=== sub_pp2_flat ===
**sub_pp2_flat: close-up of the layout**

Region (46, 3) to (66, 23) um. Cells in grey, sequential cells in the stronger grey; small squares are vias.
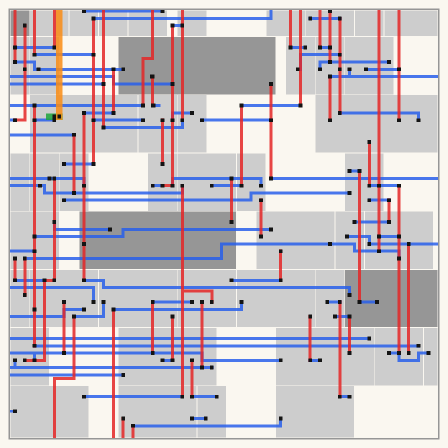
`config.mk`:
```
export PLATFORM = sky130hd
export DESIGN_NAME = sub_pp2_flat
export DESIGN_NICKNAME = d
export VERILOG_FILES = /design/src/rtl/sub_pp2_if.sv /design/src/rtl/sub_pp2.sv /design/src/flat_wrapper.sv
export SDC_FILE = /design/constraint.sdc
export NUM_CORES = 1
export LEC_CHECK = 0
export CAP_MARGIN = 5
export CORE_ASPECT_RATIO = 0.7
export CORE_MARGIN = 1
export CORE_UTILIZATION = 52
export CTS_BUF_LIST = sky130_fd_sc_hd__clkbuf_8
export CTS_CLUSTER_SIZE = 16
export DETAILED_ROUTE_END_ITERATION = 7
export PLACE_DENSITY_LB_ADDON = 0.2
export RECOVER_POWER = 100
export SKIP_LAST_GASP = 1
export SLEW_MARGIN = 20
export SYNTH_ARGS = -nofsm -noshare
export SYNTH_HDL_FRONTEND = slang
export SYNTH_SLANG_ARGS = --single-unit
```
`constraint.sdc`:
```
create_clock -name I_clk -period 2.5 [get_ports I_clk]
set_input_delay 0.75 -clock I_clk [delete_from_list [all_inputs] [get_ports I_clk]]
set_output_delay 0.75 -clock I_clk [all_outputs]
set_load 0.05 [all_outputs]
```
`src/rtl/sub_pp2_if.sv`:
```
// sub_pp2_if: operand/result stream bundle for the sub_pp2 pipelined subtractor.
//   master: drives I_a, I_b, I_vld (upstream side) and I_rdy (downstream side),
//           observes O_rdy, O_dout, O_neg, O_vld.
//   slave : the subtractor itself.
interface sub_pp2_if #(
  parameter int unsigned C_IN1 = 12,
  parameter int unsigned C_IN2 = 12,
  parameter int unsigned C_OUT = 13
);
  logic [C_IN1-1:0] I_a;
  logic [C_IN2-1:0] I_b;
  logic             I_vld;
  logic             O_rdy;
  logic [C_OUT-1:0] O_dout;
  logic             O_neg;
  logic             O_vld;
  logic             I_rdy;

  modport master (
    output I_a, I_b, I_vld, I_rdy,
    input  O_rdy, O_dout, O_neg, O_vld
  );

  modport slave (
    input  I_a, I_b, I_vld, I_rdy,
    output O_rdy, O_dout, O_neg, O_vld
  );
endinterface

```
`src/rtl/sub_pp2.sv`:
```
// sub_pp2: two-stage pipelined subtractor, O_dout = I_a - I_b, with valid/ready
// flow control. Stage 1 subtracts the low halves and captures the borrow; stage 2
// subtracts the high halves minus that borrow and registers the full result.
// Ports:
//   I_clk   : clock, rising edge
//   I_rst_n : synchronous reset, active low
//   bus     : sub_pp2_if.slave (I_a, I_b, I_vld, O_rdy, O_dout, O_neg, O_vld, I_rdy)
module sub_pp2 #(
  parameter int unsigned C_IN1    = 12,
  parameter int unsigned C_IN2    = 12,
  parameter int unsigned C_OUT    = 13,
  parameter bit          C_SIGNED = 1'b0
) (
  input  logic     I_clk,
  input  logic     I_rst_n,
  sub_pp2_if.slave bus
);

  localparam int unsigned C_INM = (C_IN1 > C_IN2) ? C_IN1 : C_IN2;
  localparam int unsigned C_IN  = C_INM + (C_INM % 2);
  localparam int unsigned C_I   = C_IN / 2;
  localparam int unsigned C_H1  = C_I + 1;
  localparam int unsigned C_R   = C_IN + 1;

  // Operands extended to the common even width
  logic [C_IN-1:0] a_ext;
  logic [C_IN-1:0] b_ext;

  // Pipeline state
  logic           v1_q, v1_d;
  logic [C_I-1:0] ha_q, ha_d;
  logic [C_I-1:0] hb_q, hb_d;
  logic           bl_q, bl_d;
  logic [C_I-1:0] lsum_q, lsum_d;
  logic           v2_q, v2_d;
  logic [C_R-1:0] r_q, r_d;

  // Combinational helpers
  logic            adv1_c;
  logic            adv2_c;
  logic            in_xfer_c;
  logic [C_H1-1:0] lo_diff_c;
  logic [C_H1-1:0] ha_x_c;
  logic [C_H1-1:0] hb_x_c;
  logic [C_H1-1:0] hi_diff_c;

  // Operand extension to C_IN bits
  always_comb begin
    if (C_SIGNED) begin
      a_ext = C_IN'($signed(bus.I_a));
      b_ext = C_IN'($signed(bus.I_b));
    end else begin
      a_ext = C_IN'(bus.I_a);
      b_ext = C_IN'(bus.I_b);
    end
  end

  // Low-half subtract; the extra top bit is set exactly when a borrow occurs
  always_comb begin
    lo_diff_c = {1'b0, a_ext[C_I-1:0]} - {1'b0, b_ext[C_I-1:0]};
  end

  // High-half subtract on the stage-1 registers, one bit wider so it never wraps
  always_comb begin
    if (C_SIGNED) begin
      ha_x_c = {ha_q[C_I-1], ha_q};
      hb_x_c = {hb_q[C_I-1], hb_q};
    end else begin
      ha_x_c = {1'b0, ha_q};
      hb_x_c = {1'b0, hb_q};
    end
    hi_diff_c = ha_x_c - hb_x_c - C_H1'(bl_q);
  end

  // Flow control: each stage moves when the one after it can take its beat,
  // so a bubble in either stage lets a new beat in even while the output stalls
  always_comb begin
    adv2_c    = !v2_q || bus.I_rdy;
    adv1_c    = adv2_c || !v1_q;
    in_xfer_c = bus.I_vld && adv1_c;
  end

  // Next-state: data registers only load when a valid beat moves into them
  always_comb begin
    v1_d   = v1_q;
    ha_d   = ha_q;
    hb_d   = hb_q;
    bl_d   = bl_q;
    lsum_d = lsum_q;
    v2_d   = v2_q;
    r_d    = r_q;

    if (adv1_c) begin
      v1_d = in_xfer_c;
    end
    if (in_xfer_c) begin
      ha_d   = a_ext[C_IN-1:C_I];
      hb_d   = b_ext[C_IN-1:C_I];
      bl_d   = lo_diff_c[C_I];
      lsum_d = lo_diff_c[C_I-1:0];
    end

    if (adv2_c) begin
      v2_d = v1_q;
    end
    if (adv2_c && v1_q) begin
      r_d = {hi_diff_c, lsum_q};
    end
  end

  // State registers with synchronous reset; reset discards any in-flight beats
  always_ff @(posedge I_clk) begin
    if (!I_rst_n) begin
      v1_q   <= 1'b0;
      ha_q   <= '0;
      hb_q   <= '0;
      bl_q   <= 1'b0;
      lsum_q <= '0;
      v2_q   <= 1'b0;
      r_q    <= '0;
    end else begin
      v1_q   <= v1_d;
      ha_q   <= ha_d;
      hb_q   <= hb_d;
      bl_q   <= bl_d;
      lsum_q <= lsum_d;
      v2_q   <= v2_d;
      r_q    <= r_d;
    end
  end

  // Result is truncated or sign-extended to C_OUT; bit C_IN is the sign
  assign bus.O_dout = C_OUT'($signed(r_q));
  assign bus.O_neg  = r_q[C_IN];
  assign bus.O_vld  = v2_q;
  assign bus.O_rdy  = adv1_c;

endmodule

```
`src/flat_wrapper.sv`:
```
// flat-port wrapper written by rule: the top's interface ports become plain ports
module sub_pp2_flat 
#(
  parameter int unsigned C_IN1    = 12,
  parameter int unsigned C_IN2    = 12,
  parameter int unsigned C_OUT    = 13,
  parameter bit          C_SIGNED = 1'b0
)
  (I_clk, I_rst_n, bus_I_a, bus_I_b, bus_I_vld, bus_I_rdy, bus_O_rdy, bus_O_dout, bus_O_neg, bus_O_vld);
  sub_pp2_if #(.C_IN1(C_IN1), .C_IN2(C_IN2), .C_OUT(C_OUT)) bus_i ();
  input  logic I_clk;
  input  logic I_rst_n;
  input wire logic [$bits(bus_i.I_a)-1:0] bus_I_a;
  input wire logic [$bits(bus_i.I_b)-1:0] bus_I_b;
  input wire logic [$bits(bus_i.I_vld)-1:0] bus_I_vld;
  input wire logic [$bits(bus_i.I_rdy)-1:0] bus_I_rdy;
  output wire logic [$bits(bus_i.O_rdy)-1:0] bus_O_rdy;
  output wire logic [$bits(bus_i.O_dout)-1:0] bus_O_dout;
  output wire logic [$bits(bus_i.O_neg)-1:0] bus_O_neg;
  output wire logic [$bits(bus_i.O_vld)-1:0] bus_O_vld;
  assign bus_i.I_a = bus_I_a;
  assign bus_i.I_b = bus_I_b;
  assign bus_i.I_vld = bus_I_vld;
  assign bus_i.I_rdy = bus_I_rdy;
  assign bus_O_rdy = bus_i.O_rdy;
  assign bus_O_dout = bus_i.O_dout;
  assign bus_O_neg = bus_i.O_neg;
  assign bus_O_vld = bus_i.O_vld;
  sub_pp2 #(.C_IN1(C_IN1), .C_IN2(C_IN2), .C_OUT(C_OUT), .C_SIGNED(C_SIGNED)) u_core (.I_clk(I_clk), .I_rst_n(I_rst_n), .bus(bus_i));
endmodule
```
==> results.txt <==
total instance count after detailed placement -> 313
number of gates resized after cts -> 0
logic gate share of total power -> 27.9%
Post-synth top flop -> dfxtp_1
metal2 WL -> 1800 um
Total Power -> 0.00140 W
Seq share, synth -> 36.0%
utilization of the core after routing -> 74.9%
number of buffers inserted by post-CTS setup repair -> 0
post-synth top area share -> 36.0%
area of the placeable core -> 3300 um2
part of the total power dissipated in the clock network -> 29.1%
filler instances -> 262
vias after detailed routing -> 1,663
most common logic cell in the routed design -> nand2_1
met1 routed wirelength after detailed routing -> 2060 um
number of clock buffers inserted by TritonCTS -> 5
fraction of area in clock buffers and inverters -> 3.70%
wire length of the first global-routing pass -> 7060 um
routed wire length per instance -> 12.8 um
storage element area -> 681 um2
CP bufs+invs -> 2
run status -> finished, final reports clean
Peak VDD IR -> 0.335 mV
Notes on 'close-up of the layout' of sub_pp2_flat above:
- met3: green
- met4: orange
- met1: blue
- met2: red
- cells with their middle in the window: 35
- sequential cells in the window: 3
- most frequent: inv_1 (6), nand2_1 (5), clkdlybuf4s50_1 (4)

worst paths after layout:
check	start	endpoint	slack (ns)	cells after the start
worst max-delay path	bus_I_rdy	bus_O_rdy	0.11	3
worst min register to register	u_core.lsum_q[5]$_SDFFE_PN0P_	u_core.bus.O_dout[5]$_SDFFE_PN0P_	0.45	2
worst max register to register	u_core.bl_q$_SDFFE_PN0P_	u_core.bus.O_dout[12]$_SDFFE_PN0P_	0.19	7
worst min-delay path	u_core.lsum_q[5]$_SDFFE_PN0P_	u_core.bus.O_dout[5]$_SDFFE_PN0P_	0.45	2
stage by stage:
step | hold slack, ns | TNS (ns)
finish | 0.451 | 0
detailed placement | 0.446 | -0.148
floorplan | 0.432 | 0
global placement | 0.441 | -0.0324
CTS | 0.456 | 0
global route | 0.482 | 0
cells by family after synthesis:
logic type | count (synthesis)
DFF | 34
muxes | 1
adders and majority gates | 19
and+or+nand+nor | 81
buffers and inverters | 36
xor gates and xnor gates | 3
AOI/OAI and AO/OA | 49
worst reg2reg max path, stage by stage (launching register included):
cell	delay, ns
dfxtp_1	0.35
inv_1	0.07
fa_1	0.47
fa_1	0.41
nand2b_4	0.18
a2111oi_4	0.39
o211ai_1	0.14
nor3b_2	0.17

=== dump_arbiter ===
### src/rtl/dump_arbiter.sv
// Round-robin arbiter that shares one RAM-to-UART dump engine among four requesters.
// Each requester owns a fixed RAM region; one region is dumped per grant, guarded by a watchdog.
//
// state   | meaning
// S_IDLE  | no owner; waits for enable and a pending request
// S_GRANT | owner and region addresses latched, engine not yet started
// S_ISSUE | one-cycle send strobe to the engine, watchdog cleared
// S_WAIT  | engine running; waits for send_ok or watchdog expiry
// S_DONE  | completion pulse to the owner, pending bit cleared
module dump_arbiter #(
  parameter int unsigned       ADDR_W     = 16,
  parameter logic [ADDR_W-1:0] REGION_LEN = 16'h0400,
  parameter logic [31:0]       TIMEOUT    = 32'd50_000_000
) (
  input  logic              clk,
  input  logic              rst_n,
  input  logic [3:0]        req,
  input  logic              enable,
  input  logic              send_ok,
  output logic              send_sig,
  output logic [ADDR_W-1:0] start_addr,
  output logic [ADDR_W-1:0] end_addr,
  output logic [3:0]        grant,
  output logic [3:0]        pending,
  output logic              busy,
  output logic [3:0]        done,
  output logic              timeout_err
);

  typedef enum logic [2:0] {
    S_IDLE,
    S_GRANT,
    S_ISSUE,
    S_WAIT,
    S_DONE
  } state_t;

  state_t            state;
  logic [1:0]        last;
  logic [1:0]        grant_idx;
  logic [1:0]        win_idx;
  logic [1:0]        cand;
  logic [31:0]       watchdog;
  logic              err_flag;
  logic [ADDR_W-1:0] start_calc;
  logic [ADDR_W-1:0] end_calc;
  logic [3:0]        clr_mask;

  // Reverse scan so the lowest offset from last+1 wins.
  always_comb begin
    win_idx = 2'd0;
    cand    = 2'd0;
    for (int i = 4; i >= 1; i--) begin
      cand = last + 2'(i);
      if (pending[cand]) win_idx = cand;
    end
  end

  assign start_calc = REGION_LEN * ADDR_W'(win_idx);
  assign end_calc   = start_calc + REGION_LEN - ADDR_W'(1);
  assign clr_mask   = (state == S_DONE) ? grant : 4'b0000;

  assign send_sig    = (state == S_ISSUE);
  assign busy        = (state != S_IDLE);
  assign done        = (state == S_DONE) ? grant : 4'b0000;
  assign timeout_err = (state == S_DONE) && err_flag;

  always_ff @(posedge clk or negedge rst_n) begin
    if (!rst_n) begin
      state      <= S_IDLE;
      pending    <= 4'b0000;
      grant      <= 4'b0000;
      grant_idx  <= 2'd0;
      start_addr <= '0;
      end_addr   <= '0;
      watchdog   <= 32'd0;
      err_flag   <= 1'b0;
      last       <= 2'd3;
    end else begin
      // A request in the DONE cycle of the same requester survives the clear.
      pending <= (pending & ~clr_mask) | req;
      case (state)
        S_IDLE: begin
          // Owner and region are latched on entry to GRANT so the addresses
          // lead send_sig by one cycle.
          if (enable && (pending != 4'b0000)) begin
            state      <= S_GRANT;
            grant      <= 4'b0001 << win_idx;
            grant_idx  <= win_idx;
            start_addr <= start_calc;
            end_addr   <= end_calc;
          end
        end
        S_GRANT: begin
          state <= S_ISSUE;
        end
        S_ISSUE: begin
          watchdog <= 32'd0;
          err_flag <= 1'b0;
          state    <= S_WAIT;
        end
        S_WAIT: begin
          watchdog <= watchdog + 32'd1;
          if (send_ok) begin
            state <= S_DONE;
          end else if (watchdog == TIMEOUT - 32'd1) begin
            err_flag <= 1'b1;
            state    <= S_DONE;
          end
        end
        S_DONE: begin
          last  <= grant_idx;
          grant <= 4'b0000;
          state <= S_IDLE;
        end
        default: begin
          state <= S_IDLE;
        end
      endcase
    end
  end

endmodule

### config.mk
export PLATFORM = sky130hd
export DESIGN_NAME = dump_arbiter
export DESIGN_NICKNAME = d
export VERILOG_FILES = /design/src/rtl/dump_arbiter.sv
export SDC_FILE = /design/constraint.sdc
export NUM_CORES = 1
export LEC_CHECK = 0
export ABC_CLOCK_PERIOD_IN_PS = 2190
export CAP_MARGIN = 10
export CORE_MARGIN = 5
export CORE_UTILIZATION = 52
export DETAILED_ROUTE_END_ITERATION = 16
export PLACE_DENSITY = 0.8
export SLEW_MARGIN = 20
export SYNTH_ARGS = -nofsm -noshare
export SYNTH_HDL_FRONTEND = slang
export SYNTH_SLANG_ARGS = --single-unit
### constraint.sdc
create_clock -name clk -period 2.19 [get_ports clk]
set_clock_uncertainty 0.05 [all_clocks]
set_input_delay 0.3285 -clock clk [delete_from_list [all_inputs] [get_ports clk]]
set_output_delay 0.3285 -clock clk [all_outputs]
set_load 0.03 [all_outputs]
**dump_arbiter: metal layers overlaid**

Drawn at 4 px/um.
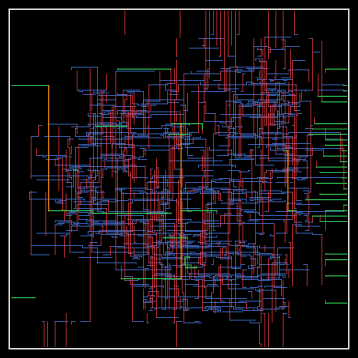
- met2: red (wire length 2,930 um)
- met4: orange (wire length 85.0 um)
- met1: blue (wire length 2,810 um)
- met3: green (wire length 270 um)
vias after detailed routing: 2,276
all-layer global routing usage: 17.7%
final wirelength: 6090 um
routed wire length per instance: 14.9 um

**dump_arbiter: close-up of the layout**

Region (53, 11) to (73, 31) um. Cells in grey, sequential cells in the stronger grey; small squares are vias.
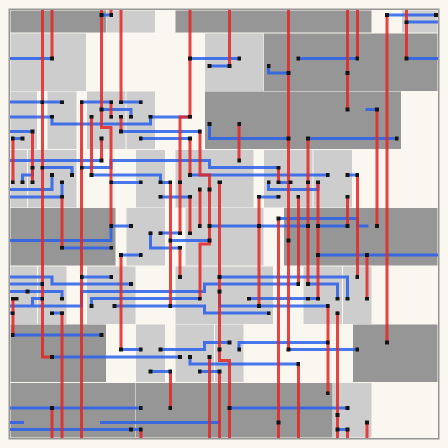
- met2: red
- met1: blue
- sequential cells in the window: 6
- cells with their middle in the window: 28
- netlist names of flops here include: watchdog (5), pending (1)
- most frequent: dfrtp_1 (6), nand2_1 (5), nand3_1 (3)

**dump_arbiter: sequential cells coloured by netlist name**

Drawn at 6 px/um. Other sequential cells in the stronger grey, the rest of the logic in the fainter grey.
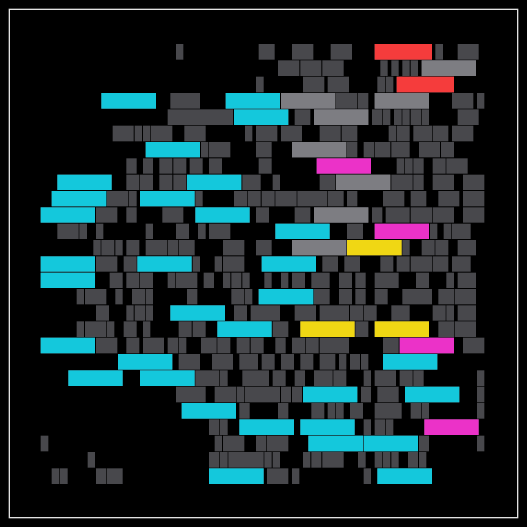
- state: yellow (sequential cells 3)
- pending: magenta (sequential cells 4)
- last: red (sequential cells 2)
- watchdog: cyan (sequential cells 32)
- not coloured: 8

==> results.txt <==
xor-xnor portion of the synthesized cell area -> 0%
cycle use final -> 91.0%
cell chain of the critical path -> nor2_2, and3_1, dlygate4sd2_1
power density cells -> 972 nW/um2
overall die height -> 84.5 um
run status -> finished, final reports clean
clock tree from TritonCTS -> yes
number of synthesized flops with an enable pin -> 0
I/O pin count -> 55
core utilization before placement -> 53.0%
Clock H-tree levels -> 2
final weighted congestion of routability-driven global placement -> 0.818
wire length of the first global-routing pass -> 10,300 um
startpoint kind of the worst setup timing path -> flop
total instance count after detailed placement -> 401
HPWL after DPL -> 4410 um
highest clock frequency the design can meet -> 502 MHz
simple logic cell fraction of the synthesized area -> 27.1%
met1 routed wirelength after detailed routing -> 2810 um
-- what timing repair did --
action,4_1_cts,5_1_grt
buffers inserted,0,0
endpoints found under the hold margin,0,0
setup endpoints to repair,6,0
resized,7,0
-- per-stage QoR --
stage                     hold WS [ns]  total power [W]
final                           0.0723          0.00318
after global routing             0.124          0.00338
after CTS                       0.0854          0.00321
after detailed placement         0.422          0.00253
after global placement           0.410          0.00251
after floorplan                -0.0171          0.00215
-- worst max path at each step --
stage	startpoint	endpoint
2_1_floorplan	state[2]$_DFFE_PN0P_	send_sig
4_1_cts	state[0]$_DFFE_PN0P_	busy
6_report	state[1]$_DFFE_PN0P_	done[0]
3_3_place_gp	state[1]$_DFFE_PN0P_	done[0]
3_5_place_dp	state[1]$_DFFE_PN0P_	done[0]
5_1_grt	state[1]$_DFFE_PN0P_	done[0]
-- registers in the layout, indices dropped and copies added (netlist names) --
signal    cells
end_addr      3
pending       4
grant         4
watchdog     32
last          2
err_flag      1
state         3
-- final cells by class --
type | instances | area (um2)
well taps | 72 | 90.1
flip-flops and latches | 49 | 1230
inverters | 12 | 45.0
repair buffers | 43 | 398
fillers | 471 | 2170
multi-input cells | 225 | 1390
clock buffers | 6 | 82.6
clock inverters | 2 | 37.5

=== reg_exec_sequencer ===
**src/rtl/reg_exec_pkg.sv**
```systemverilog
// Shared definitions for the register-file execute sequencer: opcodes,
// FSM state encoding and instruction field positions.
package reg_exec_pkg;

    localparam int INSTR_WIDTH = 16;

    localparam logic [2:0] OP_NOP = 3'd0;
    localparam logic [2:0] OP_ADD = 3'd1;
    localparam logic [2:0] OP_SUB = 3'd2;
    localparam logic [2:0] OP_AND = 3'd3;
    localparam logic [2:0] OP_OR  = 3'd4;
    localparam logic [2:0] OP_XOR = 3'd5;
    localparam logic [2:0] OP_LDI = 3'd6;
    localparam logic [2:0] OP_SHL = 3'd7;

    localparam int OPC_MSB = 15;
    localparam int OPC_LSB = 13;
    localparam int RD_BIT  = 12;
    localparam int RS1_BIT = 11;
    localparam int RS2_BIT = 10;
    localparam int RSV_MSB = 9;
    localparam int RSV_LSB = 8;
    localparam int IMM_MSB = 7;
    localparam int IMM_LSB = 0;

    typedef enum logic [1:0] {
        ST_IDLE  = 2'd0,
        ST_READ  = 2'd1,
        ST_EXEC  = 2'd2,
        ST_WRITE = 2'd3
    } state_t;

endpackage

```
**src/rtl/seq_alu.sv**
```systemverilog
// Combinational 8-bit ALU used in the EXEC state; wrap-around arithmetic,
// carry passes through unchanged for opcodes that do not define it.
module seq_alu
    import reg_exec_pkg::*;
#(
    parameter int DATA_WIDTH = 8,
    parameter int OPC_WIDTH  = 3
) (
    input  logic [OPC_WIDTH-1:0]  opcode,
    input  logic [DATA_WIDTH-1:0] a,
    input  logic [DATA_WIDTH-1:0] b,
    input  logic [DATA_WIDTH-1:0] imm,
    input  logic                  carry_in,
    output logic [DATA_WIDTH-1:0] result,
    output logic                  carry_out
);

    logic [DATA_WIDTH:0] sum;
    logic [DATA_WIDTH:0] diff;

    // The extra MSB of the zero-extended difference is the borrow (a < b).
    assign sum  = {1'b0, a} + {1'b0, b};
    assign diff = {1'b0, a} - {1'b0, b};

    always_comb begin
        result    = '0;
        carry_out = carry_in;
        case (opcode)
            OP_ADD: begin
                result    = sum[DATA_WIDTH-1:0];
                carry_out = sum[DATA_WIDTH];
            end
            OP_SUB: begin
                result    = diff[DATA_WIDTH-1:0];
                carry_out = diff[DATA_WIDTH];
            end
            OP_AND: begin
                result    = a & b;
                carry_out = 1'b0;
            end
            OP_OR: begin
                result    = a | b;
                carry_out = 1'b0;
            end
            OP_XOR: begin
                result    = a ^ b;
                carry_out = 1'b0;
            end
            OP_LDI: result = imm;
            OP_SHL: begin
                result    = {a[DATA_WIDTH-2:0], 1'b0};
                carry_out = a[DATA_WIDTH-1];
            end
            default: begin
                result    = '0;
                carry_out = carry_in;
            end
        endcase
    end

endmodule

```
**src/rtl/reg_exec_sequencer.sv**
```systemverilog
// Four-state execute controller: latches one instruction, reads two registers,
// runs the ALU and writes the result back to a 2-entry register file.
module reg_exec_sequencer
    import reg_exec_pkg::*;
#(
    parameter int DATA_WIDTH = 8,
    parameter int OPC_WIDTH  = 3
) (
    input  logic                  clock,
    input  logic                  reset,
    input  logic                  instr_valid,
    output logic                  instr_ready,
    input  logic [15:0]           instr,
    output logic                  read_register1,
    output logic                  read_register2,
    input  logic [DATA_WIDTH-1:0] read_data1,
    input  logic [DATA_WIDTH-1:0] read_data2,
    output logic                  write_enable,
    output logic                  write_register,
    output logic [DATA_WIDTH-1:0] write_data,
    output logic                  done,
    output logic [DATA_WIDTH-1:0] result,
    output logic                  zero_flag,
    output logic                  carry_flag
);

    state_t                state;
    logic [OPC_WIDTH-1:0]  opcode_q;
    logic                  rd_q;
    logic                  rs1_q;
    logic                  rs2_q;
    logic [DATA_WIDTH-1:0] imm_q;
    logic [DATA_WIDTH-1:0] opnd_a_p1;
    logic [DATA_WIDTH-1:0] opnd_b_p1;
    logic [DATA_WIDTH-1:0] alu_result;
    logic                  alu_carry;
    logic                  unused_rsvd;

    // Reserved instruction bits carry no meaning and are dropped at the port.
    assign unused_rsvd = ^instr[RSV_MSB:RSV_LSB];

    assign read_register1 = rs1_q;
    assign read_register2 = rs2_q;
    assign write_register = rd_q;

    seq_alu #(
        .DATA_WIDTH (DATA_WIDTH),
        .OPC_WIDTH  (OPC_WIDTH)
    ) u_alu (
        .opcode    (opcode_q),
        .a         (opnd_a_p1),
        .b         (opnd_b_p1),
        .imm       (imm_q),
        .carry_in  (carry_flag),
        .result    (alu_result),
        .carry_out (alu_carry)
    );

    always_ff @(posedge clock or posedge reset) begin
        if (reset) begin
            state        <= ST_IDLE;
            instr_ready  <= 1'b1;
            write_enable <= 1'b0;
            done         <= 1'b0;
            result       <= '0;
            write_data   <= '0;
            zero_flag    <= 1'b0;
            carry_flag   <= 1'b0;
            opcode_q     <= '0;
            rd_q         <= 1'b0;
            rs1_q        <= 1'b0;
            rs2_q        <= 1'b0;
            imm_q        <= '0;
        end else begin
            case (state)
                ST_IDLE: begin
                    if (instr_valid) begin
                        opcode_q    <= instr[OPC_MSB:OPC_LSB];
                        rd_q        <= instr[RD_BIT];
                        rs1_q       <= instr[RS1_BIT];
                        rs2_q       <= instr[RS2_BIT];
                        imm_q       <= instr[IMM_MSB:IMM_LSB];
                        instr_ready <= 1'b0;
                        state       <= ST_READ;
                    end
                end
                ST_READ: state <= ST_EXEC;
                ST_EXEC: begin
                    // NOP still completes with a done pulse but touches nothing.
                    if (opcode_q != OP_NOP) begin
                        result       <= alu_result;
                        write_data   <= alu_result;
                        zero_flag    <= (alu_result == '0);
                        carry_flag   <= alu_carry;
                        write_enable <= 1'b1;
                    end
                    done  <= 1'b1;
                    state <= ST_WRITE;
                end
                ST_WRITE: begin
                    write_enable <= 1'b0;
                    done         <= 1'b0;
                    instr_ready  <= 1'b1;
                    state        <= ST_IDLE;
                end
                default: state <= ST_IDLE;
            endcase
        end
    end

    // read stage -> exec stage: operand capture from the register file
    always_ff @(posedge clock) begin
        if (state == ST_READ) begin
            opnd_a_p1 <= read_data1;
            opnd_b_p1 <= read_data2;
        end
    end

endmodule

```
**config.mk**
```make
export PLATFORM = sky130hd
export DESIGN_NAME = reg_exec_sequencer
export DESIGN_NICKNAME = d
export VERILOG_FILES = /design/src/rtl/reg_exec_pkg.sv /design/src/rtl/seq_alu.sv /design/src/rtl/reg_exec_sequencer.sv
export SDC_FILE = /design/constraint.sdc
export NUM_CORES = 1
export LEC_CHECK = 0
export CORE_UTILIZATION = 53
export DETAILED_ROUTE_END_ITERATION = 7
export PLACE_DENSITY = 0.81
export SLEW_MARGIN = 20
export SYNTH_ARGS = -nofsm -noshare
export SYNTH_HDL_FRONTEND = slang
export SYNTH_HIERARCHICAL = 1
export SYNTH_SLANG_ARGS = --single-unit
```
**constraint.sdc**
```tcl
create_clock -name clock -period 2.9 [get_ports clock]
set_input_delay 0.87 -clock clock [delete_from_list [all_inputs] [get_ports clock]]
set_output_delay 0.87 -clock clock [all_outputs]
set_load 0.02 [all_outputs]
```
**reg_exec_sequencer: track usage over the die**

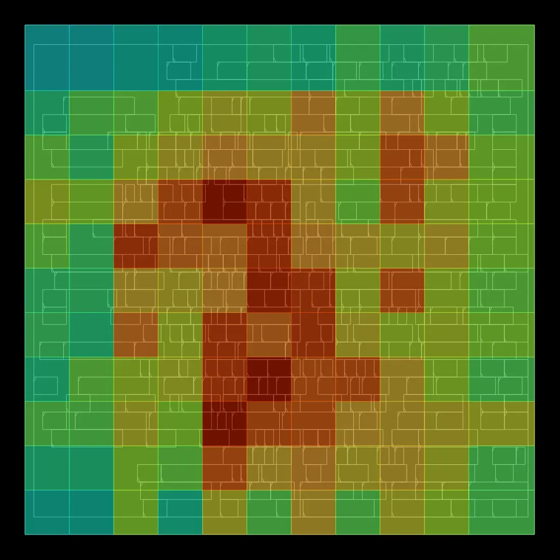
fraction of met3 tracks used by global routing: 4.48%
utilization of the core after routing: 69.0%
most crowded layer after global routing: met2

==> results.txt <==
core utilization before placement -> 56.0%
metal2 WL -> 3350 um
number of gates on the worst path with buffers counted -> 10
logic gate share of total power -> 62.6%
share of post-route cells with drive strength above 1 -> 17.3%
Slowest cell on crit path -> or4_4
flip-flop and latch count after synthesis -> 45
type of the worst min-delay path -> reg -> reg
mean cell area of the mapped netlist -> 10.4 um2
clock tree from TritonCTS -> yes
total iterations of the first detailed-routing run -> 5
pre-CTS setup slack -> 0.0899 ns
slew at the pin closest to its max-slew limit -> 0.827 ns
Rows -> 27
met1 routed wirelength after detailed routing -> 2890 um
HPWL after DPL -> 5320 um
Synth-to-Final Area Change -> 23.2%
run status -> finished, final reports clean
Clock H-tree levels -> 2
most frequent logic cells in the routed design -> clkdlybuf4s50_1 (56), ha_1 (29), dfrtp_1 (28), inv_1 (26), mux2_2 (24)
violation count after the first detailed-routing iteration -> 147
most common logic cell in the routed design -> clkdlybuf4s50_1
area of the mapped netlist -> 3160 um2
worst flop-to-flop path startpoint -> opnd_a_p1[1]$_DFFE_PN_
Post-synth top flop -> dfrtp_1
number of synthesized flops with an enable pin -> 16
vias after detailed routing -> 2,567
overall die height -> 79.2 um
data required time of the worst path -> 3.13 ns
RSZ-0062 raised after global routing -> false
xor-xnor portion of the synthesized cell area -> 0.277%
buffer type at the clock tree root -> clkbuf_8
I/O pin count -> 59
cell class contributing the biggest share of worst-path delay -> simple AND/OR/NAND/NOR gates
Crit path arrival time -> 2.97 ns
routed wire length per instance -> 16.2 um
Netlist cell types -> 58
worst hold margin -> 0.504 ns
Cells after Synth -> 305
number of buffers inserted by post-CTS setup repair -> 0
launching instance or port of the critical path -> opnd_a_p1[1]$_DFFE_PN_
**reg_exec_sequencer: clock distribution**

Drawn at 3 px/um.
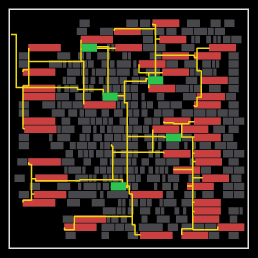
- cells driving clock nets: green (count 5)
- clock wires: yellow (length 546 um)
- flip-flops: red (count 45)
- routed clock nets: 6
Fin Clk Skew: 0.0146 ns
part of the total power dissipated in the clock network: 10.5%
clock latency on the worst-skew pair: 0.31 ns
clock network power consumption: 0.000471 W

-- layout make-up --
| type | count | area, um2 |
|---|---|---|
| Fill cell | 436 | 1750 |
| Clock buffer | 7 | 108 |
| Clock inverter | 1 | 6.26 |
| Multi-Input combinational cell | 206 | 1710 |
| Sequential cell | 45 | 1210 |
| Tap cell | 72 | 90.1 |
| Timing Repair Buffer | 70 | 666 |
| Inverter | 29 | 109 |
-- Yosys cell counts, types with 3 or more instances --
cell      number
a21oi_1       13
a221oi_1       4
a22o_1         3
a22oi_1        4
buf_2          6
buf_4          8
buf_6          3
clkbuf_1       6
dfrtp_1       28
edfxtp_1      16
ha_1          29
inv_1         27
mux2_2        24
mux2i_1        5
nand2_1       16
nand2b_1       6
nand4b_1       5
nor2_1         7
nor2b_1       10
nor3_1         9
nor4_1         4
o211ai_1       3
o21ai_0       19
-- routing by layer --
| metal | vias to the layer above | global-route usage (%) |
|---|---|---|
| met5 | - | 0 |
| met4 | 0 | 9.09 |
| met3 | 22 | 4.48 |
| met2 | 146 | 40.9 |
| met1 | 1204 | 28.9 |
| li1 | 1195 | - |

=== meter_countdown ===
**meter_countdown: close-up of the layout**

Region (37, 6) to (57, 26) um. Cells in grey, sequential cells in the stronger grey; small squares are vias.
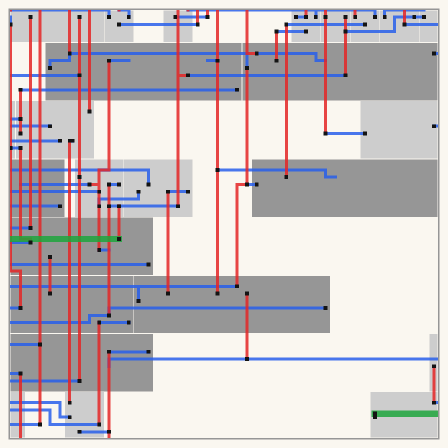
**meter_countdown: sequential cells coloured by netlist name**

Drawn at 8 px/um. Other sequential cells in the stronger grey, the rest of the logic in the fainter grey.
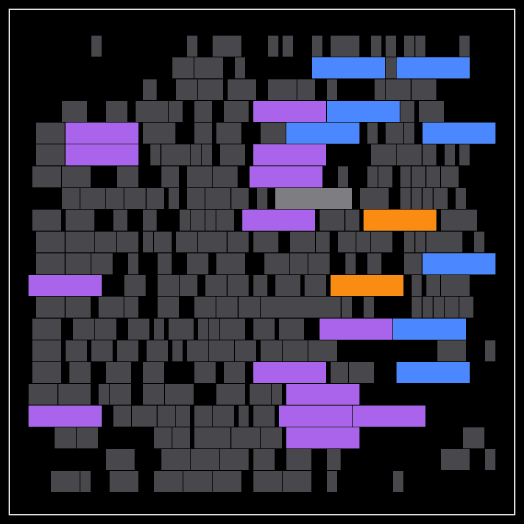
File: config.mk
export PLATFORM = sky130hd
export DESIGN_NAME = meter_countdown
export DESIGN_NICKNAME = d
export VERILOG_FILES = /design/src/rtl/meter_countdown.sv
export SDC_FILE = /design/constraint.sdc
export NUM_CORES = 1
export LEC_CHECK = 0
export CAP_MARGIN = 20
export CORE_MARGIN = 2
export CORE_UTILIZATION = 51
export CTS_CLUSTER_SIZE = 10
export DETAILED_ROUTE_END_ITERATION = 7
export HOLD_SLACK_MARGIN = 0.05
export PLACE_DENSITY = 0.85
export SYNTH_ARGS = -nofsm -noshare
export SYNTH_HDL_FRONTEND = slang
export SYNTH_SLANG_ARGS = --single-unit
File: constraint.sdc
create_clock -name clk -period 3.55 [get_ports clk]
set_input_delay 0.5325 -clock clk [delete_from_list [all_inputs] [get_ports clk]]
set_output_delay 0.5325 -clock clk [all_outputs]
set_load 0.005 [all_outputs]
File: src/rtl/meter_countdown.sv
// Remaining-time register, once-per-second countdown, expiry/low status and display blink.
// Optional BCD image of time_left is built only when METER_COUNTDOWN_BCD_EN is defined.
//
// state      | meaning
// ST_EXPIRED | time_left == 0, display blinks on the tick_20hz divider
// ST_LOW     | 0 < time_left < LOW_THRESH, display toggles every tick_1hz
// ST_RUN     | time_left >= LOW_THRESH, display steady on
module meter_countdown #(
  parameter int MAX_TIME      = 9999,
  parameter int LOW_THRESH    = 200,
  parameter int EXP_BLINK_DIV = 5
) (
  input  logic        clk,
  input  logic        rst_n,
  input  logic        tick_1hz,
  input  logic        tick_20hz,
  input  logic [13:0] time_in,
  output logic [13:0] time_left,
  output logic        expired,
  output logic        low_warn,
  output logic        display_on,
  output logic [15:0] bcd,
  output logic        bcd_valid
);

  typedef enum logic [1:0] {ST_EXPIRED, ST_LOW, ST_RUN} state_t;

  localparam logic [13:0] LP_MAX      = 14'(MAX_TIME);
  localparam logic [13:0] LP_LOW      = 14'(LOW_THRESH);
  localparam logic [7:0]  LP_DIV_LAST = 8'(EXP_BLINK_DIV - 1);

  logic [13:0] r_time_left;
  logic [13:0] w_load;
  logic [13:0] w_base;
  logic [13:0] w_time_nxt;
  state_t      r_state;
  state_t      w_state_nxt;
  logic        r_display_on;
  logic        w_disp_nxt;
  logic [7:0]  r_blink_div;
  logic [7:0]  w_div_nxt;

  assign w_load = (time_in > LP_MAX) ? LP_MAX : time_in;

  // A same-cycle load and decrement applies the decrement to the freshly loaded value.
  always_comb begin
    w_base     = tick_20hz ? w_load : r_time_left;
    w_time_nxt = w_base;
    if (tick_1hz && (w_base != 14'd0)) w_time_nxt = w_base - 14'd1;
  end

  always_ff @(posedge clk or negedge rst_n) begin
    if (!rst_n) begin
      r_time_left  <= 14'd0;
      r_state      <= ST_EXPIRED;
      r_display_on <= 1'b1;
      r_blink_div  <= 8'd0;
    end else begin
      r_time_left  <= w_time_nxt;
      r_state      <= w_state_nxt;
      r_display_on <= w_disp_nxt;
      r_blink_div  <= w_div_nxt;
    end
  end

  always_comb begin
    w_state_nxt = r_state;
    w_disp_nxt  = r_display_on;
    w_div_nxt   = r_blink_div;
    if (r_time_left == 14'd0)     w_state_nxt = ST_EXPIRED;
    else if (r_time_left < LP_LOW) w_state_nxt = ST_LOW;
    else                           w_state_nxt = ST_RUN;

    if (w_state_nxt != r_state) begin
      w_disp_nxt = 1'b1;
      w_div_nxt  = 8'd0;
    end else begin
      case (r_state)
        ST_RUN:     w_disp_nxt = 1'b1;
        ST_LOW:     if (tick_1hz) w_disp_nxt = ~r_display_on;
        ST_EXPIRED: begin
          if (tick_20hz) begin
            if (r_blink_div == LP_DIV_LAST) begin
              w_div_nxt  = 8'd0;
              w_disp_nxt = ~r_display_on;
            end else begin
              w_div_nxt  = r_blink_div + 8'd1;
            end
          end
        end
        default:    w_disp_nxt = 1'b1;
      endcase
    end
  end

  assign time_left  = r_time_left;
  assign expired    = (r_state == ST_EXPIRED);
  assign low_warn   = (r_state == ST_LOW);
  assign display_on = r_display_on;

`ifdef METER_COUNTDOWN_BCD_EN
  logic [29:0] r_shift;
  logic [29:0] w_adj;
  logic [3:0]  r_cnt;
  logic        r_busy;
  logic [13:0] r_prev_time;
  logic [15:0] r_bcd;
  logic        r_bcd_valid;

  // Shift-add-3: digits live in [29:14], the binary value shifts out of [13:0].
  always_comb begin
    w_adj = r_shift;
    for (int i = 0; i < 4; i++) begin
      if (r_shift[14 + 4*i +: 4] >= 4'd5) w_adj[14 + 4*i +: 4] = r_shift[14 + 4*i +: 4] + 4'd3;
    end
  end

  always_ff @(posedge clk or negedge rst_n) begin
    if (!rst_n) begin
      r_shift     <= 30'd0;
      r_cnt       <= 4'd0;
      r_busy      <= 1'b0;
      r_prev_time <= 14'd0;
      r_bcd       <= 16'h0000;
      r_bcd_valid <= 1'b1;
    end else begin
      r_prev_time <= r_time_left;
      if (r_time_left != r_prev_time) begin
        r_shift     <= {16'd0, r_time_left};
        r_cnt       <= 4'd14;
        r_busy      <= 1'b1;
        r_bcd_valid <= 1'b0;
      end else if (r_busy) begin
        if (r_cnt != 4'd0) begin
          r_shift <= w_adj << 1;
          r_cnt   <= r_cnt - 4'd1;
        end else begin
          r_bcd       <= r_shift[29:14];
          r_bcd_valid <= 1'b1;
          r_busy      <= 1'b0;
        end
      end
    end
  end

  assign bcd       = r_bcd;
  assign bcd_valid = r_bcd_valid;
`else
  assign bcd       = 16'h0000;
  assign bcd_valid = 1'b0;
`endif

endmodule

==> results.txt <==
core utilization before placement -> 53.2%
part of the total power dissipated in the clock network -> 20.1%
number of global-route vias before repair -> 1,622
logic gate share of total power -> 29.8%
Cells after Synth -> 197
number of OpenROAD warnings -> 27
Num Clock Sinks -> 25
number of gates resized after cts -> 0
I/O pin count -> 52
share of post-route cells with drive strength above 1 -> 14.2%
library cell occupying the most area in the post-synthesis netlist -> dfrtp_1
Post-synth top flop -> dfrtp_1
number of gates on the worst path with buffers counted -> 11
RSZ-0062 raised after global routing -> false
routed wire length per instance -> 15.4 um
number of design rule violations left after detail routing -> 0
Seq share, synth -> 35.3%
# hold bufs at CTS -> 0
Critical Path Fanout Max -> 4
floorplan die area -> 3970 um2
Switch Pwr -> 0.000217 W
number of port buffers -> 34
ANT cells -> 0
buffer type at the clock tree root -> clkbuf_4
all-layer global routing usage -> 24.5%
run status -> finished, final reports clean
## Picture notes: 'close-up of the layout' of meter_countdown
- met3: green
- met2: red
- met1: blue
- sequential cells in the window: 7
- netlist names of flops here include: time_left (5), r_blink_div (2)
- most frequent: dfrtp_1 (7), nor2_1 (3), clkdlybuf4s50_1 (2)
- cells with their middle in the window: 19

## Picture notes: 'sequential cells coloured by netlist name' of meter_countdown
- time_left: purple (sequential cells 14)
- r_blink_div: blue (sequential cells 8)
- r_state: orange (sequential cells 2)
- not coloured: 1
power in sequential cells: 0.000339 W
storage element area: 627 um2

-- kinds of logic after synthesis --
logic type / Yosys count / share of synthesized area (%)
xor gates and xnor gates: 17 / 8.39
buffers and inverters: 28 / 9.58
adders and majority gates: 3 / 2.11
DFF: 25 / 35.3
and+or+nand+nor: 71 / 22.1
muxes: 4 / 2.26
AOI/OAI and AO/OA: 48 / 20.0
other: 1 / 0.211
-- metrics by stage --
| step | setup slack [ns] | area, um2 | util, % |
|---|---|---|---|
| 6_report | 0.105 | 2300 | 68.8 |
| 5_1_grt | 0.00221 | 2300 | 68.8 |
| 4_1_cts | 0.0514 | 2300 | 68.8 |
| 3_5_place_dp | -0.297 | 2270 | 67.9 |
| 3_3_place_gp | -0.149 | 2270 | 67.9 |
| 2_1_floorplan | 0.285 | 1840 | - |
-- layout make-up --
type	count	area, um2	area share [%]
clock buffers	3	22.5	0.981
flip-flops and latches	25	627	27.3
repair buffers	57	513	22.3
inverters	8	30.0	1.31
clock inverters	1	7.51	0.327
multi-input cells	160	1040	45.2
well taps	46	57.6	2.51
-- state kept, by name, indices dropped and copies added, names as in the netlist --
signal / flops
r_blink_div: 8
r_state: 2
time_left: 14
display_on: 1

=== sbg_et ===
**sbg_et: metal layers overlaid**

Drawn at 6 px/um.
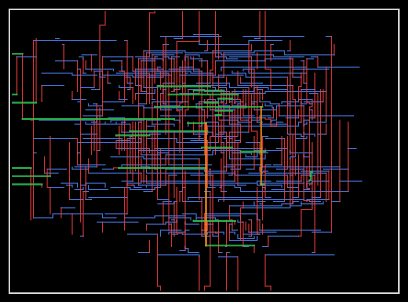
**sbg_et: sequential cells coloured by netlist name**

Drawn at 8 px/um. Other sequential cells in the stronger grey, the rest of the logic in the fainter grey.
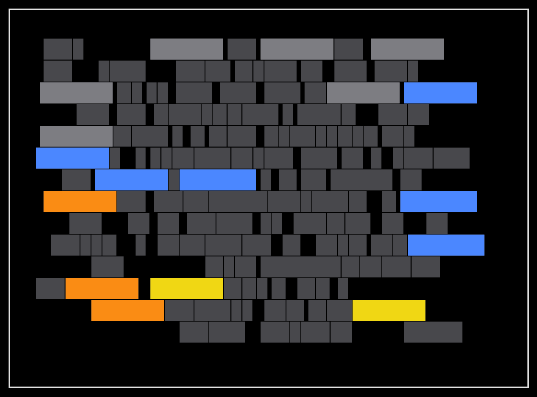
**sbg_et: close-up of the layout**

Region (39, 2) to (59, 22) um. Cells in grey, sequential cells in the stronger grey; small squares are vias.
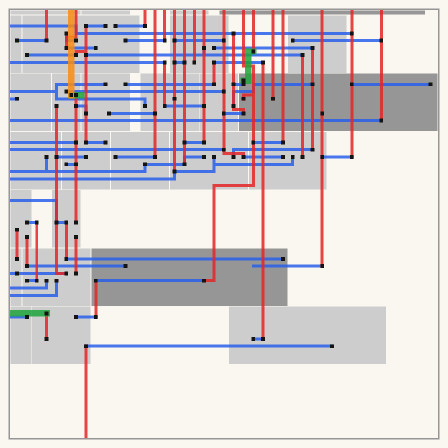
File: src/rtl/sbg_et.sv
// sbg_et: early-terminating stochastic bitstream generator.
// Encodes an unsigned W-bit value as a unipolar bitstream by comparing it
// against a bit-reversed (van der Corput) counter, so that every 2^k prefix
// of the stream is itself a valid lower-precision encoding of the value.
// The stream is emitted under valid/ready flow control with a last marker
// and a precision-boundary strobe (rshift) at every power-of-two index.
//
// Optional build macro: SBG_ET_AUTO_EN
//   When defined, the captured length is also limited to the shortest
//   length that encodes x exactly (W minus the trailing zeros of x), so
//   the stream terminates as soon as it is exact.

module sbg_et #(
  parameter int W  = 6,
  parameter int LW = $clog2(W + 1)
) (
  input  logic          clk,
  input  logic          rst,
  input  logic          start,
  input  logic [W-1:0]  x,
  input  logic [LW-1:0] len,
  output logic          busy,
  output logic          z_valid,
  input  logic          z_ready,
  output logic          z,
  output logic          rshift,
  output logic          z_last,
  output logic          done
);

  typedef enum logic [1:0] {
    IDLE,
    RUN,
    DONE
  } state_t;

  localparam logic [W-1:0]  CNT_ONE  = 1;
  localparam logic [W:0]    WIDE_ONE = 1;
  localparam logic [LW-1:0] LEN_MAX  = LW'(W);

  state_t        state;
  state_t        state_nx;
  logic [W-1:0]  cnt;
  logic [W-1:0]  cnt_rev;
  logic [W-1:0]  x_q;
  logic [LW-1:0] len_q;
  logic [LW-1:0] len_cap;
  logic [W:0]    last_idx;
  logic          is_last;

`ifdef SBG_ET_AUTO_EN
  logic [LW-1:0] tz;
  logic [LW-1:0] exact_len;
`endif

  // Length exponent to capture on start: clamped to W, and with the
  // auto feature also to the shortest exact length of x.
  always_comb begin
    len_cap = (len > LEN_MAX) ? LEN_MAX : len;
`ifdef SBG_ET_AUTO_EN
    tz = LEN_MAX;
    for (int i = W - 1; i >= 0; i--) begin
      if (x[i]) tz = LW'(i);
    end
    exact_len = LEN_MAX - tz;
    if (exact_len < len_cap) len_cap = exact_len;
`endif
  end

  // Bit-reversed counter and final-index detection for the comparator.
  always_comb begin
    for (int i = 0; i < W; i++) begin
      cnt_rev[i] = cnt[W-1-i];
    end
    last_idx = (WIDE_ONE << len_q) - WIDE_ONE;
    is_last  = ({1'b0, cnt} == last_idx);
  end

  // State register.
  always_ff @(posedge clk or posedge rst) begin
    if (rst) state <= IDLE;
    else     state <= state_nx;
  end

  // Next-state and all outputs, decoded from the registered state.
  always_comb begin
    state_nx = state;
    busy     = 1'b0;
    z_valid  = 1'b0;
    z        = 1'b0;
    rshift   = 1'b0;
    z_last   = 1'b0;
    done     = 1'b0;
    case (state)
      IDLE: begin
        if (start) state_nx = RUN;
      end
      RUN: begin
        busy    = 1'b1;
        z_valid = 1'b1;
        z       = (x_q > cnt_rev);
        rshift  = (cnt != '0) && ((cnt & (cnt - CNT_ONE)) == '0);
        z_last  = is_last;
        if (z_ready && is_last) state_nx = DONE;
      end
      DONE: begin
        busy     = 1'b1;
        done     = 1'b1;
        state_nx = IDLE;
      end
      default: state_nx = IDLE;
    endcase
  end

  // Operand capture on accepted start; counter advances on each accepted
  // bit except the last, so it never wraps past the final index.
  always_ff @(posedge clk or posedge rst) begin
    if (rst) begin
      cnt   <= '0;
      x_q   <= '0;
      len_q <= '0;
    end else if (state == IDLE && start) begin
      cnt   <= '0;
      x_q   <= x;
      len_q <= len_cap;
    end else if (state == RUN && z_ready && !is_last) begin
      cnt <= cnt + CNT_ONE;
    end
  end

endmodule
File: config.mk
export PLATFORM = sky130hd
export DESIGN_NAME = sbg_et
export DESIGN_NICKNAME = d
export VERILOG_FILES = /design/src/rtl/sbg_et.sv
export SDC_FILE = /design/constraint.sdc
export NUM_CORES = 1
export LEC_CHECK = 0
export CORE_ASPECT_RATIO = 0.7
export CORE_MARGIN = 3
export CORE_UTILIZATION = 54
export DETAILED_ROUTE_END_ITERATION = 10
export PLACE_DENSITY = 0.9
export SLEW_MARGIN = 15
export SYNTH_ARGS = -nofsm -noshare
export SYNTH_HDL_FRONTEND = slang
export SYNTH_SLANG_ARGS = --single-unit
export TNS_END_PERCENT = 5
File: constraint.sdc
create_clock -name clk -period 2.5 [get_ports clk]
set_input_delay 0.5 -clock clk [delete_from_list [all_inputs] [get_ports clk]]
set_output_delay 0.5 -clock clk [all_outputs]
set_load 0.05 [all_outputs]
==> results.txt <==
overall die height -> 47.1 um
Gate Area -> 805 um2
crit path kind -> reg -> out
wire length of the first global-routing pass -> 4750 um
Synth-to-Final Area Change -> 21.8%
number of clock buffers inserted by TritonCTS -> 3
Min-Delay Endpoint -> x_q[1]$_DFFE_PP0P_
area of the placeable core -> 2220 um2
number of hold violations in the final report -> 0
sequential group share of total power -> 28.2%
flip-flop and latch count after synthesis -> 17
post-route ant nets -> 0
vias after detailed routing -> 1,124
min cycle time layout -> 2.46 ns
floorplan die area -> 3040 um2
seq_cells -> 17
launching instance or port of the critical path -> cnt[1]$_DFFE_PP0P_
# hold bufs at CTS -> 0
met2 Use GR -> 34.2%
core utilization before placement -> 58.5%
clock network power consumption -> 0.000156 W
async set-or-reset flop fraction in the synthesized netlist -> 100%
number of synthesized flops with an enable pin -> 0
HPWL after DPL -> 2260 um
maximum number of pins on one net before global-route repair -> 18
LEAKAGE -> 0.661 nW
tapcell count -> 32
Clock buffer cells -> 3
Peak VDD IR -> 0.583 mV
power consumed by combinational cells -> 0.00113 W
data required time of the worst path -> 2.00 ns
mean cell area of the mapped netlist -> 9.36 um2
post-synth top area share -> 32.7%
count of instantiated cells in the yosys netlist -> 139
number of port buffers -> 18
Seq share, synth -> 32.7%
clock tree from TritonCTS -> yes
number of global-route vias before repair -> 1,049
run status -> finished, final reports clean
number of buffers inserted by post-CTS setup repair -> 0
About 'metal layers overlaid' of sbg_et:
- met4: orange (wire length 33.3 um)
- met3: green (wire length 159 um)
- met1: blue (wire length 1,390 um)
- met2: red (wire length 1,430 um)

About 'sequential cells coloured by netlist name' of sbg_et:
- cnt: blue (sequential cells 6)
- state: yellow (sequential cells 2)
- len_q: orange (sequential cells 3)
- not coloured: 6
utilization of the core after routing: 71.3%
power in sequential cells: 0.000504 W

About 'close-up of the layout' of sbg_et:
- met4: orange
- met2: red
- met1: blue
- met3: green
- sequential cells in the window: 2
- most frequent: buf_4 (4), nand2_1 (2), nand3_1 (2)
- netlist names of flops here include: cnt (1), state (1)
- cells with their middle in the window: 20

[per-layer routing]
layer	vias to the layer above	wire length [um]
li1	535	-
met4	0	33
met5	-	0
met3	5	159
met2	42	1430
met1	542	1390
[per-stage QoR]
| step | setup slack (ns) | TNS (ns) | hold slack, ns | cell area, um2 | std cells |
|---|---|---|---|---|---|
| final | 0.0361 | 0 | 0.527 | 1590 | 192 |
| after global routing | -0.00944 | -0.0251 | 0.553 | 1590 | 192 |
| after CTS | 0.0328 | 0 | 0.532 | 1570 | 190 |
| after detailed placement | 0.276 | 0 | 0.508 | 1540 | 186 |
| after global placement | 0.346 | 0 | 0.498 | 1540 | 186 |
| after floorplan | -0.0106 | -0.0106 | 0.426 | 1310 | 139 |
[kinds of logic (layout without fill, tap and decap cells)]
logic type / count (synthesis) / in the layout
simple gates: 48 / 48
compound gates: 29 / 29
buf+inv: 19 / 40
flops: 17 / 17
fa+ha+maj: 14 / 14
mux: 12 / 12
[flip-flops by register name, summed over array words and instances, names as in the netlist]
register  flops
cnt           6
x_q           6
len_q         3
state         2

=== freq_generator ===
File: config.mk
export PLATFORM = sky130hd
export DESIGN_NAME = freq_generator
export DESIGN_NICKNAME = d
export VERILOG_FILES = /design/src/rtl/freq_generator.sv
export SDC_FILE = /design/constraint.sdc
export NUM_CORES = 1
export LEC_CHECK = 0
export ABC_CLOCK_PERIOD_IN_PS = 7600
export CAP_MARGIN = 40
export CORE_ASPECT_RATIO = 1.4
export CORE_MARGIN = 2
export CORE_UTILIZATION = 50
export DETAILED_ROUTE_END_ITERATION = 8
export HOLD_SLACK_MARGIN = 0.12
export PLACE_DENSITY_LB_ADDON = 0.3
export SLEW_MARGIN = 25
export SYNTH_ARGS = -nofsm -noshare
export SYNTH_HDL_FRONTEND = slang
export SYNTH_SLANG_ARGS = --single-unit
File: constraint.sdc
create_clock -name CLK -period 7.6 [get_ports CLK]
set_input_delay 0.76 -clock CLK [delete_from_list [all_inputs] [get_ports CLK]]
set_output_delay 0.76 -clock CLK [all_outputs]
set_load 0.01 [all_outputs]
File: src/rtl/freq_generator.sv
// freq_generator: square-wave generator whose half-period comes from an iterative restoring divide of CLK_HZ by 2*freq_in.
module freq_generator #(
  parameter int CLK_HZ = 100000000,
  parameter int WIDTH  = 32
) (
  input  logic             CLK,
  input  logic             RESET,
  input  logic [WIDTH-1:0] freq_in,
  input  logic             load,
  input  logic             enable,
  output logic             OUT,
  output logic             ready,
  output logic             busy,
  output logic             error,
  output logic [WIDTH-1:0] half_period,
  output logic [WIDTH-1:0] edge_count
);
  localparam logic [WIDTH-1:0] DVD  = WIDTH'(CLK_HZ);
  localparam logic [WIDTH-1:0] MAXF = WIDTH'(CLK_HZ / 2);
  typedef enum logic [1:0] {IDLE, DIVIDE, RUN} state_t;
  state_t           state_q, state_d;
  logic             out_q, out_d, err_q, err_d;
  logic [WIDTH-1:0] cnt_q, cnt_d, quo_q, quo_d, hp_q, hp_d, ec_q, ec_d;
  logic [WIDTH:0]   rem_q, rem_d, div_q, div_d;
  logic [WIDTH+1:0] trial, diff;
  logic             ge;
  always_ff @(posedge CLK or negedge RESET) begin
    if (!RESET) begin
      state_q <= IDLE;
      out_q   <= 1'b0;
      err_q   <= 1'b0;
      cnt_q   <= '0;
      quo_q   <= '0;
      hp_q    <= '0;
      ec_q    <= '0;
      rem_q   <= '0;
      div_q   <= '0;
    end else begin
      state_q <= state_d;
      out_q   <= out_d;
      err_q   <= err_d;
      cnt_q   <= cnt_d;
      quo_q   <= quo_d;
      hp_q    <= hp_d;
      ec_q    <= ec_d;
      rem_q   <= rem_d;
      div_q   <= div_d;
    end
  end
  // quo_q starts as the dividend and shifts quotient bits in from the right as dividend bits leave on the left
  assign trial = {rem_q, quo_q[WIDTH-1]};
  assign diff  = trial - {1'b0, div_q};
  assign ge    = trial >= {1'b0, div_q};
  always_comb begin
    state_d = state_q;
    out_d   = out_q;
    err_d   = err_q;
    cnt_d   = cnt_q;
    quo_d   = quo_q;
    hp_d    = hp_q;
    ec_d    = ec_q;
    rem_d   = rem_q;
    div_d   = div_q;
    if (load && state_q != DIVIDE) begin
      out_d   = 1'b0;
      cnt_d   = '0;
      err_d   = (freq_in == '0) || (freq_in > MAXF);
      state_d = err_d ? IDLE : DIVIDE;
      div_d   = err_d ? div_q : {freq_in, 1'b0};
      rem_d   = err_d ? rem_q : '0;
      quo_d   = err_d ? quo_q : DVD;
      ec_d    = err_d ? ec_q : '0;
    end else if (state_q == DIVIDE) begin
      rem_d = ge ? diff[WIDTH:0] : trial[WIDTH:0];
      quo_d = {quo_q[WIDTH-2:0], ge};
      cnt_d = cnt_q + 1'b1;
      if (cnt_q == WIDTH'(WIDTH - 1)) begin
        hp_d    = quo_d;
        state_d = RUN;
        cnt_d   = '0;
        out_d   = 1'b0;
      end
    end else if (state_q == RUN) begin
      if (!enable) begin
        out_d = 1'b0;
        cnt_d = '0;
      end else if (cnt_q == hp_q - 1'b1) begin
        out_d = !out_q;
        cnt_d = '0;
        ec_d  = out_q ? ec_q : ec_q + 1'b1;
      end else begin
        cnt_d = cnt_q + 1'b1;
      end
    end
  end
  assign OUT         = out_q;
  assign ready       = state_q == RUN;
  assign busy        = state_q == DIVIDE;
  assign error       = err_q;
  assign half_period = hp_q;
  assign edge_count  = ec_q;
endmodule

**freq_generator: track usage over the die**

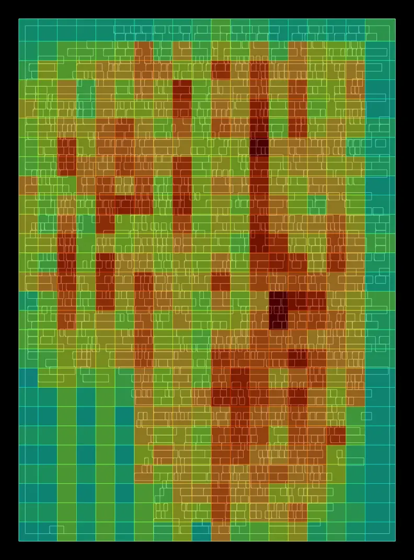
utilization of the core after routing: 58.4%
routed wire length per instance: 17.2 um

==> results.txt <==
run status -> finished, final reports clean
setup TNS after final layout -> 0 ns
Fin Clk Skew -> 0.0134 ns
CP bufs+invs -> 1
most frequent logic cells in the routed design -> dfrtp_1 (197), nand2_1 (155), o21ai_0 (103), clkdlybuf4s50_1 (102), a21oi_1 (88)
Clock buffer cells -> 17
number of buffers other than clock buffers in the final layout -> 114
cell kind with the greatest summed area -> combinational gates
slew at the pin closest to its max-slew limit -> 0.937 ns
Clock H-tree levels -> 4
top routing layer in use -> met4
LEAKAGE -> 5.92 nW
Final Max-Slew Violation Tally -> 0
Top cells by area -> dfrtp_1 (41%), mux2_2 (5.2%), nand2_1 (4.9%)
fraction of met3 tracks used by global routing -> 3.31%
power density cells -> 251 nW/um2
cell chain of the critical path -> inv_1, ha_1, nor3b_1, nand3_1, or4_1, nand2_1, nor4bb_1, and3_1, o2111ai_2, or4_1, a21oi_1
number of synthesized flops with an enable pin -> 0
buffer type at the clock tree root -> clkbuf_16
Peak VDD IR -> 0.196 mV
mean cell area of the mapped netlist -> 8.94 um2
number of gates on the worst path with buffers counted -> 11
global routing met1 resource utilization -> 28.4%
Slowest cell on crit path -> nor4bb_1
storage element area -> 4930 um2
-- how the worst min path moves through the flow --
stage / startpoint / end / slack [ns] / depth (start not counted)
floorplan: div_q[27]$_DFFE_PN0P_ / div_q[27]$_DFFE_PN0P_ / 0.45 / 1
global placement: div_q[27]$_DFFE_PN0P_ / div_q[27]$_DFFE_PN0P_ / 0.47 / 1
detailed placement: div_q[28]$_DFFE_PN0P_ / div_q[28]$_DFFE_PN0P_ / 0.47 / 1
CTS: RESET / quo_q[12]$_DFFE_PN0P_ / 0.22 / 1
global route: RESET / quo_q[12]$_DFFE_PN0P_ / 0.24 / 1
finish: RESET / quo_q[12]$_DFFE_PN0P_ / 0.22 / 1
-- power groups by stage --
stage	clock network (W)	registers (W)	logic (W)
floorplan	0	0.00129	0.000984
global placement	0	0.00132	0.00122
detailed placement	0	0.00133	0.00125
CTS	0.000934	0.00131	0.00126
global route	0.000969	0.00133	0.00143
finish	0.000911	0.00131	0.00126
-- per-stage QoR --
step           worst slack, ns  instances
2_1_floorplan             3.62       1345
3_3_place_gp              3.05       1696
3_5_place_dp              2.93       1699
4_1_cts                   2.88       1731
5_1_grt                   2.58       1731
6_report                  2.78       1731

=== ravens_pkt_spi_tx ===
**ravens_pkt_spi_tx: metal layers overlaid**

Drawn at 3 px/um.
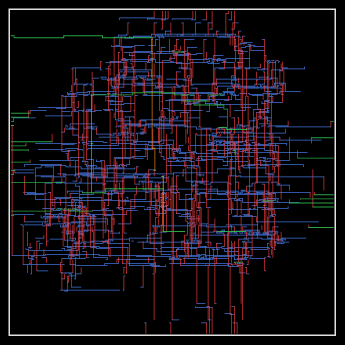
`src/rtl/dvs_ravens_pkg.sv`:
```
// dvs_ravens_pkg: shared types and constants for the DVS-to-RAVENS pipeline.
package dvs_ravens_pkg;
    localparam int RAVENS_PKT_BITS = 32;
    localparam int SPI_CLK_DIV     = 4;
    localparam int SPI_GAP_CYCLES  = 2;
    typedef enum logic [2:0] {IDLE, SETUP, SCK_HI, SCK_LO, TRAIL, GAP} spi_tx_state_t;
endpackage

```
`src/rtl/ravens_pkt_spi_tx.sv`:
```
// ravens_pkt_spi_tx: buffers one RAVENS packet and shifts it out on a SPI mode-0 master link.
module ravens_pkt_spi_tx
    import dvs_ravens_pkg::*;
#(
    parameter int PKT_BITS   = RAVENS_PKT_BITS,
    parameter int CLK_DIV    = SPI_CLK_DIV,
    parameter int GAP_CYCLES = SPI_GAP_CYCLES,
    parameter bit MSB_FIRST  = 1'b1
) (
    input  logic                clk,
    input  logic                rst,
    input  logic [PKT_BITS-1:0] pkt_in,
    input  logic                pkt_valid,
    output logic                pkt_ready,
    output logic                spi_sclk,
    output logic                spi_mosi,
    output logic                spi_cs_n,
    output logic                busy,
    output logic                tx_done
);
    localparam int BIT_W = $clog2(PKT_BITS);
    localparam int DIV_W = $clog2(CLK_DIV + 1);
    localparam int GAP_W = $clog2(GAP_CYCLES + 1);

    spi_tx_state_t       state_q, state_d;
    logic [DIV_W-1:0]    div_cnt_q, div_cnt_d;
    logic [BIT_W-1:0]    bit_cnt_q, bit_cnt_d;
    logic [GAP_W-1:0]    gap_cnt_q, gap_cnt_d;
    logic [PKT_BITS-1:0] shift_q, shift_d, hold_q, hold_d;
    logic                hold_full_q, hold_full_d;
    logic                sclk_q, sclk_d, mosi_q, mosi_d, cs_n_q, cs_n_d, tx_done_q, tx_done_d;
    logic                accept, expire;

    assign pkt_ready = !rst && (!hold_full_q || state_q == IDLE);
    assign accept    = pkt_valid && pkt_ready;
    assign expire    = div_cnt_q == DIV_W'(CLK_DIV - 1);
    assign busy      = state_q != IDLE || hold_full_q;
    assign spi_sclk  = sclk_q;
    assign spi_mosi  = mosi_q;
    assign spi_cs_n  = cs_n_q;
    assign tx_done   = tx_done_q;

    always_comb begin
        state_d     = state_q;
        div_cnt_d   = (expire || state_q == IDLE || state_q == GAP) ? '0 : div_cnt_q + 1'b1;
        bit_cnt_d   = bit_cnt_q;
        gap_cnt_d   = '0;
        shift_d     = shift_q;
        hold_d      = accept ? pkt_in : hold_q;
        hold_full_d = accept ? 1'b1 : hold_full_q;
        sclk_d      = sclk_q;
        mosi_d      = mosi_q;
        cs_n_d      = cs_n_q;
        tx_done_d   = 1'b0;
        case (state_q)
            IDLE: if (hold_full_q) begin
                // A same-edge accept refills the hold while its old content moves to the shifter.
                shift_d     = hold_q;
                hold_full_d = accept;
                cs_n_d      = 1'b0;
                mosi_d      = MSB_FIRST ? hold_q[PKT_BITS-1] : hold_q[0];
                bit_cnt_d   = '0;
                state_d     = SETUP;
            end
            SETUP, SCK_LO: if (expire) begin
                sclk_d  = 1'b1;
                state_d = SCK_HI;
            end
            SCK_HI: if (expire) begin
                sclk_d = 1'b0;
                if (bit_cnt_q == BIT_W'(PKT_BITS - 1)) begin
                    state_d = TRAIL;
                end else begin
                    shift_d   = MSB_FIRST ? shift_q << 1 : shift_q >> 1;
                    mosi_d    = MSB_FIRST ? shift_q[PKT_BITS-2] : shift_q[1];
                    bit_cnt_d = bit_cnt_q + 1'b1;
                    state_d   = SCK_LO;
                end
            end
            TRAIL: if (expire) begin
                cs_n_d    = 1'b1;
                tx_done_d = 1'b1;
                state_d   = GAP;
            end
            GAP: begin
                gap_cnt_d = gap_cnt_q == GAP_W'(GAP_CYCLES - 1) ? '0 : gap_cnt_q + 1'b1;
                state_d   = gap_cnt_q == GAP_W'(GAP_CYCLES - 1) ? IDLE : GAP;
            end
            default: state_d = IDLE;
        endcase
    end

    always_ff @(posedge clk) begin
        if (rst) begin
            state_q     <= IDLE;
            div_cnt_q   <= '0;
            bit_cnt_q   <= '0;
            gap_cnt_q   <= '0;
            shift_q     <= '0;
            hold_q      <= '0;
            hold_full_q <= 1'b0;
            sclk_q      <= 1'b0;
            mosi_q      <= 1'b0;
            cs_n_q      <= 1'b1;
            tx_done_q   <= 1'b0;
        end else begin
            state_q     <= state_d;
            div_cnt_q   <= div_cnt_d;
            bit_cnt_q   <= bit_cnt_d;
            gap_cnt_q   <= gap_cnt_d;
            shift_q     <= shift_d;
            hold_q      <= hold_d;
            hold_full_q <= hold_full_d;
            sclk_q      <= sclk_d;
            mosi_q      <= mosi_d;
            cs_n_q      <= cs_n_d;
            tx_done_q   <= tx_done_d;
        end
    end
endmodule

```
`config.mk`:
```
export PLATFORM = sky130hd
export DESIGN_NAME = ravens_pkt_spi_tx
export DESIGN_NICKNAME = d
export VERILOG_FILES = /design/src/rtl/dvs_ravens_pkg.sv /design/src/rtl/ravens_pkt_spi_tx.sv
export SDC_FILE = /design/constraint.sdc
export NUM_CORES = 1
export LEC_CHECK = 0
export ABC_AREA = 1
export CORE_MARGIN = 2
export CORE_UTILIZATION = 32
export DETAILED_ROUTE_END_ITERATION = 16
export SYNTH_ARGS = -nofsm -noshare
export SYNTH_HDL_FRONTEND = slang
export SYNTH_SLANG_ARGS = --single-unit
```
`constraint.sdc`:
```
create_clock -name clk -period 2.41 [get_ports clk]
set_clock_uncertainty 0.15 [all_clocks]
set_input_delay 0.3615 -clock clk [delete_from_list [all_inputs] [get_ports clk]]
set_output_delay 0.3615 -clock clk [all_outputs]
set_load 0.01 [all_outputs]
```
==> results.txt <==
Final Max-Slew Violation Tally -> 0
clk buf depth -> 2
Setup violations, final -> 0
most common logic cell in the routed design -> nand2_1
Register-to-Register Path Depth -> 10
number of gates resized after cts -> 0
area fraction in full adders, half adders and majority gates -> 1.80%
# Max-Cap Violations -> 0
Cells after Synth -> 498
Final Instance Count excl. Fillers -> 675
synth cell count leaders -> nand2_1 (155), dfxtp_1 (81), nor2_1 (80), nand3_1 (71), o21ai_0 (27)
Post-synth top flop -> dfxtp_1
run status -> finished, final reports clean
cell with the most instances after synthesis -> nand2_1
library cell occupying the most area in the post-synthesis netlist -> dfxtp_1
wire length of the first global-routing pass -> 13,400 um
Reg2Reg Capture Point -> bit_cnt_q[2]$_SDFFE_PP0P_
setup TNS after final layout -> 0 ns
maximum number of pins on one net before global-route repair -> 58
floorplan die area -> 11,700 um2
count of instantiated cells in the yosys netlist -> 498
number of OpenROAD warnings -> 26
clock tree from TritonCTS -> yes
total gr overflow -> 0
summed standard-cell area reported by yosys -> 3470 um2
met3 WL -> 335 um
mux share -> 0%
Peak VDD IR -> 0.592 mV
total iterations of the first detailed-routing run -> 4
total instance count after detailed placement -> 659
Slew HR -> 77.1%
number of clock buffers inserted by TritonCTS -> 9
crit path kind -> reg -> out
data required time of the worst path -> 1.90 ns
power density cells -> 1130 nW/um2
number of nets in the final layout -> 570
highest clock frequency the design can meet -> 461 MHz
Clock H-tree levels -> 3
Regs by FF count -> hold_q: 32 flops, shift_q: 31 flops, bit_cnt_q: 5 flops
buffer type at the clock tree root -> clkbuf_8
I/O pin count -> 41
## Picture notes: 'metal layers overlaid' of ravens_pkt_spi_tx
- met1: blue (wire length 3,800 um)
- met2: red (wire length 3,470 um)
- met4: orange (wire length 96.1 um)
- met3: green (wire length 335 um)
final wirelength: 7700 um
vias after detailed routing: 3,121
routed wire length per instance: 11.4 um
all-layer global routing usage: 14.5%

-- worst min path at each step --
stage                            start                       to  slack [ns]  depth (start not counted)
6_report       gap_cnt_q[0]$_SDFF_PP0_  gap_cnt_q[0]$_SDFF_PP0_        0.28                          1
5_1_grt        gap_cnt_q[0]$_SDFF_PP0_  gap_cnt_q[0]$_SDFF_PP0_        0.30                          1
4_1_cts        gap_cnt_q[0]$_SDFF_PP0_  gap_cnt_q[0]$_SDFF_PP0_        0.28                          1
3_5_place_dp   gap_cnt_q[0]$_SDFF_PP0_  gap_cnt_q[0]$_SDFF_PP0_        0.27                          1
3_3_place_gp   gap_cnt_q[0]$_SDFF_PP0_  gap_cnt_q[0]$_SDFF_PP0_        0.26                          1
2_1_floorplan  gap_cnt_q[0]$_SDFF_PP0_  gap_cnt_q[0]$_SDFF_PP0_        0.25                          1
-- cell type report --
class,instances,area (um2)
Clock buffer,9,124
Clock inverter,7,77.6
Fill cell,1154,6480
Inverter,18,67.6
Multi-Input combinational cell,368,1640
Sequential cell,81,1620
Tap cell,140,175
Timing Repair Buffer,52,518
-- critical path, stage by stage (launching register included) --
cell and delay (ns):
dfxtp_1 0.39, nor2_4 0.22, nand3b_2 0.18, clkdlybuf4s50_1 0.52

=== id_scroll_disp ===
`config.mk`:
```
export PLATFORM = sky130hd
export DESIGN_NAME = id_scroll_disp
export DESIGN_NICKNAME = d
export VERILOG_FILES = /design/src/rtl/id_scroll_disp.sv
export SDC_FILE = /design/constraint.sdc
export NUM_CORES = 1
export LEC_CHECK = 0
export CAP_MARGIN = 20
export CELL_PAD_IN_SITES_DETAIL_PLACEMENT = 0
export CELL_PAD_IN_SITES_GLOBAL_PLACEMENT = 1
export CORE_MARGIN = 2
export CORE_UTILIZATION = 50
export CTS_CLUSTER_DIAMETER = 200
export DETAILED_ROUTE_END_ITERATION = 6
export PLACE_DENSITY = 0.84
export RECOVER_POWER = 100
export SLEW_MARGIN = 40
export SYNTH_ARGS = -nofsm -noshare
export SYNTH_HDL_FRONTEND = slang
export SYNTH_SLANG_ARGS = --single-unit
```
`constraint.sdc`:
```
create_clock -name clk100M -period 5.6 [get_ports clk100M]
set_input_delay 1.12 -clock clk100M [delete_from_list [all_inputs] [get_ports clk100M]]
set_output_delay 1.12 -clock clk100M [all_outputs]
set_load 0.1 [all_outputs]
```
`src/rtl/id_scroll_disp.sv`:
```
// Scrolling hexadecimal ID display controller for a multiplexed,
// common-anode 7-segment board display. Shows an N_AN-digit window of an
// N_NIB-nibble ID, scanning one digit at a time and scrolling the window
// one nibble per step period.
module id_scroll_disp #(
  parameter int unsigned        N_NIB    = 16,
  parameter logic [N_NIB*4-1:0] ID       = 64'h1135_1127_0081_5f18,
  parameter int unsigned        N_AN     = 8,
  parameter int unsigned        SCAN_DIV = 100_000,
  parameter int unsigned        STEP_DIV = 100_000_000
) (
  input  logic                       clk100M,
  input  logic                       sys_rst,
  input  logic                       run,
  input  logic                       U_D,
  input  logic                       home,
  input  logic                       dp_in,
  output logic                       CA,
  output logic                       CB,
  output logic                       CC,
  output logic                       CD,
  output logic                       CE,
  output logic                       CF,
  output logic                       CG,
  output logic                       DP,
  output logic [N_AN-1:0]            AN,
  output logic [$clog2(N_NIB)-1:0]   pos
);

  localparam int unsigned POS_W  = $clog2(N_NIB);
  localparam int unsigned IDX_W  = (N_AN > 1) ? $clog2(N_AN) : 1;
  localparam int unsigned SCAN_W = $clog2(SCAN_DIV);
  localparam int unsigned STEP_W = $clog2(STEP_DIV);
  // Wide enough for pos + N_AN-1 without overflow before the modulo.
  localparam int unsigned SUM_W  = $clog2(N_NIB + N_AN) + 1;

  logic [SCAN_W-1:0] scan_cnt;
  logic [STEP_W-1:0] step_cnt;
  logic [IDX_W-1:0]  scan_idx;
  logic              scan_tick;
  logic              step_tick;
  logic [SUM_W-1:0]  nib_sum;
  logic [SUM_W-1:0]  nib_idx;
  logic [3:0]        nib_val;
  logic [6:0]        seg_q;

  // Active-low {CA..CG} pattern for one hex digit.
  function automatic logic [6:0] seg_decode(input logic [3:0] v);
    logic [6:0] s;
    case (v)
      4'h0:    s = 7'b0000001;
      4'h1:    s = 7'b1001111;
      4'h2:    s = 7'b0010010;
      4'h3:    s = 7'b0000110;
      4'h4:    s = 7'b1001100;
      4'h5:    s = 7'b0100100;
      4'h6:    s = 7'b0100000;
      4'h7:    s = 7'b0001111;
      4'h8:    s = 7'b0000000;
      4'h9:    s = 7'b0000100;
      4'hA:    s = 7'b0001000;
      4'hB:    s = 7'b1100000;
      4'hC:    s = 7'b0110001;
      4'hD:    s = 7'b1000010;
      4'hE:    s = 7'b0110000;
      default: s = 7'b0111000;
    endcase
    return s;
  endfunction

  assign scan_tick = (scan_cnt == SCAN_W'(SCAN_DIV - 1));
  assign step_tick = (step_cnt == STEP_W'(STEP_DIV - 1));

  // Digit scan divider.
  always_ff @(posedge clk100M or posedge sys_rst) begin
    if (sys_rst)        scan_cnt <= '0;
    else if (scan_tick) scan_cnt <= '0;
    else                scan_cnt <= scan_cnt + SCAN_W'(1);
  end

  // Free-running scroll step divider.
  always_ff @(posedge clk100M or posedge sys_rst) begin
    if (sys_rst)        step_cnt <= '0;
    else if (step_tick) step_cnt <= '0;
    else                step_cnt <= step_cnt + STEP_W'(1);
  end

  // Active digit index, advancing once per scan period.
  always_ff @(posedge clk100M or posedge sys_rst) begin
    if (sys_rst) begin
      scan_idx <= '0;
    end else if (scan_tick) begin
      if (scan_idx == IDX_W'(N_AN - 1)) scan_idx <= '0;
      else                              scan_idx <= scan_idx + IDX_W'(1);
    end
  end

  // Window position: home wins over a step; wrap by compare so any N_NIB works.
  always_ff @(posedge clk100M or posedge sys_rst) begin
    if (sys_rst) begin
      pos <= '0;
    end else if (home) begin
      pos <= '0;
    end else if (step_tick && run) begin
      if (U_D) pos <= (pos == POS_W'(N_NIB - 1)) ? '0 : pos + POS_W'(1);
      else     pos <= (pos == '0) ? POS_W'(N_NIB - 1) : pos - POS_W'(1);
    end
  end

  // Nibble shown on the active digit: (pos + N_AN-1-scan_idx) mod N_NIB.
  always_comb begin
    nib_sum = SUM_W'(pos) + SUM_W'(N_AN - 1) - SUM_W'(scan_idx);
    nib_idx = nib_sum % SUM_W'(N_NIB);
    nib_val = 4'h0;
    for (int i = 0; i < N_NIB; i++) begin
      if (nib_idx == SUM_W'(i)) nib_val = ID[(N_NIB-1-i)*4 +: 4];
    end
  end

  // Registered segment, decimal point and anode drive.
  always_ff @(posedge clk100M or posedge sys_rst) begin
    if (sys_rst) begin
      seg_q <= '1;
      DP    <= 1'b1;
      AN    <= '1;
    end else begin
      seg_q <= seg_decode(nib_val);
      DP    <= dp_in;
      AN    <= ~(N_AN'(1) << scan_idx);
    end
  end

  assign {CA, CB, CC, CD, CE, CF, CG} = seg_q;

endmodule

```
**id_scroll_disp: metal layers overlaid**

Drawn at 4 px/um.
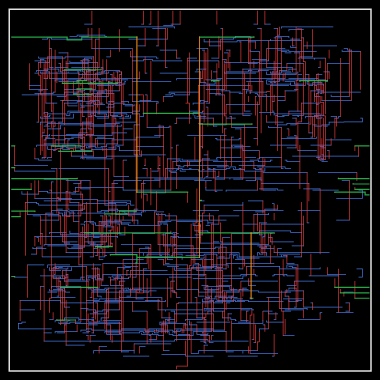
- met1: blue (wire length 3,690 um)
- met3: green (wire length 315 um)
- met4: orange (wire length 110 um)
- met2: red (wire length 3,180 um)
vias after detailed routing: 2,839
final wirelength: 7290 um
all-layer global routing usage: 19.4%

**id_scroll_disp: track usage over the die**

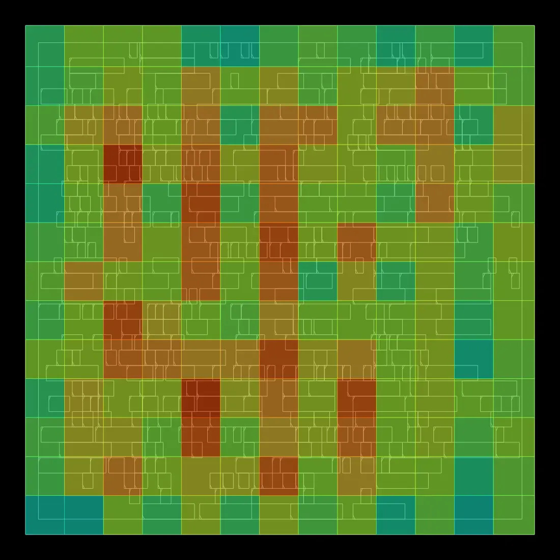
global routing met1 resource utilization: 28.1%
fraction of met3 tracks used by global routing: 5.11%
most crowded layer after global routing: met2
routed wire length per instance: 14.5 um
utilization of the core after routing: 56.6%

[report_power, final]
group | internal, W | total (W) | switching [W]
clock network | 0.000183 | 0.000366 | 0.000183
registers | 0.000485 | 0.000485 | 0.0000000758
logic | 0.00000463 | 0.0000186 | 0.0000139
[worst max path at each step]
stage                                       start            endpoint  slack [ns]  cells past startpoint
after floorplan                pos[1]$_DFFE_PP0P_  seg_q[6]$_DFF_PP1_        1.68                     13
after global placement         pos[1]$_DFFE_PP0P_  seg_q[6]$_DFF_PP1_        2.09                     13
after detailed placement       pos[1]$_DFFE_PP0P_  seg_q[6]$_DFF_PP1_        1.90                     13
after CTS                      pos[1]$_DFFE_PP0P_  seg_q[6]$_DFF_PP1_        1.87                     13
after global routing      scan_idx[2]$_DFFE_PP0N_  seg_q[6]$_DFF_PP1_        1.63                     13
final                          pos[1]$_DFFE_PP0P_  seg_q[6]$_DFF_PP1_        1.88                     13
[metal layers]
layer | share of wire (%) | wire [um] | GRT usage, %
met1 | 51 | 3690 | 28.1
met2 | 44 | 3180 | 28.4
met3 | 4.3 | 314 | 5.11
met4 | 1.5 | 110 | 6.67
met5 | 0 | 0 | 0
==> results.txt <==
fraction of area in clock buffers and inverters -> 4.41%
Slowest Stage Delay on Critical Path -> 0.49 ns
net count after synthesis -> 399
async set-or-reset flop fraction in the synthesized netlist -> 100%
LEAKAGE -> 1.74 nW
# Max-Cap Violations -> 0
Cells after Synth -> 371
clock transition at the register clock pins on the worst setup and hold paths after CTS -> 0.07 ns
number of hold violations in the final report -> 0
wire length of the first global-routing pass -> 12,800 um
simple logic cell fraction of the synthesized area -> 21.1%
RSZ-0062 raised after global routing -> false
HPWL after DPL -> 5020 um
count of instantiated cells in the yosys netlist -> 371
type of the worst min-delay path -> reg -> reg
Crit path arrival time -> 3.98 ns
count of inverters not on the clock network in the layout -> 21
cycle use final -> 66.4%
most common logic cell in the routed design -> dfrtp_1
synth cell count leaders -> dfrtp_1 (51), nand2_1 (29), nor2_1 (27), o21ai_0 (22)
run status -> finished, final reports clean
# hold bufs at CTS -> 0

=== tlp_recv ===
**tlp_recv: metal layers overlaid**

Drawn at 3 px/um.
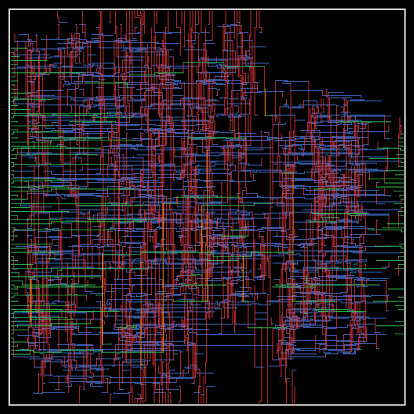
**tlp_recv: clock distribution**

Drawn at 2 px/um.
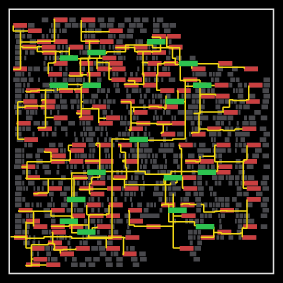
**config.mk**
```make
export PLATFORM = sky130hd
export DESIGN_NAME = tlp_recv
export DESIGN_NICKNAME = d
export VERILOG_FILES = /design/src/rtl/tlp_xcvr_pkg.sv /design/src/rtl/tlp_recv.sv
export SDC_FILE = /design/constraint.sdc
export NUM_CORES = 1
export LEC_CHECK = 0
export ABC_AREA = 0
export CAP_MARGIN = 20
export CORE_UTILIZATION = 37
export DETAILED_ROUTE_END_ITERATION = 8
export GPL_ROUTABILITY_DRIVEN = 0
export GPL_TIMING_DRIVEN = 0
export PLACE_DENSITY = 0.64
export SLEW_MARGIN = 20
export SYNTH_ARGS = -nofsm -noshare
export SYNTH_HDL_FRONTEND = slang
export SYNTH_SLANG_ARGS = --single-unit
```
**constraint.sdc**
```tcl
create_clock -name pcieClk_in -period 2.7 [get_ports pcieClk_in]
set_input_delay 0.54 -clock pcieClk_in [delete_from_list [all_inputs] [get_ports pcieClk_in]]
set_output_delay 0.54 -clock pcieClk_in [all_outputs]
set_load 0.01 [all_outputs]
```
**src/rtl/tlp_xcvr_pkg.sv**
```systemverilog
// Shared types for the TLP transceiver: action records, error codes and header field extraction.
package tlp_xcvr_pkg;

  localparam int unsigned CHAN_BITS = 4;
  localparam logic [6:0]  FMT_MRD32 = 7'h00;
  localparam logic [6:0]  FMT_MWR32 = 7'h40;

  typedef enum logic [1:0] {ACT_WRITE = 2'd0, ACT_READ = 2'd1, ACT_ERROR = 2'd2} ActionType;
  typedef enum logic [1:0] {ERR_TYPE, ERR_LEN, ERR_BE, ERR_FRAMING} ErrorCode;

  typedef logic [CHAN_BITS-1:0] chan_t;

  typedef struct packed {
    logic [15:0] req_id;
    logic [7:0]  tag;
    chan_t       chan;
  } RegRead;

  typedef struct packed {
    chan_t       chan;
    logic [31:0] data;
  } RegWrite;

  // Only the view selected by typ is meaningful; the others are zero.
  typedef struct packed {
    ActionType typ;
    RegRead    rd;
    RegWrite   wr;
    ErrorCode  err;
  } Action;

  typedef struct packed {
    logic [6:0]  fmt_type;
    logic [9:0]  len;
    logic [15:0] req_id;
    logic [7:0]  tag;
    logic [3:0]  first_be;
  } hdr_t;

  function automatic hdr_t hdr_decode(input logic [63:0] qw0);
    hdr_t h;
    h.fmt_type = qw0[30:24];
    h.len      = qw0[9:0];
    h.req_id   = qw0[63:48];
    h.tag      = qw0[47:40];
    h.first_be = qw0[35:32];
    return h;
  endfunction

  function automatic chan_t addr_chan(input logic [31:0] addr);
    return addr[CHAN_BITS+1:2];
  endfunction

  function automatic Action mk_read(input logic [15:0] req_id, input logic [7:0] tag,
                                    input chan_t chan);
    Action a;
    a           = '0;
    a.typ       = ACT_READ;
    a.rd.req_id = req_id;
    a.rd.tag    = tag;
    a.rd.chan   = chan;
    return a;
  endfunction

  function automatic Action mk_write(input chan_t chan, input logic [31:0] data);
    Action a;
    a         = '0;
    a.typ     = ACT_WRITE;
    a.wr.chan = chan;
    a.wr.data = data;
    return a;
  endfunction

  function automatic Action mk_error(input ErrorCode code);
    Action a;
    a     = '0;
    a.typ = ACT_ERROR;
    a.err = code;
    return a;
  endfunction

endpackage

```
**src/rtl/tlp_recv.sv**
```systemverilog
// TLP receive parser: turns 64-bit Avalon-ST TLP beats into one action record per TLP,
// held in a single-entry output register.
module tlp_recv
  import tlp_xcvr_pkg::*;
#(
  parameter bit CHECK_BE = 1'b1
) (
  input  logic        pcieClk_in,
  input  logic        pcieRst_in,
  input  logic [63:0] rxData_in,
  input  logic        rxValid_in,
  output logic        rxReady_out,
  input  logic        rxSOP_in,
  input  logic        rxEOP_in,
  output Action       actData_out,
  output logic        actValid_out,
  input  logic        actReady_in,
  output logic [31:0] errCount_out
);

  typedef enum logic [1:0] {S_IDLE, S_HDR1, S_DATA, S_DRAIN} state_e;

  state_e      state_q, state_d;
  hdr_t        hdr_q, hdr_d;
  chan_t       chan_q, chan_d;
  Action       act_q, act_d, act_new;
  logic        act_valid_q, act_valid_d;
  logic [31:0] err_cnt_q, err_cnt_d;
  logic        beat, emit, finish;

  // A completing beat may load while the previous action is popped in the same cycle.
  assign rxReady_out = !pcieRst_in && (!act_valid_q || actReady_in);
  assign beat        = rxValid_in && rxReady_out;

  always_comb begin
    state_d = state_q;
    hdr_d   = hdr_q;
    chan_d  = chan_q;
    emit    = 1'b0;
    finish  = 1'b0;
    act_new = '0;
    if (beat) begin
      if (rxSOP_in && state_q != S_IDLE) begin
        // Abandon the open TLP; the new SOP beat becomes the next header.
        emit    = 1'b1;
        act_new = mk_error(ERR_FRAMING);
        if (rxEOP_in) begin
          state_d = S_IDLE;
        end else begin
          hdr_d   = hdr_decode(rxData_in);
          state_d = S_HDR1;
        end
      end else begin
        unique case (state_q)
          S_IDLE: begin
            if (!rxSOP_in || rxEOP_in) begin
              emit    = 1'b1;
              finish  = 1'b1;
              act_new = mk_error(ERR_FRAMING);
            end else begin
              hdr_d   = hdr_decode(rxData_in);
              state_d = S_HDR1;
            end
          end
          S_HDR1: begin
            emit   = 1'b1;
            finish = 1'b1;
            if (hdr_q.fmt_type != FMT_MRD32 && hdr_q.fmt_type != FMT_MWR32) begin
              act_new = mk_error(ERR_TYPE);
            end else if (hdr_q.len != 10'd1) begin
              act_new = mk_error(ERR_LEN);
            end else if (CHECK_BE && hdr_q.first_be != 4'hF) begin
              act_new = mk_error(ERR_BE);
            end else if (hdr_q.fmt_type == FMT_MRD32) begin
              act_new = mk_read(hdr_q.req_id, hdr_q.tag, addr_chan(rxData_in[31:0]));
            end else if (rxData_in[2]) begin
              act_new = mk_write(addr_chan(rxData_in[31:0]), rxData_in[63:32]);
            end else if (rxEOP_in) begin
              act_new = mk_error(ERR_FRAMING);
            end else begin
              // QW-aligned write: data arrives in the low DW of the next beat.
              emit    = 1'b0;
              finish  = 1'b0;
              chan_d  = addr_chan(rxData_in[31:0]);
              state_d = S_DATA;
            end
          end
          S_DATA: begin
            emit    = 1'b1;
            finish  = 1'b1;
            act_new = mk_write(chan_q, rxData_in[31:0]);
          end
          S_DRAIN: begin
            if (rxEOP_in) state_d = S_IDLE;
          end
          default: state_d = S_IDLE;
        endcase
      end
      if (finish) state_d = rxEOP_in ? S_IDLE : S_DRAIN;
    end
  end

  always_comb begin
    act_valid_d = act_valid_q && !actReady_in;
    act_d       = act_q;
    err_cnt_d   = err_cnt_q;
    if (emit) begin
      act_valid_d = 1'b1;
      act_d       = act_new;
      if (act_new.typ == ACT_ERROR && err_cnt_q != 32'hFFFF_FFFF) err_cnt_d = err_cnt_q + 32'd1;
    end
  end

  always_ff @(posedge pcieClk_in) begin
    if (pcieRst_in) begin
      state_q     <= S_IDLE;
      hdr_q       <= '0;
      chan_q      <= '0;
      act_q       <= '0;
      act_valid_q <= 1'b0;
      err_cnt_q   <= '0;
    end else begin
      state_q     <= state_d;
      hdr_q       <= hdr_d;
      chan_q      <= chan_d;
      act_q       <= act_d;
      act_valid_q <= act_valid_d;
      err_cnt_q   <= err_cnt_d;
    end
  end

  assign actData_out  = act_q;
  assign actValid_out = act_valid_q;
  assign errCount_out = err_cnt_q;

endmodule

```
==> results.txt <==
run status -> finished, final reports clean
number of antenna violations at the first check in global routing -> 0
storage element area -> 3020 um2
cell class contributing the biggest share of worst-path delay -> simple AND/OR/NAND/NOR gates
utilization of the core after routing -> 55.1%
part of the total power dissipated in the clock network -> 46.9%
pre-CTS setup slack -> -0.622 ns
simple logic cell fraction of the synthesized area -> 22.0%
ANT cells -> 0
post-route ant nets -> 0
Yosys warning count -> 0
Cells after Synth -> 720
total iterations of the first detailed-routing run -> 5
data required time of the worst path -> 3.01 ns
Vias/cell -> 5.29
## Picture notes: 'metal layers overlaid' of tlp_recv
- met2: red (wire length 9,340 um)
- met3: green (wire length 1,750 um)
- met1: blue (wire length 8,420 um)
- met4: orange (wire length 260 um)
final wirelength: 19,800 um
routed wire length per instance: 17.3 um
all-layer global routing usage: 23.5%
vias after detailed routing: 6,058

## Picture notes: 'clock distribution' of tlp_recv
- clock wires: yellow (length 1,900 um)
- cells driving clock nets: green (count 17)
- flip-flops: red (count 151)
- flops lie: widely spread

## cells in the final DEF (no fill, tap or decap), types with 3 or more instances in the layout
cell type	instances
clkdlybuf4s50_1	168
dfxtp_1	151
nand2_1	143
a21oi_1	96
a22oi_1	61
nor2_1	53
clkbuf_1	25
clkbuf_16	17
buf_4	13
nand3_1	13
o31ai_1	12
or4_1	10
nand4_1	10
buf_2	9
clkbuf_2	8
inv_1	8
or3_1	8
a21oi_2	8
nor2b_1	6
o21ai_1	6
and3_1	5
o21ai_2	5
or3_2	5
mux2i_1	5
inv_6	5
nor3_1	4
nor4_1	4
clkinvlp_4	4
or4_4	3
nor4_2	3
o21ai_0	3
buf_8	3
or4_2	3
## worst min-delay path: cells and delay by family, from the launching register on
family | cells | cell delay (ns)
simple gates | 1 | 0.05
flops | 1 | 0.31
compound gates | 1 | 0.05
## final cells by class
class	instances	area share (%)
multi-input combinational	508	33.0
tap	216	3.04
sequential	151	34.0
timing repair buffer	178	19.8
clock inverter	15	1.61
clock buffer	17	4.79
inverter	8	0.338
buffer	53	3.39
## registers in the layout, summed over array words and instances, names as in the netlist
register,cells
errCount_out,32
actValid_out,1
chan_q,3
hdr_q,45
actData_out,68
state_q,2

=== iter_divider_hs ===
**iter_divider_hs: metal layers overlaid**

Drawn at 2 px/um.
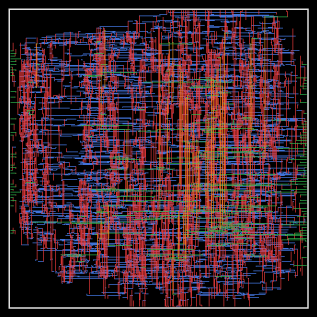
File: config.mk
export PLATFORM = sky130hd
export DESIGN_NAME = iter_divider_hs
export DESIGN_NICKNAME = d
export VERILOG_FILES = /design/src/rtl/iter_divider_hs.sv
export SDC_FILE = /design/constraint.sdc
export NUM_CORES = 1
export LEC_CHECK = 0
export CAP_MARGIN = 20
export CORE_UTILIZATION = 55
export CTS_BUF_LIST = sky130_fd_sc_hd__clkbuf_4 sky130_fd_sc_hd__clkbuf_8 sky130_fd_sc_hd__clkbuf_16
export CTS_CLUSTER_DIAMETER = 60
export DETAILED_ROUTE_END_ITERATION = 7
export PLACE_DENSITY = 0.79
export SLEW_MARGIN = 30
export SYNTH_ARGS = -nofsm -noshare
export SYNTH_HDL_FRONTEND = slang
export SYNTH_SLANG_ARGS = --single-unit
File: constraint.sdc
create_clock -name clk -period 8.84 [get_ports clk]
set_input_delay 0.884 -clock clk [delete_from_list [all_inputs] [get_ports clk]]
set_output_delay 0.884 -clock clk [all_outputs]
set_load 0.01 [all_outputs]
File: src/rtl/iter_divider_hs.sv
`default_nettype none
// ============================================================================
// Module     : iter_divider_hs
// Description: Multi-cycle restoring integer divider, signed/unsigned per
//              request, valid/ready handshakes, div-by-zero/overflow flags.
// Revision   : 1.0
// ============================================================================
module iter_divider_hs #(
    parameter int N              = 32,
    parameter int BITS_PER_CYCLE = 1
) (
    input  logic         clk,
    input  logic         rst,
    input  logic         in_valid,
    output logic         in_ready,
    input  logic [N-1:0] in_dividend,
    input  logic [N-1:0] in_divisor,
    input  logic         in_signed,
    output logic         out_valid,
    input  logic         out_ready,
    output logic [N-1:0] out_quotient,
    output logic [N-1:0] out_remainder,
    output logic         out_div_by_zero,
    output logic         out_overflow,
    output logic         busy
);

    localparam logic [1:0] c_IDLE  = 2'd0;
    localparam logic [1:0] c_CALC  = 2'd1;
    localparam logic [1:0] c_FIXUP = 2'd2;
    localparam logic [1:0] c_DONE  = 2'd3;

    localparam int                 c_STEPS    = N / BITS_PER_CYCLE;
    localparam int                 c_CNT_W    = $clog2(c_STEPS + 1);
    localparam logic [c_CNT_W-1:0] c_CNT_LOAD = c_CNT_W'(c_STEPS);
    localparam logic [c_CNT_W-1:0] c_CNT_ONE  = c_CNT_W'(1);
    localparam logic [N-1:0]       c_MIN      = {1'b1, {(N-1){1'b0}}};

    logic [1:0]         r_state;
    logic [c_CNT_W-1:0] r_cnt;
    logic [N-1:0]       r_quot;
    logic [N-1:0]       r_rem;
    logic [N-1:0]       r_div;
    logic               r_neg_q;
    logic               r_neg_r;
    logic [N-1:0]       r_out_q;
    logic [N-1:0]       r_out_r;
    logic               r_dbz;
    logic               r_ovf;
    logic               r_valid;

    logic               w_dvd_neg;
    logic               w_dvs_neg;
    logic [N-1:0]       w_dvd_abs;
    logic [N-1:0]       w_dvs_abs;
    logic               w_div_zero;
    logic               w_ovf_case;

    logic [N-1:0]       w_rem_acc;
    logic [N-1:0]       w_q_acc;
    logic [N:0]         w_trial;
    logic [N:0]         w_diff;

    assign w_dvd_neg  = in_signed & in_dividend[N-1];
    assign w_dvs_neg  = in_signed & in_divisor[N-1];
    assign w_dvd_abs  = w_dvd_neg ? -in_dividend : in_dividend;
    assign w_dvs_abs  = w_dvs_neg ? -in_divisor  : in_divisor;
    assign w_div_zero = (in_divisor == '0);
    assign w_ovf_case = in_signed & (in_dividend == c_MIN) & (in_divisor == '1);

    // Chained restoring steps; the borrow of the N+1-bit trial subtraction
    // decides whether the step restores.
    always_comb begin
        w_rem_acc = r_rem;
        w_q_acc   = r_quot;
        w_trial   = '0;
        w_diff    = '0;
        for (int k = 0; k < BITS_PER_CYCLE; k++) begin
            w_trial = {w_rem_acc, w_q_acc[N-1]};
            w_diff  = w_trial - {1'b0, r_div};
            w_rem_acc = w_diff[N] ? w_trial[N-1:0] : w_diff[N-1:0];
            w_q_acc   = {w_q_acc[N-2:0], ~w_diff[N]};
        end
    end

    always_ff @(posedge clk or posedge rst) begin
        if (rst) begin
            r_state <= c_IDLE;
            r_cnt   <= '0;
            r_quot  <= '0;
            r_rem   <= '0;
            r_div   <= '0;
            r_neg_q <= 1'b0;
            r_neg_r <= 1'b0;
            r_out_q <= '0;
            r_out_r <= '0;
            r_dbz   <= 1'b0;
            r_ovf   <= 1'b0;
            r_valid <= 1'b0;
        end else begin
            case (r_state)
                c_IDLE: begin
                    if (in_valid) begin
                        if (w_div_zero) begin
                            r_out_q <= '1;
                            r_out_r <= in_dividend;
                            r_dbz   <= 1'b1;
                            r_ovf   <= 1'b0;
                            r_state <= c_DONE;
                        end else if (w_ovf_case) begin
                            r_out_q <= in_dividend;
                            r_out_r <= '0;
                            r_dbz   <= 1'b0;
                            r_ovf   <= 1'b1;
                            r_state <= c_DONE;
                        end else begin
                            r_quot  <= w_dvd_abs;
                            r_rem   <= '0;
                            r_div   <= w_dvs_abs;
                            r_neg_q <= w_dvd_neg ^ w_dvs_neg;
                            r_neg_r <= w_dvd_neg;
                            r_dbz   <= 1'b0;
                            r_ovf   <= 1'b0;
                            r_cnt   <= c_CNT_LOAD;
                            r_state <= c_CALC;
                        end
                    end
                end
                c_CALC: begin
                    r_rem  <= w_rem_acc;
                    r_quot <= w_q_acc;
                    r_cnt  <= r_cnt - c_CNT_ONE;
                    if (r_cnt == c_CNT_ONE) begin
                        r_state <= c_FIXUP;
                    end
                end
                c_FIXUP: begin
                    r_out_q <= r_neg_q ? -r_quot : r_quot;
                    r_out_r <= r_neg_r ? -r_rem  : r_rem;
                    r_state <= c_DONE;
                end
                c_DONE: begin
                    // Results land on DONE entry; valid follows one cycle later.
                    if (!r_valid) begin
                        r_valid <= 1'b1;
                    end else if (out_ready) begin
                        r_valid <= 1'b0;
                        r_dbz   <= 1'b0;
                        r_ovf   <= 1'b0;
                        r_state <= c_IDLE;
                    end
                end
                default: r_state <= c_IDLE;
            endcase
        end
    end

    assign in_ready        = (r_state == c_IDLE);
    assign busy            = (r_state != c_IDLE);
    assign out_valid       = r_valid;
    assign out_quotient    = r_out_q;
    assign out_remainder   = r_out_r;
    assign out_div_by_zero = r_dbz;
    assign out_overflow    = r_ovf;

endmodule
`default_nettype wire
==> results.txt <==
run status -> finished, final reports clean
storage element area -> 4330 um2
Register-to-Register Path Depth -> 13
cycle use final -> 50.6%
count of instantiated cells in the yosys netlist -> 1,374
core utilization before placement -> 56.2%
net count after synthesis -> 1,487
Top cells by area -> dfrtp_1 (37%), o21ai_0 (7.0%), xnor2_1 (6.2%)
share of post-route cells with drive strength above 1 -> 5.25%
global routing met1 resource utilization -> 39.9%
number of antenna violations at the first check in global routing -> 0
final wirelength -> 33,100 um
Reg2Reg Capture Point -> r_rem[9]$_DFFE_PP0P_
Netlist cell types -> 73
most crowded layer after global routing -> met2
worst flop-to-flop path startpoint -> r_rem[0]$_DFFE_PP0P_
Num Clock Sinks -> 173
clock latency on the worst-skew pair -> 0.44 ns
count of inverters not on the clock network in the layout -> 60
HPWL after DPL -> 25,200 um
floorplan die width -> 149 um
met3 WL -> 1960 um
total instance count after detailed placement -> 1,728
fraction of met3 tracks used by global routing -> 5.12%
Min-Delay Endpoint -> out_quotient[7]$_DFFE_PP0P_
routed wire length per instance -> 18.8 um
number of gates resized after cts -> 0
metal2 WL -> 15,400 um
clk buf depth -> 2
number of global-route vias before repair -> 10.0k
all-layer global routing usage -> 30.6%
power density cells -> 118 nW/um2
Synth-to-Final Area Change -> 17.9%
launching instance or port of the critical path -> in_dividend[16]
Fin Clk Skew -> 0.0119 ns
maximum number of pins on one net before global-route repair -> 104
top routing layer in use -> met4
startpoint kind of the worst setup timing path -> primary input
multi-input combinational area share -> 50.0%
number of nets in the final layout -> 1,585
synth cell count leaders -> dfrtp_1 (173), o21ai_0 (166), nand2_1 (164), a21oi_1 (97), xnor2_1 (83)
final weighted congestion of routability-driven global placement -> 0.987
min cycle time layout -> 4.47 ns
overall die height -> 149 um
Notes on 'metal layers overlaid' of iter_divider_hs above:
- met1: blue (wire length 14,200 um)
- met4: orange (wire length 1,470 um)
- met2: red (wire length 15,400 um)
- met3: green (wire length 1,960 um)

==> sequential cells by signal, summed over array words and instances, names as in the netlist <==
name             count
out_quotient        32
out_remainder       32
r_div               32
r_quot              32
r_rem               32
r_cnt                6
r_state              2
out_div_by_zero      1
out_overflow         1
out_valid            1
r_neg_q              1
r_neg_r              1
==> report_power, final <==
part	internal, W	switching [W]
Clock	0.000375	0.000362
Combinational	0.0000507	0.0000714
Sequential	0.000791	0.00000000000000136
==> critical path, cell delays in order <==
cell             delay [ns]
clkdlybuf4s50_1        0.49
or4_4                  0.60
or3_4                  0.37
nor4_1                 0.37
nand4_1                0.22
nand2_1                0.20
and3_1                 0.22
a21oi_4                0.04
buf_4                  0.25
buf_4                  0.38
a221oi_1               0.62
a21oi_1                0.08
==> cells by family (layout without fill, tap and decap cells) <==
group / count (synthesis) / count (layout) / share of synthesized area [%]
muxes: 29 / 29 / 2.48
xor gates and xnor gates: 146 / 146 / 11.0
buffers and inverters: 131 / 242 / 4.63
AOI/OAI and AO/OA: 473 / 473 / 25.0
adders and majority gates: 44 / 44 / 4.72
and+or+nand+nor: 378 / 378 / 15.6
DFF: 173 / 173 / 36.6

=== alu_normalizer32 ===
File: config.mk
export PLATFORM = sky130hd
export DESIGN_NAME = alu_normalizer32
export DESIGN_NICKNAME = d
export VERILOG_FILES = /design/src/rtl/alu_normalizer32.sv
export SDC_FILE = /design/constraint.sdc
export NUM_CORES = 1
export LEC_CHECK = 0
export CAP_MARGIN = 25
export CORE_MARGIN = 10
export CORE_UTILIZATION = 28
export DETAILED_ROUTE_END_ITERATION = 6
export DONT_BUFFER_PORTS = 1
export PLACE_DENSITY = 0.49
export SLEW_MARGIN = 20
export SYNTH_ARGS = -nofsm -noshare
export SYNTH_HDL_FRONTEND = slang
export SYNTH_SLANG_ARGS = --single-unit
File: constraint.sdc
create_clock -name clk -period 6.6 [get_ports clk]
set_input_delay 0.66 -clock clk [delete_from_list [all_inputs] [get_ports clk]]
set_output_delay 0.66 -clock clk [all_outputs]
set_load 0.01 [all_outputs]
File: src/rtl/alu_normalizer32.sv
// Binary-search normalizer: leading-zero / redundant-sign-bit count, one stage per clock.
// Optional ALU_NORM_EARLY_DONE_EN: finish as soon as the working value is normalized.
module alu_normalizer32 #(
  parameter int DATA_W = 32,
  parameter int CNT_W  = 5
) (
  input  logic              clk,
  input  logic              rst,
  input  logic              in_valid,
  output logic              in_ready,
  input  logic [DATA_W-1:0] in,
  input  logic              signed_mode,
  output logic              out_valid,
  input  logic              out_ready,
  output logic [DATA_W-1:0] out,
  output logic [CNT_W-1:0]  shiftby,
  output logic              zero
);

  typedef enum logic [1:0] {
    IDLE,
    SCAN,
    DONE
  } state_t;

  state_t            state;
  logic [DATA_W-1:0] w;
  logic [CNT_W-1:0]  cnt;
  logic [CNT_W-1:0]  stg;
  logic              sgn;
  logic              zq;

  logic [DATA_W-1:0] d;
  logic [DATA_W-1:0] t;
  logic [DATA_W-1:0] mask;
  logic              hit;
  logic              in_zero;

  // stg is one-hot and doubles as the shift amount of the current stage
  assign d       = w ^ {w[DATA_W-2:0], 1'b0};
  assign t       = sgn ? d : w;
  assign mask    = ~({DATA_W{1'b1}} >> stg);
  assign hit     = (t & mask) == '0;
  assign in_zero = (in == '0) || (signed_mode && (in == '1));

`ifdef ALU_NORM_EARLY_DONE_EN
  logic norm;
  assign norm = sgn ? (w[DATA_W-1] ^ w[DATA_W-2]) : w[DATA_W-1];
`endif

  assign out     = w;
  assign shiftby = cnt;

  always_ff @(posedge clk) begin
    if (rst) begin
      state     <= IDLE;
      in_ready  <= 1'b1;
      out_valid <= 1'b0;
      zero      <= 1'b0;
      w         <= '0;
      cnt       <= '0;
      stg       <= '0;
      sgn       <= 1'b0;
      zq        <= 1'b0;
    end else begin
      unique case (state)
        IDLE: begin
          if (in_valid && in_ready) begin
            w        <= in;
            cnt      <= '0;
            sgn      <= signed_mode;
            zq       <= in_zero;
            stg      <= CNT_W'(16);
            in_ready <= 1'b0;
            state    <= SCAN;
          end
        end
        SCAN: begin
`ifdef ALU_NORM_EARLY_DONE_EN
          if (norm) begin
            state     <= DONE;
            out_valid <= 1'b1;
            zero      <= zq;
          end else
`endif
          begin
            if (hit) begin
              w   <= w << stg;
              cnt <= cnt + stg;
            end
            stg <= stg >> 1;
            if (stg[0]) begin
              state     <= DONE;
              out_valid <= 1'b1;
              zero      <= zq;
            end
          end
        end
        DONE: begin
          if (out_ready) begin
            state     <= IDLE;
            out_valid <= 1'b0;
            in_ready  <= 1'b1;
            zero      <= 1'b0;
          end
        end
        default: state <= IDLE;
      endcase
    end
  end

endmodule
**alu_normalizer32: signal wires on met4**

Drawn at 2 px/um. Cells faint in the background.
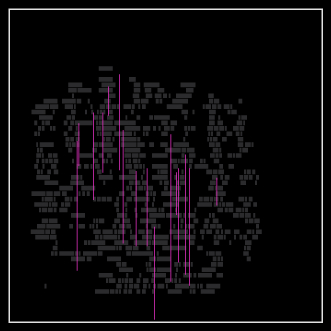
- share of all routed wire: 3.2%
- main direction: vertical

==> results.txt <==
clk buf depth -> 2
run status -> finished, final reports clean
buffer type at the clock tree root -> clkbuf_16
Slew HR -> 30.5%
number of gates resized after cts -> 0
final wirelength -> 21,000 um
largest family of logic cells by area -> AND-OR/OR-AND gates
Crit path arrival time -> 3.78 ns
area of the placeable core -> 18,000 um2
synth cell count leaders -> nand2_1 (78), nor2_1 (58), dfxtp_1 (49), clkbuf_1 (45), a21oi_1 (36)
crit path kind -> reg -> reg
vias after detailed routing -> 5,164
Final Max-Slew Violation Tally -> 0
simple logic cell fraction of the synthesized area -> 21.3%
share of post-route cells with drive strength above 1 -> 12.8%
number of port buffers -> 0
Register-to-Register Path Depth -> 10
total iterations of the first detailed-routing run -> 6
overall die height -> 156 um
async set-or-reset flop fraction in the synthesized netlist -> 0%
pre-CTS setup slack -> 2.59 ns
launching instance or port of the critical path -> sgn$_SDFFE_PP0P_
sequential group share of total power -> 39.9%
# Max-Cap Violations -> 0
and-or/or-and share of the synthesized area -> 25.6%
all-layer global routing usage -> 16.8%
type of the worst min-delay path -> in -> reg
number of stages on the worst hold path -> 1
Slowest Stage Delay on Critical Path -> 0.53 ns
worst hold margin -> 0.434 ns
cycle use final -> 54.5%
number of synthesized flops with an enable pin -> 0
power in sequential cells -> 0.000465 W
CP bufs+invs -> 2
post-synth top area share -> 19.0%
endpoint of the most critical setup path -> out[31]$_SDFFE_PP0P_
number of design rule violations left after detail routing -> 0
Vias/cell -> 6.34
launch instance of the worst min-delay path -> rst
Reg2Reg Capture Point -> out[31]$_SDFFE_PP0P_
LEAKAGE -> 1.71 nW
number of OpenROAD warnings -> 26
area fraction in full adders, half adders and majority gates -> 1.36%
**alu_normalizer32: clock distribution**

Drawn at 2 px/um.
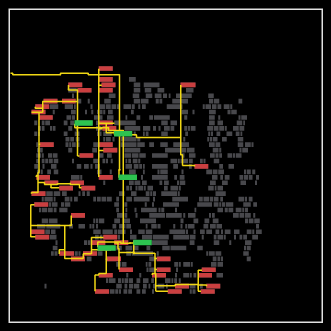
- flip-flops: red (count 49)
- cells driving clock nets: green (count 5)
- clock wires: yellow (length 783 um)
- routed clock nets: 6
clock latency on the worst-skew pair: 0.30 ns
part of the total power dissipated in the clock network: 29.0%

through the flow:
stage / instances / area (um2)
floorplan: 642 / 5160
global placement: 805 / 5180
detailed placement: 805 / 5180
CTS: 813 / 5370
global route: 814 / 5390
finish: 814 / 5390
sequential cells by signal (all words and copies together), names as in the netlist:
signal / count
sgn: 1
in_ready: 1
out_valid: 1
stg: 5
state: 2
shiftby: 5
zq: 1
zero: 1
out: 32
final cells by class:
cell class / instances / area, um2 / area share, %
tap: 229 / 287 / 5.32
sequential: 49 / 983 / 18.3
timing repair buffer: 11 / 90.1 / 1.67
multi-input combinational: 511 / 3810 / 70.8
clock buffer: 5 / 125 / 2.32
inverter: 6 / 22.5 / 0.418
clock inverter: 3 / 65.1 / 1.21
routing by layer:
layer  part of all wire [%]  track usage [%]  up-vias  routed length, um
met4                    3.2             5.88        0                673
li1                       -                -     2301                  -
met5                      0                0        -                  0
met1                     38             20.9     2529               8090
met3                     13             6.15       35               2640
met2                     46             26.2      299               9620

=== fhe_op_scheduler ===
`config.mk`:
```
export PLATFORM = sky130hd
export DESIGN_NAME = fhe_op_scheduler
export DESIGN_NICKNAME = d
export VERILOG_FILES = /design/src/rtl/fhe_op_scheduler.sv
export SDC_FILE = /design/constraint.sdc
export NUM_CORES = 1
export LEC_CHECK = 0
export ABC_AREA = 1
export CAP_MARGIN = 10
export CORE_MARGIN = 4
export CORE_UTILIZATION = 35
export DETAILED_ROUTE_END_ITERATION = 10
export PLACE_DENSITY_LB_ADDON = 0.25
export SKIP_CTS_REPAIR_TIMING = 1
export SLEW_MARGIN = 15
export SYNTH_ARGS = -nofsm -noshare
export SYNTH_HDL_FRONTEND = slang
export SYNTH_SLANG_ARGS = --single-unit
```
`constraint.sdc`:
```
create_clock -name wb_clk_i -period 2.7 [get_ports wb_clk_i]
set_input_delay 0.405 -clock wb_clk_i [delete_from_list [all_inputs] [get_ports wb_clk_i]]
set_output_delay 0.405 -clock wb_clk_i [all_outputs]
set_load 0.1 [all_outputs]
```
`src/rtl/fhe_op_scheduler.sv`:
```
// Opcode command queue and single-issue scheduler for the LWE compute engine,
// with a per-operation watchdog, retired-operation counter and sticky error flags.
module fhe_op_scheduler #(
    parameter int unsigned ADDR_WIDTH     = 9,
    parameter int unsigned QDEPTH         = 4,
    parameter int unsigned TIMEOUT_CYCLES = 1024,
    parameter int unsigned CNT_WIDTH      = 16
) (
    input  logic                      wb_clk_i,
    input  logic                      wb_rst_ni,
    input  logic                      cmd_we,
    input  logic [31:0]               cmd_data,
    input  logic                      sw_flush,
    input  logic                      clr_err,
    input  logic                      eng_done,
    output logic                      eng_start,
    output logic [1:0]                eng_op,
    output logic [ADDR_WIDTH-1:0]     eng_src_a,
    output logic [ADDR_WIDTH-1:0]     eng_src_b,
    output logic [ADDR_WIDTH-1:0]     eng_dst,
    output logic                      eng_abort,
    output logic [$clog2(QDEPTH):0]   q_count,
    output logic                      q_full,
    output logic                      busy,
    output logic                      done_irq,
    output logic [CNT_WIDTH-1:0]      retired_cnt,
    output logic                      err_overflow,
    output logic                      err_timeout
);
    localparam int unsigned PTR_W   = $clog2(QDEPTH);
    localparam int unsigned CNT_Q_W = PTR_W + 1;
    localparam int unsigned ENTRY_W = 2 + 3 * ADDR_WIDTH;
    localparam int unsigned WD_W    = $clog2(TIMEOUT_CYCLES);
    localparam logic [WD_W-1:0]    WD_LAST    = WD_W'(TIMEOUT_CYCLES - 1);
    localparam logic [CNT_Q_W-1:0] Q_FULL_CNT = CNT_Q_W'(QDEPTH);

    typedef enum logic [1:0] {IDLE, ISSUE, BUSY, RETIRE} state_t;

    state_t               state, state_nxt;
    logic [ENTRY_W-1:0]   mem [QDEPTH];
    logic [PTR_W-1:0]     wr_ptr, rd_ptr;
    logic [CNT_Q_W-1:0]   cnt_nxt;
    logic [WD_W-1:0]      wd;
    logic                 go_cmd, push, ovf_evt, pop, load;
    logic                 wd_clr, wd_inc, abort_nxt;
    logic                 unused_bits;

    assign unused_bits = ^cmd_data[30:ENTRY_W];

    // Flush beats a coincident enqueue, which is then neither stored nor flagged.
    assign go_cmd  = cmd_we & cmd_data[31];
    assign push    = go_cmd & ~q_full & ~sw_flush;
    assign ovf_evt = go_cmd & q_full & ~sw_flush;

    always_ff @(posedge wb_clk_i or negedge wb_rst_ni) begin
        if (!wb_rst_ni) state <= IDLE;
        else            state <= state_nxt;
    end

    // Lifecycle of one operation; eng_done beats the watchdog terminal count.
    always_comb begin
        state_nxt = state;
        pop       = 1'b0;
        wd_clr    = 1'b0;
        wd_inc    = 1'b0;
        abort_nxt = 1'b0;
        case (state)
            IDLE: begin
                if ((q_count != '0) && !sw_flush) state_nxt = ISSUE;
            end
            ISSUE: begin
                pop       = ~sw_flush;
                wd_clr    = 1'b1;
                state_nxt = BUSY;
            end
            BUSY: begin
                if (eng_done) begin
                    state_nxt = RETIRE;
                end else if (wd == WD_LAST) begin
                    abort_nxt = 1'b1;
                    state_nxt = IDLE;
                end else begin
                    wd_inc = 1'b1;
                end
            end
            RETIRE:  state_nxt = IDLE;
            default: state_nxt = IDLE;
        endcase
    end

    assign load = (state == IDLE) && (state_nxt == ISSUE);

    always_comb begin
        cnt_nxt = q_count;
        if (push && !pop)      cnt_nxt = q_count + CNT_Q_W'(1);
        else if (pop && !push) cnt_nxt = q_count - CNT_Q_W'(1);
    end

    always_ff @(posedge wb_clk_i) begin
        if (push) mem[wr_ptr] <= cmd_data[ENTRY_W-1:0];
    end

    // Pointers wrap naturally because QDEPTH is a power of two.
    always_ff @(posedge wb_clk_i or negedge wb_rst_ni) begin
        if (!wb_rst_ni) begin
            wr_ptr  <= '0;
            rd_ptr  <= '0;
            q_count <= '0;
            q_full  <= 1'b0;
        end else if (sw_flush) begin
            wr_ptr  <= '0;
            rd_ptr  <= '0;
            q_count <= '0;
            q_full  <= 1'b0;
        end else begin
            if (push) wr_ptr <= wr_ptr + PTR_W'(1);
            if (pop)  rd_ptr <= rd_ptr + PTR_W'(1);
            q_count <= cnt_nxt;
            q_full  <= (cnt_nxt == Q_FULL_CNT);
        end
    end

    always_ff @(posedge wb_clk_i or negedge wb_rst_ni) begin
        if (!wb_rst_ni)  wd <= '0;
        else if (wd_clr) wd <= '0;
        else if (wd_inc) wd <= wd + WD_W'(1);
    end

    // Engine-facing outputs line up with the state they describe.
    always_ff @(posedge wb_clk_i or negedge wb_rst_ni) begin
        if (!wb_rst_ni) begin
            eng_start   <= 1'b0;
            eng_abort   <= 1'b0;
            busy        <= 1'b0;
            done_irq    <= 1'b0;
            retired_cnt <= '0;
            eng_op      <= '0;
            eng_src_a   <= '0;
            eng_src_b   <= '0;
            eng_dst     <= '0;
        end else begin
            eng_start <= (state_nxt == ISSUE);
            eng_abort <= abort_nxt;
            busy      <= (state_nxt == ISSUE) || (state_nxt == BUSY);
            done_irq  <= (state_nxt == RETIRE);
            if (state_nxt == RETIRE) retired_cnt <= retired_cnt + CNT_WIDTH'(1);
            if (load) {eng_dst, eng_src_b, eng_src_a, eng_op} <= mem[rd_ptr];
        end
    end

    // Sticky error flags: a new event in the clearing cycle keeps the flag set.
    always_ff @(posedge wb_clk_i or negedge wb_rst_ni) begin
        if (!wb_rst_ni) begin
            err_overflow <= 1'b0;
            err_timeout  <= 1'b0;
        end else begin
            if (ovf_evt)      err_overflow <= 1'b1;
            else if (clr_err) err_overflow <= 1'b0;
            if (abort_nxt)    err_timeout  <= 1'b1;
            else if (clr_err) err_timeout  <= 1'b0;
        end
    end
endmodule

```
**fhe_op_scheduler: clock distribution**

Drawn at 2 px/um.
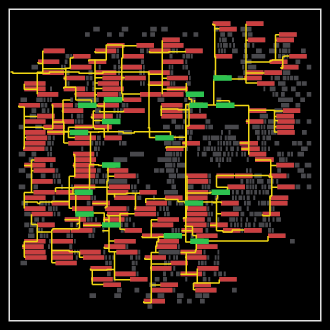
- cells driving clock nets: green (count 17)
- flip-flops: red (count 187)
- clock wires: yellow (length 2,000 um)
- flops lie: widely spread
clock latency on the worst-skew pair: 0.42 ns
part of the total power dissipated in the clock network: 24.6%
Fin Clk Skew: 0.0124 ns
clock network power consumption: 0.00248 W

**fhe_op_scheduler: metal layers overlaid**

Drawn at 2 px/um.
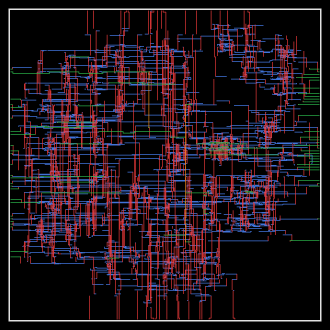
- met2: red (wire length 8,040 um)
- met4: orange (wire length 96.6 um)
- met3: green (wire length 836 um)
- met1: blue (wire length 7,380 um)

**fhe_op_scheduler: sequential cells coloured by netlist name**

Drawn at 3 px/um. Other sequential cells in the stronger grey, the rest of the logic in the fainter grey.
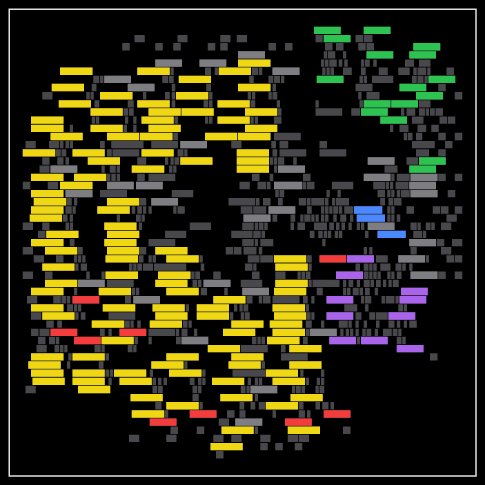
- mem: yellow (sequential cells 116)
- eng_src_a: red (sequential cells 9)
- q_count: blue (sequential cells 3)
- retired_cnt: green (sequential cells 16; where top right)
- wd: purple (sequential cells 10)
- not coloured: 33

==> results.txt <==
count of instantiated cells in the yosys netlist -> 653
cell with the most instances after synthesis -> nor2_1
violation count after the first detailed-routing iteration -> 309
cell class contributing the biggest share of worst-path delay -> simple AND/OR/NAND/NOR gates
run status -> finished with violations
kind of end point of the critical path -> flop
violated checks -> hold timing
Slowest Stage Delay on Critical Path -> 0.46 ns
CP bufs+invs -> 3
clock tree from TritonCTS -> yes
number of synthesized flops with an enable pin -> 116
Netlist cell types -> 34
post-route ant nets -> 0
final weighted congestion of routability-driven global placement -> 0.817
slew at the pin closest to its max-slew limit -> 0.675 ns
Cells after Synth -> 653
Slew HR -> 55.0%
routed wire length per instance -> 15.7 um
LEAKAGE -> 3.74 nW
met2 Use GR -> 23.6%
minimum setup slack among reg-to-reg paths -> 0.32 ns
total gr overflow -> 0
number of port buffers -> 90
most common logic cell in the routed design -> nor2_1
Rows -> 53
Design Area, Final -> 9400 um2
endpoint of the most critical setup path -> eng_src_b[1]$_DFFE_PN0P_
Num Clock Sinks -> 187
top routing layer in use -> met4
min cycle time layout -> 2.38 ns
global routing met1 resource utilization -> 18.1%
flip-flop and latch count after synthesis -> 187
number of hold violations in the final report -> 19
Critical Path Fanout Max -> 58
top register by number of flip-flops -> mem
number of gates on the worst path with buffers counted -> 13
worst hold margin -> -0.00835 ns
report_power, final:
part | leakage, nW | switching (W) | internal [W]
registers | 1.93 | 0.000287 | 0.00342
clock network | 0.276 | 0.00102 | 0.00146
logic | 1.54 | 0.00304 | 0.000831
total | 3.74 | 0.00434 | 0.00571
logic make-up (layout without fill, tap and decap cells):
family	after synthesis	after routing	synth area share, %
AND/OR/NAND/NOR	261	261	14.8
XOR/XNOR	15	15	1.84
adder cells (fa/ha/maj)	12	12	1.98
buffers and inverters	68	184	3.80
AND-OR/OR-AND	109	109	7.92
multiplexers	1	1	0.149
flip-flops	187	187	69.5
final cells by class:
type                       count  area [um2]
multi-input combinational    398        2060
tap                          275         344
sequential                   187        5270
fill                        1948       11800
clock buffer                  21         440
timing repair buffer         111         993
inverter                      41         156
clock inverter                11         144
per-stage QoR:
stage / setup WS (ns) / hold slack (ns) / util [%]
4_1_cts: 0.294 / -0.00139 / 44.4
5_1_grt: 0.0539 / 0.0199 / 44.4
3_5_place_dp: 0.244 / 0.452 / 41.7
2_1_floorplan: -0.180 / 0.109 / -
6_report: 0.318 / -0.00835 / 44.4
3_3_place_gp: 0.277 / 0.458 / 41.7

=== buzzer_tone_driver ===
`src/rtl/buzzer_tone_driver.sv`:
```
// buzzer_tone_driver: debounces a one-hot 21-note request (three octaves of
// do..si) and drives a piezo buzzer with the matching square wave. A silent
// articulation gap separates two different notes. A request with several bits
// set is flagged on note_err and keeps the buzzer quiet.
module buzzer_tone_driver #(
  parameter int CLK_FREQ      = 100000000,
  parameter int STABLE_CYCLES = 100000,
  parameter int GAP_CYCLES    = 2000000
) (
  input  logic        clk,
  input  logic        rst,
  input  logic [20:0] note_in,
  output logic        buzzer,
  output logic [4:0]  note_idx,
  output logic        playing,
  output logic        note_err
);

  // Half-period in clk cycles for note k, rounded to nearest. The base
  // frequencies are held in centi-Hz so the whole computation stays integer.
  function automatic int half_for(input int k);
    longint f_centi;
    longint num;
    longint den;
    case (3'(k % 7))
      3'd0:    f_centi = 64'd26163;
      3'd1:    f_centi = 64'd29366;
      3'd2:    f_centi = 64'd32963;
      3'd3:    f_centi = 64'd34923;
      3'd4:    f_centi = 64'd39200;
      3'd5:    f_centi = 64'd44000;
      3'd6:    f_centi = 64'd49388;
      default: f_centi = 64'd49388;
    endcase
    den = 64'd2 * f_centi * (64'd1 << (k / 7));
    num = longint'(CLK_FREQ) * 64'd100;
    return int'((num + den / 64'd2) / den);
  endfunction

  // Index of the set bit of a one-hot value; 31 when no bit is set.
  function automatic logic [4:0] onehot_idx(input logic [20:0] v);
    logic [4:0] idx;
    idx = 5'd31;
    for (int i = 0; i < 21; i++) begin
      if (v[i]) begin
        idx = 5'(i);
      end
    end
    return idx;
  endfunction

  // True when two or more bits are set.
  function automatic logic is_multi(input logic [20:0] v);
    return (v & (v - 21'd1)) != 21'd0;
  endfunction

  // The lowest note (low do) has the longest half-period and sets the width.
  localparam int HALF_MAX = half_for(0);
  localparam int TW = (HALF_MAX < 2) ? 1 : $clog2(HALF_MAX + 1);
  localparam int SW = $clog2(STABLE_CYCLES + 1);
  localparam int GW = (GAP_CYCLES < 2) ? 1 : $clog2(GAP_CYCLES + 1);

  typedef enum logic [1:0] {
    IDLE = 2'd0,
    GAP  = 2'd1,
    PLAY = 2'd2,
    ERR  = 2'd3
  } state_t;

  // Half-period minus one for every note, fixed at elaboration.
  logic [TW-1:0] half_m1 [21];
  for (genvar g = 0; g < 21; g++) begin : g_half
    localparam logic [TW-1:0] HM1 = TW'(half_for(g) - 1);
    assign half_m1[g] = HM1;
  end

  logic [20:0]   sample_r;
  logic [SW-1:0] stab_cnt_r;
  logic          acc_pulse_r;
  logic [20:0]   acc_note_r;

  state_t        state_r;
  logic [4:0]    cur_k_r;
  logic [4:0]    pend_k_r;
  logic [TW-1:0] half_r;
  logic [TW-1:0] tone_cnt_r;
  logic [GW-1:0] gap_cnt_r;
  logic          buzzer_r;
  logic          playing_r;
  logic [4:0]    idx_r;
  logic          err_r;

  logic          acc_silent_s;
  logic          acc_multi_s;
  logic          acc_one_s;
  logic [4:0]    acc_k_s;
  logic [4:0]    gap_k_s;
  logic [4:0]    play_k_s;
  logic [TW-1:0] play_half_s;

  // Input filter: register the request and count consecutive equal samples.
  always_ff @(posedge clk or posedge rst) begin
    if (rst) begin
      sample_r   <= 21'd0;
      stab_cnt_r <= '0;
    end else begin
      sample_r <= note_in;
      if (note_in != sample_r) begin
        stab_cnt_r <= '0;
      end else if (stab_cnt_r != SW'(STABLE_CYCLES)) begin
        stab_cnt_r <= stab_cnt_r + SW'(1);
      end else begin
        stab_cnt_r <= stab_cnt_r;
      end
    end
  end

  // Acceptance: one pulse per stable run, latching the accepted request.
  always_ff @(posedge clk or posedge rst) begin
    if (rst) begin
      acc_pulse_r <= 1'b0;
      acc_note_r  <= 21'd0;
    end else begin
      if (stab_cnt_r == SW'(STABLE_CYCLES - 1)) begin
        acc_pulse_r <= 1'b1;
        acc_note_r  <= sample_r;
      end else begin
        acc_pulse_r <= 1'b0;
        acc_note_r  <= acc_note_r;
      end
    end
  end

  // Classify the accepted request and pick the note a PLAY entry would use.
  always_comb begin
    acc_silent_s = 1'b0;
    acc_multi_s  = 1'b0;
    acc_one_s    = 1'b0;
    acc_k_s      = onehot_idx(acc_note_r);
    if (acc_pulse_r) begin
      if (acc_note_r == 21'd0) begin
        acc_silent_s = 1'b1;
      end else if (is_multi(acc_note_r)) begin
        acc_multi_s = 1'b1;
      end else begin
        acc_one_s = 1'b1;
      end
    end else begin
      acc_silent_s = 1'b0;
    end
    gap_k_s  = acc_one_s ? acc_k_s : pend_k_r;
    play_k_s = (state_r == GAP) ? gap_k_s : acc_k_s;
    if (play_k_s <= 5'd20) begin
      play_half_s = half_m1[play_k_s];
    end else begin
      play_half_s = '0;
    end
  end

  // Tone FSM with registered outputs; an accepted request always wins over
  // the gap timer expiring in the same cycle.
  always_ff @(posedge clk or posedge rst) begin
    if (rst) begin
      state_r    <= IDLE;
      cur_k_r    <= 5'd31;
      pend_k_r   <= 5'd0;
      half_r     <= '0;
      tone_cnt_r <= '0;
      gap_cnt_r  <= '0;
      buzzer_r   <= 1'b0;
      playing_r  <= 1'b0;
      idx_r      <= 5'd31;
      err_r      <= 1'b0;
    end else begin
      case (state_r)
        IDLE, ERR, GAP, PLAY: begin
          if (acc_silent_s) begin
            state_r    <= IDLE;
            tone_cnt_r <= '0;
            buzzer_r   <= 1'b0;
            playing_r  <= 1'b0;
            idx_r      <= 5'd31;
            err_r      <= 1'b0;
          end else if (acc_multi_s) begin
            state_r    <= ERR;
            tone_cnt_r <= '0;
            buzzer_r   <= 1'b0;
            playing_r  <= 1'b0;
            idx_r      <= 5'd31;
            err_r      <= 1'b1;
          end else if (state_r == PLAY) begin
            if (acc_one_s && (acc_k_s != cur_k_r)) begin
              state_r    <= GAP;
              pend_k_r   <= acc_k_s;
              gap_cnt_r  <= '0;
              tone_cnt_r <= '0;
              buzzer_r   <= 1'b0;
              playing_r  <= 1'b0;
              idx_r      <= 5'd31;
            end else if (tone_cnt_r == half_r) begin
              tone_cnt_r <= '0;
              buzzer_r   <= ~buzzer_r;
            end else begin
              tone_cnt_r <= tone_cnt_r + TW'(1);
            end
          end else if ((state_r == GAP) && (gap_cnt_r != GW'(GAP_CYCLES - 1))) begin
            gap_cnt_r <= gap_cnt_r + GW'(1);
            pend_k_r  <= gap_k_s;
          end else if (acc_one_s || (state_r == GAP)) begin
            state_r    <= PLAY;
            cur_k_r    <= play_k_s;
            half_r     <= play_half_s;
            tone_cnt_r <= '0;
            buzzer_r   <= 1'b0;
            playing_r  <= 1'b1;
            idx_r      <= play_k_s;
            err_r      <= 1'b0;
          end else begin
            state_r <= state_r;
          end
        end
        default: begin
          state_r  <= IDLE;
          buzzer_r <= 1'b0;
          playing_r <= 1'b0;
          idx_r    <= 5'd31;
          err_r    <= 1'b0;
        end
      endcase
    end
  end

  assign buzzer   = buzzer_r;
  assign note_idx = idx_r;
  assign playing  = playing_r;
  assign note_err = err_r;

endmodule

```
`config.mk`:
```
export PLATFORM = sky130hd
export DESIGN_NAME = buzzer_tone_driver
export DESIGN_NICKNAME = d
export VERILOG_FILES = /design/src/rtl/buzzer_tone_driver.sv
export SDC_FILE = /design/constraint.sdc
export NUM_CORES = 1
export LEC_CHECK = 0
export ABC_AREA = 1
export CAP_MARGIN = 15
export CORE_MARGIN = 10
export CORE_UTILIZATION = 45
export CTS_BUF_LIST = sky130_fd_sc_hd__clkbuf_16
export DETAILED_ROUTE_END_ITERATION = 10
export GPL_ROUTABILITY_DRIVEN = 0
export PLACE_DENSITY_LB_ADDON = 0.3
export SLEW_MARGIN = 0
export SYNTH_ARGS = -nofsm -noshare
export SYNTH_HDL_FRONTEND = slang
export SYNTH_SLANG_ARGS = --single-unit
```
`constraint.sdc`:
```
create_clock -name clk -period 4 [get_ports clk]
set_input_delay 0.4 -clock clk [delete_from_list [all_inputs] [get_ports clk]]
set_output_delay 0.4 -clock clk [all_outputs]
set_load 0.02 [all_outputs]
```
**buzzer_tone_driver: track usage over the die**

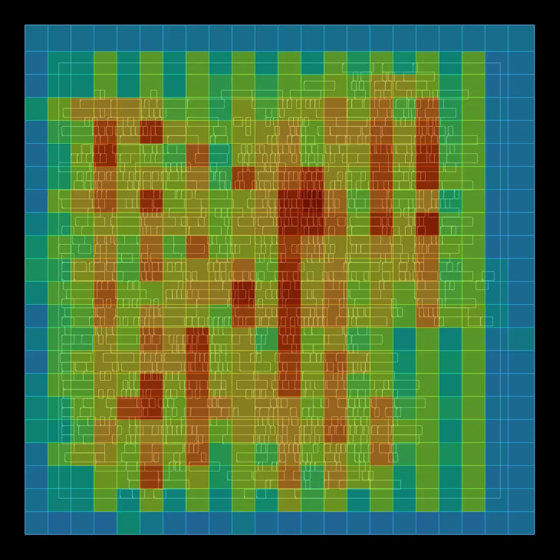
all-layer global routing usage: 15.0%
most crowded layer after global routing: met2
routed wire length per instance: 13.3 um
global routing met1 resource utilization: 19.3%
fraction of met3 tracks used by global routing: 3.45%

**buzzer_tone_driver: clock distribution**

Drawn at 2 px/um.
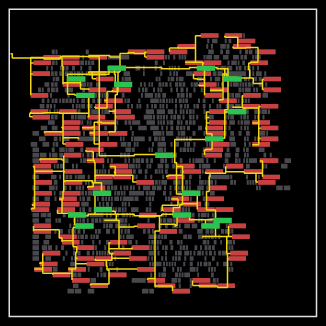
- clock wires: yellow (length 1,750 um)
- flip-flops: red (count 137)
- cells driving clock nets: green (count 17)
- routed clock nets: 18

==> results.txt <==
run status -> finished, final reports clean
LEAKAGE -> 4.31 nW
clock latency on the worst-skew pair -> 0.42 ns
share of final layout cell area taken by non-clock buffers -> 4.00%
post-route setup slack -> 0.415 ns
final wirelength -> 17,300 um
number of port buffers -> 30
fraction of area in clock buffers and inverters -> 7.36%
cell type with the highest occurrence count on the critical path -> nand2_1
count of inverters not on the clock network in the layout -> 145
multi-input combinational area share -> 41.9%
power consumed by combinational cells -> 0.0000773 W
crit path kind -> reg -> reg
Clock H-tree levels -> 4
buffer type at the clock tree root -> clkbuf_16
# hold bufs at CTS -> 0
kind of end point of the critical path -> flop
most common logic cell in the routed design -> nand2_1
Clock buffer cells -> 17
Slew HR -> 33.2%
floorplan die width -> 153 um
mux share -> 0%
total instance count after detailed placement -> 1,273
Min-Delay Endpoint -> note_idx[4]$_DFFE_PP1P_
Slowest Stage Delay on Critical Path -> 0.40 ns
flip-flop and latch count after synthesis -> 137
number of buffers inserted by post-CTS setup repair -> 0
clk buf depth -> 2
type of the worst min-delay path -> reg -> reg
cycle use final -> 89.6%
Regs by FF count -> acc_note_r: 21 flops, gap_cnt_r: 21 flops, sample_r: 21 flops
I/O pin count -> 31
power in sequential cells -> 0.00141 W
sequential group share of total power -> 43.0%
met2 Use GR -> 24.6%
==> cells in the mapped netlist (3+ instances only) <==
library cell  count  share of area [%]
o22ai_1           4               0.32
dfrtp_1         127                 40
nand2_2          12               0.95
nand2_4           3               0.43
o21ai_1          15               0.95
inv_2             9               0.43
nor2_1           87                4.1
nand2_1         262                 12
nor2_4            5               0.71
nand4_1          20                1.6
or2_2             3               0.24
xnor2_1          32                3.5
ha_1             17                2.7
a21oi_1          36                2.3
nor4_1           14                1.1
xor2_1           32                3.5
nor3_1           30                1.9
o21ai_2           5               0.55
inv_1           135                6.4
buf_2             5               0.32
nand3_1          62                3.9
o21ai_0          59                3.7
nor2_2            5               0.39
dfstp_2          10                3.3
clkbuf_1         14               0.66
o211ai_1          5               0.47
==> worst max-delay path: cells and delay by family, from the launching register on <==
kind	cells	cell delay, ns
buffers and inverters	2	0.23
flip-flops	1	0.40
AND-OR/OR-AND	3	0.50
adder cells (fa/ha/maj)	1	0.36
AND/OR/NAND/NOR	17	1.96
==> layer usage <==
metal	share of wire (%)	vias to the layer above
met1	48	3117
li1	-	3374
met2	46	130
met5	0	-
met3	4.0	23
met4	1.5	0

=== key_step_gen ===
--- src/rtl/key_step_pkg.sv ---
// Shared types for the key_step_gen pushbutton step generator.
package key_step_pkg;

  localparam int CNT_W = 16;

  typedef enum logic [2:0] {
    ST_IDLE       = 3'd0,
    ST_PRESS_DB   = 3'd1,
    ST_HELD       = 3'd2,
    ST_REPEAT     = 3'd3,
    ST_RELEASE_DB = 3'd4
  } state_e;

  function automatic logic [CNT_W-1:0] sat_inc(
    input logic [CNT_W-1:0] v
  );
    return (v == '1) ? v : v + {{(CNT_W-1){1'b0}}, 1'b1};
  endfunction

endpackage

--- src/rtl/sync2.sv ---
// Two-flop synchroniser for an asynchronous level input, resets to 0.
module sync2 (
  input  logic clk,
  input  logic rstn,
  input  logic d,
  output logic q
);

  logic r_meta;
  logic r_q;

  always_ff @(posedge clk or negedge rstn) begin
    if (!rstn) begin
      r_meta <= 1'b0;
      r_q    <= 1'b0;
    end else begin
      r_meta <= d;
      r_q    <= r_meta;
    end
  end

  assign q = r_q;

endmodule

--- src/rtl/key_step_gen.sv ---
// Debounced pushbutton to single-cycle step pulses, optional auto-repeat.
// Auto-repeat is enabled by defining KEY_STEP_AUTOREPEAT_EN.
module key_step_gen
  import key_step_pkg::*;
#(
  parameter int unsigned DEB_CYCLES = 4,
  parameter int unsigned RPT_DELAY  = 16,
  parameter int unsigned RPT_PERIOD = 4
) (
  input  logic clk,
  input  logic rstn,
  input  logic key_n,
  input  logic en,
  output logic step,
  output logic pressed,
  output logic rpt_active
);

`ifdef KEY_STEP_AUTOREPEAT_EN
  localparam bit L_AUTO = 1'b1;
`else
  localparam bit L_AUTO = 1'b0;
`endif

  // Limits are "last count value": the current sample completes the run.
  localparam logic [CNT_W-1:0] L_DEB_LAST = CNT_W'(DEB_CYCLES - 1);
  localparam logic [CNT_W-1:0] L_DLY_LAST = CNT_W'(RPT_DELAY - 1);
  localparam logic [CNT_W-1:0] L_PER_LAST = CNT_W'(RPT_PERIOD - 1);
  localparam bit               L_DEB_ONE  = (DEB_CYCLES == 1);
  localparam logic [CNT_W-1:0] L_ONE      = CNT_W'(1);

  logic             w_key_raw;
  logic             w_key_s;
  state_e           r_state;
  state_e           w_nxt;
  logic [CNT_W-1:0] r_cnt;
  logic [CNT_W-1:0] w_cnt_nxt;
  logic             w_step_nxt;
  logic             r_step;
  logic             r_pressed;
  logic             r_rpt;

  assign w_key_raw = ~key_n;

  sync2 u_sync (
    .clk  (clk),
    .rstn (rstn),
    .d    (w_key_raw),
    .q    (w_key_s)
  );

  always_comb begin
    w_nxt      = r_state;
    w_cnt_nxt  = r_cnt;
    w_step_nxt = 1'b0;
    case (r_state)
      ST_IDLE: begin
        w_cnt_nxt = '0;
        if (w_key_s) begin
          if (L_DEB_ONE) begin
            w_nxt      = ST_HELD;
            w_step_nxt = en;
          end else begin
            w_nxt     = ST_PRESS_DB;
            w_cnt_nxt = L_ONE;
          end
        end
      end
      ST_PRESS_DB: begin
        if (!w_key_s) begin
          w_nxt     = ST_IDLE;
          w_cnt_nxt = '0;
        end else if (r_cnt >= L_DEB_LAST) begin
          w_nxt      = ST_HELD;
          w_cnt_nxt  = '0;
          w_step_nxt = en;
        end else begin
          w_cnt_nxt = sat_inc(r_cnt);
        end
      end
      ST_HELD, ST_REPEAT: begin
        // Release is checked first so it wins over a coincident repeat.
        if (!w_key_s) begin
          w_nxt     = L_DEB_ONE ? ST_IDLE : ST_RELEASE_DB;
          w_cnt_nxt = L_DEB_ONE ? '0 : L_ONE;
        end else if (r_state == ST_HELD) begin
          if (L_AUTO && r_cnt >= L_DLY_LAST) begin
            w_nxt      = ST_REPEAT;
            w_cnt_nxt  = '0;
            w_step_nxt = en;
          end else begin
            w_cnt_nxt = L_AUTO ? sat_inc(r_cnt) : '0;
          end
        end else if (r_cnt >= L_PER_LAST) begin
          w_cnt_nxt  = '0;
          w_step_nxt = en;
        end else begin
          w_cnt_nxt = sat_inc(r_cnt);
        end
      end
      ST_RELEASE_DB: begin
        if (w_key_s) begin
          w_nxt     = ST_HELD;
          w_cnt_nxt = '0;
        end else if (r_cnt >= L_DEB_LAST) begin
          w_nxt     = ST_IDLE;
          w_cnt_nxt = '0;
        end else begin
          w_cnt_nxt = sat_inc(r_cnt);
        end
      end
      default: begin
        w_nxt     = ST_IDLE;
        w_cnt_nxt = '0;
      end
    endcase
  end

  always_ff @(posedge clk or negedge rstn) begin
    if (!rstn) begin
      r_state   <= ST_IDLE;
      r_cnt     <= '0;
      r_step    <= 1'b0;
      r_pressed <= 1'b0;
      r_rpt     <= 1'b0;
    end else begin
      r_state   <= w_nxt;
      r_cnt     <= w_cnt_nxt;
      r_step    <= w_step_nxt;
      r_pressed <= (w_nxt == ST_HELD) || (w_nxt == ST_REPEAT) ||
                   (w_nxt == ST_RELEASE_DB);
      r_rpt     <= L_AUTO && (w_nxt == ST_REPEAT);
    end
  end

  assign step       = r_step;
  assign pressed    = r_pressed;
  assign rpt_active = r_rpt;

endmodule

--- config.mk ---
export PLATFORM = sky130hd
export DESIGN_NAME = key_step_gen
export DESIGN_NICKNAME = d
export VERILOG_FILES = /design/src/rtl/key_step_pkg.sv /design/src/rtl/sync2.sv /design/src/rtl/key_step_gen.sv
export SDC_FILE = /design/constraint.sdc
export NUM_CORES = 1
export LEC_CHECK = 0
export CAP_MARGIN = 5
export CORE_MARGIN = 1.5
export CORE_UTILIZATION = 40
export DETAILED_ROUTE_END_ITERATION = 8
export PLACE_DENSITY = 0.57
export SLEW_MARGIN = 0
export SYNTH_ARGS = -nofsm -noshare
export SYNTH_HDL_FRONTEND = slang
export SYNTH_SLANG_ARGS = --single-unit
--- constraint.sdc ---
create_clock -name clk -period 4.1 [get_ports clk]
set_clock_uncertainty 0.05 [all_clocks]
set_input_delay 0.615 -clock clk [delete_from_list [all_inputs] [get_ports clk]]
set_output_delay 0.615 -clock clk [all_outputs]
set_load 0.1 [all_outputs]
==> results.txt <==
run status -> finished, final reports clean
largest family of logic cells by area -> simple AND/OR/NAND/NOR gates
worst hold margin -> 0.326 ns
area of the placeable core -> 1980 um2
minimum setup slack among reg-to-reg paths -> 2.50 ns
mux share -> 1.19%
data required time of the worst path -> 3.43 ns
total instance count after detailed placement -> 105
# hold bufs at CTS -> 0
Crit path arrival time -> 1.77 ns
post-route ant nets -> 0
slew at the pin closest to its max-slew limit -> 1.00 ns
startpoint kind of the worst setup timing path -> flop
Netlist cell types -> 27
crit path kind -> reg -> out
floorplan die area -> 2390 um2
Slew HR -> 33.0%
I/O pin count -> 7
storage element area -> 576 um2
-- registers in the layout (all words and copies together) (netlist names) --
signal	count
r_state	3
u_sync.r_meta	1
pressed	1
r_cnt	16
step	1
u_sync.q	1
-- per-layer routing --
metal | GRT usage [%] | vias up | wire, um
met1 | 17.8 | 238 | 566
met3 | 3.07 | 4 | 37
li1 | - | 245 | -
met4 | 8.57 | 0 | 31
met5 | 0 | - | 0
met2 | 18.7 | 9 | 524
-- power by group through the flow --
stage	sequential, W	combinational [W]	clock, W
after global routing	0.000268	0.0000909	0.000119
after global placement	0.000268	0.0000814	0
final	0.000265	0.0000815	0.000103
after floorplan	0.000294	0.0000351	0
after CTS	0.000265	0.0000822	0.000109
after detailed placement	0.000269	0.0000824	0
-- cell type report --
| class | instances | share of cell area [%] |
|---|---|---|
| clock buffer | 3 | 2.26 |
| tap | 27 | 3.38 |
| timing repair buffer | 5 | 5.01 |
| clock inverter | 1 | 0.501 |
| sequential | 23 | 57.6 |
| inverter | 2 | 0.752 |
| multi-input combinational | 48 | 30.5 |
**key_step_gen: clock distribution**

Drawn at 6 px/um.
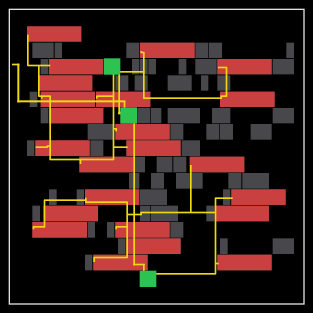
- clock wires: yellow (length 254 um)
- flip-flops: red (count 23)
- cells driving clock nets: green (count 3)
- routed clock nets: 4
part of the total power dissipated in the clock network: 23.0%
clock network power consumption: 0.000103 W
clock latency on the worst-skew pair: 0.31 ns


=== cpu_mem_arbiter_flat ===
**cpu_mem_arbiter_flat: clock distribution**

Drawn at 1.5 px/um.
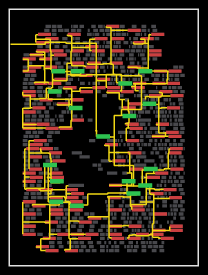
**cpu_mem_arbiter_flat: close-up of the layout**

Region (84, 32) to (104, 52) um. Cells in grey, sequential cells in the stronger grey; small squares are vias.
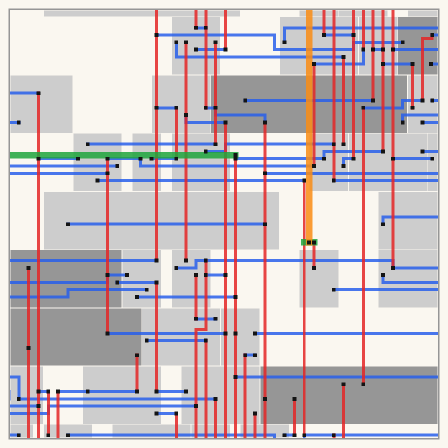
## src/rtl/cpu_mem_arbiter_if.sv

```systemverilog
// cpu_mem_arbiter_if: fetch port, load/store port and external bus signals of the memory arbiter.
interface cpu_mem_arbiter_if;
  logic        imem_req;
  logic [31:0] imem_addr;
  logic [31:0] imem_rdata;
  logic        imem_ready;
  logic        imem_err;
  logic        dmem_req;
  logic        dmem_we;
  logic [3:0]  dmem_wstrb;
  logic [31:0] dmem_addr;
  logic [31:0] dmem_wdata;
  logic [31:0] dmem_rdata;
  logic        dmem_ready;
  logic        dmem_err;
  logic        bus_valid;
  logic        bus_we;
  logic [3:0]  bus_wstrb;
  logic [31:0] bus_addr;
  logic [31:0] bus_wdata;
  logic [31:0] bus_rdata;
  logic        bus_ready;
  logic        stall_if;
  logic        stall_mem;
  modport slave (
    input  imem_req, imem_addr, dmem_req, dmem_we, dmem_wstrb, dmem_addr, dmem_wdata, bus_rdata, bus_ready,
    output imem_rdata, imem_ready, imem_err, dmem_rdata, dmem_ready, dmem_err,
    output bus_valid, bus_we, bus_wstrb, bus_addr, bus_wdata, stall_if, stall_mem
  );
  modport master (
    output imem_req, imem_addr, dmem_req, dmem_we, dmem_wstrb, dmem_addr, dmem_wdata, bus_rdata, bus_ready,
    input  imem_rdata, imem_ready, imem_err, dmem_rdata, dmem_ready, dmem_err,
    input  bus_valid, bus_we, bus_wstrb, bus_addr, bus_wdata, stall_if, stall_mem
  );
endinterface

```

## src/rtl/cpu_mem_arbiter.sv

```systemverilog
// cpu_mem_arbiter: shares the memory bus between fetch and load/store, data first with a fetch anti-starvation streak.
// Define CPU_MEM_ARB_TIMEOUT_EN to abort grants the bus leaves unanswered for TIMEOUT_CYCLES cycles.
module cpu_mem_arbiter #(
  parameter int MAX_D_STREAK   = 4,
  parameter int TIMEOUT_CYCLES = 255
) (
  input logic              clk,
  input logic              rst_n,
  cpu_mem_arbiter_if.slave arb
);
  typedef enum logic [1:0] {IDLE, GRANT_I, GRANT_D} state_t;
  state_t     state;
  logic [2:0] d_streak;
  logic       cancel, tmo_hit, resp, keep, arb_ok, go_d, go_i;
  if (MAX_D_STREAK < 1 || MAX_D_STREAK > 7 || TIMEOUT_CYCLES < 1 || TIMEOUT_CYCLES > 255) begin : g_bad_cfg
    $error("cpu_mem_arbiter: parameter out of range");
  end
`ifdef CPU_MEM_ARB_TIMEOUT_EN
  logic [7:0] tmo;
  always_ff @(posedge clk or negedge rst_n)
    if (!rst_n) tmo <= '0;
    else tmo <= (state == IDLE || arb.bus_ready) ? '0 : tmo + 8'd1;
  assign tmo_hit = state != IDLE && !arb.bus_ready && tmo == 8'(TIMEOUT_CYCLES - 1);
`else
  assign tmo_hit = 1'b0;
`endif
  // A ready-pulse cycle does not arbitrate, so a requester still showing its finished request is not re-granted.
  assign arb_ok    = state == IDLE && !arb.imem_ready && !arb.dmem_ready;
  assign go_d      = arb_ok && arb.dmem_req && !(arb.imem_req && d_streak == 3'(MAX_D_STREAK));
  assign go_i      = arb_ok && !go_d && arb.imem_req;
  assign resp      = state != IDLE && (arb.bus_ready || tmo_hit);
  assign keep      = !cancel && (state == GRANT_I ? arb.imem_req : arb.dmem_req);
  assign arb.stall_if  = arb.imem_req & ~arb.imem_ready;
  assign arb.stall_mem = arb.dmem_req & ~arb.dmem_ready;
  always_ff @(posedge clk or negedge rst_n)
    if (!rst_n) begin
      state          <= IDLE;
      d_streak       <= '0;
      cancel         <= 1'b0;
      arb.bus_valid  <= 1'b0;
      arb.bus_we     <= 1'b0;
      arb.bus_wstrb  <= '0;
      arb.bus_addr   <= '0;
      arb.bus_wdata  <= '0;
      arb.imem_ready <= 1'b0;
      arb.imem_err   <= 1'b0;
      arb.imem_rdata <= '0;
      arb.dmem_ready <= 1'b0;
      arb.dmem_err   <= 1'b0;
      arb.dmem_rdata <= '0;
    end else begin
      arb.imem_ready <= resp && state == GRANT_I && keep;
      arb.imem_err   <= resp && state == GRANT_I && keep && tmo_hit;
      arb.dmem_ready <= resp && state == GRANT_D && keep;
      arb.dmem_err   <= resp && state == GRANT_D && keep && tmo_hit;
      if (resp && state == GRANT_I) arb.imem_rdata <= tmo_hit ? '0 : arb.bus_rdata;
      if (resp && state == GRANT_D) arb.dmem_rdata <= tmo_hit ? '0 : arb.bus_rdata;
      cancel <= state != IDLE && !resp && !keep;
      if (go_d || go_i) begin
        state         <= go_d ? GRANT_D : GRANT_I;
        arb.bus_valid <= 1'b1;
        arb.bus_we    <= go_d && arb.dmem_we;
        arb.bus_wstrb <= go_d ? arb.dmem_wstrb : 4'b0;
        arb.bus_addr  <= go_d ? arb.dmem_addr : arb.imem_addr;
        arb.bus_wdata <= go_d ? arb.dmem_wdata : 32'b0;
        d_streak      <= go_d && arb.imem_req ? d_streak + 3'(d_streak != 3'd7) : 3'd0;
      end else if (resp) begin
        state         <= IDLE;
        arb.bus_valid <= 1'b0;
      end
    end
endmodule

```

## src/flat_wrapper.sv

```systemverilog
// flat-port wrapper written by rule: the top's interface ports become plain ports
module cpu_mem_arbiter_flat 
#(
  parameter int MAX_D_STREAK   = 4,
  parameter int TIMEOUT_CYCLES = 255
)
  (clk, rst_n, arb_imem_req, arb_imem_addr, arb_dmem_req, arb_dmem_we, arb_dmem_wstrb, arb_dmem_addr, arb_dmem_wdata, arb_bus_rdata, arb_bus_ready, arb_imem_rdata, arb_imem_ready, arb_imem_err, arb_dmem_rdata, arb_dmem_ready, arb_dmem_err, arb_bus_valid, arb_bus_we, arb_bus_wstrb, arb_bus_addr, arb_bus_wdata, arb_stall_if, arb_stall_mem);
  cpu_mem_arbiter_if arb_i ();
  input logic clk;
  input logic rst_n;
  input wire logic [$bits(arb_i.imem_req)-1:0] arb_imem_req;
  input wire logic [$bits(arb_i.imem_addr)-1:0] arb_imem_addr;
  input wire logic [$bits(arb_i.dmem_req)-1:0] arb_dmem_req;
  input wire logic [$bits(arb_i.dmem_we)-1:0] arb_dmem_we;
  input wire logic [$bits(arb_i.dmem_wstrb)-1:0] arb_dmem_wstrb;
  input wire logic [$bits(arb_i.dmem_addr)-1:0] arb_dmem_addr;
  input wire logic [$bits(arb_i.dmem_wdata)-1:0] arb_dmem_wdata;
  input wire logic [$bits(arb_i.bus_rdata)-1:0] arb_bus_rdata;
  input wire logic [$bits(arb_i.bus_ready)-1:0] arb_bus_ready;
  output wire logic [$bits(arb_i.imem_rdata)-1:0] arb_imem_rdata;
  output wire logic [$bits(arb_i.imem_ready)-1:0] arb_imem_ready;
  output wire logic [$bits(arb_i.imem_err)-1:0] arb_imem_err;
  output wire logic [$bits(arb_i.dmem_rdata)-1:0] arb_dmem_rdata;
  output wire logic [$bits(arb_i.dmem_ready)-1:0] arb_dmem_ready;
  output wire logic [$bits(arb_i.dmem_err)-1:0] arb_dmem_err;
  output wire logic [$bits(arb_i.bus_valid)-1:0] arb_bus_valid;
  output wire logic [$bits(arb_i.bus_we)-1:0] arb_bus_we;
  output wire logic [$bits(arb_i.bus_wstrb)-1:0] arb_bus_wstrb;
  output wire logic [$bits(arb_i.bus_addr)-1:0] arb_bus_addr;
  output wire logic [$bits(arb_i.bus_wdata)-1:0] arb_bus_wdata;
  output wire logic [$bits(arb_i.stall_if)-1:0] arb_stall_if;
  output wire logic [$bits(arb_i.stall_mem)-1:0] arb_stall_mem;
  assign arb_i.imem_req = arb_imem_req;
  assign arb_i.imem_addr = arb_imem_addr;
  assign arb_i.dmem_req = arb_dmem_req;
  assign arb_i.dmem_we = arb_dmem_we;
  assign arb_i.dmem_wstrb = arb_dmem_wstrb;
  assign arb_i.dmem_addr = arb_dmem_addr;
  assign arb_i.dmem_wdata = arb_dmem_wdata;
  assign arb_i.bus_rdata = arb_bus_rdata;
  assign arb_i.bus_ready = arb_bus_ready;
  assign arb_imem_rdata = arb_i.imem_rdata;
  assign arb_imem_ready = arb_i.imem_ready;
  assign arb_imem_err = arb_i.imem_err;
  assign arb_dmem_rdata = arb_i.dmem_rdata;
  assign arb_dmem_ready = arb_i.dmem_ready;
  assign arb_dmem_err = arb_i.dmem_err;
  assign arb_bus_valid = arb_i.bus_valid;
  assign arb_bus_we = arb_i.bus_we;
  assign arb_bus_wstrb = arb_i.bus_wstrb;
  assign arb_bus_addr = arb_i.bus_addr;
  assign arb_bus_wdata = arb_i.bus_wdata;
  assign arb_stall_if = arb_i.stall_if;
  assign arb_stall_mem = arb_i.stall_mem;
  cpu_mem_arbiter #(.MAX_D_STREAK(MAX_D_STREAK), .TIMEOUT_CYCLES(TIMEOUT_CYCLES)) u_core (.clk(clk), .rst_n(rst_n), .arb(arb_i));
endmodule
```

## config.mk

```make
export PLATFORM = sky130hd
export DESIGN_NAME = cpu_mem_arbiter_flat
export DESIGN_NICKNAME = d
export VERILOG_FILES = /design/src/rtl/cpu_mem_arbiter_if.sv /design/src/rtl/cpu_mem_arbiter.sv /design/src/flat_wrapper.sv
export SDC_FILE = /design/constraint.sdc
export NUM_CORES = 1
export LEC_CHECK = 0
export CORE_AREA = 8 8 117 162
export DETAILED_ROUTE_END_ITERATION = 10
export DIE_AREA = 0 0 125 170
export PLACE_DENSITY = 0.83
export SLEW_MARGIN = 0
export SYNTH_ARGS = -nofsm -noshare
export SYNTH_HDL_FRONTEND = slang
export SYNTH_SLANG_ARGS = --single-unit
```

## constraint.sdc

```tcl
create_clock -name clk -period 1.9 [get_ports clk]
set_clock_uncertainty 0.1 [all_clocks]
set_input_delay 0.285 -clock clk [delete_from_list [all_inputs] [get_ports clk]]
set_output_delay 0.285 -clock clk [all_outputs]
set_load 0.02 [all_outputs]
```

==> results.txt <==
run status -> finished, final reports clean
sequential group share of total power -> 30.0%
number of buffers inserted by post-CTS setup repair -> 0
internal power of the cells -> 0.0109 W
area of the mapped netlist -> 6190 um2
library cell occupying the most area in the post-synthesis netlist -> dfrtp_1
met1 routed wirelength after detailed routing -> 7710 um
part of the total power dissipated in the clock network -> 19.5%
Crit path arrival time -> 1.44 ns
all-layer global routing usage -> 18.9%
CP bufs+invs -> 2
number of gates on the worst path with buffers counted -> 2
maximum number of pins on one net before global-route repair -> 74
area of the placeable core -> 16,500 um2
highest clock frequency the design can meet -> 548 MHz
Seq share, synth -> 57.4%
Switch Pwr -> 0.00662 W
async set-or-reset flop fraction in the synthesized netlist -> 100%
Netlist cell types -> 27
Peak VDD IR -> 0.961 mV
most crowded layer after global routing -> met2
Cells after Synth -> 538
Vias/cell -> 5.21
fraction of met3 tracks used by global routing -> 7.49%
Gate Area -> 2290 um2
wire length of the first global-routing pass -> 31,800 um
RSZ-0062 raised after global routing -> false
power group with the highest consumption -> combinational cells
synth cell count leaders -> dfrtp_1 (142), o21ai_0 (74), mux2_2 (64), clkbuf_1 (42)
endpoint of the most critical setup path -> arb_dmem_ready
met2 Use GR -> 32.6%
floorplan die width -> 125 um
most common logic cell in the routed design -> clkdlybuf4s50_1
post-route ant nets -> 0
most frequent logic cells in the routed design -> clkdlybuf4s50_1 (269), dfrtp_1 (140), o21ai_0 (69), mux2_2 (64)
power consumed by combinational cells -> 0.00885 W
total iterations of the first detailed-routing run -> 4
met3 WL -> 1710 um
number of synthesized flops with an enable pin -> 0
final wirelength -> 20,300 um
Yosys warning count -> 0
Total Power -> 0.0175 W
clock network power consumption -> 0.00341 W
clock transition at the register clock pins on the worst setup and hold paths after CTS -> 0.07 ns
## Picture notes: 'clock distribution' of cpu_mem_arbiter_flat
- cells driving clock nets: green (count 17)
- flip-flops: red (count 142)
- clock wires: yellow (length 1,920 um)
- routed clock nets: 18

## Picture notes: 'close-up of the layout' of cpu_mem_arbiter_flat
- met3: green
- met1: blue
- met2: red
- met4: orange
- netlist names of flops here include: u_core.arb.bus_addr (4)
- most frequent: clkdlybuf4s50_1 (7), dfrtp_1 (4)
- sequential cells in the window: 4
- cells with their middle in the window: 25

-- layout make-up --
cell class                 count  area share [%]
antenna                        1          0.0250
clock buffer                  19            4.53
clock inverter                13            1.54
inverter                      40            1.50
multi-input combinational    304            22.9
sequential                   142            35.5
tap                          203            2.54
timing repair buffer         309            31.5
-- sequential cells by signal (all words and copies together) (netlist names) --
name	cells
u_core.cancel	1
u_core.arb.bus_we	1
u_core.arb.bus_valid	1
u_core.arb.dmem_ready	1
u_core.d_streak	3
u_core.state	2
u_core.arb.imem_rdata	32
u_core.arb.imem_ready	1
u_core.arb.bus_wdata	32
u_core.arb.bus_addr	32
u_core.arb.bus_wstrb	4
u_core.arb.dmem_rdata	32
-- logic make-up after synthesis --
group | count (synthesis) | share of synthesized area [%]
AND-OR/OR-AND | 108 | 9.51
buffers and inverters | 93 | 6.25
adder cells (fa/ha/maj) | 2 | 0.404
flip-flops | 142 | 57.4
other | 1 | 0.0606
multiplexers | 104 | 18.1
AND/OR/NAND/NOR | 88 | 8.21
-- timing repair --
| item | CTS | global route |
|---|---|---|
| hold buffers | 1 | 0 |
| resized | 5 | 14 |
| endpoints found under the hold margin | 34 | 0 |
| endpoints found under the setup margin | 12 | 73 |

=== elevator_motion_flat ===
[src/rtl/elevator_motion_if.sv]
// Goal-selector <-> motion-controller link for the three-floor elevator.
// Define ELEVATOR_DOOR_HOLD_EN to add the door_hold signal.
interface elevator_motion_if;
    logic [1:0] gf;
    logic       req;
    logic [1:0] floor;
    logic       moving;
    logic       dir;
    logic       door_open;
    logic       arrived;
`ifdef ELEVATOR_DOOR_HOLD_EN
    logic       door_hold;
`endif

    modport master (
        output gf,
        output req,
`ifdef ELEVATOR_DOOR_HOLD_EN
        output door_hold,
`endif
        input  floor,
        input  moving,
        input  dir,
        input  door_open,
        input  arrived
    );

    modport slave (
        input  gf,
        input  req,
`ifdef ELEVATOR_DOOR_HOLD_EN
        input  door_hold,
`endif
        output floor,
        output moving,
        output dir,
        output door_open,
        output arrived
    );
endinterface

[src/rtl/elevator_motion.sv]
// Elevator motion controller: floor-by-floor travel, door timing and arrival pulse.
// Optional feature macro: ELEVATOR_DOOR_HOLD_EN (adds door_hold to keep the door open).
module elevator_motion #(
    parameter logic [1:0]  labelF1       = 2'b00,
    parameter logic [1:0]  labelF2       = 2'b01,
    parameter logic [1:0]  labelF3       = 2'b10,
    parameter int unsigned TRAVEL_CYCLES = 8,
    parameter int unsigned DOOR_CYCLES   = 4
) (
    input  logic             clk,
    input  logic             rst_n,
    elevator_motion_if.slave bus
);

    localparam int unsigned TW = $clog2(TRAVEL_CYCLES);
    localparam int unsigned DW = (DOOR_CYCLES > 1) ? $clog2(DOOR_CYCLES) : 1;
    localparam logic [TW-1:0] TRAVEL_LAST = TW'(TRAVEL_CYCLES - 1);
    localparam logic [DW-1:0] DOOR_LAST   = DW'(DOOR_CYCLES - 1);

    typedef enum logic [1:0] {StIdle, StMove, StDoor} state_e;

    state_e          r_state, w_state_d;
    logic [1:0]      r_floor, w_floor_d;
    logic            r_moving, w_moving_d;
    logic            r_dir, w_dir_d;
    logic            r_door_open, w_door_open_d;
    logic            r_arrived, w_arrived_d;
    logic [TW-1:0]   r_travel_cnt, w_travel_cnt_d;
    logic [DW-1:0]   r_door_cnt, w_door_cnt_d;

    logic            w_goal_valid;
    logic            w_seg_done;
    logic            w_door_done;
    logic            w_hold;
    logic [1:0]      w_floor_step;

    // Physical position (0 = bottom) so direction decisions work for any label encoding.
    function automatic logic [1:0] f_idx(input logic [1:0] f);
        if (f == labelF3)      return 2'd2;
        else if (f == labelF2) return 2'd1;
        else                   return 2'd0;
    endfunction

    function automatic logic [1:0] f_step(input logic [1:0] f, input logic up);
        if (up) return (f == labelF1) ? labelF2 : labelF3;
        else    return (f == labelF3) ? labelF2 : labelF1;
    endfunction

`ifdef ELEVATOR_DOOR_HOLD_EN
    assign w_hold = bus.door_hold;
`else
    assign w_hold = 1'b0;
`endif

    assign w_goal_valid = bus.req && (bus.gf != 2'b11);
    assign w_seg_done   = (r_travel_cnt == TRAVEL_LAST);
    assign w_door_done  = (r_door_cnt == DOOR_LAST) && !w_hold;
    assign w_floor_step = f_step(r_floor, r_dir);

    always_ff @(posedge clk or negedge rst_n) begin
        if (!rst_n) begin
            r_state      <= StIdle;
            r_floor      <= labelF1;
            r_moving     <= 1'b0;
            r_dir        <= 1'b0;
            r_door_open  <= 1'b0;
            r_arrived    <= 1'b0;
            r_travel_cnt <= '0;
            r_door_cnt   <= '0;
        end else begin
            r_state      <= w_state_d;
            r_floor      <= w_floor_d;
            r_moving     <= w_moving_d;
            r_dir        <= w_dir_d;
            r_door_open  <= w_door_open_d;
            r_arrived    <= w_arrived_d;
            r_travel_cnt <= w_travel_cnt_d;
            r_door_cnt   <= w_door_cnt_d;
        end
    end

    always_comb begin
        w_state_d = r_state;
        case (r_state)
            StIdle: begin
                if (w_goal_valid) w_state_d = (bus.gf == r_floor) ? StDoor : StMove;
            end
            StMove: begin
                if (w_seg_done) begin
                    if (!w_goal_valid)              w_state_d = StIdle;
                    else if (bus.gf == w_floor_step) w_state_d = StDoor;
                end
            end
            StDoor: begin
                if (w_door_done) w_state_d = StIdle;
            end
            default: w_state_d = StIdle;
        endcase
    end

    always_comb begin
        w_floor_d      = r_floor;
        w_moving_d     = r_moving;
        w_dir_d        = r_dir;
        w_door_open_d  = r_door_open;
        w_arrived_d    = 1'b0;
        w_travel_cnt_d = r_travel_cnt;
        w_door_cnt_d   = r_door_cnt;
        case (r_state)
            StIdle: begin
                if (w_goal_valid) begin
                    if (bus.gf == r_floor) begin
                        w_door_open_d = 1'b1;
                        w_arrived_d   = 1'b1;
                        w_door_cnt_d  = '0;
                    end else begin
                        w_moving_d     = 1'b1;
                        w_dir_d        = f_idx(bus.gf) > f_idx(r_floor);
                        w_travel_cnt_d = '0;
                    end
                end
            end
            StMove: begin
                if (w_seg_done) begin
                    w_travel_cnt_d = '0;
                    w_floor_d      = w_floor_step;
                    if (!w_goal_valid) begin
                        w_moving_d = 1'b0;
                    end else if (bus.gf == w_floor_step) begin
                        w_moving_d    = 1'b0;
                        w_door_open_d = 1'b1;
                        w_arrived_d   = 1'b1;
                        w_door_cnt_d  = '0;
                    end else begin
                        // Covers both continuing and reversing for the next segment.
                        w_dir_d = f_idx(bus.gf) > f_idx(w_floor_step);
                    end
                end else begin
                    w_travel_cnt_d = r_travel_cnt + 1'b1;
                end
            end
            StDoor: begin
                if (w_hold) begin
                    w_door_cnt_d = '0;
                end else if (w_door_done) begin
                    w_door_open_d = 1'b0;
                    w_door_cnt_d  = '0;
                end else begin
                    w_door_cnt_d = r_door_cnt + 1'b1;
                end
            end
            default: ;
        endcase
    end

    assign bus.floor     = r_floor;
    assign bus.moving    = r_moving;
    assign bus.dir       = r_dir;
    assign bus.door_open = r_door_open;
    assign bus.arrived   = r_arrived;

endmodule

[src/flat_wrapper.sv]
// flat-port wrapper written by rule: the top's interface ports become plain ports
module elevator_motion_flat 
#(
    parameter logic [1:0]  labelF1       = 2'b00,
    parameter logic [1:0]  labelF2       = 2'b01,
    parameter logic [1:0]  labelF3       = 2'b10,
    parameter int unsigned TRAVEL_CYCLES = 8,
    parameter int unsigned DOOR_CYCLES   = 4
)
  (clk, rst_n, bus_gf, bus_req, bus_floor, bus_moving, bus_dir, bus_door_open, bus_arrived);
  elevator_motion_if bus_i ();
  input  logic clk;
  input  logic rst_n;
  input wire logic [$bits(bus_i.gf)-1:0] bus_gf;
  input wire logic [$bits(bus_i.req)-1:0] bus_req;
  output wire logic [$bits(bus_i.floor)-1:0] bus_floor;
  output wire logic [$bits(bus_i.moving)-1:0] bus_moving;
  output wire logic [$bits(bus_i.dir)-1:0] bus_dir;
  output wire logic [$bits(bus_i.door_open)-1:0] bus_door_open;
  output wire logic [$bits(bus_i.arrived)-1:0] bus_arrived;
  assign bus_i.gf = bus_gf;
  assign bus_i.req = bus_req;
  assign bus_floor = bus_i.floor;
  assign bus_moving = bus_i.moving;
  assign bus_dir = bus_i.dir;
  assign bus_door_open = bus_i.door_open;
  assign bus_arrived = bus_i.arrived;
  elevator_motion #(.labelF1(labelF1), .labelF2(labelF2), .labelF3(labelF3), .TRAVEL_CYCLES(TRAVEL_CYCLES), .DOOR_CYCLES(DOOR_CYCLES)) u_core (.clk(clk), .rst_n(rst_n), .bus(bus_i));
endmodule
[config.mk]
export PLATFORM = sky130hd
export DESIGN_NAME = elevator_motion_flat
export DESIGN_NICKNAME = d
export VERILOG_FILES = /design/src/rtl/elevator_motion_if.sv /design/src/rtl/elevator_motion.sv /design/src/flat_wrapper.sv
export SDC_FILE = /design/constraint.sdc
export NUM_CORES = 1
export LEC_CHECK = 0
export CORE_ASPECT_RATIO = 1.25
export CORE_MARGIN = 3
export CORE_UTILIZATION = 47
export CTS_CLUSTER_DIAMETER = 150
export DETAILED_ROUTE_END_ITERATION = 7
export GPL_TIMING_DRIVEN = 0
export PLACE_DENSITY = 0.71
export SYNTH_ARGS = -nofsm -noshare
export SYNTH_HDL_FRONTEND = slang
export SYNTH_SLANG_ARGS = --single-unit
[constraint.sdc]
create_clock -name clk -period 1.6 [get_ports clk]
set_input_delay 0.16 -clock clk [delete_from_list [all_inputs] [get_ports clk]]
set_output_delay 0.16 -clock clk [all_outputs]
set_load 0.03 [all_outputs]
**elevator_motion_flat: sequential cells coloured by netlist name**

Drawn at 10 px/um. Other sequential cells in the stronger grey, the rest of the logic in the fainter grey.
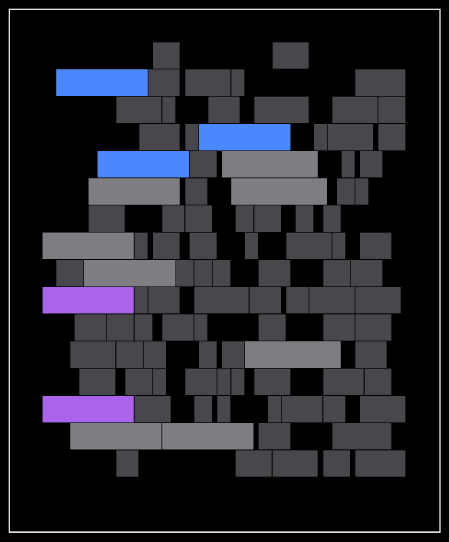
- u_core.r_travel_cnt: blue (sequential cells 3)
- u_core.r_door_cnt: purple (sequential cells 2)
- not coloured: 8

==> results.txt <==
# hold bufs at CTS -> 0
power group with the highest consumption -> combinational cells
met2 Use GR -> 30.3%
data required time of the worst path -> 1.76 ns
and-or/or-and share of the synthesized area -> 19.5%
fraction of standard cell area that is sequential -> 31.4%
number of antenna violations at the first check in global routing -> 0
RSZ-0062 raised after global routing -> true
flip-flop and latch count after synthesis -> 13
share of final layout cell area taken by non-clock buffers -> 15.4%
number of clock buffers inserted by TritonCTS -> 3
Design Area, Final -> 1050 um2
Rows -> 16
run status -> finished with violations
buffer type at the clock tree root -> clkbuf_4
endpoint of the most critical setup path -> u_core.bus.dir$_DFFE_PN0P_
final wirelength -> 1650 um
violated checks -> setup timing
number of gates resized after cts -> 7
max reg flops -> 3
power consumed by combinational cells -> 0.00106 W
Num Clock Sinks -> 13
fraction of power spent switching nets -> 41.7%
met3 WL -> 63 um
most common logic cell in the routed design -> dfrtp_1
xor-xnor portion of the synthesized cell area -> 4.38%
Crit path arrival time -> 1.88 ns
multi-input combinational area share -> 46.8%
number of global-route vias before repair -> 636
post-route setup slack -> -0.121 ns
vias after detailed routing -> 659
Setup violations, final -> 4
Final Instance Count excl. Fillers -> 119
launching instance or port of the critical path -> u_core.bus.floor[1]$_DFFE_PN0P_
# Max-Cap Violations -> 0
total gr overflow -> 0
summed standard-cell area reported by yosys -> 801 um2
number of OpenROAD warnings -> 29
mean cell area of the mapped netlist -> 10.1 um2
number of nets in the final layout -> 114
**elevator_motion_flat: close-up of the layout**

Region (22, 3) to (42, 23) um. Cells in grey, sequential cells in the stronger grey; small squares are vias.
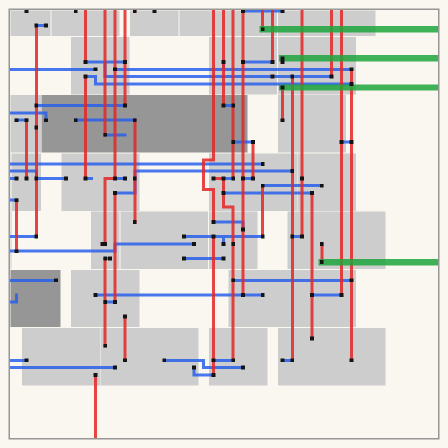
- met1: blue
- met3: green
- met2: red
- netlist names of flops here include: u_core.bus.floor (1)
- sequential cells in the window: 1
- cells with their middle in the window: 20
- most frequent: clkdlybuf4s50_1 (2), buf_4 (2)

==> through the flow <==
step	hold slack, ns	util, %	setup slack [ns]
6_report	0.249	66.3	-0.121
3_5_place_dp	0.485	59.1	-0.499
4_1_cts	0.265	63.1	-0.0715
3_3_place_gp	0.481	59.1	-0.439
2_1_floorplan	-0.136	-	-0.0938
5_1_grt	0.272	66.3	-0.197
==> synthesized netlist by cell type <==
cell / count
o21ai_0: 4
nand2b_1: 3
o2bb2ai_1: 1
nand2_1: 6
a41oi_1: 1
a21boi_0: 1
o211ai_1: 1
o211ai_2: 1
a22o_1: 1
nor3_1: 1
nor2b_1: 3
mux2_2: 2
a32o_1: 1
a31oi_1: 2
or3_4: 1
and2b_2: 1
a211o_1: 1
a21bo_2: 1
dfrtp_1: 13
o21bai_1: 1
nand4_1: 1
nand3_1: 3
ha_1: 7
a21oi_1: 2
a31o_1: 1
a2111oi_2: 1
nor2_1: 6
inv_1: 5
xnor2_1: 4
mux2_1: 1
nand3b_1: 2
==> cell families after synthesis <==
logic type	Yosys count
buffers and inverters	5
flip-flops	13
XOR/XNOR	4
AND/OR/NAND/NOR	27
AND-OR/OR-AND	20
adder cells (fa/ha/maj)	7
multiplexers	3

=== apb_slave ===
$ cat src/rtl/apb_slave.sv
`default_nettype none
// ============================================================================
//  Module      : apb_slave
//  Description : APB completer with MEM_DEPTH x DATA_WIDTH register storage,
//                word-indexed addressing, zero wait states and error response
//                on out-of-range addresses or missing setup phase.
//  Revision    : 1.0  initial release
// ============================================================================
module apb_slave #(
    parameter int ADDR_WIDTH = 32,
    parameter int DATA_WIDTH = 32,
    parameter int MEM_DEPTH  = 16
) (
    input  logic                  PCLK,
    input  logic                  PRESETn,   // active-high despite the name
    input  logic [ADDR_WIDTH-1:0] PADDR,
    input  logic                  PSEL,
    input  logic                  PENABLE,
    input  logic                  PWRITE,
    input  logic [DATA_WIDTH-1:0] PWDATA,
    output logic                  PREADY,
    output logic [DATA_WIDTH-1:0] PRDATA,
    output logic                  PSLVERR
);

    localparam int c_IDX_W = (MEM_DEPTH > 1) ? $clog2(MEM_DEPTH) : 1;
    localparam logic [ADDR_WIDTH-1:0] c_DEPTH = ADDR_WIDTH'(MEM_DEPTH);

    localparam logic [1:0] c_ST_IDLE   = 2'd0;
    localparam logic [1:0] c_ST_SETUP  = 2'd1;
    localparam logic [1:0] c_ST_ACCESS = 2'd2;
    localparam logic [1:0] c_ST_ERROR  = 2'd3;

    logic [1:0]            r_state;
    logic [1:0]            w_state_nxt;
    logic [DATA_WIDTH-1:0] r_mem [MEM_DEPTH];

    logic                  w_xfer;
    logic                  w_addr_valid;
    logic [c_IDX_W-1:0]    w_idx;
    logic                  w_bad_state;
    logic                  w_wr_en;
    logic                  w_err;

    // Full-width compare so high address bits never alias into the array.
    assign w_addr_valid = (PADDR < c_DEPTH);
    assign w_idx        = PADDR[c_IDX_W-1:0];
    assign w_xfer       = PSEL & PENABLE;
    assign w_bad_state  = (r_state == c_ST_IDLE) | (r_state == c_ST_ERROR);

    // Only the access phase that follows a genuine setup phase may write.
    assign w_wr_en = (r_state == c_ST_SETUP) & w_xfer & PWRITE & w_addr_valid;

    // State register; reset aborts any transfer in flight.
    always_ff @(posedge PCLK or posedge PRESETn) begin
        if (PRESETn) begin
            r_state <= c_ST_IDLE;
        end else begin
            r_state <= w_state_nxt;
        end
    end

    // Next-state decode from the bus handshake.
    always_comb begin
        w_state_nxt = r_state;
        case (r_state)
            c_ST_IDLE: begin
                if (PSEL && !PENABLE)     w_state_nxt = c_ST_SETUP;
                else if (PSEL && PENABLE) w_state_nxt = c_ST_ERROR;
                else                      w_state_nxt = c_ST_IDLE;
            end
            c_ST_SETUP: begin
                if (!PSEL)                w_state_nxt = c_ST_IDLE;
                else if (PENABLE)         w_state_nxt = c_ST_ACCESS;
                else                      w_state_nxt = c_ST_SETUP;
            end
            c_ST_ACCESS, c_ST_ERROR: begin
                // Holding PENABLE keeps the current state; no new transfer starts.
                if (!PSEL)                w_state_nxt = c_ST_IDLE;
                else if (!PENABLE)        w_state_nxt = c_ST_SETUP;
                else                      w_state_nxt = r_state;
            end
            default:                      w_state_nxt = c_ST_IDLE;
        endcase
    end

    // Storage array: cleared by reset, written once at the end of a valid access.
    always_ff @(posedge PCLK or posedge PRESETn) begin
        if (PRESETn) begin
            for (int i = 0; i < MEM_DEPTH; i++) begin
                r_mem[i] <= '0;
            end
        end else if (w_wr_en) begin
            r_mem[w_idx] <= PWDATA;
        end
    end

    // Combinational response; reset forces every output low.
    always_comb begin
        w_err   = w_xfer & (~w_addr_valid | w_bad_state);
        PREADY  = ~PRESETn & w_xfer;
        PSLVERR = ~PRESETn & w_err;
        PRDATA  = '0;
        if (~PRESETn && w_xfer && !PWRITE && w_addr_valid && !w_err) begin
            PRDATA = r_mem[w_idx];
        end
    end

endmodule
`default_nettype wire

$ cat config.mk
export PLATFORM = sky130hd
export DESIGN_NAME = apb_slave
export DESIGN_NICKNAME = d
export VERILOG_FILES = /design/src/rtl/apb_slave.sv
export SDC_FILE = /design/constraint.sdc
export NUM_CORES = 1
export LEC_CHECK = 0
export CORE_AREA = 2 2 194 196
export CTS_CLUSTER_SIZE = 30
export DETAILED_ROUTE_END_ITERATION = 8
export DIE_AREA = 0 0 196 198
export PLACE_DENSITY = 0.9
export SYNTH_ARGS = -nofsm -noshare
export SYNTH_HDL_FRONTEND = slang
export SYNTH_SLANG_ARGS = --single-unit
$ cat constraint.sdc
create_clock -name PCLK -period 35.9 [get_ports PCLK]
set_input_delay 3.59 -clock PCLK [delete_from_list [all_inputs] [get_ports PCLK]]
set_output_delay 3.59 -clock PCLK [all_outputs]
set_load 0.005 [all_outputs]
**apb_slave: metal layers overlaid**

Drawn at 2 px/um.
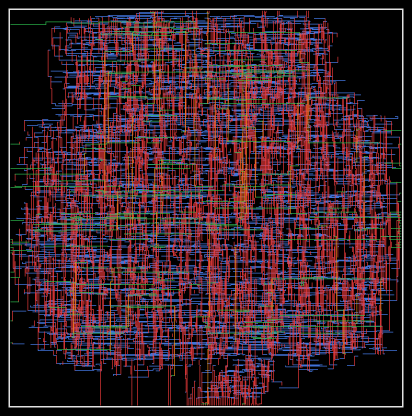
- met1: blue (wire length 21.3 mm)
- met2: red (wire length 26.6 mm)
- met4: orange (wire length 1,400 um)
- met3: green (wire length 3,070 um)
routed wire length per instance: 26.3 um
all-layer global routing usage: 28.1%
final wirelength: 52,400 um
vias after detailed routing: 13.2k

==> results.txt <==
run status -> finished, final reports clean
Yosys warning count -> 0
logic gate share of total power -> 4.2%
ANT cells -> 1
flip-flop and latch count after synthesis -> 514
Synth-to-Final Area Change -> 11.8%
Final Max-Slew Violation Tally -> 0
#MultiIn Comb -> 786
seq_cells -> 514
highest clock frequency the design can meet -> 95.7 MHz
power in sequential cells -> 0.000580 W
multi-input combinational area share -> 37.5%
number of port buffers -> 102
count of inverters not on the clock network in the layout -> 5
Slew HR -> 19.4%
part of the total power dissipated in the clock network -> 46.6%
violation count after the first detailed-routing iteration -> 1,030
data required time of the worst path -> 32.31 ns
post-synth top area share -> 54.8%
crit path kind -> in -> out
wire length of the first global-routing pass -> 83,000 um
fraction of standard cell area that is sequential -> 49.0%
tapcell count -> 474
Cells after Synth -> 1,437
cycle use final -> 29.1%
floorplan die area -> 38,800 um2
number of design rule violations left after detail routing -> 0
Critical Path Fanout Max -> 81
# Max-Cap Violations -> 0
cell class contributing the biggest share of worst-path delay -> buffers and inverters
number of gates resized after cts -> 0
Total Power -> 0.00118 W
# hold bufs at CTS -> 0
**apb_slave: track usage over the die**

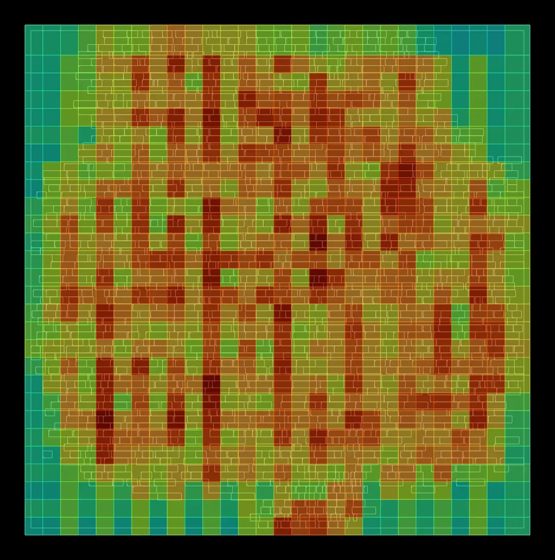
global routing met1 resource utilization: 37.9%
most crowded layer after global routing: met2

[kinds of logic after synthesis]
group / synth area share [%]
compound gates: 2.82
fa+ha+maj: 0.213
buf+inv: 3.35
flops: 54.8
mux: 37.0
simple gates: 1.83
[state kept, by name (all words and copies together), names as in the netlist]
signal / cells
r_mem: 512
r_state: 2
[layer usage]
metal  vias up  global-route usage, %  wire [um]
met1      7094                   37.9      21300
li1       5537                      -          -
met3       102                   5.13       3070
met2       441                   46.8      26600
met5         -                      0          0
met4         0                   9.37       1400
[path summary, 6_finish.rpt]
kind / start / end / slack [ns] / depth (start not counted)
max reg2reg: r_state[1]$_DFFE_PP0P_ / r_mem[171]$_DFFE_PP0P_ / 32.40 / 8
min: r_mem[10]$_DFFE_PP0P_ / r_mem[10]$_DFFE_PP0P_ / 0.49 / 1
max in group asynchronous: PRESETn / r_mem[18]$_DFFE_PP0P_ / 29.59 / 4
min in group asynchronous: PRESETn / r_mem[511]$_DFFE_PP0P_ / 3.72 / 2
min reg2reg: r_mem[10]$_DFFE_PP0P_ / r_mem[10]$_DFFE_PP0P_ / 0.49 / 1
max: PADDR[0] / PRDATA[30] / 25.45 / 6

=== pi_bus_ctl ===
**pi_bus_ctl: metal layers overlaid**

Drawn at 4 px/um.
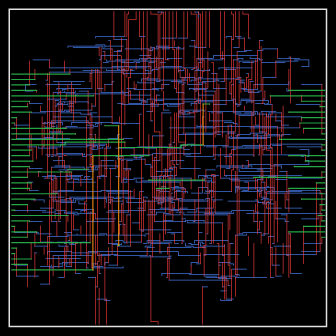
File: src/rtl/pi_bus_ctl.sv
// Pi-side RAM access sequencer: places Pi reads/writes into the Pi slot of the bus frame and muxes RAM control.
// Optional build macro PI_ADDR_INC_EN: an all-ones pi_addr requests the previous latched address + 1.
module pi_bus_ctl #(
    parameter int ADDR_WIDTH = 17,
    parameter int DATA_WIDTH = 8,
    parameter int TIMEOUT    = 40
) (
    input  logic                  clk16,
    input  logic                  reset_n,
    input  logic                  pi_select,
    input  logic                  pi_strobe,
    input  logic                  cpu_select,
    input  logic                  cpu_strobe,
    input  logic                  pi_req,
    input  logic                  pi_we,
    input  logic [ADDR_WIDTH-1:0] pi_addr,
    input  logic [DATA_WIDTH-1:0] pi_wr_data,
    output logic                  pi_busy,
    output logic                  pi_done,
    output logic                  pi_err,
    output logic [DATA_WIDTH-1:0] pi_rd_data,
    input  logic [ADDR_WIDTH-1:0] cpu_addr,
    input  logic                  cpu_rw,
    output logic [ADDR_WIDTH-1:0] ram_addr,
    input  logic [DATA_WIDTH-1:0] ram_din,
    output logic [DATA_WIDTH-1:0] ram_dout,
    output logic                  ram_dout_oe,
    output logic                  ram_we_n,
    output logic                  ram_oe_n
);

    localparam int CNT_W = $clog2(TIMEOUT + 1);
    localparam logic [CNT_W-1:0] CNT_LAST = CNT_W'(TIMEOUT - 1);

    typedef enum logic [1:0] {
        ST_IDLE      = 2'd0,
        ST_WAIT_SLOT = 2'd1,
        ST_ACCESS    = 2'd2
    } state_t;

    state_t                  state_r;
    state_t                  state_nxt_s;
    logic                    pi_strobe_q_r;
    logic                    we_lat_r;
    logic [ADDR_WIDTH-1:0]   addr_r;
    logic [DATA_WIDTH-1:0]   wdata_r;
    logic [CNT_W-1:0]        stall_cnt_r;
    logic                    busy_r;
    logic                    done_r;
    logic                    err_r;
    logic [DATA_WIDTH-1:0]   rd_data_r;
    logic [ADDR_WIDTH-1:0]   addr_sel_s;

    logic strobe_rise_s;
    logic strobe_fall_s;
    logic latch_s;
    logic finish_s;
    logic abort_s;
    logic pi_access_s;
    logic cpu_access_s;

    assign strobe_rise_s = pi_strobe & ~pi_strobe_q_r;
    assign strobe_fall_s = ~pi_strobe & pi_strobe_q_r;
    assign latch_s       = (state_r == ST_IDLE) & pi_req;
    assign finish_s      = (state_r == ST_ACCESS) & strobe_fall_s;
    assign abort_s       = (state_r == ST_WAIT_SLOT) & ~strobe_rise_s & (stall_cnt_r == CNT_LAST);
    // The rise cycle itself belongs to the access so the RAM strobe spans the whole pi_strobe pulse.
    assign pi_access_s   = pi_strobe & ((state_r == ST_ACCESS) |
                                        ((state_r == ST_WAIT_SLOT) & strobe_rise_s));
    assign cpu_access_s  = cpu_strobe & cpu_select & ~pi_select;

    // Address captured on request: verbatim, or incremented for the burst code
    always_comb begin
        addr_sel_s = pi_addr;
`ifdef PI_ADDR_INC_EN
        if (&pi_addr) begin
            addr_sel_s = addr_r + ADDR_WIDTH'(1);
        end else begin
            addr_sel_s = pi_addr;
        end
`else
        addr_sel_s = pi_addr;
`endif
    end

    // State register
    always_ff @(posedge clk16) begin
        if (!reset_n) begin
            state_r <= ST_IDLE;
        end else begin
            state_r <= state_nxt_s;
        end
    end

    // Next-state logic
    always_comb begin
        state_nxt_s = state_r;
        case (state_r)
            ST_IDLE: begin
                if (pi_req) begin
                    state_nxt_s = ST_WAIT_SLOT;
                end else begin
                    state_nxt_s = ST_IDLE;
                end
            end
            ST_WAIT_SLOT: begin
                if (strobe_rise_s) begin
                    state_nxt_s = ST_ACCESS;
                end else if (abort_s) begin
                    state_nxt_s = ST_IDLE;
                end else begin
                    state_nxt_s = ST_WAIT_SLOT;
                end
            end
            ST_ACCESS: begin
                if (strobe_fall_s) begin
                    state_nxt_s = ST_IDLE;
                end else begin
                    state_nxt_s = ST_ACCESS;
                end
            end
            default: begin
                state_nxt_s = ST_IDLE;
            end
        endcase
    end

    // Request latch, stall counter, handshake pulses and read capture
    always_ff @(posedge clk16) begin
        if (!reset_n) begin
            pi_strobe_q_r <= 1'b0;
            we_lat_r      <= 1'b0;
            addr_r        <= '0;
            wdata_r       <= '0;
            stall_cnt_r   <= '0;
            busy_r        <= 1'b0;
            done_r        <= 1'b0;
            err_r         <= 1'b0;
            rd_data_r     <= '0;
        end else begin
            pi_strobe_q_r <= pi_strobe;
            done_r        <= finish_s;
            err_r         <= abort_s;
            if (latch_s) begin
                we_lat_r    <= pi_we;
                addr_r      <= addr_sel_s;
                wdata_r     <= pi_wr_data;
                stall_cnt_r <= '0;
                busy_r      <= 1'b1;
            end else if (finish_s || abort_s) begin
                busy_r      <= 1'b0;
            end else if (state_r == ST_WAIT_SLOT) begin
                stall_cnt_r <= stall_cnt_r + CNT_W'(1);
            end
            if (finish_s && !we_lat_r) begin
                rd_data_r <= ram_din;
            end
        end
    end

    // RAM address mux and control strobes for both slots
    always_comb begin
        ram_addr    = cpu_addr;
        ram_we_n    = 1'b1;
        ram_oe_n    = 1'b1;
        ram_dout_oe = 1'b0;
        if (pi_select) begin
            ram_addr = addr_r;
        end else begin
            ram_addr = cpu_addr;
        end
        if (pi_access_s) begin
            if (we_lat_r) begin
                ram_we_n    = 1'b0;
                ram_dout_oe = 1'b1;
            end else begin
                ram_oe_n    = 1'b0;
            end
        end else if (cpu_access_s) begin
            if (cpu_rw) begin
                ram_oe_n = 1'b0;
            end else begin
                ram_we_n = 1'b0;
            end
        end else begin
            ram_we_n    = 1'b1;
            ram_oe_n    = 1'b1;
            ram_dout_oe = 1'b0;
        end
    end

    assign pi_busy    = busy_r;
    assign pi_done    = done_r;
    assign pi_err     = err_r;
    assign pi_rd_data = rd_data_r;
    assign ram_dout   = wdata_r;

endmodule

File: config.mk
export PLATFORM = sky130hd
export DESIGN_NAME = pi_bus_ctl
export DESIGN_NICKNAME = d
export VERILOG_FILES = /design/src/rtl/pi_bus_ctl.sv
export SDC_FILE = /design/constraint.sdc
export NUM_CORES = 1
export LEC_CHECK = 0
export ABC_CLOCK_PERIOD_IN_PS = 2100
export CORE_MARGIN = 4
export CORE_UTILIZATION = 41
export CTS_CLUSTER_DIAMETER = 80
export CTS_CLUSTER_SIZE = 20
export DETAILED_ROUTE_END_ITERATION = 10
export PLACE_DENSITY = 0.87
export RECOVER_POWER = 50
export SYNTH_ARGS = -nofsm -noshare
export SYNTH_HDL_FRONTEND = slang
export SYNTH_SLANG_ARGS = --single-unit
File: constraint.sdc
create_clock -name clk16 -period 2.1 [get_ports clk16]
set_clock_uncertainty 0.15 [all_clocks]
set_input_delay 0.42 -clock clk16 [delete_from_list [all_inputs] [get_ports clk16]]
set_output_delay 0.42 -clock clk16 [all_outputs]
set_load 0.05 [all_outputs]
==> results.txt <==
highest clock frequency the design can meet -> 490 MHz
Clock H-tree levels -> 2
Vias/cell -> 4.98
cycle use final -> 97.1%
I/O pin count -> 98
run status -> finished, final reports clean
flip-flop and latch count after synthesis -> 46
HPWL after DPL -> 4280 um
area of the placeable core -> 4790 um2
LEAKAGE -> 1.26 nW
library cell occupying the most area in the post-synthesis netlist -> dfxtp_1
worst hold margin -> 0.309 ns
minimum setup slack among reg-to-reg paths -> 0.40 ns
power density cells -> 668 nW/um2
top register by number of flip-flops -> addr_r
floorplan die area -> 6230 um2
About 'metal layers overlaid' of pi_bus_ctl:
- met1: blue (wire length 2,430 um)
- met3: green (wire length 510 um)
- met2: red (wire length 2,900 um)
- met4: orange (wire length 68.7 um)
routed wire length per instance: 14.4 um
final wirelength: 5910 um

## metal layers
layer	vias to the layer above	track usage [%]	part of all wire [%]
met4	0	6.19	1.2
li1	1028	-	-
met5	-	0	0
met1	933	22.3	41
met2	77	31.8	49
met3	7	6.01	8.6
## cells in the final DEF (no fill, tap or decap), types with 2 or more instances in the layout
master / n
a211oi_1: 2
and4bb_2: 2
nor2_1: 2
mux2i_2: 2
dfxtp_2: 2
buf_12: 4
buf_4: 35
clkbuf_8: 5
o21ai_0: 10
a21oi_1: 37
mux2_2: 17
nand2b_1: 2
clkdlybuf4s50_1: 74
or3_1: 4
nand2_1: 56
inv_1: 3
dfxtp_1: 44
mux2i_1: 3
nor3b_2: 2
nand3_1: 13
## cells by family (layout without fill, tap and decap cells)
family          count (synthesis)  in the layout  share of synthesized area [%]
simple gates                   93             93                           21.5
compound gates                 55             55                           14.4
flops                          46             46                           44.7
mux                            22             22                           11.7
buf+inv                        22            127                           7.04
fa+ha+maj                       1              1                          0.607
## cell type report
class	instances	share of cell area, %
Timing Repair Buffer	115	34.0
Multi-Input combinational cell	171	31.7
Sequential cell	46	28.0
Tap cell	67	2.54
Clock buffer	6	2.20
Clock inverter	2	1.14
Inverter	4	0.455

=== mem_port_arbiter ===
**mem_port_arbiter: metal layers overlaid**

Drawn at 4 px/um.
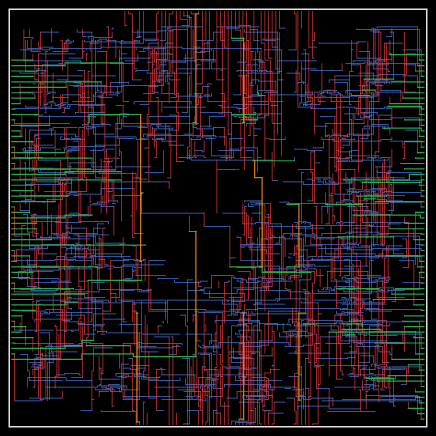
**mem_port_arbiter: close-up of the layout**

Region (68, 16) to (88, 36) um. Cells in grey, sequential cells in the stronger grey; small squares are vias.
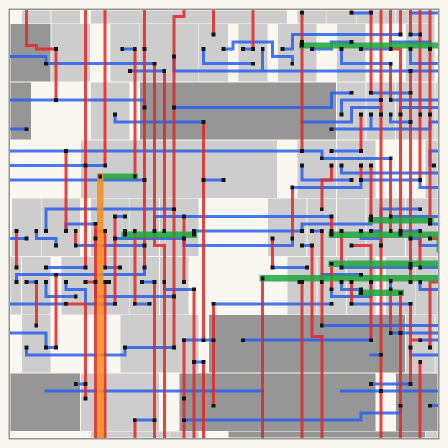
**src/rtl/mem_port_arbiter.sv**
```systemverilog
// Round-robin arbiter sharing one single-port memory between instruction fetch (read-only)
// and the load/store unit; one access in flight, fixed four-cycle IDLE/ISSUE/WAIT/RESP sequence.
module mem_port_arbiter #(
    parameter int  DATA_W    = 32,
    parameter int  MEM_DEPTH = 512,
    localparam int ADDR_W    = $clog2(MEM_DEPTH)
) (
    input  logic              clk,
    input  logic              rst,
    input  logic              if_req,
    input  logic [ADDR_W-1:0] if_addr,
    output logic              if_ack,
    output logic [DATA_W-1:0] if_rdata,
    output logic              if_err,
    input  logic              ls_req,
    input  logic              ls_we,
    input  logic [ADDR_W-1:0] ls_addr,
    input  logic [DATA_W-1:0] ls_wdata,
    output logic              ls_ack,
    output logic [DATA_W-1:0] ls_rdata,
    output logic              ls_err,
    output logic              mem_we,
    output logic [ADDR_W-1:0] mem_addr,
    output logic [DATA_W-1:0] mem_wdata,
    input  logic [DATA_W-1:0] mem_rdata,
    output logic              busy
);

    typedef enum logic [1:0] {
        IDLE,
        ISSUE,
        WAIT,
        RESP
    } state_t;

    // One extra bit so MEM_DEPTH itself is representable when it is a power of two.
    localparam logic [ADDR_W:0] DEPTH_LIM = (ADDR_W + 1)'(MEM_DEPTH);

    state_t state_reg;
    logic   last_ls_reg;
    logic   gnt_ls_reg;
    logic   oor_reg;

    logic              grant_ls;
    logic [ADDR_W-1:0] req_addr;
    logic              req_we;
    logic              req_in_range;

    // LS wins when it is the only requester, or when both ask and IF was served last.
    assign grant_ls     = ls_req && (!if_req || !last_ls_reg);
    assign req_addr     = grant_ls ? ls_addr : if_addr;
    assign req_we       = grant_ls && ls_we;
    assign req_in_range = ({1'b0, req_addr} < DEPTH_LIM);

    always_ff @(posedge clk or posedge rst) begin
        if (rst) begin
            state_reg   <= IDLE;
            last_ls_reg <= 1'b1;
            gnt_ls_reg  <= 1'b0;
            oor_reg     <= 1'b0;
            if_ack      <= 1'b0;
            if_rdata    <= '0;
            if_err      <= 1'b0;
            ls_ack      <= 1'b0;
            ls_rdata    <= '0;
            ls_err      <= 1'b0;
            mem_we      <= 1'b0;
            mem_addr    <= '0;
            mem_wdata   <= '0;
            busy        <= 1'b0;
        end else begin
            case (state_reg)
                IDLE: begin
                    if (if_req || ls_req) begin
                        gnt_ls_reg  <= grant_ls;
                        last_ls_reg <= grant_ls;
                        oor_reg     <= !req_in_range;
                        mem_addr    <= req_addr;
                        mem_wdata   <= ls_wdata;
                        mem_we      <= req_we && req_in_range;
                        busy        <= 1'b1;
                        state_reg   <= ISSUE;
                    end
                end
                ISSUE: begin
                    mem_we    <= 1'b0;
                    state_reg <= WAIT;
                end
                WAIT: begin
                    // Memory data is valid now; out-of-range accesses return zero.
                    if (gnt_ls_reg) begin
                        ls_ack   <= 1'b1;
                        ls_err   <= oor_reg;
                        ls_rdata <= oor_reg ? '0 : mem_rdata;
                    end else begin
                        if_ack   <= 1'b1;
                        if_err   <= oor_reg;
                        if_rdata <= oor_reg ? '0 : mem_rdata;
                    end
                    state_reg <= RESP;
                end
                RESP: begin
                    if_ack    <= 1'b0;
                    ls_ack    <= 1'b0;
                    busy      <= 1'b0;
                    state_reg <= IDLE;
                end
                default: state_reg <= IDLE;
            endcase
        end
    end

endmodule

```
**config.mk**
```make
export PLATFORM = sky130hd
export DESIGN_NAME = mem_port_arbiter
export DESIGN_NICKNAME = d
export VERILOG_FILES = /design/src/rtl/mem_port_arbiter.sv
export SDC_FILE = /design/constraint.sdc
export NUM_CORES = 1
export LEC_CHECK = 0
export ABC_AREA = 1
export CAP_MARGIN = 5
export CORE_MARGIN = 2
export CORE_UTILIZATION = 45
export DETAILED_ROUTE_END_ITERATION = 8
export PLACE_DENSITY = 0.84
export SLEW_MARGIN = 20
export SYNTH_ARGS = -nofsm -noshare
export SYNTH_HDL_FRONTEND = slang
export SYNTH_SLANG_ARGS = --single-unit
```
**constraint.sdc**
```tcl
create_clock -name clk -period 9.1 [get_ports clk]
set_clock_uncertainty 0.15 [all_clocks]
set_input_delay 1.82 -clock clk [delete_from_list [all_inputs] [get_ports clk]]
set_output_delay 1.82 -clock clk [all_outputs]
set_load 0.05 [all_outputs]
```
==> results.txt <==
HPWL after DPL -> 8460 um
cell with the most instances after synthesis -> nand2_1
min cycle time layout -> 3.70 ns
run status -> finished, final reports clean
core utilization before placement -> 46.2%
number of synthesized flops with an enable pin -> 0
library cell occupying the most area in the post-synthesis netlist -> dfrtp_1
area of the placeable core -> 9730 um2
Slew HR -> 28.7%
# hold bufs at CTS -> 0
simple logic cell fraction of the synthesized area -> 19.3%
Gate Area -> 1320 um2
summed standard-cell area reported by yosys -> 4500 um2
Design Area, Final -> 7080 um2
clock tree from TritonCTS -> yes
Critical Path Fanout Max -> 2
number of buffers other than clock buffers in the final layout -> 197
Netlist cell types -> 15
total instance count after detailed placement -> 808
slew at the pin closest to its max-slew limit -> 1.07 ns
number of antenna violations at the first check in global routing -> 0
number of buffers inserted by post-CTS setup repair -> 0
area of the mapped netlist -> 4500 um2
count of instantiated cells in the yosys netlist -> 503
total iterations of the first detailed-routing run -> 4
number of nets in the final layout -> 786
# Max-Cap Violations -> 0
pre-CTS setup slack -> 5.10 ns
total placed instance area -> 6510 um2
most common logic cell in the routed design -> nand2_1
wire length of the first global-routing pass -> 20,400 um
Yosys warning count -> 0
Setup violations, final -> 0
Top cells by area -> dfrtp_1 (62%), nand2_1 (17%), o21ai_0 (7.7%)
overall die height -> 104 um
Final Max-Slew Violation Tally -> 0
## Picture notes: 'metal layers overlaid' of mem_port_arbiter
- met2: red (wire length 5,880 um)
- met3: green (wire length 1,060 um)
- met1: blue (wire length 4,990 um)
- met4: orange (wire length 236 um)
final wirelength: 12,200 um
all-layer global routing usage: 23.6%
routed wire length per instance: 14.5 um
vias after detailed routing: 4,023

## Picture notes: 'close-up of the layout' of mem_port_arbiter
- met3: green
- met4: orange
- met2: red
- met1: blue
- sequential cells in the window: 3
- netlist names of flops here include: mem_addr (3)
- most frequent: nand2_1 (18), nand3_1 (11), inv_1 (4)
- cells with their middle in the window: 42

[routing by layer]
metal | global-route usage (%) | wire length [um]
met1 | 27.5 | 4990
met5 | 0 | 0
met3 | 8.46 | 1060
met4 | 10.5 | 235
met2 | 39.3 | 5880
[final timing paths]
path,startpoint,to,slack [ns],depth (start not counted)
max in group asynchronous,rst,ls_rdata[7]$_DFFE_PP0P_,5.97,3
min,mem_wdata[15]$_DFFE_PP0P_,mem_wdata[15]$_DFFE_PP0P_,0.33,2
max,busy$_DFFE_PP0P_,busy,5.40,1
max reg2reg,state_reg[0]$_DFFE_PP0P_,ls_ack$_DFFE_PP0P_,6.90,6
min reg2reg,mem_wdata[15]$_DFFE_PP0P_,mem_wdata[15]$_DFFE_PP0P_,0.33,2
min in group asynchronous,rst,mem_wdata[10]$_DFFE_PP0P_,1.62,2

=== fir_hist_ctrl ===
<file path="config.mk">
export PLATFORM = sky130hd
export DESIGN_NAME = fir_hist_ctrl
export DESIGN_NICKNAME = d
export VERILOG_FILES = /design/src/rtl/fir_hist_pkg.sv /design/src/rtl/hist_bin_ram.sv /design/src/rtl/fir_hist_ctrl.sv
export SDC_FILE = /design/constraint.sdc
export NUM_CORES = 2
export LEC_CHECK = 0
export CAP_MARGIN = 20
export CORE_ASPECT_RATIO = 1.4
export CORE_UTILIZATION = 57
export DETAILED_ROUTE_END_ITERATION = 8
export GPL_TIMING_DRIVEN = 0
export PLACE_DENSITY = 0.86
export SLEW_MARGIN = 10
export SYNTH_ARGS = -nofsm -noshare
export SYNTH_HDL_FRONTEND = slang
export SYNTH_HIERARCHICAL = 1
export SYNTH_SLANG_ARGS = --single-unit
</file>
<file path="constraint.sdc">
create_clock -name clk -period 3.6 [get_ports clk]
set_clock_uncertainty 0.15 [all_clocks]
set_input_delay 0.54 -clock clk [delete_from_list [all_inputs] [get_ports clk]]
set_output_delay 0.54 -clock clk [all_outputs]
set_load 0.02 [all_outputs]
</file>
<file path="src/rtl/fir_hist_pkg.sv">
// Shared constants, register map and FSM encodings for fir_hist_ctrl.
// Optional feature macro used by the design: HIST_DOUBLE_BUF_EN.
package fir_hist_pkg;

    localparam int DEF_COEF_NUM  = 25;
    localparam int DEF_COEF_W    = 16;
    localparam int DEF_HIST_BINS = 256;
    localparam int DEF_BIN_W     = 16;
    localparam int DEF_ADDR_W    = 10;

    localparam int ADDR_CTRL      = 32'h000;
    localparam int ADDR_STATUS    = 32'h001;
    localparam int ADDR_COEF_BASE = 32'h040;
    localparam int ADDR_BIN_BASE  = 32'h100;

    localparam int CTRL_COMMIT_BIT = 0;
    localparam int CTRL_ARM_BIT    = 1;

    localparam int STAT_LOAD_BUSY  = 0;
    localparam int STAT_COMMIT_PND = 1;
    localparam int STAT_HIST_VALID = 2;
    localparam int STAT_OVERRUN    = 3;
    localparam int STAT_WR_ERR     = 4;
    localparam int STAT_FRONT_BANK = 5;

    typedef enum logic [1:0] {
        IDLE    = 2'd0,
        WAIT_VS = 2'd1,
        LOAD    = 2'd2
    } coef_state_e;

    typedef enum logic [1:0] {
        H_IDLE = 2'd0,
        SAMPLE = 2'd1,
        ACK    = 2'd2
    } hist_state_e;

endpackage

</file>
<file path="src/rtl/hist_bin_ram.sv">
// Simple dual-port bin buffer: one write port, one synchronous read port
// with a single cycle of read latency. Contents are not reset.
module hist_bin_ram #(
    parameter int DEPTH = 256,
    parameter int W     = 16,
    parameter int AW    = $clog2(DEPTH)
) (
    input  logic          clk,
    input  logic          we,
    input  logic [AW-1:0] waddr,
    input  logic [W-1:0]  wdata,
    input  logic [AW-1:0] raddr,
    output logic [W-1:0]  rdata
);

    logic [W-1:0] mem [DEPTH];
    logic [W-1:0] rdata_q;

    always_ff @(posedge clk) begin
        if (we) begin
            mem[waddr] <= wdata;
        end
        rdata_q <= mem[raddr];
    end

    assign rdata = rdata_q;

endmodule

</file>
<file path="src/rtl/fir_hist_ctrl.sv">
// Register-bus controller for FIR coefficient commits and histogram drain.
// Define HIST_DOUBLE_BUF_EN to make the bin buffer a ping-pong pair.
module fir_hist_ctrl
    import fir_hist_pkg::*;
#(
    parameter int COEF_NUM  = DEF_COEF_NUM,
    parameter int COEF_W    = DEF_COEF_W,
    parameter int HIST_BINS = DEF_HIST_BINS,
    parameter int BIN_W     = DEF_BIN_W,
    parameter int ADDR_W    = DEF_ADDR_W
) (
    input  logic              clk,
    input  logic              rst,
    input  logic              vs_i,
    input  logic              reg_wr,
    input  logic              reg_rd,
    input  logic [ADDR_W-1:0] reg_addr,
    input  logic [31:0]       reg_wdata,
    output logic [31:0]       reg_rdata,
    output logic              reg_rvalid,
    output logic              fir_coef_write,
    output logic [COEF_W-1:0] fir_coef_data,
    input  logic [BIN_W-1:0]  hist_bin_data,
    input  logic              hist_bin_ready,
    output logic              hist_bin_saved,
    output logic              irq
);

    localparam int CIDX_W = $clog2(COEF_NUM);
    localparam int BIDX_W = $clog2(HIST_BINS);
`ifdef HIST_DOUBLE_BUF_EN
    localparam int RAM_DEPTH = 2 * HIST_BINS;
`else
    localparam int RAM_DEPTH = HIST_BINS;
`endif
    localparam int RAM_AW = $clog2(RAM_DEPTH);

    localparam logic [ADDR_W-1:0] CTRL_A      = ADDR_W'(ADDR_CTRL);
    localparam logic [ADDR_W-1:0] STATUS_A    = ADDR_W'(ADDR_STATUS);
    localparam logic [ADDR_W-1:0] COEF_BASE_A = ADDR_W'(ADDR_COEF_BASE);
    localparam logic [ADDR_W-1:0] BIN_BASE_A  = ADDR_W'(ADDR_BIN_BASE);
    localparam logic [ADDR_W-1:0] COEF_NUM_A  = ADDR_W'(COEF_NUM);
    localparam logic [ADDR_W-1:0] BINS_A      = ADDR_W'(HIST_BINS);
    localparam logic [CIDX_W-1:0] LAST_COEF   = CIDX_W'(COEF_NUM - 1);
    localparam logic [BIDX_W-1:0] LAST_BIN    = BIDX_W'(HIST_BINS - 1);

    // Address decode
    logic [ADDR_W-1:0] coef_rel_s, bin_rel_s;
    logic [CIDX_W-1:0] coef_off_s;
    logic [BIDX_W-1:0] bin_off_s;
    logic              coef_hit_s, bin_hit_s, status_wr_s, commit_s, arm_s, vs_rise_s;
    logic              unused_ok_s;

    assign coef_rel_s  = reg_addr - COEF_BASE_A;
    assign bin_rel_s   = reg_addr - BIN_BASE_A;
    assign coef_off_s  = coef_rel_s[CIDX_W-1:0];
    assign bin_off_s   = bin_rel_s[BIDX_W-1:0];
    assign coef_hit_s  = (coef_rel_s < COEF_NUM_A);
    assign bin_hit_s   = (bin_rel_s < BINS_A);
    assign status_wr_s = reg_wr && (reg_addr == STATUS_A);
    assign commit_s    = reg_wr && (reg_addr == CTRL_A) && reg_wdata[CTRL_COMMIT_BIT];
    assign arm_s       = reg_wr && (reg_addr == CTRL_A) && reg_wdata[CTRL_ARM_BIT];
    assign unused_ok_s = ^reg_wdata[31:COEF_W];

    // Coefficient path state
    coef_state_e       coef_state_q, coef_state_d;
    logic [CIDX_W-1:0] load_idx_q, load_idx_d;
    logic [COEF_W-1:0] shadow_q [COEF_NUM];
    logic [COEF_W-1:0] shadow_d [COEF_NUM];
    logic              vs_prev_q;
    logic              commit_pending_q, commit_pending_d;
    logic              wr_err_q, wr_err_d;
    logic              coef_write_q, coef_write_d;
    logic [COEF_W-1:0] coef_data_q, coef_data_d;

    // Histogram path state
    hist_state_e       hist_state_q, hist_state_d;
    logic [BIDX_W-1:0] bin_idx_q, bin_idx_d;
    logic              armed_q, armed_d;
    logic              hist_valid_q, hist_valid_d;
    logic              overrun_q, overrun_d;
    logic              saved_q, saved_d;
    logic              irq_q, irq_d;
    logic              front_q, front_d;

    // Read path state
    logic              rvalid_q, rvalid_d;
    logic              rd_bin_q, rd_bin_d;
    logic [31:0]       csr_rdata_q, csr_rdata_d;

    logic              ram_we_s;
    logic [RAM_AW-1:0] ram_waddr_s, ram_raddr_s;
    logic [BIN_W-1:0]  ram_rdata_s;

    assign vs_rise_s = vs_i && !vs_prev_q;

    // Shadow registers and the vertical-blank coefficient streamer
    always_comb begin
        coef_state_d     = coef_state_q;
        load_idx_d       = load_idx_q;
        commit_pending_d = commit_pending_q;
        coef_write_d     = 1'b0;
        coef_data_d      = {COEF_W{1'b0}};
        shadow_d         = shadow_q;

        if (status_wr_s && reg_wdata[STAT_WR_ERR]) begin
            wr_err_d = 1'b0;
        end else begin
            wr_err_d = wr_err_q;
        end

        // Loading reads shadow_q live, so a write now would tear the set.
        if (reg_wr && coef_hit_s) begin
            if (coef_state_q == LOAD) begin
                wr_err_d = 1'b1;
            end else begin
                shadow_d[coef_off_s] = reg_wdata[COEF_W-1:0];
            end
        end else begin
            shadow_d = shadow_q;
        end

        case (coef_state_q)
            IDLE: begin
                if (commit_s) begin
                    coef_state_d     = WAIT_VS;
                    commit_pending_d = 1'b1;
                    load_idx_d       = {CIDX_W{1'b0}};
                end else begin
                    coef_state_d = IDLE;
                end
            end
            WAIT_VS: begin
                if (vs_rise_s) begin
                    coef_state_d = LOAD;
                    load_idx_d   = {CIDX_W{1'b0}};
                end else begin
                    coef_state_d = WAIT_VS;
                end
            end
            LOAD: begin
                coef_write_d = 1'b1;
                coef_data_d  = shadow_q[load_idx_q];
                if (load_idx_q == LAST_COEF) begin
                    coef_state_d     = IDLE;
                    commit_pending_d = 1'b0;
                    load_idx_d       = {CIDX_W{1'b0}};
                end else begin
                    load_idx_d = load_idx_q + CIDX_W'(1);
                end
            end
            default: begin
                coef_state_d = IDLE;
            end
        endcase
    end

    // Histogram drain: every ready bin is acknowledged, captured only when armed
    always_comb begin
        hist_state_d = hist_state_q;
        bin_idx_d    = bin_idx_q;
        armed_d      = armed_q;
        hist_valid_d = hist_valid_q;
        irq_d        = 1'b0;
        front_d      = front_q;
        ram_we_s     = 1'b0;

        if (status_wr_s && reg_wdata[STAT_OVERRUN]) begin
            overrun_d = 1'b0;
        end else begin
            overrun_d = overrun_q;
        end

        if (arm_s) begin
            armed_d      = 1'b1;
            hist_valid_d = 1'b0;
            bin_idx_d    = {BIDX_W{1'b0}};
            hist_state_d = SAMPLE;
        end else begin
            case (hist_state_q)
                H_IDLE: begin
                    if (hist_bin_ready) begin
                        hist_state_d = ACK;
                        overrun_d    = 1'b1;
                    end else begin
                        hist_state_d = H_IDLE;
                    end
                end
                SAMPLE: begin
                    if (hist_bin_ready) begin
                        ram_we_s     = 1'b1;
                        hist_state_d = ACK;
                    end else begin
                        hist_state_d = SAMPLE;
                    end
                end
                ACK: begin
                    if (!armed_q) begin
                        hist_state_d = H_IDLE;
                    end else if (bin_idx_q == LAST_BIN) begin
                        hist_state_d = H_IDLE;
                        hist_valid_d = 1'b1;
                        armed_d      = 1'b0;
                        irq_d        = 1'b1;
                        bin_idx_d    = {BIDX_W{1'b0}};
                        front_d      = !front_q;
                    end else begin
                        hist_state_d = SAMPLE;
                        bin_idx_d    = bin_idx_q + BIDX_W'(1);
                    end
                end
                default: begin
                    hist_state_d = H_IDLE;
                end
            endcase
        end

        saved_d = (hist_state_d == ACK);
    end

`ifdef HIST_DOUBLE_BUF_EN
    assign ram_waddr_s = {!front_q, bin_idx_q};
    assign ram_raddr_s = {front_q, bin_off_s};
`else
    assign ram_waddr_s = bin_idx_q;
    assign ram_raddr_s = bin_off_s;
`endif

    // Register read mux; bin reads take their data straight from the RAM output register
    always_comb begin
        rvalid_d    = reg_rd;
        rd_bin_d    = 1'b0;
        csr_rdata_d = 32'd0;
        if (reg_rd) begin
            if (reg_addr == STATUS_A) begin
                csr_rdata_d[STAT_LOAD_BUSY]  = (coef_state_q == LOAD);
                csr_rdata_d[STAT_COMMIT_PND] = commit_pending_q;
                csr_rdata_d[STAT_HIST_VALID] = hist_valid_q;
                csr_rdata_d[STAT_OVERRUN]    = overrun_q;
                csr_rdata_d[STAT_WR_ERR]     = wr_err_q;
`ifdef HIST_DOUBLE_BUF_EN
                csr_rdata_d[STAT_FRONT_BANK] = front_q;
`else
                csr_rdata_d[STAT_FRONT_BANK] = 1'b0;
`endif
            end else if (coef_hit_s) begin
                csr_rdata_d = {{(32-COEF_W){1'b0}}, shadow_q[coef_off_s]};
            end else if (bin_hit_s) begin
                rd_bin_d = 1'b1;
            end else begin
                csr_rdata_d = 32'd0;
            end
        end else begin
            csr_rdata_d = 32'd0;
        end
    end

    // State registers
    always_ff @(posedge clk) begin
        if (rst) begin
            coef_state_q     <= IDLE;
            load_idx_q       <= {CIDX_W{1'b0}};
            vs_prev_q        <= 1'b0;
            commit_pending_q <= 1'b0;
            wr_err_q         <= 1'b0;
            coef_write_q     <= 1'b0;
            coef_data_q      <= {COEF_W{1'b0}};
            for (int i = 0; i < COEF_NUM; i++) begin
                shadow_q[i] <= {COEF_W{1'b0}};
            end
            hist_state_q     <= H_IDLE;
            bin_idx_q        <= {BIDX_W{1'b0}};
            armed_q          <= 1'b0;
            hist_valid_q     <= 1'b0;
            overrun_q        <= 1'b0;
            saved_q          <= 1'b0;
            irq_q            <= 1'b0;
            front_q          <= 1'b0;
            rvalid_q         <= 1'b0;
            rd_bin_q         <= 1'b0;
            csr_rdata_q      <= 32'd0;
        end else begin
            coef_state_q     <= coef_state_d;
            load_idx_q       <= load_idx_d;
            vs_prev_q        <= vs_i;
            commit_pending_q <= commit_pending_d;
            wr_err_q         <= wr_err_d;
            coef_write_q     <= coef_write_d;
            coef_data_q      <= coef_data_d;
            shadow_q         <= shadow_d;
            hist_state_q     <= hist_state_d;
            bin_idx_q        <= bin_idx_d;
            armed_q          <= armed_d;
            hist_valid_q     <= hist_valid_d;
            overrun_q        <= overrun_d;
            saved_q          <= saved_d;
            irq_q            <= irq_d;
            front_q          <= front_d;
            rvalid_q         <= rvalid_d;
            rd_bin_q         <= rd_bin_d;
            csr_rdata_q      <= csr_rdata_d;
        end
    end

    hist_bin_ram #(
        .DEPTH (RAM_DEPTH),
        .W     (BIN_W),
        .AW    (RAM_AW)
    ) u_bin_ram (
        .clk   (clk),
        .we    (ram_we_s),
        .waddr (ram_waddr_s),
        .wdata (hist_bin_data),
        .raddr (ram_raddr_s),
        .rdata (ram_rdata_s)
    );

    assign reg_rdata      = rd_bin_q ? {{(32-BIN_W){1'b0}}, ram_rdata_s} : csr_rdata_q;
    assign reg_rvalid     = rvalid_q;
    assign fir_coef_write = coef_write_q;
    assign fir_coef_data  = coef_data_q;
    assign hist_bin_saved = saved_q;
    assign irq            = irq_q;

endmodule

</file>
**fir_hist_ctrl: metal layers overlaid**

Drawn at 1 px/um.
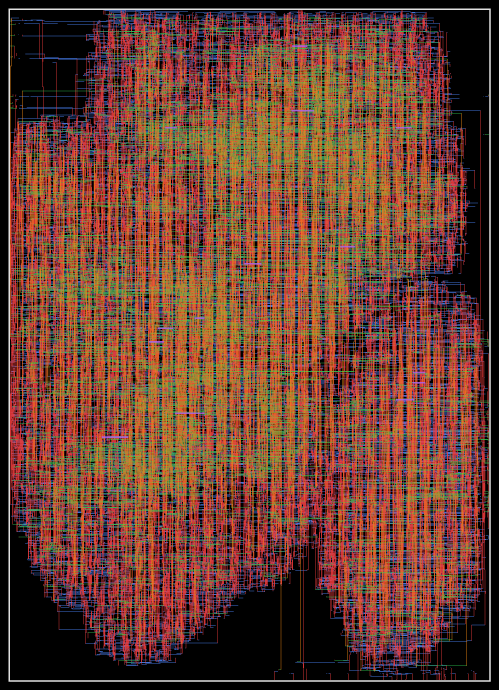
- met1: blue (wire length 194 mm)
- met5: purple (wire length 215 um)
- met4: orange (wire length 91.5 mm)
- met2: red (wire length 317 mm)
- met3: green (wire length 89.0 mm)

==> results.txt <==
run status -> finished with violations
violated checks -> DRC, hold timing, setup timing
Setup violations, final -> 1,308
met2 Use GR -> 66.6%
Num Clock Sinks -> 4,572
summed standard-cell area reported by yosys -> 182,000 um2
internal power of the cells -> 0.0859 W
post-synth top area share -> 67.7%
number of clock buffers inserted by TritonCTS -> 415
part of the total power dissipated in the clock network -> 41.9%
I/O pin count -> 116
kind of end point of the critical path -> flop
Vias/cell -> 7.44
all-layer global routing usage -> 42.9%
Post-synth top flop -> edfxtp_1
routed wire length per instance -> 45.1 um
final wirelength -> 692,000 um
violation count after the first detailed-routing iteration -> 20.4k
number of OpenROAD warnings -> 140
Seq share, synth -> 72.9%
number of global-route vias before repair -> 112k
number of design rule violations left after detail routing -> 1
mux share -> 16.4%
clock network power consumption -> 0.0467 W
min cycle time layout -> 4.01 ns
RSZ-0062 raised after global routing -> true
power density cells -> 528 nW/um2
cell type with the highest occurrence count on the critical path -> clkbuf_2
Reg2Reg Capture Point -> fir_coef_data[14]$_SDFF_PP0_
number of port buffers -> 66
core utilization before placement -> 57.2%
data required time of the worst path -> 4.26 ns
worst hold margin -> -0.00785 ns
number of hold violations in the final report -> 6
fraction of met3 tracks used by global routing -> 13.1%
number of gates on the worst path with buffers counted -> 9
post-route setup slack -> -0.407 ns
buffer type at the clock tree root -> clkbuf_16
utilization of the core after routing -> 66.5%
CP bufs+invs -> 4
share of post-route cells with drive strength above 1 -> 28.0%
Rows -> 245
clock tree from TritonCTS -> yes
**fir_hist_ctrl: close-up of the layout**

Region (349, 158) to (369, 178) um. Cells in grey, sequential cells in the stronger grey; small squares are vias.
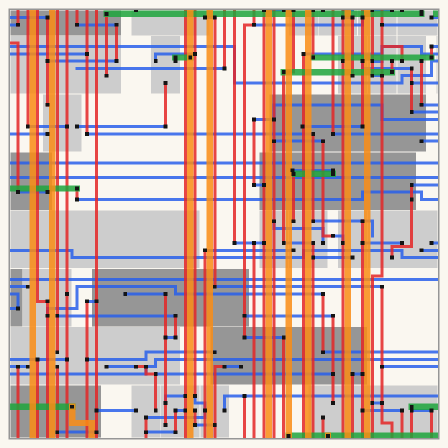
- met2: red
- met4: orange
- met1: blue
- met3: green
- netlist names of flops here include: shadow_q (5)
- sequential cells in the window: 5
- cells with their middle in the window: 21
- most frequent: nand2_1 (8), dfxtp_1 (5)

cell usage in the layout, fill, tap and decap left out, types with 162 or more instances in the layout:
master,count
edfxtp_1,4096
mux4_2,974
nand2_1,816
mux2i_1,659
a21oi_1,551
dfxtp_1,476
clkbuf_16,422
clkbuf_1,244
buf_8,234
o221ai_1,227
o22ai_1,162
state kept, by name, indices dropped and copies added (netlist names), 2 cells and up:
register / count
csr_rdata_q: 16
coef_state_q: 2
hist_state_q: 2
fir_coef_data: 16
shadow_q: 400
load_idx_q: 5
bin_idx_q: 8
u_bin_ram/mem: 4096
u_bin_ram/rdata: 16
layout make-up:
class,instances,area [um2],area share (%)
tap,4199,5250,2.49
clock buffer,478,10800,5.11
sequential,4572,133000,62.8
timing repair buffer,433,6220,2.95
inverter,11,47.5,0.0225
buffer,719,4820,2.28
clock inverter,276,3200,1.52
antenna,39,97.6,0.0462
multi-input combinational,4617,48200,22.8
timing repair:
item / in CTS / in global routing
pin swaps: 36 / 29
setup endpoints to repair: 4198 / 1659
resized: 634 / 164
hold buffers: 26 / 0
setup buffers: 42 / 16
endpoints found under the hold margin: 632 / 0

=== pipe_stage_reg ===
**pipe_stage_reg: signal wires on met4**

Drawn at 2 px/um. Cells faint in the background.
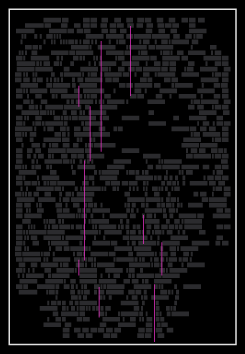
**pipe_stage_reg: metal layers overlaid**

Drawn at 2 px/um.
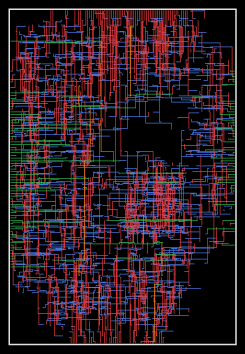
**src/rtl/pipe_stage_reg.sv**
```systemverilog
// ---------------------------------------------------------------------------
// pipe_stage_reg
//
// Inter-stage pipeline register for the five-stage MIPS core. One instance
// sits on any stage boundary (F/D, D/E, E/M, M/W) and carries instruction,
// PC, PC+4, valid, exception code and the branch-delay flag. It also keeps
// saturating stall/flush performance counters and a sticky hang detector
// that fires when the stage has been held for STALL_LIMIT consecutive cycles.
//
// Ports
//   clk         rising-edge clock
//   reset       asynchronous, active-high reset
//   stall       hold all stage contents this cycle
//   flush       load a bubble (NOP) this cycle; wins over stall
//   cnt_clr     synchronous clear of counters, run counter and hang_err
//   ir_in       incoming instruction
//   pc_in       incoming PC
//   valid_in    incoming slot holds a real instruction
//   excode_in   incoming exception code (0 = none)
//   bd_in       incoming instruction sits in a branch delay slot
//   ir_out      registered instruction
//   pc_out      registered PC
//   pc4_out     registered PC+4
//   valid_out   registered valid
//   excode_out  registered exception code
//   bd_out      registered delay-slot flag
//   stall_cnt   cycles in which the hold took effect (saturating)
//   flush_cnt   cycles in which flush was asserted (saturating)
//   hang_err    sticky: stall lasted STALL_LIMIT consecutive cycles
// ---------------------------------------------------------------------------
module pipe_stage_reg #(
    parameter int                 DATA_W           = 32,
    parameter logic [DATA_W-1:0]  PC_RESET         = DATA_W'(32'h0000_3000),
    parameter int                 EXC_W            = 5,
    parameter int                 CNT_W            = 16,
    parameter bit                 KEEP_PC_ON_FLUSH = 1'b1,
    parameter int                 STALL_LIMIT      = 64
) (
    input  logic              clk,
    input  logic              reset,
    input  logic              stall,
    input  logic              flush,
    input  logic              cnt_clr,
    input  logic [DATA_W-1:0] ir_in,
    input  logic [DATA_W-1:0] pc_in,
    input  logic              valid_in,
    input  logic [EXC_W-1:0]  excode_in,
    input  logic              bd_in,
    output logic [DATA_W-1:0] ir_out,
    output logic [DATA_W-1:0] pc_out,
    output logic [DATA_W-1:0] pc4_out,
    output logic              valid_out,
    output logic [EXC_W-1:0]  excode_out,
    output logic              bd_out,
    output logic [CNT_W-1:0]  stall_cnt,
    output logic [CNT_W-1:0]  flush_cnt,
    output logic              hang_err
);

    localparam logic [DATA_W-1:0] PC4_RESET = PC_RESET + DATA_W'(4);
    localparam logic [CNT_W-1:0]  CNT_MAX   = '1;
    localparam logic [CNT_W-1:0]  LIMIT     = CNT_W'(STALL_LIMIT);

    // Pipeline data registers
    logic [DATA_W-1:0] r_ir;
    logic [DATA_W-1:0] r_pc;
    logic [DATA_W-1:0] r_pc4;
    logic              r_valid;
    logic [EXC_W-1:0]  r_excode;
    logic              r_bd;

    // Performance / hang-detection registers
    logic [CNT_W-1:0]  r_stall_cnt;
    logic [CNT_W-1:0]  r_flush_cnt;
    logic [CNT_W-1:0]  r_run_cnt;
    logic              r_hang;

    logic              w_hold;
    logic [DATA_W-1:0] w_pc4_in;
    logic [CNT_W-1:0]  w_stall_cnt_next;
    logic [CNT_W-1:0]  w_flush_cnt_next;
    logic [CNT_W-1:0]  w_run_cnt_next;
    logic              w_hang_next;

    // A stall only takes effect when no flush is pending in the same cycle.
    assign w_hold   = stall & ~flush;
    // Carry out of the PC+4 add is deliberately dropped (address wraps).
    assign w_pc4_in = pc_in + DATA_W'(4);

    // ------------------------------------------------------------------
    // Data path: flush > stall > load
    // ------------------------------------------------------------------
    always_ff @(posedge clk or posedge reset) begin
        if (reset) begin
            r_ir     <= '0;
            r_pc     <= PC_RESET;
            r_pc4    <= PC4_RESET;
            r_valid  <= 1'b0;
            r_excode <= '0;
            r_bd     <= 1'b0;
        end else if (flush) begin
            r_ir     <= '0;
            r_valid  <= 1'b0;
            r_excode <= '0;
            // Keeping the PC on a bubble lets exception/EPC logic downstream
            // still see where the squashed slot came from.
            if (KEEP_PC_ON_FLUSH) begin
                r_pc  <= pc_in;
                r_pc4 <= w_pc4_in;
                r_bd  <= bd_in;
            end else begin
                r_pc  <= PC_RESET;
                r_pc4 <= PC4_RESET;
                r_bd  <= 1'b0;
            end
        end else if (!stall) begin
            // valid_in=0 still captures every field; consumers qualify on valid.
            r_ir     <= ir_in;
            r_pc     <= pc_in;
            r_pc4    <= w_pc4_in;
            r_valid  <= valid_in;
            r_excode <= excode_in;
            r_bd     <= bd_in;
        end
    end

    // ------------------------------------------------------------------
    // Counter next-state: saturating increments, run counter tracks the
    // current unbroken stretch of effective stalls.
    // ------------------------------------------------------------------
    always_comb begin
        w_stall_cnt_next = r_stall_cnt;
        w_flush_cnt_next = r_flush_cnt;
        w_run_cnt_next   = '0;
        w_hang_next      = r_hang;

        if (w_hold) begin
            if (r_stall_cnt != CNT_MAX) begin
                w_stall_cnt_next = r_stall_cnt + CNT_W'(1);
            end
            if (r_run_cnt != CNT_MAX) begin
                w_run_cnt_next = r_run_cnt + CNT_W'(1);
            end else begin
                w_run_cnt_next = r_run_cnt;
            end
            if (w_run_cnt_next == LIMIT) begin
                w_hang_next = 1'b1;
            end
        end

        if (flush && (r_flush_cnt != CNT_MAX)) begin
            w_flush_cnt_next = r_flush_cnt + CNT_W'(1);
        end

        // Clear overrides any increment or hang set in the same cycle.
        if (cnt_clr) begin
            w_stall_cnt_next = '0;
            w_flush_cnt_next = '0;
            w_run_cnt_next   = '0;
            w_hang_next      = 1'b0;
        end
    end

    always_ff @(posedge clk or posedge reset) begin
        if (reset) begin
            r_stall_cnt <= '0;
            r_flush_cnt <= '0;
            r_run_cnt   <= '0;
            r_hang      <= 1'b0;
        end else begin
            r_stall_cnt <= w_stall_cnt_next;
            r_flush_cnt <= w_flush_cnt_next;
            r_run_cnt   <= w_run_cnt_next;
            r_hang      <= w_hang_next;
        end
    end

    assign ir_out     = r_ir;
    assign pc_out     = r_pc;
    assign pc4_out    = r_pc4;
    assign valid_out  = r_valid;
    assign excode_out = r_excode;
    assign bd_out     = r_bd;
    assign stall_cnt  = r_stall_cnt;
    assign flush_cnt  = r_flush_cnt;
    assign hang_err   = r_hang;

endmodule

```
**config.mk**
```make
export PLATFORM = sky130hd
export DESIGN_NAME = pipe_stage_reg
export DESIGN_NICKNAME = d
export VERILOG_FILES = /design/src/rtl/pipe_stage_reg.sv
export SDC_FILE = /design/constraint.sdc
export NUM_CORES = 1
export LEC_CHECK = 0
export CAP_MARGIN = 20
export CORE_ASPECT_RATIO = 1.5
export CORE_MARGIN = 2
export CORE_UTILIZATION = 40
export CTS_CLUSTER_DIAMETER = 30
export DETAILED_ROUTE_END_ITERATION = 8
export GPL_TIMING_DRIVEN = 1
export PLACE_DENSITY_LB_ADDON = 0.25
export SYNTH_ARGS = -nofsm -noshare
export SYNTH_HDL_FRONTEND = slang
export SYNTH_SLANG_ARGS = --single-unit
export TNS_END_PERCENT = 100
```
**constraint.sdc**
```tcl
create_clock -name clk -period 5.7 [get_ports clk]
set_input_delay 0.57 -clock clk [delete_from_list [all_inputs] [get_ports clk]]
set_output_delay 0.57 -clock clk [all_outputs]
set_load 0.02 [all_outputs]
```
==> results.txt <==
wire length of the first global-routing pass -> 29,100 um
number of gates resized after cts -> 0
Vias/cell -> 5.01
met1 routed wirelength after detailed routing -> 7250 um
total iterations of the first detailed-routing run -> 4
number of antenna violations at the first check in global routing -> 0
storage element area -> 3760 um2
Reg2Reg Capture Point -> hang_err$_DFFE_PP0P_
minimum setup slack among reg-to-reg paths -> 3.43 ns
HPWL after DPL -> 12,400 um
share of final layout cell area taken by non-clock buffers -> 21.6%
Min-Delay Endpoint -> pc_out[12]$_DFFE_PP1N_
number of stages on the worst hold path -> 2
Top cells by area -> dfrtp_1 (51%), nand2_1 (8.1%), mux2i_1 (6.1%)
kind of end point of the critical path -> flop
clk buf depth -> 2
number of global-route vias before repair -> 5,764
slew at the pin closest to its max-slew limit -> 0.913 ns
flip-flop and latch count after synthesis -> 150
run status -> finished, final reports clean
library cell occupying the most area in the post-synthesis netlist -> dfrtp_1
area of the placeable core -> 17,300 um2
cycle use final -> 45.0%
area of the mapped netlist -> 7080 um2
count of inverters not on the clock network in the layout -> 13
sequential group share of total power -> 42.3%
most crowded layer after global routing -> met2
About 'signal wires on met4' of pipe_stage_reg:
- wire length on this layer: 258 um
- share of all routed wire: 1.5%
- longest straight run: 55.1 um
- nets with wire on the layer: 5
- main direction: vertical
final wirelength: 17,800 um
vias after detailed routing: 5,873

About 'metal layers overlaid' of pipe_stage_reg:
- met1: blue (wire length 7,250 um)
- met4: orange (wire length 258 um)
- met3: green (wire length 1,360 um)
- met2: red (wire length 8,900 um)
all-layer global routing usage: 19.1%
routed wire length per instance: 15.2 um

[synthesized netlist by cell type, types with 3 or more instances]
library cell    n
nand4_1        14
and2_1          4
xor2_1         22
buf_1           7
or3_1          14
buf_2           3
o21ai_1         7
xnor2_1        32
nor3_1          7
clkbuf_1       21
dfstp_2         5
mux2i_1        43
nor2_1        105
nand3_1        25
buf_4           3
nand2_1       153
inv_1          13
o21ai_0        42
o32ai_1         4
a21oi_1        13
ha_1            4
nor2b_1         5
nand2b_1        3
and3_1         13
dfrtp_1       145
and4_1          9
[sequential cells by signal, indices dropped and copies added (netlist names)]
register	count
valid_out	1
pc4_out	30
excode_out	5
hang_err	1
stall_cnt	16
bd_out	1
flush_cnt	16
ir_out	32
pc_out	32
r_run_cnt	16
[how the worst max path moves through the flow]
stage | from | endpoint | cells past startpoint
after floorplan | reset | bd_out$_DFFE_PP0N_ | 1
after global placement | stall | stall_cnt[2]$_DFFE_PP0P_ | 8
after detailed placement | stall | stall_cnt[2]$_DFFE_PP0P_ | 8
after CTS | stall | stall_cnt[2]$_DFFE_PP0P_ | 8
after global routing | stall | stall_cnt[2]$_DFFE_PP0P_ | 8
final | stall | stall_cnt[2]$_DFFE_PP0P_ | 8

=== control_unit_ws ===
## config.mk

```make
export PLATFORM = sky130hd
export DESIGN_NAME = control_unit_ws
export DESIGN_NICKNAME = d
export VERILOG_FILES = /design/src/rtl/control_unit_ws.sv
export SDC_FILE = /design/constraint.sdc
export NUM_CORES = 1
export LEC_CHECK = 0
export ABC_AREA = 1
export ABC_CLOCK_PERIOD_IN_PS = 2500
export CORE_MARGIN = 4
export CORE_UTILIZATION = 56
export DETAILED_ROUTE_END_ITERATION = 7
export PLACE_DENSITY_LB_ADDON = 0.2
export RECOVER_POWER = 25
export SLEW_MARGIN = 20
export SYNTH_ARGS = -nofsm -noshare
export SYNTH_HDL_FRONTEND = slang
export SYNTH_SLANG_ARGS = --single-unit
```

## constraint.sdc

```tcl
create_clock -name clk_i -period 2.5 [get_ports clk_i]
set_input_delay 0.375 -clock clk_i [delete_from_list [all_inputs] [get_ports clk_i]]
set_output_delay 0.375 -clock clk_i [all_outputs]
set_load 0.02 [all_outputs]
```

## src/rtl/control_unit_ws.sv

```systemverilog
// Multi-cycle core sequencer: FETCH/EXEC/MEM/WB with HALT, single-step and FAULT handling.
// Outputs are decoded combinationally from the current state and opcode.
module control_unit_ws #(
    parameter int MEM_TIMEOUT = 15,
    parameter int CNT_W       = 32,
    parameter bit STEP_EN     = 1'b0
) (
    input  logic             clk_i,
    input  logic             reset_i,
    input  logic             continue_i,
    input  logic [3:0]       opcode_i,
    input  logic             mem_ready_i,
    output logic             loadPC_o,
    output logic             writeReg_o,
    output logic             MemEn_o,
    output logic             MemWen_o,
    output logic             IMMsel_o,
    output logic [1:0]       DataSel_o,
    output logic [2:0]       BRANCH_o,
    output logic             pwr_o,
    output logic             halted_o,
    output logic             fault_o,
    output logic [CNT_W-1:0] retired_o
);

    typedef enum logic [2:0] {
        S_FETCH = 3'd0,
        S_EXEC  = 3'd1,
        S_MEM   = 3'd2,
        S_WB    = 3'd3,
        S_HALT  = 3'd4,
        S_STEP  = 3'd5,
        S_FAULT = 3'd6
    } state_t;

    localparam logic [7:0] WAIT_LAST = 8'(MEM_TIMEOUT - 1);

    state_t           state_q, state_d;
    logic [7:0]       wait_q, wait_d;
    logic [CNT_W-1:0] retired_q, retired_d;
    logic             continue_q;
    logic             cont_edge;

    logic is_alur, is_alui, is_load, is_store, is_br, is_cmov, is_halt, is_illegal;
    logic       imm_sel;
    logic [2:0] br_mode;

    assign is_alur    = (opcode_i == 4'b0000);
    assign is_alui    = (opcode_i == 4'b0001);
    assign is_load    = (opcode_i == 4'b0010);
    assign is_store   = (opcode_i == 4'b0011);
    assign is_br      = (opcode_i[3:2] == 2'b01);
    assign is_cmov    = (opcode_i == 4'b1000);
    assign is_halt    = (opcode_i == 4'b1111);
    assign is_illegal = ~(is_alur | is_alui | is_load | is_store | is_br | is_cmov | is_halt);

    assign imm_sel   = is_alui | is_load | is_store;
    assign br_mode   = is_br ? {1'b1, opcode_i[1:0]} : 3'b000;
    assign cont_edge = continue_i & ~continue_q;
    assign retired_o = retired_q;

    always_ff @(posedge clk_i or posedge reset_i) begin
        if (reset_i) begin
            state_q    <= S_FETCH;
            wait_q     <= 8'd0;
            retired_q  <= '0;
            continue_q <= 1'b0;
        end else begin
            state_q    <= state_d;
            wait_q     <= wait_d;
            retired_q  <= retired_d;
            continue_q <= continue_i;
        end
    end

    always_comb begin
        state_d    = state_q;
        wait_d     = wait_q;
        retired_d  = retired_q;
        loadPC_o   = 1'b0;
        writeReg_o = 1'b0;
        MemEn_o    = 1'b0;
        MemWen_o   = 1'b0;
        IMMsel_o   = 1'b0;
        DataSel_o  = 2'b00;
        BRANCH_o   = 3'b000;
        pwr_o      = 1'b1;
        halted_o   = 1'b0;
        fault_o    = 1'b0;

        case (state_q)
            S_FETCH: state_d = S_EXEC;

            S_EXEC: begin
                IMMsel_o = imm_sel;
                BRANCH_o = br_mode;
                wait_d   = 8'd0;
                if (is_load | is_store) state_d = S_MEM;
                else if (is_halt)       state_d = S_HALT;
                else if (is_illegal)    state_d = S_FAULT;
                else                    state_d = S_WB;
            end

            S_MEM: begin
                MemEn_o  = 1'b1;
                MemWen_o = is_store;
                IMMsel_o = 1'b1;
                wait_d   = wait_q + 8'd1;
                // wait_q counts completed MEM cycles, so WAIT_LAST marks the final allowed one
                if (mem_ready_i)              state_d = S_WB;
                else if (wait_q >= WAIT_LAST) state_d = S_FAULT;
            end

            S_WB: begin
                loadPC_o   = 1'b1;
                IMMsel_o   = imm_sel;
                BRANCH_o   = br_mode;
                writeReg_o = is_alur | is_alui | is_load | is_cmov;
                DataSel_o  = is_load ? 2'b01 : (is_cmov ? 2'b10 : 2'b00);
                retired_d  = retired_q + CNT_W'(1);
                state_d    = STEP_EN ? S_STEP : S_FETCH;
            end

            S_HALT: begin
                halted_o = 1'b1;
                if (cont_edge) state_d = S_WB;
            end

            S_STEP: begin
                halted_o = 1'b1;
                if (cont_edge) state_d = S_FETCH;
            end

            S_FAULT: begin
                fault_o  = 1'b1;
                halted_o = 1'b1;
                pwr_o    = 1'b0;
            end

            default: state_d = S_FETCH;
        endcase
    end

endmodule

```

==> results.txt <==
fraction of standard cell area that is sequential -> 32.3%
number of buffers other than clock buffers in the final layout -> 57
core utilization before placement -> 59.9%
Clock H-tree levels -> 2
Min-Delay Endpoint -> retired_o[11]$_DFFE_PP0P_
worst flop-to-flop path startpoint -> state_q[1]$_DFFE_PP0P_
clock transition at the register clock pins on the worst setup and hold paths after CTS -> 0.08 ns
final wirelength -> 6330 um
logic gate share of total power -> 36.9%
run status -> finished, final reports clean
Rows -> 24
mean cell area of the mapped netlist -> 7.43 um2
Yosys warning count -> 0
number of global-route vias before repair -> 2,529
number of clock buffers inserted by TritonCTS -> 5
Final Max-Slew Violation Tally -> 0
cell kind with the greatest summed area -> combinational gates
slew at the pin closest to its max-slew limit -> 0.844 ns
ANT cells -> 0
setup TNS after final layout -> 0 ns
#MultiIn Comb -> 261
CP bufs+invs -> 3
count of instantiated cells in the yosys netlist -> 363
most common logic cell in the routed design -> nand2_1
clk buf depth -> 2
cycle use final -> 96.4%
number of stages on the worst hold path -> 1
Final Instance Count excl. Fillers -> 479
number of nets in the final layout -> 437
Peak VDD IR -> 0.712 mV
[power by group through the flow]
stage	Combinational (W)	Sequential (W)	Clock, W
global placement	0.000790	0.000908	0
detailed placement	0.000807	0.000913	0
CTS	0.000810	0.000900	0.000466
floorplan	0.000482	0.000926	0
global route	0.000893	0.000915	0.000504
finish	0.000798	0.000901	0.000463
[cells by family after synthesis]
family	after synthesis	synth area share (%)
adder cells (fa/ha/maj)	3	1.39
AND/OR/NAND/NOR	220	39.1
XOR/XNOR	17	5.52
AND-OR/OR-AND	21	4.78
buffers and inverters	58	8.35
flip-flops	44	40.8
[per-stage QoR]
step	worst slack [ns]	util, %	cell area, um2	power (W)
floorplan	0.659	-	2700	0.00141
global placement	0.118	73.5	3310	0.00170
detailed placement	0.0802	73.5	3310	0.00172
CTS	0.0661	75.5	3400	0.00218
global route	0.0114	75.6	3400	0.00231
finish	0.0894	75.6	3400	0.00216
[routing by layer]
metal | vias to the layer above | wire length (um)
met5 | - | 0
met4 | 0 | 72
met3 | 7 | 262
met2 | 72 | 3070
met1 | 1203 | 2920
li1 | 1279 | -
**control_unit_ws: close-up of the layout**

Region (48, 9) to (68, 29) um. Cells in grey, sequential cells in the stronger grey; small squares are vias.
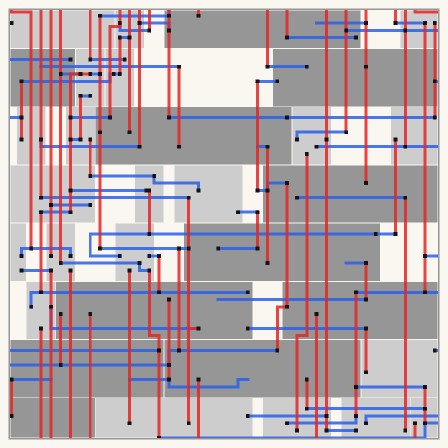
- met2: red
- met1: blue
- sequential cells in the window: 9
- cells with their middle in the window: 30
- most frequent: dfrtp_1 (9), nand2_1 (5), nand3_1 (3)
- netlist names of flops here include: retired_o (8), wait_q (1)

**control_unit_ws: sequential cells coloured by netlist name**

Drawn at 6 px/um. Other sequential cells in the stronger grey, the rest of the logic in the fainter grey.
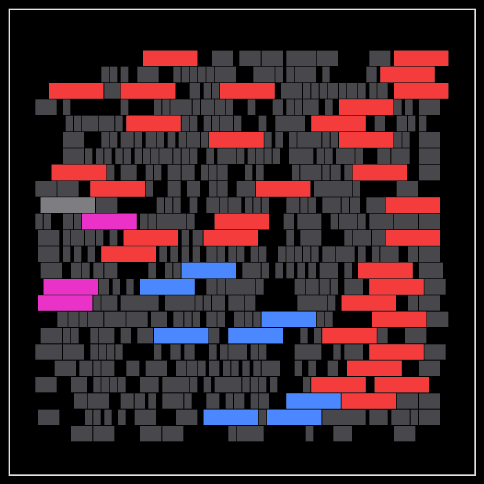
- state_q: magenta (sequential cells 3)
- wait_q: blue (sequential cells 8)
- retired_o: red (sequential cells 32)


=== seq_stage_ctrl ===
==> src/rtl/seq_stage_ctrl.sv <==
// Multi-cycle stage sequencer for the Y86-64 SEQ datapath: one-hot stage strobes,
// Y86 status tracking and saturating retire/cycle counters.
module seq_stage_ctrl #(
  parameter int MEM_TIMEOUT = 15,
  parameter int CNT_W       = 32
) (
  input  logic             clk,
  input  logic             rst,
  input  logic             start,
  input  logic [3:0]       icode,
  input  logic             instr_valid,
  input  logic             imem_error,
  input  logic             dmem_ack,
  input  logic             dmem_error,
  output logic             if_en,
  output logic             id_en,
  output logic             ex_en,
  output logic             cc_we,
  output logic             dmem_req,
  output logic             dmem_we,
  output logic             wb_en,
  output logic             pc_we,
  output logic [2:0]       stat,
  output logic             busy,
  output logic [CNT_W-1:0] instr_cnt,
  output logic [CNT_W-1:0] cycle_cnt
);

  localparam int WAIT_W = $clog2(MEM_TIMEOUT + 1);
  localparam logic [WAIT_W-1:0] WAIT_LAST = WAIT_W'(MEM_TIMEOUT - 1);
  localparam logic [WAIT_W-1:0] WAIT_ONE  = WAIT_W'(1);
  localparam logic [CNT_W-1:0]  CNT_ONE   = CNT_W'(1);

  localparam logic [2:0] STAT_AOK = 3'd1;
  localparam logic [2:0] STAT_HLT = 3'd2;
  localparam logic [2:0] STAT_ADR = 3'd3;
  localparam logic [2:0] STAT_INS = 3'd4;

  typedef enum logic [2:0] {
    S_IDLE, S_FETCH, S_DECODE, S_EXEC, S_MEM, S_WB, S_PCUPD, S_HALT
  } state_t;

  state_t            state_r, state_s;
  logic [3:0]        icode_r;
  logic [2:0]        stat_r, stat_s;
  logic [WAIT_W-1:0] wait_r, wait_s;
  logic [CNT_W-1:0]  instr_cnt_r, cycle_cnt_r;

  // rmmovq, mrmovq, call, ret, pushq, popq touch data memory
  function automatic logic is_mem_op(input logic [3:0] ic);
    return (ic == 4'h4) || (ic == 4'h5) || (ic == 4'h8) ||
           (ic == 4'h9) || (ic == 4'hA) || (ic == 4'hB);
  endfunction

  function automatic logic is_mem_write(input logic [3:0] ic);
    return (ic == 4'h4) || (ic == 4'h8) || (ic == 4'hA);
  endfunction

  function automatic logic writes_reg(input logic [3:0] ic);
    return (ic == 4'h2) || (ic == 4'h3) || (ic == 4'h5) || (ic == 4'h6) ||
           (ic == 4'h8) || (ic == 4'h9) || (ic == 4'hA) || (ic == 4'hB);
  endfunction

  // State, status, latched icode, memory wait counter and debug counters
  always_ff @(posedge clk or posedge rst) begin
    if (rst) begin
      state_r     <= S_IDLE;
      icode_r     <= 4'h0;
      stat_r      <= STAT_AOK;
      wait_r      <= '0;
      instr_cnt_r <= '0;
      cycle_cnt_r <= '0;
    end else begin
      state_r <= state_s;
      stat_r  <= stat_s;
      wait_r  <= wait_s;
      if (state_r == S_FETCH) icode_r <= icode;
      if (state_r == S_PCUPD && instr_cnt_r != '1) instr_cnt_r <= instr_cnt_r + CNT_ONE;
      if (state_r != S_IDLE && state_r != S_HALT && cycle_cnt_r != '1)
        cycle_cnt_r <= cycle_cnt_r + CNT_ONE;
    end
  end

  // Next-state, status and wait-counter logic
  always_comb begin
    state_s = state_r;
    stat_s  = stat_r;
    wait_s  = wait_r;
    case (state_r)
      S_IDLE: begin
        if (start) state_s = S_FETCH;
        else       state_s = S_IDLE;
      end
      S_FETCH: begin
        if (imem_error) begin
          stat_s  = STAT_ADR;
          state_s = S_HALT;
        end else if (!instr_valid) begin
          stat_s  = STAT_INS;
          state_s = S_HALT;
        end else if (icode == 4'h0) begin
          stat_s  = STAT_HLT;
          state_s = S_HALT;
        end else if (icode == 4'h1) begin
          state_s = S_PCUPD;
        end else begin
          state_s = S_DECODE;
        end
      end
      S_DECODE: state_s = S_EXEC;
      S_EXEC: begin
        wait_s = '0;
        if (is_mem_op(icode_r)) state_s = S_MEM;
        else                    state_s = S_WB;
      end
      S_MEM: begin
        if (dmem_ack) begin
          if (dmem_error) begin
            stat_s  = STAT_ADR;
            state_s = S_HALT;
          end else begin
            state_s = S_WB;
          end
        end else if (wait_r == WAIT_LAST) begin
          stat_s  = STAT_ADR;
          state_s = S_HALT;
        end else begin
          wait_s = wait_r + WAIT_ONE;
        end
      end
      S_WB:    state_s = S_PCUPD;
      S_PCUPD: state_s = S_FETCH;
      S_HALT:  state_s = S_HALT;
      default: state_s = S_IDLE;
    endcase
  end

  // Moore output decode from registered state and latched icode
  always_comb begin
    if_en    = 1'b0;
    id_en    = 1'b0;
    ex_en    = 1'b0;
    cc_we    = 1'b0;
    dmem_req = 1'b0;
    dmem_we  = 1'b0;
    wb_en    = 1'b0;
    pc_we    = 1'b0;
    case (state_r)
      S_FETCH:  if_en = 1'b1;
      S_DECODE: id_en = 1'b1;
      S_EXEC: begin
        ex_en = 1'b1;
        cc_we = (icode_r == 4'h6);
      end
      S_MEM: begin
        dmem_req = 1'b1;
        dmem_we  = is_mem_write(icode_r);
      end
      S_WB:    wb_en = writes_reg(icode_r);
      S_PCUPD: pc_we = 1'b1;
      default: if_en = 1'b0;
    endcase
  end

  assign busy      = (state_r != S_IDLE) && (state_r != S_HALT);
  assign stat      = stat_r;
  assign instr_cnt = instr_cnt_r;
  assign cycle_cnt = cycle_cnt_r;

endmodule

==> config.mk <==
export PLATFORM = sky130hd
export DESIGN_NAME = seq_stage_ctrl
export DESIGN_NICKNAME = d
export VERILOG_FILES = /design/src/rtl/seq_stage_ctrl.sv
export SDC_FILE = /design/constraint.sdc
export NUM_CORES = 1
export LEC_CHECK = 0
export ABC_AREA = 1
export CORE_MARGIN = 3
export CORE_UTILIZATION = 55
export CTS_BUF_LIST = sky130_fd_sc_hd__clkbuf_4 sky130_fd_sc_hd__clkbuf_8 sky130_fd_sc_hd__clkbuf_16
export CTS_CLUSTER_SIZE = 10
export DETAILED_ROUTE_END_ITERATION = 7
export PLACE_DENSITY = 0.82
export SLEW_MARGIN = 20
export SYNTH_ARGS = -nofsm -noshare
export SYNTH_HDL_FRONTEND = slang
export SYNTH_SLANG_ARGS = --single-unit
export TNS_END_PERCENT = 30
==> constraint.sdc <==
create_clock -name clk -period 4.5 [get_ports clk]
set_clock_uncertainty 0.1 [all_clocks]
set_input_delay 0.9 -clock clk [delete_from_list [all_inputs] [get_ports clk]]
set_output_delay 0.9 -clock clk [all_outputs]
set_load 0.005 [all_outputs]
==> results.txt <==
number of global-route vias before repair -> 5,139
core utilization before placement -> 57.6%
power group with the highest consumption -> sequential cells
setup TNS after final layout -> 0 ns
cycle use final -> 70.1%
internal power of the cells -> 0.00104 W
Slowest Stage Delay on Critical Path -> 0.57 ns
share of post-route cells with drive strength above 1 -> 3.75%
Synth-to-Final Area Change -> 22.6%
vias after detailed routing -> 5,306
min cycle time layout -> 3.15 ns
Seq share, synth -> 38.3%
run status -> finished, final reports clean
data required time of the worst path -> 3.50 ns
simple logic cell fraction of the synthesized area -> 46.4%
post-route setup slack -> 1.35 ns
area fraction in full adders, half adders and majority gates -> 0.982%
I/O pin count -> 87
number of synthesized flops with an enable pin -> 0
pre-CTS setup slack -> 1.75 ns
number of antenna violations at the first check in global routing -> 0
total instance count after detailed placement -> 998
sequential group share of total power -> 52.4%
met1 routed wirelength after detailed routing -> 5860 um
clk buf depth -> 2
power consumed by combinational cells -> 0.0000288 W
top routing layer in use -> met4
Gate Area -> 2780 um2
HPWL after DPL -> 10,300 um
[layout by cell type, fill, tap and decap left out, drive strengths merged, types with 2 or more instances in the layout]
cell	n
nor3	4
a21oi	7
clkdlybuf4s50	86
ha	4
bufinv	2
dfrtp	77
clkbuf	11
clkinvlp	2
nor2	118
nand4	5
o21ai	17
inv	75
nand3b	4
xnor2	12
xor2	13
nand3	40
nand2	422
[final cells by class]
class	instances	share of cell area (%)
clock buffers	11	2.22
multi-input cells	650	44.4
flip-flops and latches	78	31.3
inverters	75	4.51
repair buffers	87	14.1
well taps	108	2.16
clock inverters	5	1.34
[worst paths after layout]
kind                       cells after the start  slack, ns                startpoint                         to
max                                            5       1.35    state_r[0]$_DFFE_PP0N_                      cc_we
min                                            2       0.37       stat[0]$_DFFE_PP1P_        stat[0]$_DFFE_PP1P_
max reg2reg                                   10       1.78  cycle_cnt[0]$_DFFE_PP0P_  cycle_cnt[27]$_DFFE_PP0P_
min reg2reg                                    2       0.37       stat[0]$_DFFE_PP1P_        stat[0]$_DFFE_PP1P_
max in group asynchronous                      3       3.11                       rst  instr_cnt[23]$_DFFE_PP0P_
min in group asynchronous                      3       0.83                       rst  cycle_cnt[29]$_DFFE_PP0P_
**seq_stage_ctrl: clock distribution**

Drawn at 3 px/um.
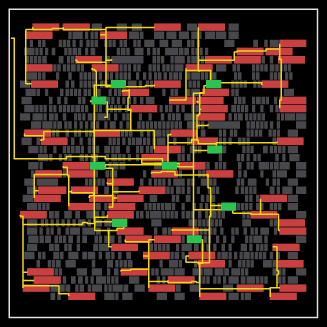
- cells driving clock nets: green (count 9)
- flip-flops: red (count 78)
- clock wires: yellow (length 1,120 um)
- routed clock nets: 10
- flops lie: widely spread
clock network power consumption: 0.000607 W
clock latency on the worst-skew pair: 0.36 ns
part of the total power dissipated in the clock network: 45.4%

**seq_stage_ctrl: close-up of the layout**

Region (67, 16) to (87, 36) um. Cells in grey, sequential cells in the stronger grey; small squares are vias.
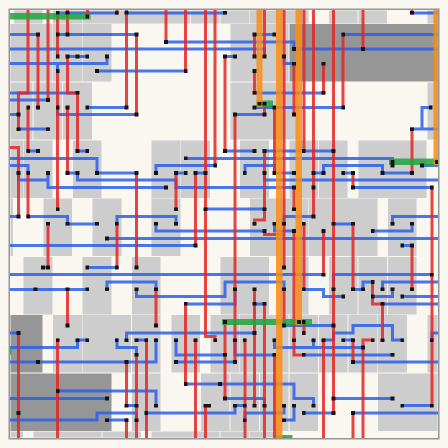
- met1: blue
- met3: green
- met4: orange
- met2: red
- cells with their middle in the window: 50
- sequential cells in the window: 2
- most frequent: nand2_1 (25), nor2_1 (13), xor2_1 (4)
- netlist names of flops here include: instr_cnt (2)


=== seq_overlap_trimmer_flat ===
## config.mk

```make
export PLATFORM = sky130hd
export DESIGN_NAME = seq_overlap_trimmer_flat
export DESIGN_NICKNAME = d
export VERILOG_FILES = /design/src/rtl/seq_overlap_trimmer_pkg.sv /design/src/rtl/seq_overlap_trimmer_if.sv /design/src/rtl/seq_overlap_trimmer_trim_calc.sv /design/src/rtl/seq_overlap_trimmer.sv /design/src/flat_wrapper.sv
export SDC_FILE = /design/constraint.sdc
export NUM_CORES = 1
export LEC_CHECK = 0
export ABC_AREA = 1
export CAP_MARGIN = 40
export CORE_ASPECT_RATIO = 1.2
export CORE_MARGIN = 2
export CORE_UTILIZATION = 50
export DETAILED_ROUTE_END_ITERATION = 8
export PLACE_DENSITY_LB_ADDON = 0.1
export REMOVE_ABC_BUFFERS = 1
export SLEW_MARGIN = 25
export SYNTH_ARGS = -nofsm -noshare
export SYNTH_HDL_FRONTEND = slang
export SYNTH_SLANG_ARGS = --single-unit
export TNS_END_PERCENT = 5
```

## constraint.sdc

```tcl
create_clock -name clk -period 6.5 [get_ports clk]
set_input_delay 1.3 -clock clk [delete_from_list [all_inputs] [get_ports clk]]
set_output_delay 1.3 -clock clk [all_outputs]
set_load 0.02 [all_outputs]
```

## src/rtl/seq_overlap_trimmer_pkg.sv

```systemverilog
// Shared widths and types for the sequence overlap trimmer.
//   SEQ_LL_BITS       literal-length field width
//   SEQ_ML_BITS       match-length / overlap-length field width
//   SEQ_OFFSET_BITS   match offset field width
//   SEQ_DROP_CNT_BITS swallowed-sequence counter width
package seq_overlap_trimmer_pkg;

  localparam int SEQ_LL_BITS       = 12;
  localparam int SEQ_ML_BITS       = 16;
  localparam int SEQ_OFFSET_BITS   = 20;
  localparam int SEQ_DROP_CNT_BITS = 16;

  typedef enum logic {
    ST_PASS = 1'b0,   // skip budget is zero, sequences forwarded untouched
    ST_TRIM = 1'b1    // skip budget pending, head bytes are being removed
  } trim_state_e;

  function automatic int max_w(input int a, input int b);
    return (a > b) ? a : b;
  endfunction

endpackage

```

## src/rtl/seq_overlap_trimmer_if.sv

```systemverilog
// Sequence stream bus with valid/ready flow control.
//   valid/ready  handshake, transfer when both high
//   ll, ml       literal and match lengths
//   offset       match offset
//   eoj          last sequence of a job
//   overlap_len  bytes of the next job already covered (only with eoj)
//   delim        block delimiter
// master drives the payload, slave drives ready.
interface seq_overlap_trimmer_if #(
  parameter int LL_W  = seq_overlap_trimmer_pkg::SEQ_LL_BITS,
  parameter int ML_W  = seq_overlap_trimmer_pkg::SEQ_ML_BITS,
  parameter int OFF_W = seq_overlap_trimmer_pkg::SEQ_OFFSET_BITS
) ();

  logic             valid;
  logic             ready;
  logic [LL_W-1:0]  ll;
  logic [ML_W-1:0]  ml;
  logic [OFF_W-1:0] offset;
  logic             eoj;
  logic [ML_W-1:0]  overlap_len;
  logic             delim;

  modport master (output valid, ll, ml, offset, eoj, overlap_len, delim, input ready);
  modport slave  (input valid, ll, ml, offset, eoj, overlap_len, delim, output ready);

endinterface

```

## src/rtl/seq_overlap_trimmer_trim_calc.sv

```systemverilog
// seq_trim_calc: removes a skip budget from the head of one sequence.
// Literals are consumed first, then the match; whatever budget is left
// over is returned as rem.
//   skip    in   bytes still to remove
//   ll, ml  in   literal and match length of the sequence
//   ll_out  out  trimmed literal length
//   ml_out  out  trimmed match length
//   rem     out  budget not absorbed by this sequence
module seq_trim_calc
  import seq_overlap_trimmer_pkg::*;
#(
  parameter int LL_W = SEQ_LL_BITS,
  parameter int ML_W = SEQ_ML_BITS
) (
  input  logic [ML_W-1:0] skip,
  input  logic [LL_W-1:0] ll,
  input  logic [ML_W-1:0] ml,
  output logic [LL_W-1:0] ll_out,
  output logic [ML_W-1:0] ml_out,
  output logic [ML_W-1:0] rem
);

  // ll and skip have different widths; compare at the wider of the two.
  localparam int W = max_w(LL_W, ML_W);

  typedef struct packed {
    logic [LL_W-1:0] ll;
    logic [ML_W-1:0] ml;
    logic [ML_W-1:0] rem;
  } trim_res_t;

  function automatic trim_res_t trim(input logic [ML_W-1:0] s,
                                     input logic [LL_W-1:0] l,
                                     input logic [ML_W-1:0] m);
    trim_res_t  t;
    logic [W-1:0] s_w, l_w, m_w, r_w;
    s_w = W'(s);
    l_w = W'(l);
    m_w = W'(m);
    r_w = '0;
    if (s_w <= l_w) begin
      t.ll  = LL_W'(l_w - s_w);
      t.ml  = m;
      t.rem = '0;
    end else begin
      r_w  = s_w - l_w;
      t.ll = '0;
      if (r_w < m_w) begin
        t.ml  = ML_W'(m_w - r_w);
        t.rem = '0;
      end else begin
        t.ml  = '0;
        t.rem = ML_W'(r_w - m_w);
      end
    end
    return t;
  endfunction

  trim_res_t res;

  assign res    = trim(skip, ll, ml);
  assign ll_out = res.ll;
  assign ml_out = res.ml;
  assign rem    = res.rem;

endmodule

```

## src/rtl/seq_overlap_trimmer.sv

```systemverilog
// seq_overlap_trimmer: strips bytes of a job that the previous job already
// covered, so the downstream encoder sees a contiguous stream.
//   clk, rst_n   clock and synchronous active-low reset
//   in_if        upstream sequences (slave); ready = !out_valid || out_ready
//   out_if       trimmed sequences (master), one registered stage
//   overlap_err  sticky: a job ended with skip budget left over
//   drop_cnt     saturating count of sequences swallowed entirely
module seq_overlap_trimmer
  import seq_overlap_trimmer_pkg::*;
#(
  parameter int LL_W  = SEQ_LL_BITS,
  parameter int ML_W  = SEQ_ML_BITS,
  parameter int OFF_W = SEQ_OFFSET_BITS,
  parameter int CNT_W = SEQ_DROP_CNT_BITS
) (
  input  logic                  clk,
  input  logic                  rst_n,
  seq_overlap_trimmer_if.slave  in_if,
  seq_overlap_trimmer_if.master out_if,
  output logic                  overlap_err,
  output logic [CNT_W-1:0]      drop_cnt
);

  trim_state_e     state_q, state_d;
  logic [ML_W-1:0] skip_q, skip_d;
  logic [ML_W-1:0] skip_eff;
  logic [LL_W-1:0] t_ll;
  logic [ML_W-1:0] t_ml, t_rem;
  logic            in_fire;
  logic            emit;
  logic            set_err;

  assign in_if.ready = !out_if.valid || out_if.ready;
  assign in_fire     = in_if.valid && in_if.ready;

  // The output bus carries no overlap information downstream.
  assign out_if.overlap_len = '0;

  assign skip_eff = (state_q == ST_TRIM) ? skip_q : '0;

  seq_trim_calc #(.LL_W(LL_W), .ML_W(ML_W)) u_calc (
    .skip   (skip_eff),
    .ll     (in_if.ll),
    .ml     (in_if.ml),
    .ll_out (t_ll),
    .ml_out (t_ml),
    .rem    (t_rem)
  );

  // NOTE: every signal written here gets a default first, so no path leaves
  // it unassigned and no latch is inferred.
  always_comb begin
    state_d = state_q;
    skip_d  = skip_q;
    emit    = 1'b0;
    set_err = 1'b0;
    if (in_fire) begin
      // Fully trimmed plain sequences vanish; markers (eoj/delim) survive.
      emit = (t_ll != '0) || (t_ml != '0) || in_if.eoj || in_if.delim;
      if (in_if.delim) begin
        skip_d  = '0;
        set_err = (t_rem != '0);
      end else if (in_if.eoj) begin
        // Leftover budget from this job is dropped, not carried into the next.
        skip_d  = in_if.overlap_len;
        set_err = (t_rem != '0);
      end else begin
        skip_d  = t_rem;
      end
      state_d = (skip_d != '0) ? ST_TRIM : ST_PASS;
    end
  end

  // NOTE: sequential state uses non-blocking assignments so every register
  // samples pre-edge values regardless of statement order.
  always_ff @(posedge clk) begin
    if (!rst_n) begin
      state_q       <= ST_PASS;
      skip_q        <= '0;
      overlap_err   <= 1'b0;
      drop_cnt      <= '0;
      out_if.valid  <= 1'b0;
      out_if.ll     <= '0;
      out_if.ml     <= '0;
      out_if.offset <= '0;
      out_if.eoj    <= 1'b0;
      out_if.delim  <= 1'b0;
    end else begin
      state_q     <= state_d;
      skip_q      <= skip_d;
      overlap_err <= overlap_err | set_err;

      if (in_fire && !emit && (drop_cnt != '1)) begin
        drop_cnt <= drop_cnt + 1'b1;
      end

      if (in_fire && emit) begin
        out_if.valid  <= 1'b1;
        out_if.ll     <= t_ll;
        out_if.ml     <= t_ml;
        out_if.offset <= in_if.offset;
        out_if.eoj    <= in_if.eoj;
        out_if.delim  <= in_if.delim;
      end else if (out_if.ready) begin
        out_if.valid  <= 1'b0;
      end
    end
  end

endmodule

```

## src/flat_wrapper.sv

```systemverilog
// flat-port wrapper written by rule: the top's interface ports become plain ports
module seq_overlap_trimmer_flat import seq_overlap_trimmer_pkg::*;
#(
  parameter int LL_W  = SEQ_LL_BITS,
  parameter int ML_W  = SEQ_ML_BITS,
  parameter int OFF_W = SEQ_OFFSET_BITS,
  parameter int CNT_W = SEQ_DROP_CNT_BITS
)
  (clk, rst_n, overlap_err, drop_cnt, in_if_valid, in_if_ll, in_if_ml, in_if_offset, in_if_eoj, in_if_overlap_len, in_if_delim, in_if_ready, out_if_valid, out_if_ll, out_if_ml, out_if_offset, out_if_eoj, out_if_overlap_len, out_if_delim, out_if_ready);
  seq_overlap_trimmer_if #(.LL_W(LL_W), .ML_W(ML_W), .OFF_W(OFF_W)) in_if_i ();
  seq_overlap_trimmer_if #(.LL_W(LL_W), .ML_W(ML_W), .OFF_W(OFF_W)) out_if_i ();
  input  logic clk;
  input  logic rst_n;
  output logic overlap_err;
  output logic [CNT_W-1:0] drop_cnt;
  input wire logic [$bits(in_if_i.valid)-1:0] in_if_valid;
  input wire logic [$bits(in_if_i.ll)-1:0] in_if_ll;
  input wire logic [$bits(in_if_i.ml)-1:0] in_if_ml;
  input wire logic [$bits(in_if_i.offset)-1:0] in_if_offset;
  input wire logic [$bits(in_if_i.eoj)-1:0] in_if_eoj;
  input wire logic [$bits(in_if_i.overlap_len)-1:0] in_if_overlap_len;
  input wire logic [$bits(in_if_i.delim)-1:0] in_if_delim;
  output wire logic [$bits(in_if_i.ready)-1:0] in_if_ready;
  output wire logic [$bits(out_if_i.valid)-1:0] out_if_valid;
  output wire logic [$bits(out_if_i.ll)-1:0] out_if_ll;
  output wire logic [$bits(out_if_i.ml)-1:0] out_if_ml;
  output wire logic [$bits(out_if_i.offset)-1:0] out_if_offset;
  output wire logic [$bits(out_if_i.eoj)-1:0] out_if_eoj;
  output wire logic [$bits(out_if_i.overlap_len)-1:0] out_if_overlap_len;
  output wire logic [$bits(out_if_i.delim)-1:0] out_if_delim;
  input wire logic [$bits(out_if_i.ready)-1:0] out_if_ready;
  assign in_if_i.valid = in_if_valid;
  assign in_if_i.ll = in_if_ll;
  assign in_if_i.ml = in_if_ml;
  assign in_if_i.offset = in_if_offset;
  assign in_if_i.eoj = in_if_eoj;
  assign in_if_i.overlap_len = in_if_overlap_len;
  assign in_if_i.delim = in_if_delim;
  assign in_if_ready = in_if_i.ready;
  assign out_if_valid = out_if_i.valid;
  assign out_if_ll = out_if_i.ll;
  assign out_if_ml = out_if_i.ml;
  assign out_if_offset = out_if_i.offset;
  assign out_if_eoj = out_if_i.eoj;
  assign out_if_overlap_len = out_if_i.overlap_len;
  assign out_if_delim = out_if_i.delim;
  assign out_if_i.ready = out_if_ready;
  seq_overlap_trimmer #(.LL_W(LL_W), .ML_W(ML_W), .OFF_W(OFF_W), .CNT_W(CNT_W)) u_core (.clk(clk), .rst_n(rst_n), .in_if(in_if_i), .out_if(out_if_i), .overlap_err(overlap_err), .drop_cnt(drop_cnt));
endmodule
```

==> results.txt <==
run status -> finished, final reports clean
area fraction in full adders, half adders and majority gates -> 10.3%
total placed instance area -> 9420 um2
overall die height -> 141 um
endpoint of the most critical setup path -> u_core.out_if.ll[5]$_SDFFE_PN0P_
internal power of the cells -> 0.00116 W
summed standard-cell area reported by yosys -> 7830 um2
Yosys warning count -> 0
flip-flop and latch count after synthesis -> 85
storage element area -> 1700 um2
maximum number of pins on one net before global-route repair -> 85
number of gates resized after cts -> 0
mean cell area of the mapped netlist -> 5.89 um2
Register-to-Register Path Depth -> 31
kind of end point of the critical path -> flop
Crit path arrival time -> 6.21 ns
most common logic cell in the routed design -> nand2_1
Cells after Synth -> 1,329
Switch Pwr -> 0.000793 W
Peak VDD IR -> 0.123 mV
logic gate share of total power -> 44.5%
floorplan die width -> 118 um
clock transition at the register clock pins on the worst setup and hold paths after CTS -> 0.07 ns
async set-or-reset flop fraction in the synthesized netlist -> 0%
Reg2Reg Capture Point -> u_core.out_if.offset[8]$_SDFFE_PN0P_
fraction of power spent switching nets -> 40.5%
setup TNS after final layout -> 0 ns
Synth-to-Final Area Change -> 24.4%
core utilization before placement -> 50.6%
sequential group share of total power -> 29.7%
simple logic cell fraction of the synthesized area -> 38.9%
LEAKAGE -> 5.06 nW
Rows -> 50
mux share -> 0%
area of the mapped netlist -> 7830 um2
part of the total power dissipated in the clock network -> 25.8%
min cycle time layout -> 5.97 ns
total gr overflow -> 0
crit path kind -> in -> reg
Fin Clk Skew -> 0.00822 ns
launch instance of the worst min-delay path -> u_core.out_if.offset[11]$_SDFFE_PN0P_
final weighted congestion of routability-driven global placement -> 0.958
slew at the pin closest to its max-slew limit -> 0.730 ns
Clock H-tree levels -> 3
number of stages on the worst hold path -> 2
cell type report:
type | count | share of cell area, %
clock buffers | 10 | 2.46
multi-input cells | 992 | 51.3
clock inverters | 6 | 0.463
inverters | 200 | 7.71
well taps | 208 | 2.67
repair buffers | 181 | 17.9
flip-flops and latches | 85 | 17.5
sequential cells by signal (all words and copies together) (netlist names):
signal                cells
u_core.drop_cnt          16
u_core.out_if.eoj         1
u_core.out_if.ml         16
u_core.overlap_err        1
u_core.out_if.ll         12
u_core.state_q            1
u_core.out_if.delim       1
u_core.skip_q            16
u_core.out_if.offset     20
u_core.out_if.valid       1
per-stage QoR:
stage                     setup slack, ns  util (%)  total power (W)
after detailed placement            0.198      60.9          0.00145
after global placement              0.189      60.8          0.00144
final                               0.532      63.0          0.00195
after floorplan                      1.03         -          0.00112
after CTS                           0.539      62.8          0.00195
after global routing              0.00162      63.0          0.00209
routing by layer:
layer,routed length (um),global-route usage (%),vias up
met5,0,0,-
li1,-,-,4371
met2,10500,46.7,260
met3,1160,3.32,49
met1,10600,35.6,3697
met4,866,11.5,0
tightest hold or removal path, cell delays in order, from the launching register on:
cell and delay (ns):
dfxtp_1 0.32, nor2_1 0.04, nor2_1 0.08
**seq_overlap_trimmer_flat: clock distribution**

Drawn at 2 px/um.
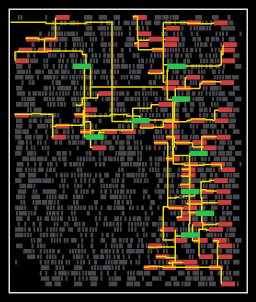
- cells driving clock nets: green (count 9)
- flip-flops: red (count 85)
- clock wires: yellow (length 1,280 um)
- flops lie: widely spread

**seq_overlap_trimmer_flat: metal layers overlaid**

Drawn at 3 px/um.
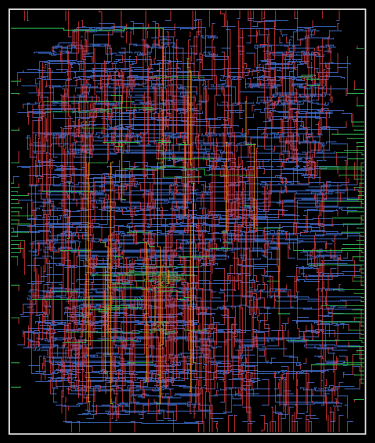
- met3: green (wire length 1,160 um)
- met1: blue (wire length 10,600 um)
- met4: orange (wire length 867 um)
- met2: red (wire length 10,500 um)

**seq_overlap_trimmer_flat: signal wires on met4**

Drawn at 3 px/um. Cells faint in the background.
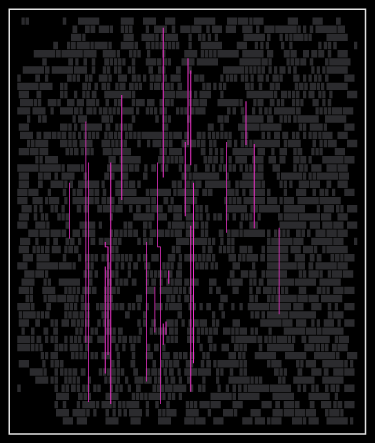
- nets with wire on the layer: 20
- main direction: vertical
- share of all routed wire: 3.8%
- wire length on this layer: 867 um
final wirelength: 23,100 um
vias after detailed routing: 8,377



==> notes/layouts.md <==
Pictures saved along the way, in no particular order.

Signal wires on met4.
picture 1
Drawn at 2 px/um. Cells faint in the background.
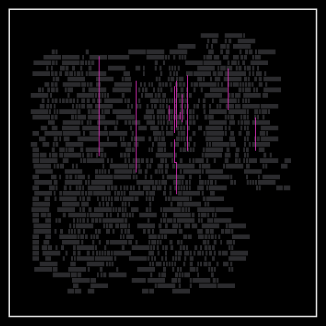
picture 2
Drawn at 2 px/um. Cells faint in the background.
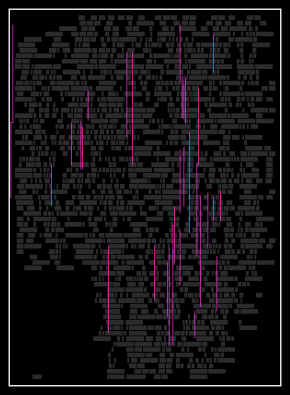
picture 3
Drawn at 3 px/um. Cells faint in the background.
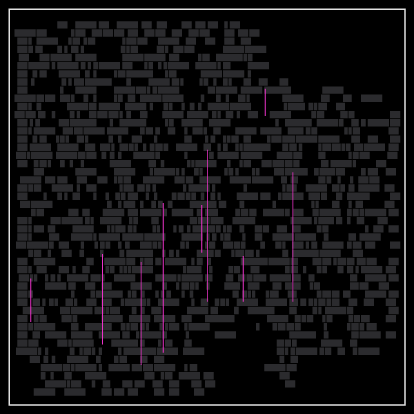
picture 4
Drawn at 4 px/um. Cells faint in the background.
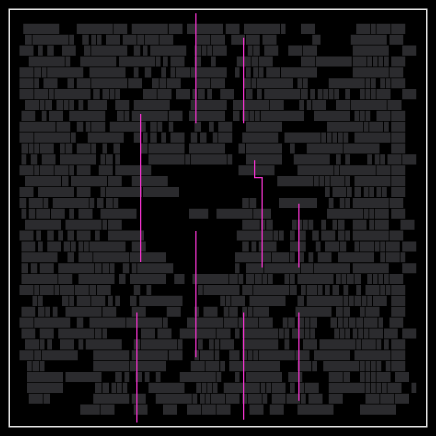
picture 5
Drawn at 2 px/um. Cells faint in the background.
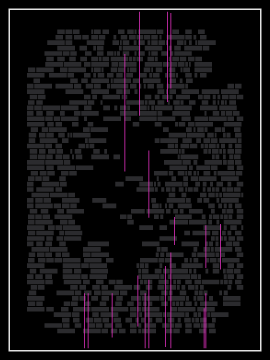
picture 6
Drawn at 2 px/um. Cells faint in the background.
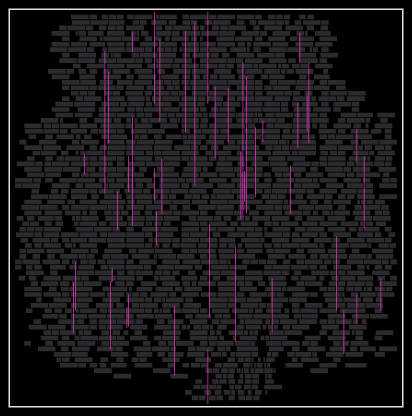
| picture | from |
|---|---|
| picture 3 | tlp_recv |
| picture 2 | freq_generator |
| picture 1 | buzzer_tone_driver |
| picture 4 | mem_port_arbiter |
| picture 6 | apb_slave |
| picture 5 | cpu_mem_arbiter_flat |
Of these, smallest die: picture 4
Of these, largest die: picture 6

Key to picture 6:
- nets with wire on the layer: 22
- longest straight run: 82.3 um
- share of all routed wire: 2.7%
- main direction: vertical
- wire length on this layer: 1,400 um


## Gallery

Signal wires on met4.
image #1
Drawn at 1 px/um. Cells faint in the background.
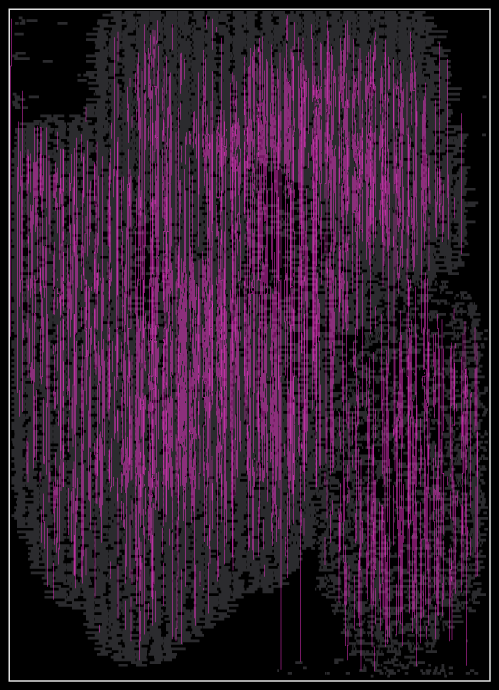
image #2
Drawn at 4 px/um. Cells faint in the background.
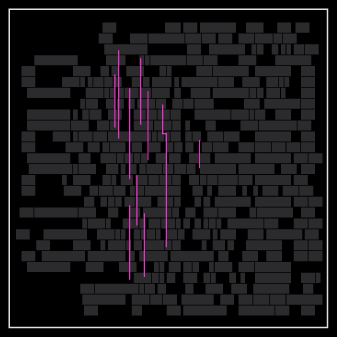
image #3
Drawn at 4 px/um. Cells faint in the background.
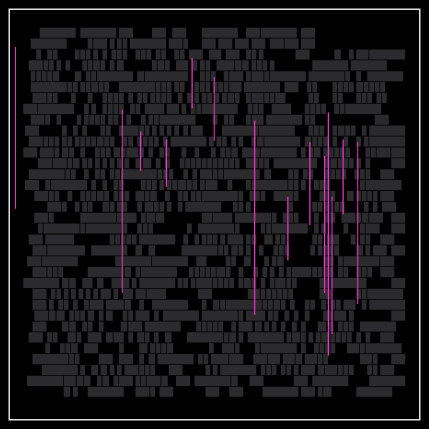
image #4
Drawn at 2 px/um. Cells faint in the background.
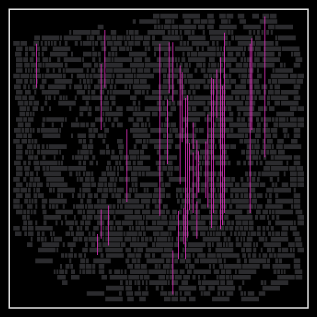
reg_exec_sequencer is image #2.
seq_stage_ctrl is image #3.
fir_hist_ctrl is image #1.
iter_divider_hs is image #4.
- largest die: image #1

Key to image #4:
- nets with wire on the layer: 29
- main direction: vertical

Power is estimated from default activity; no workload was simulated.
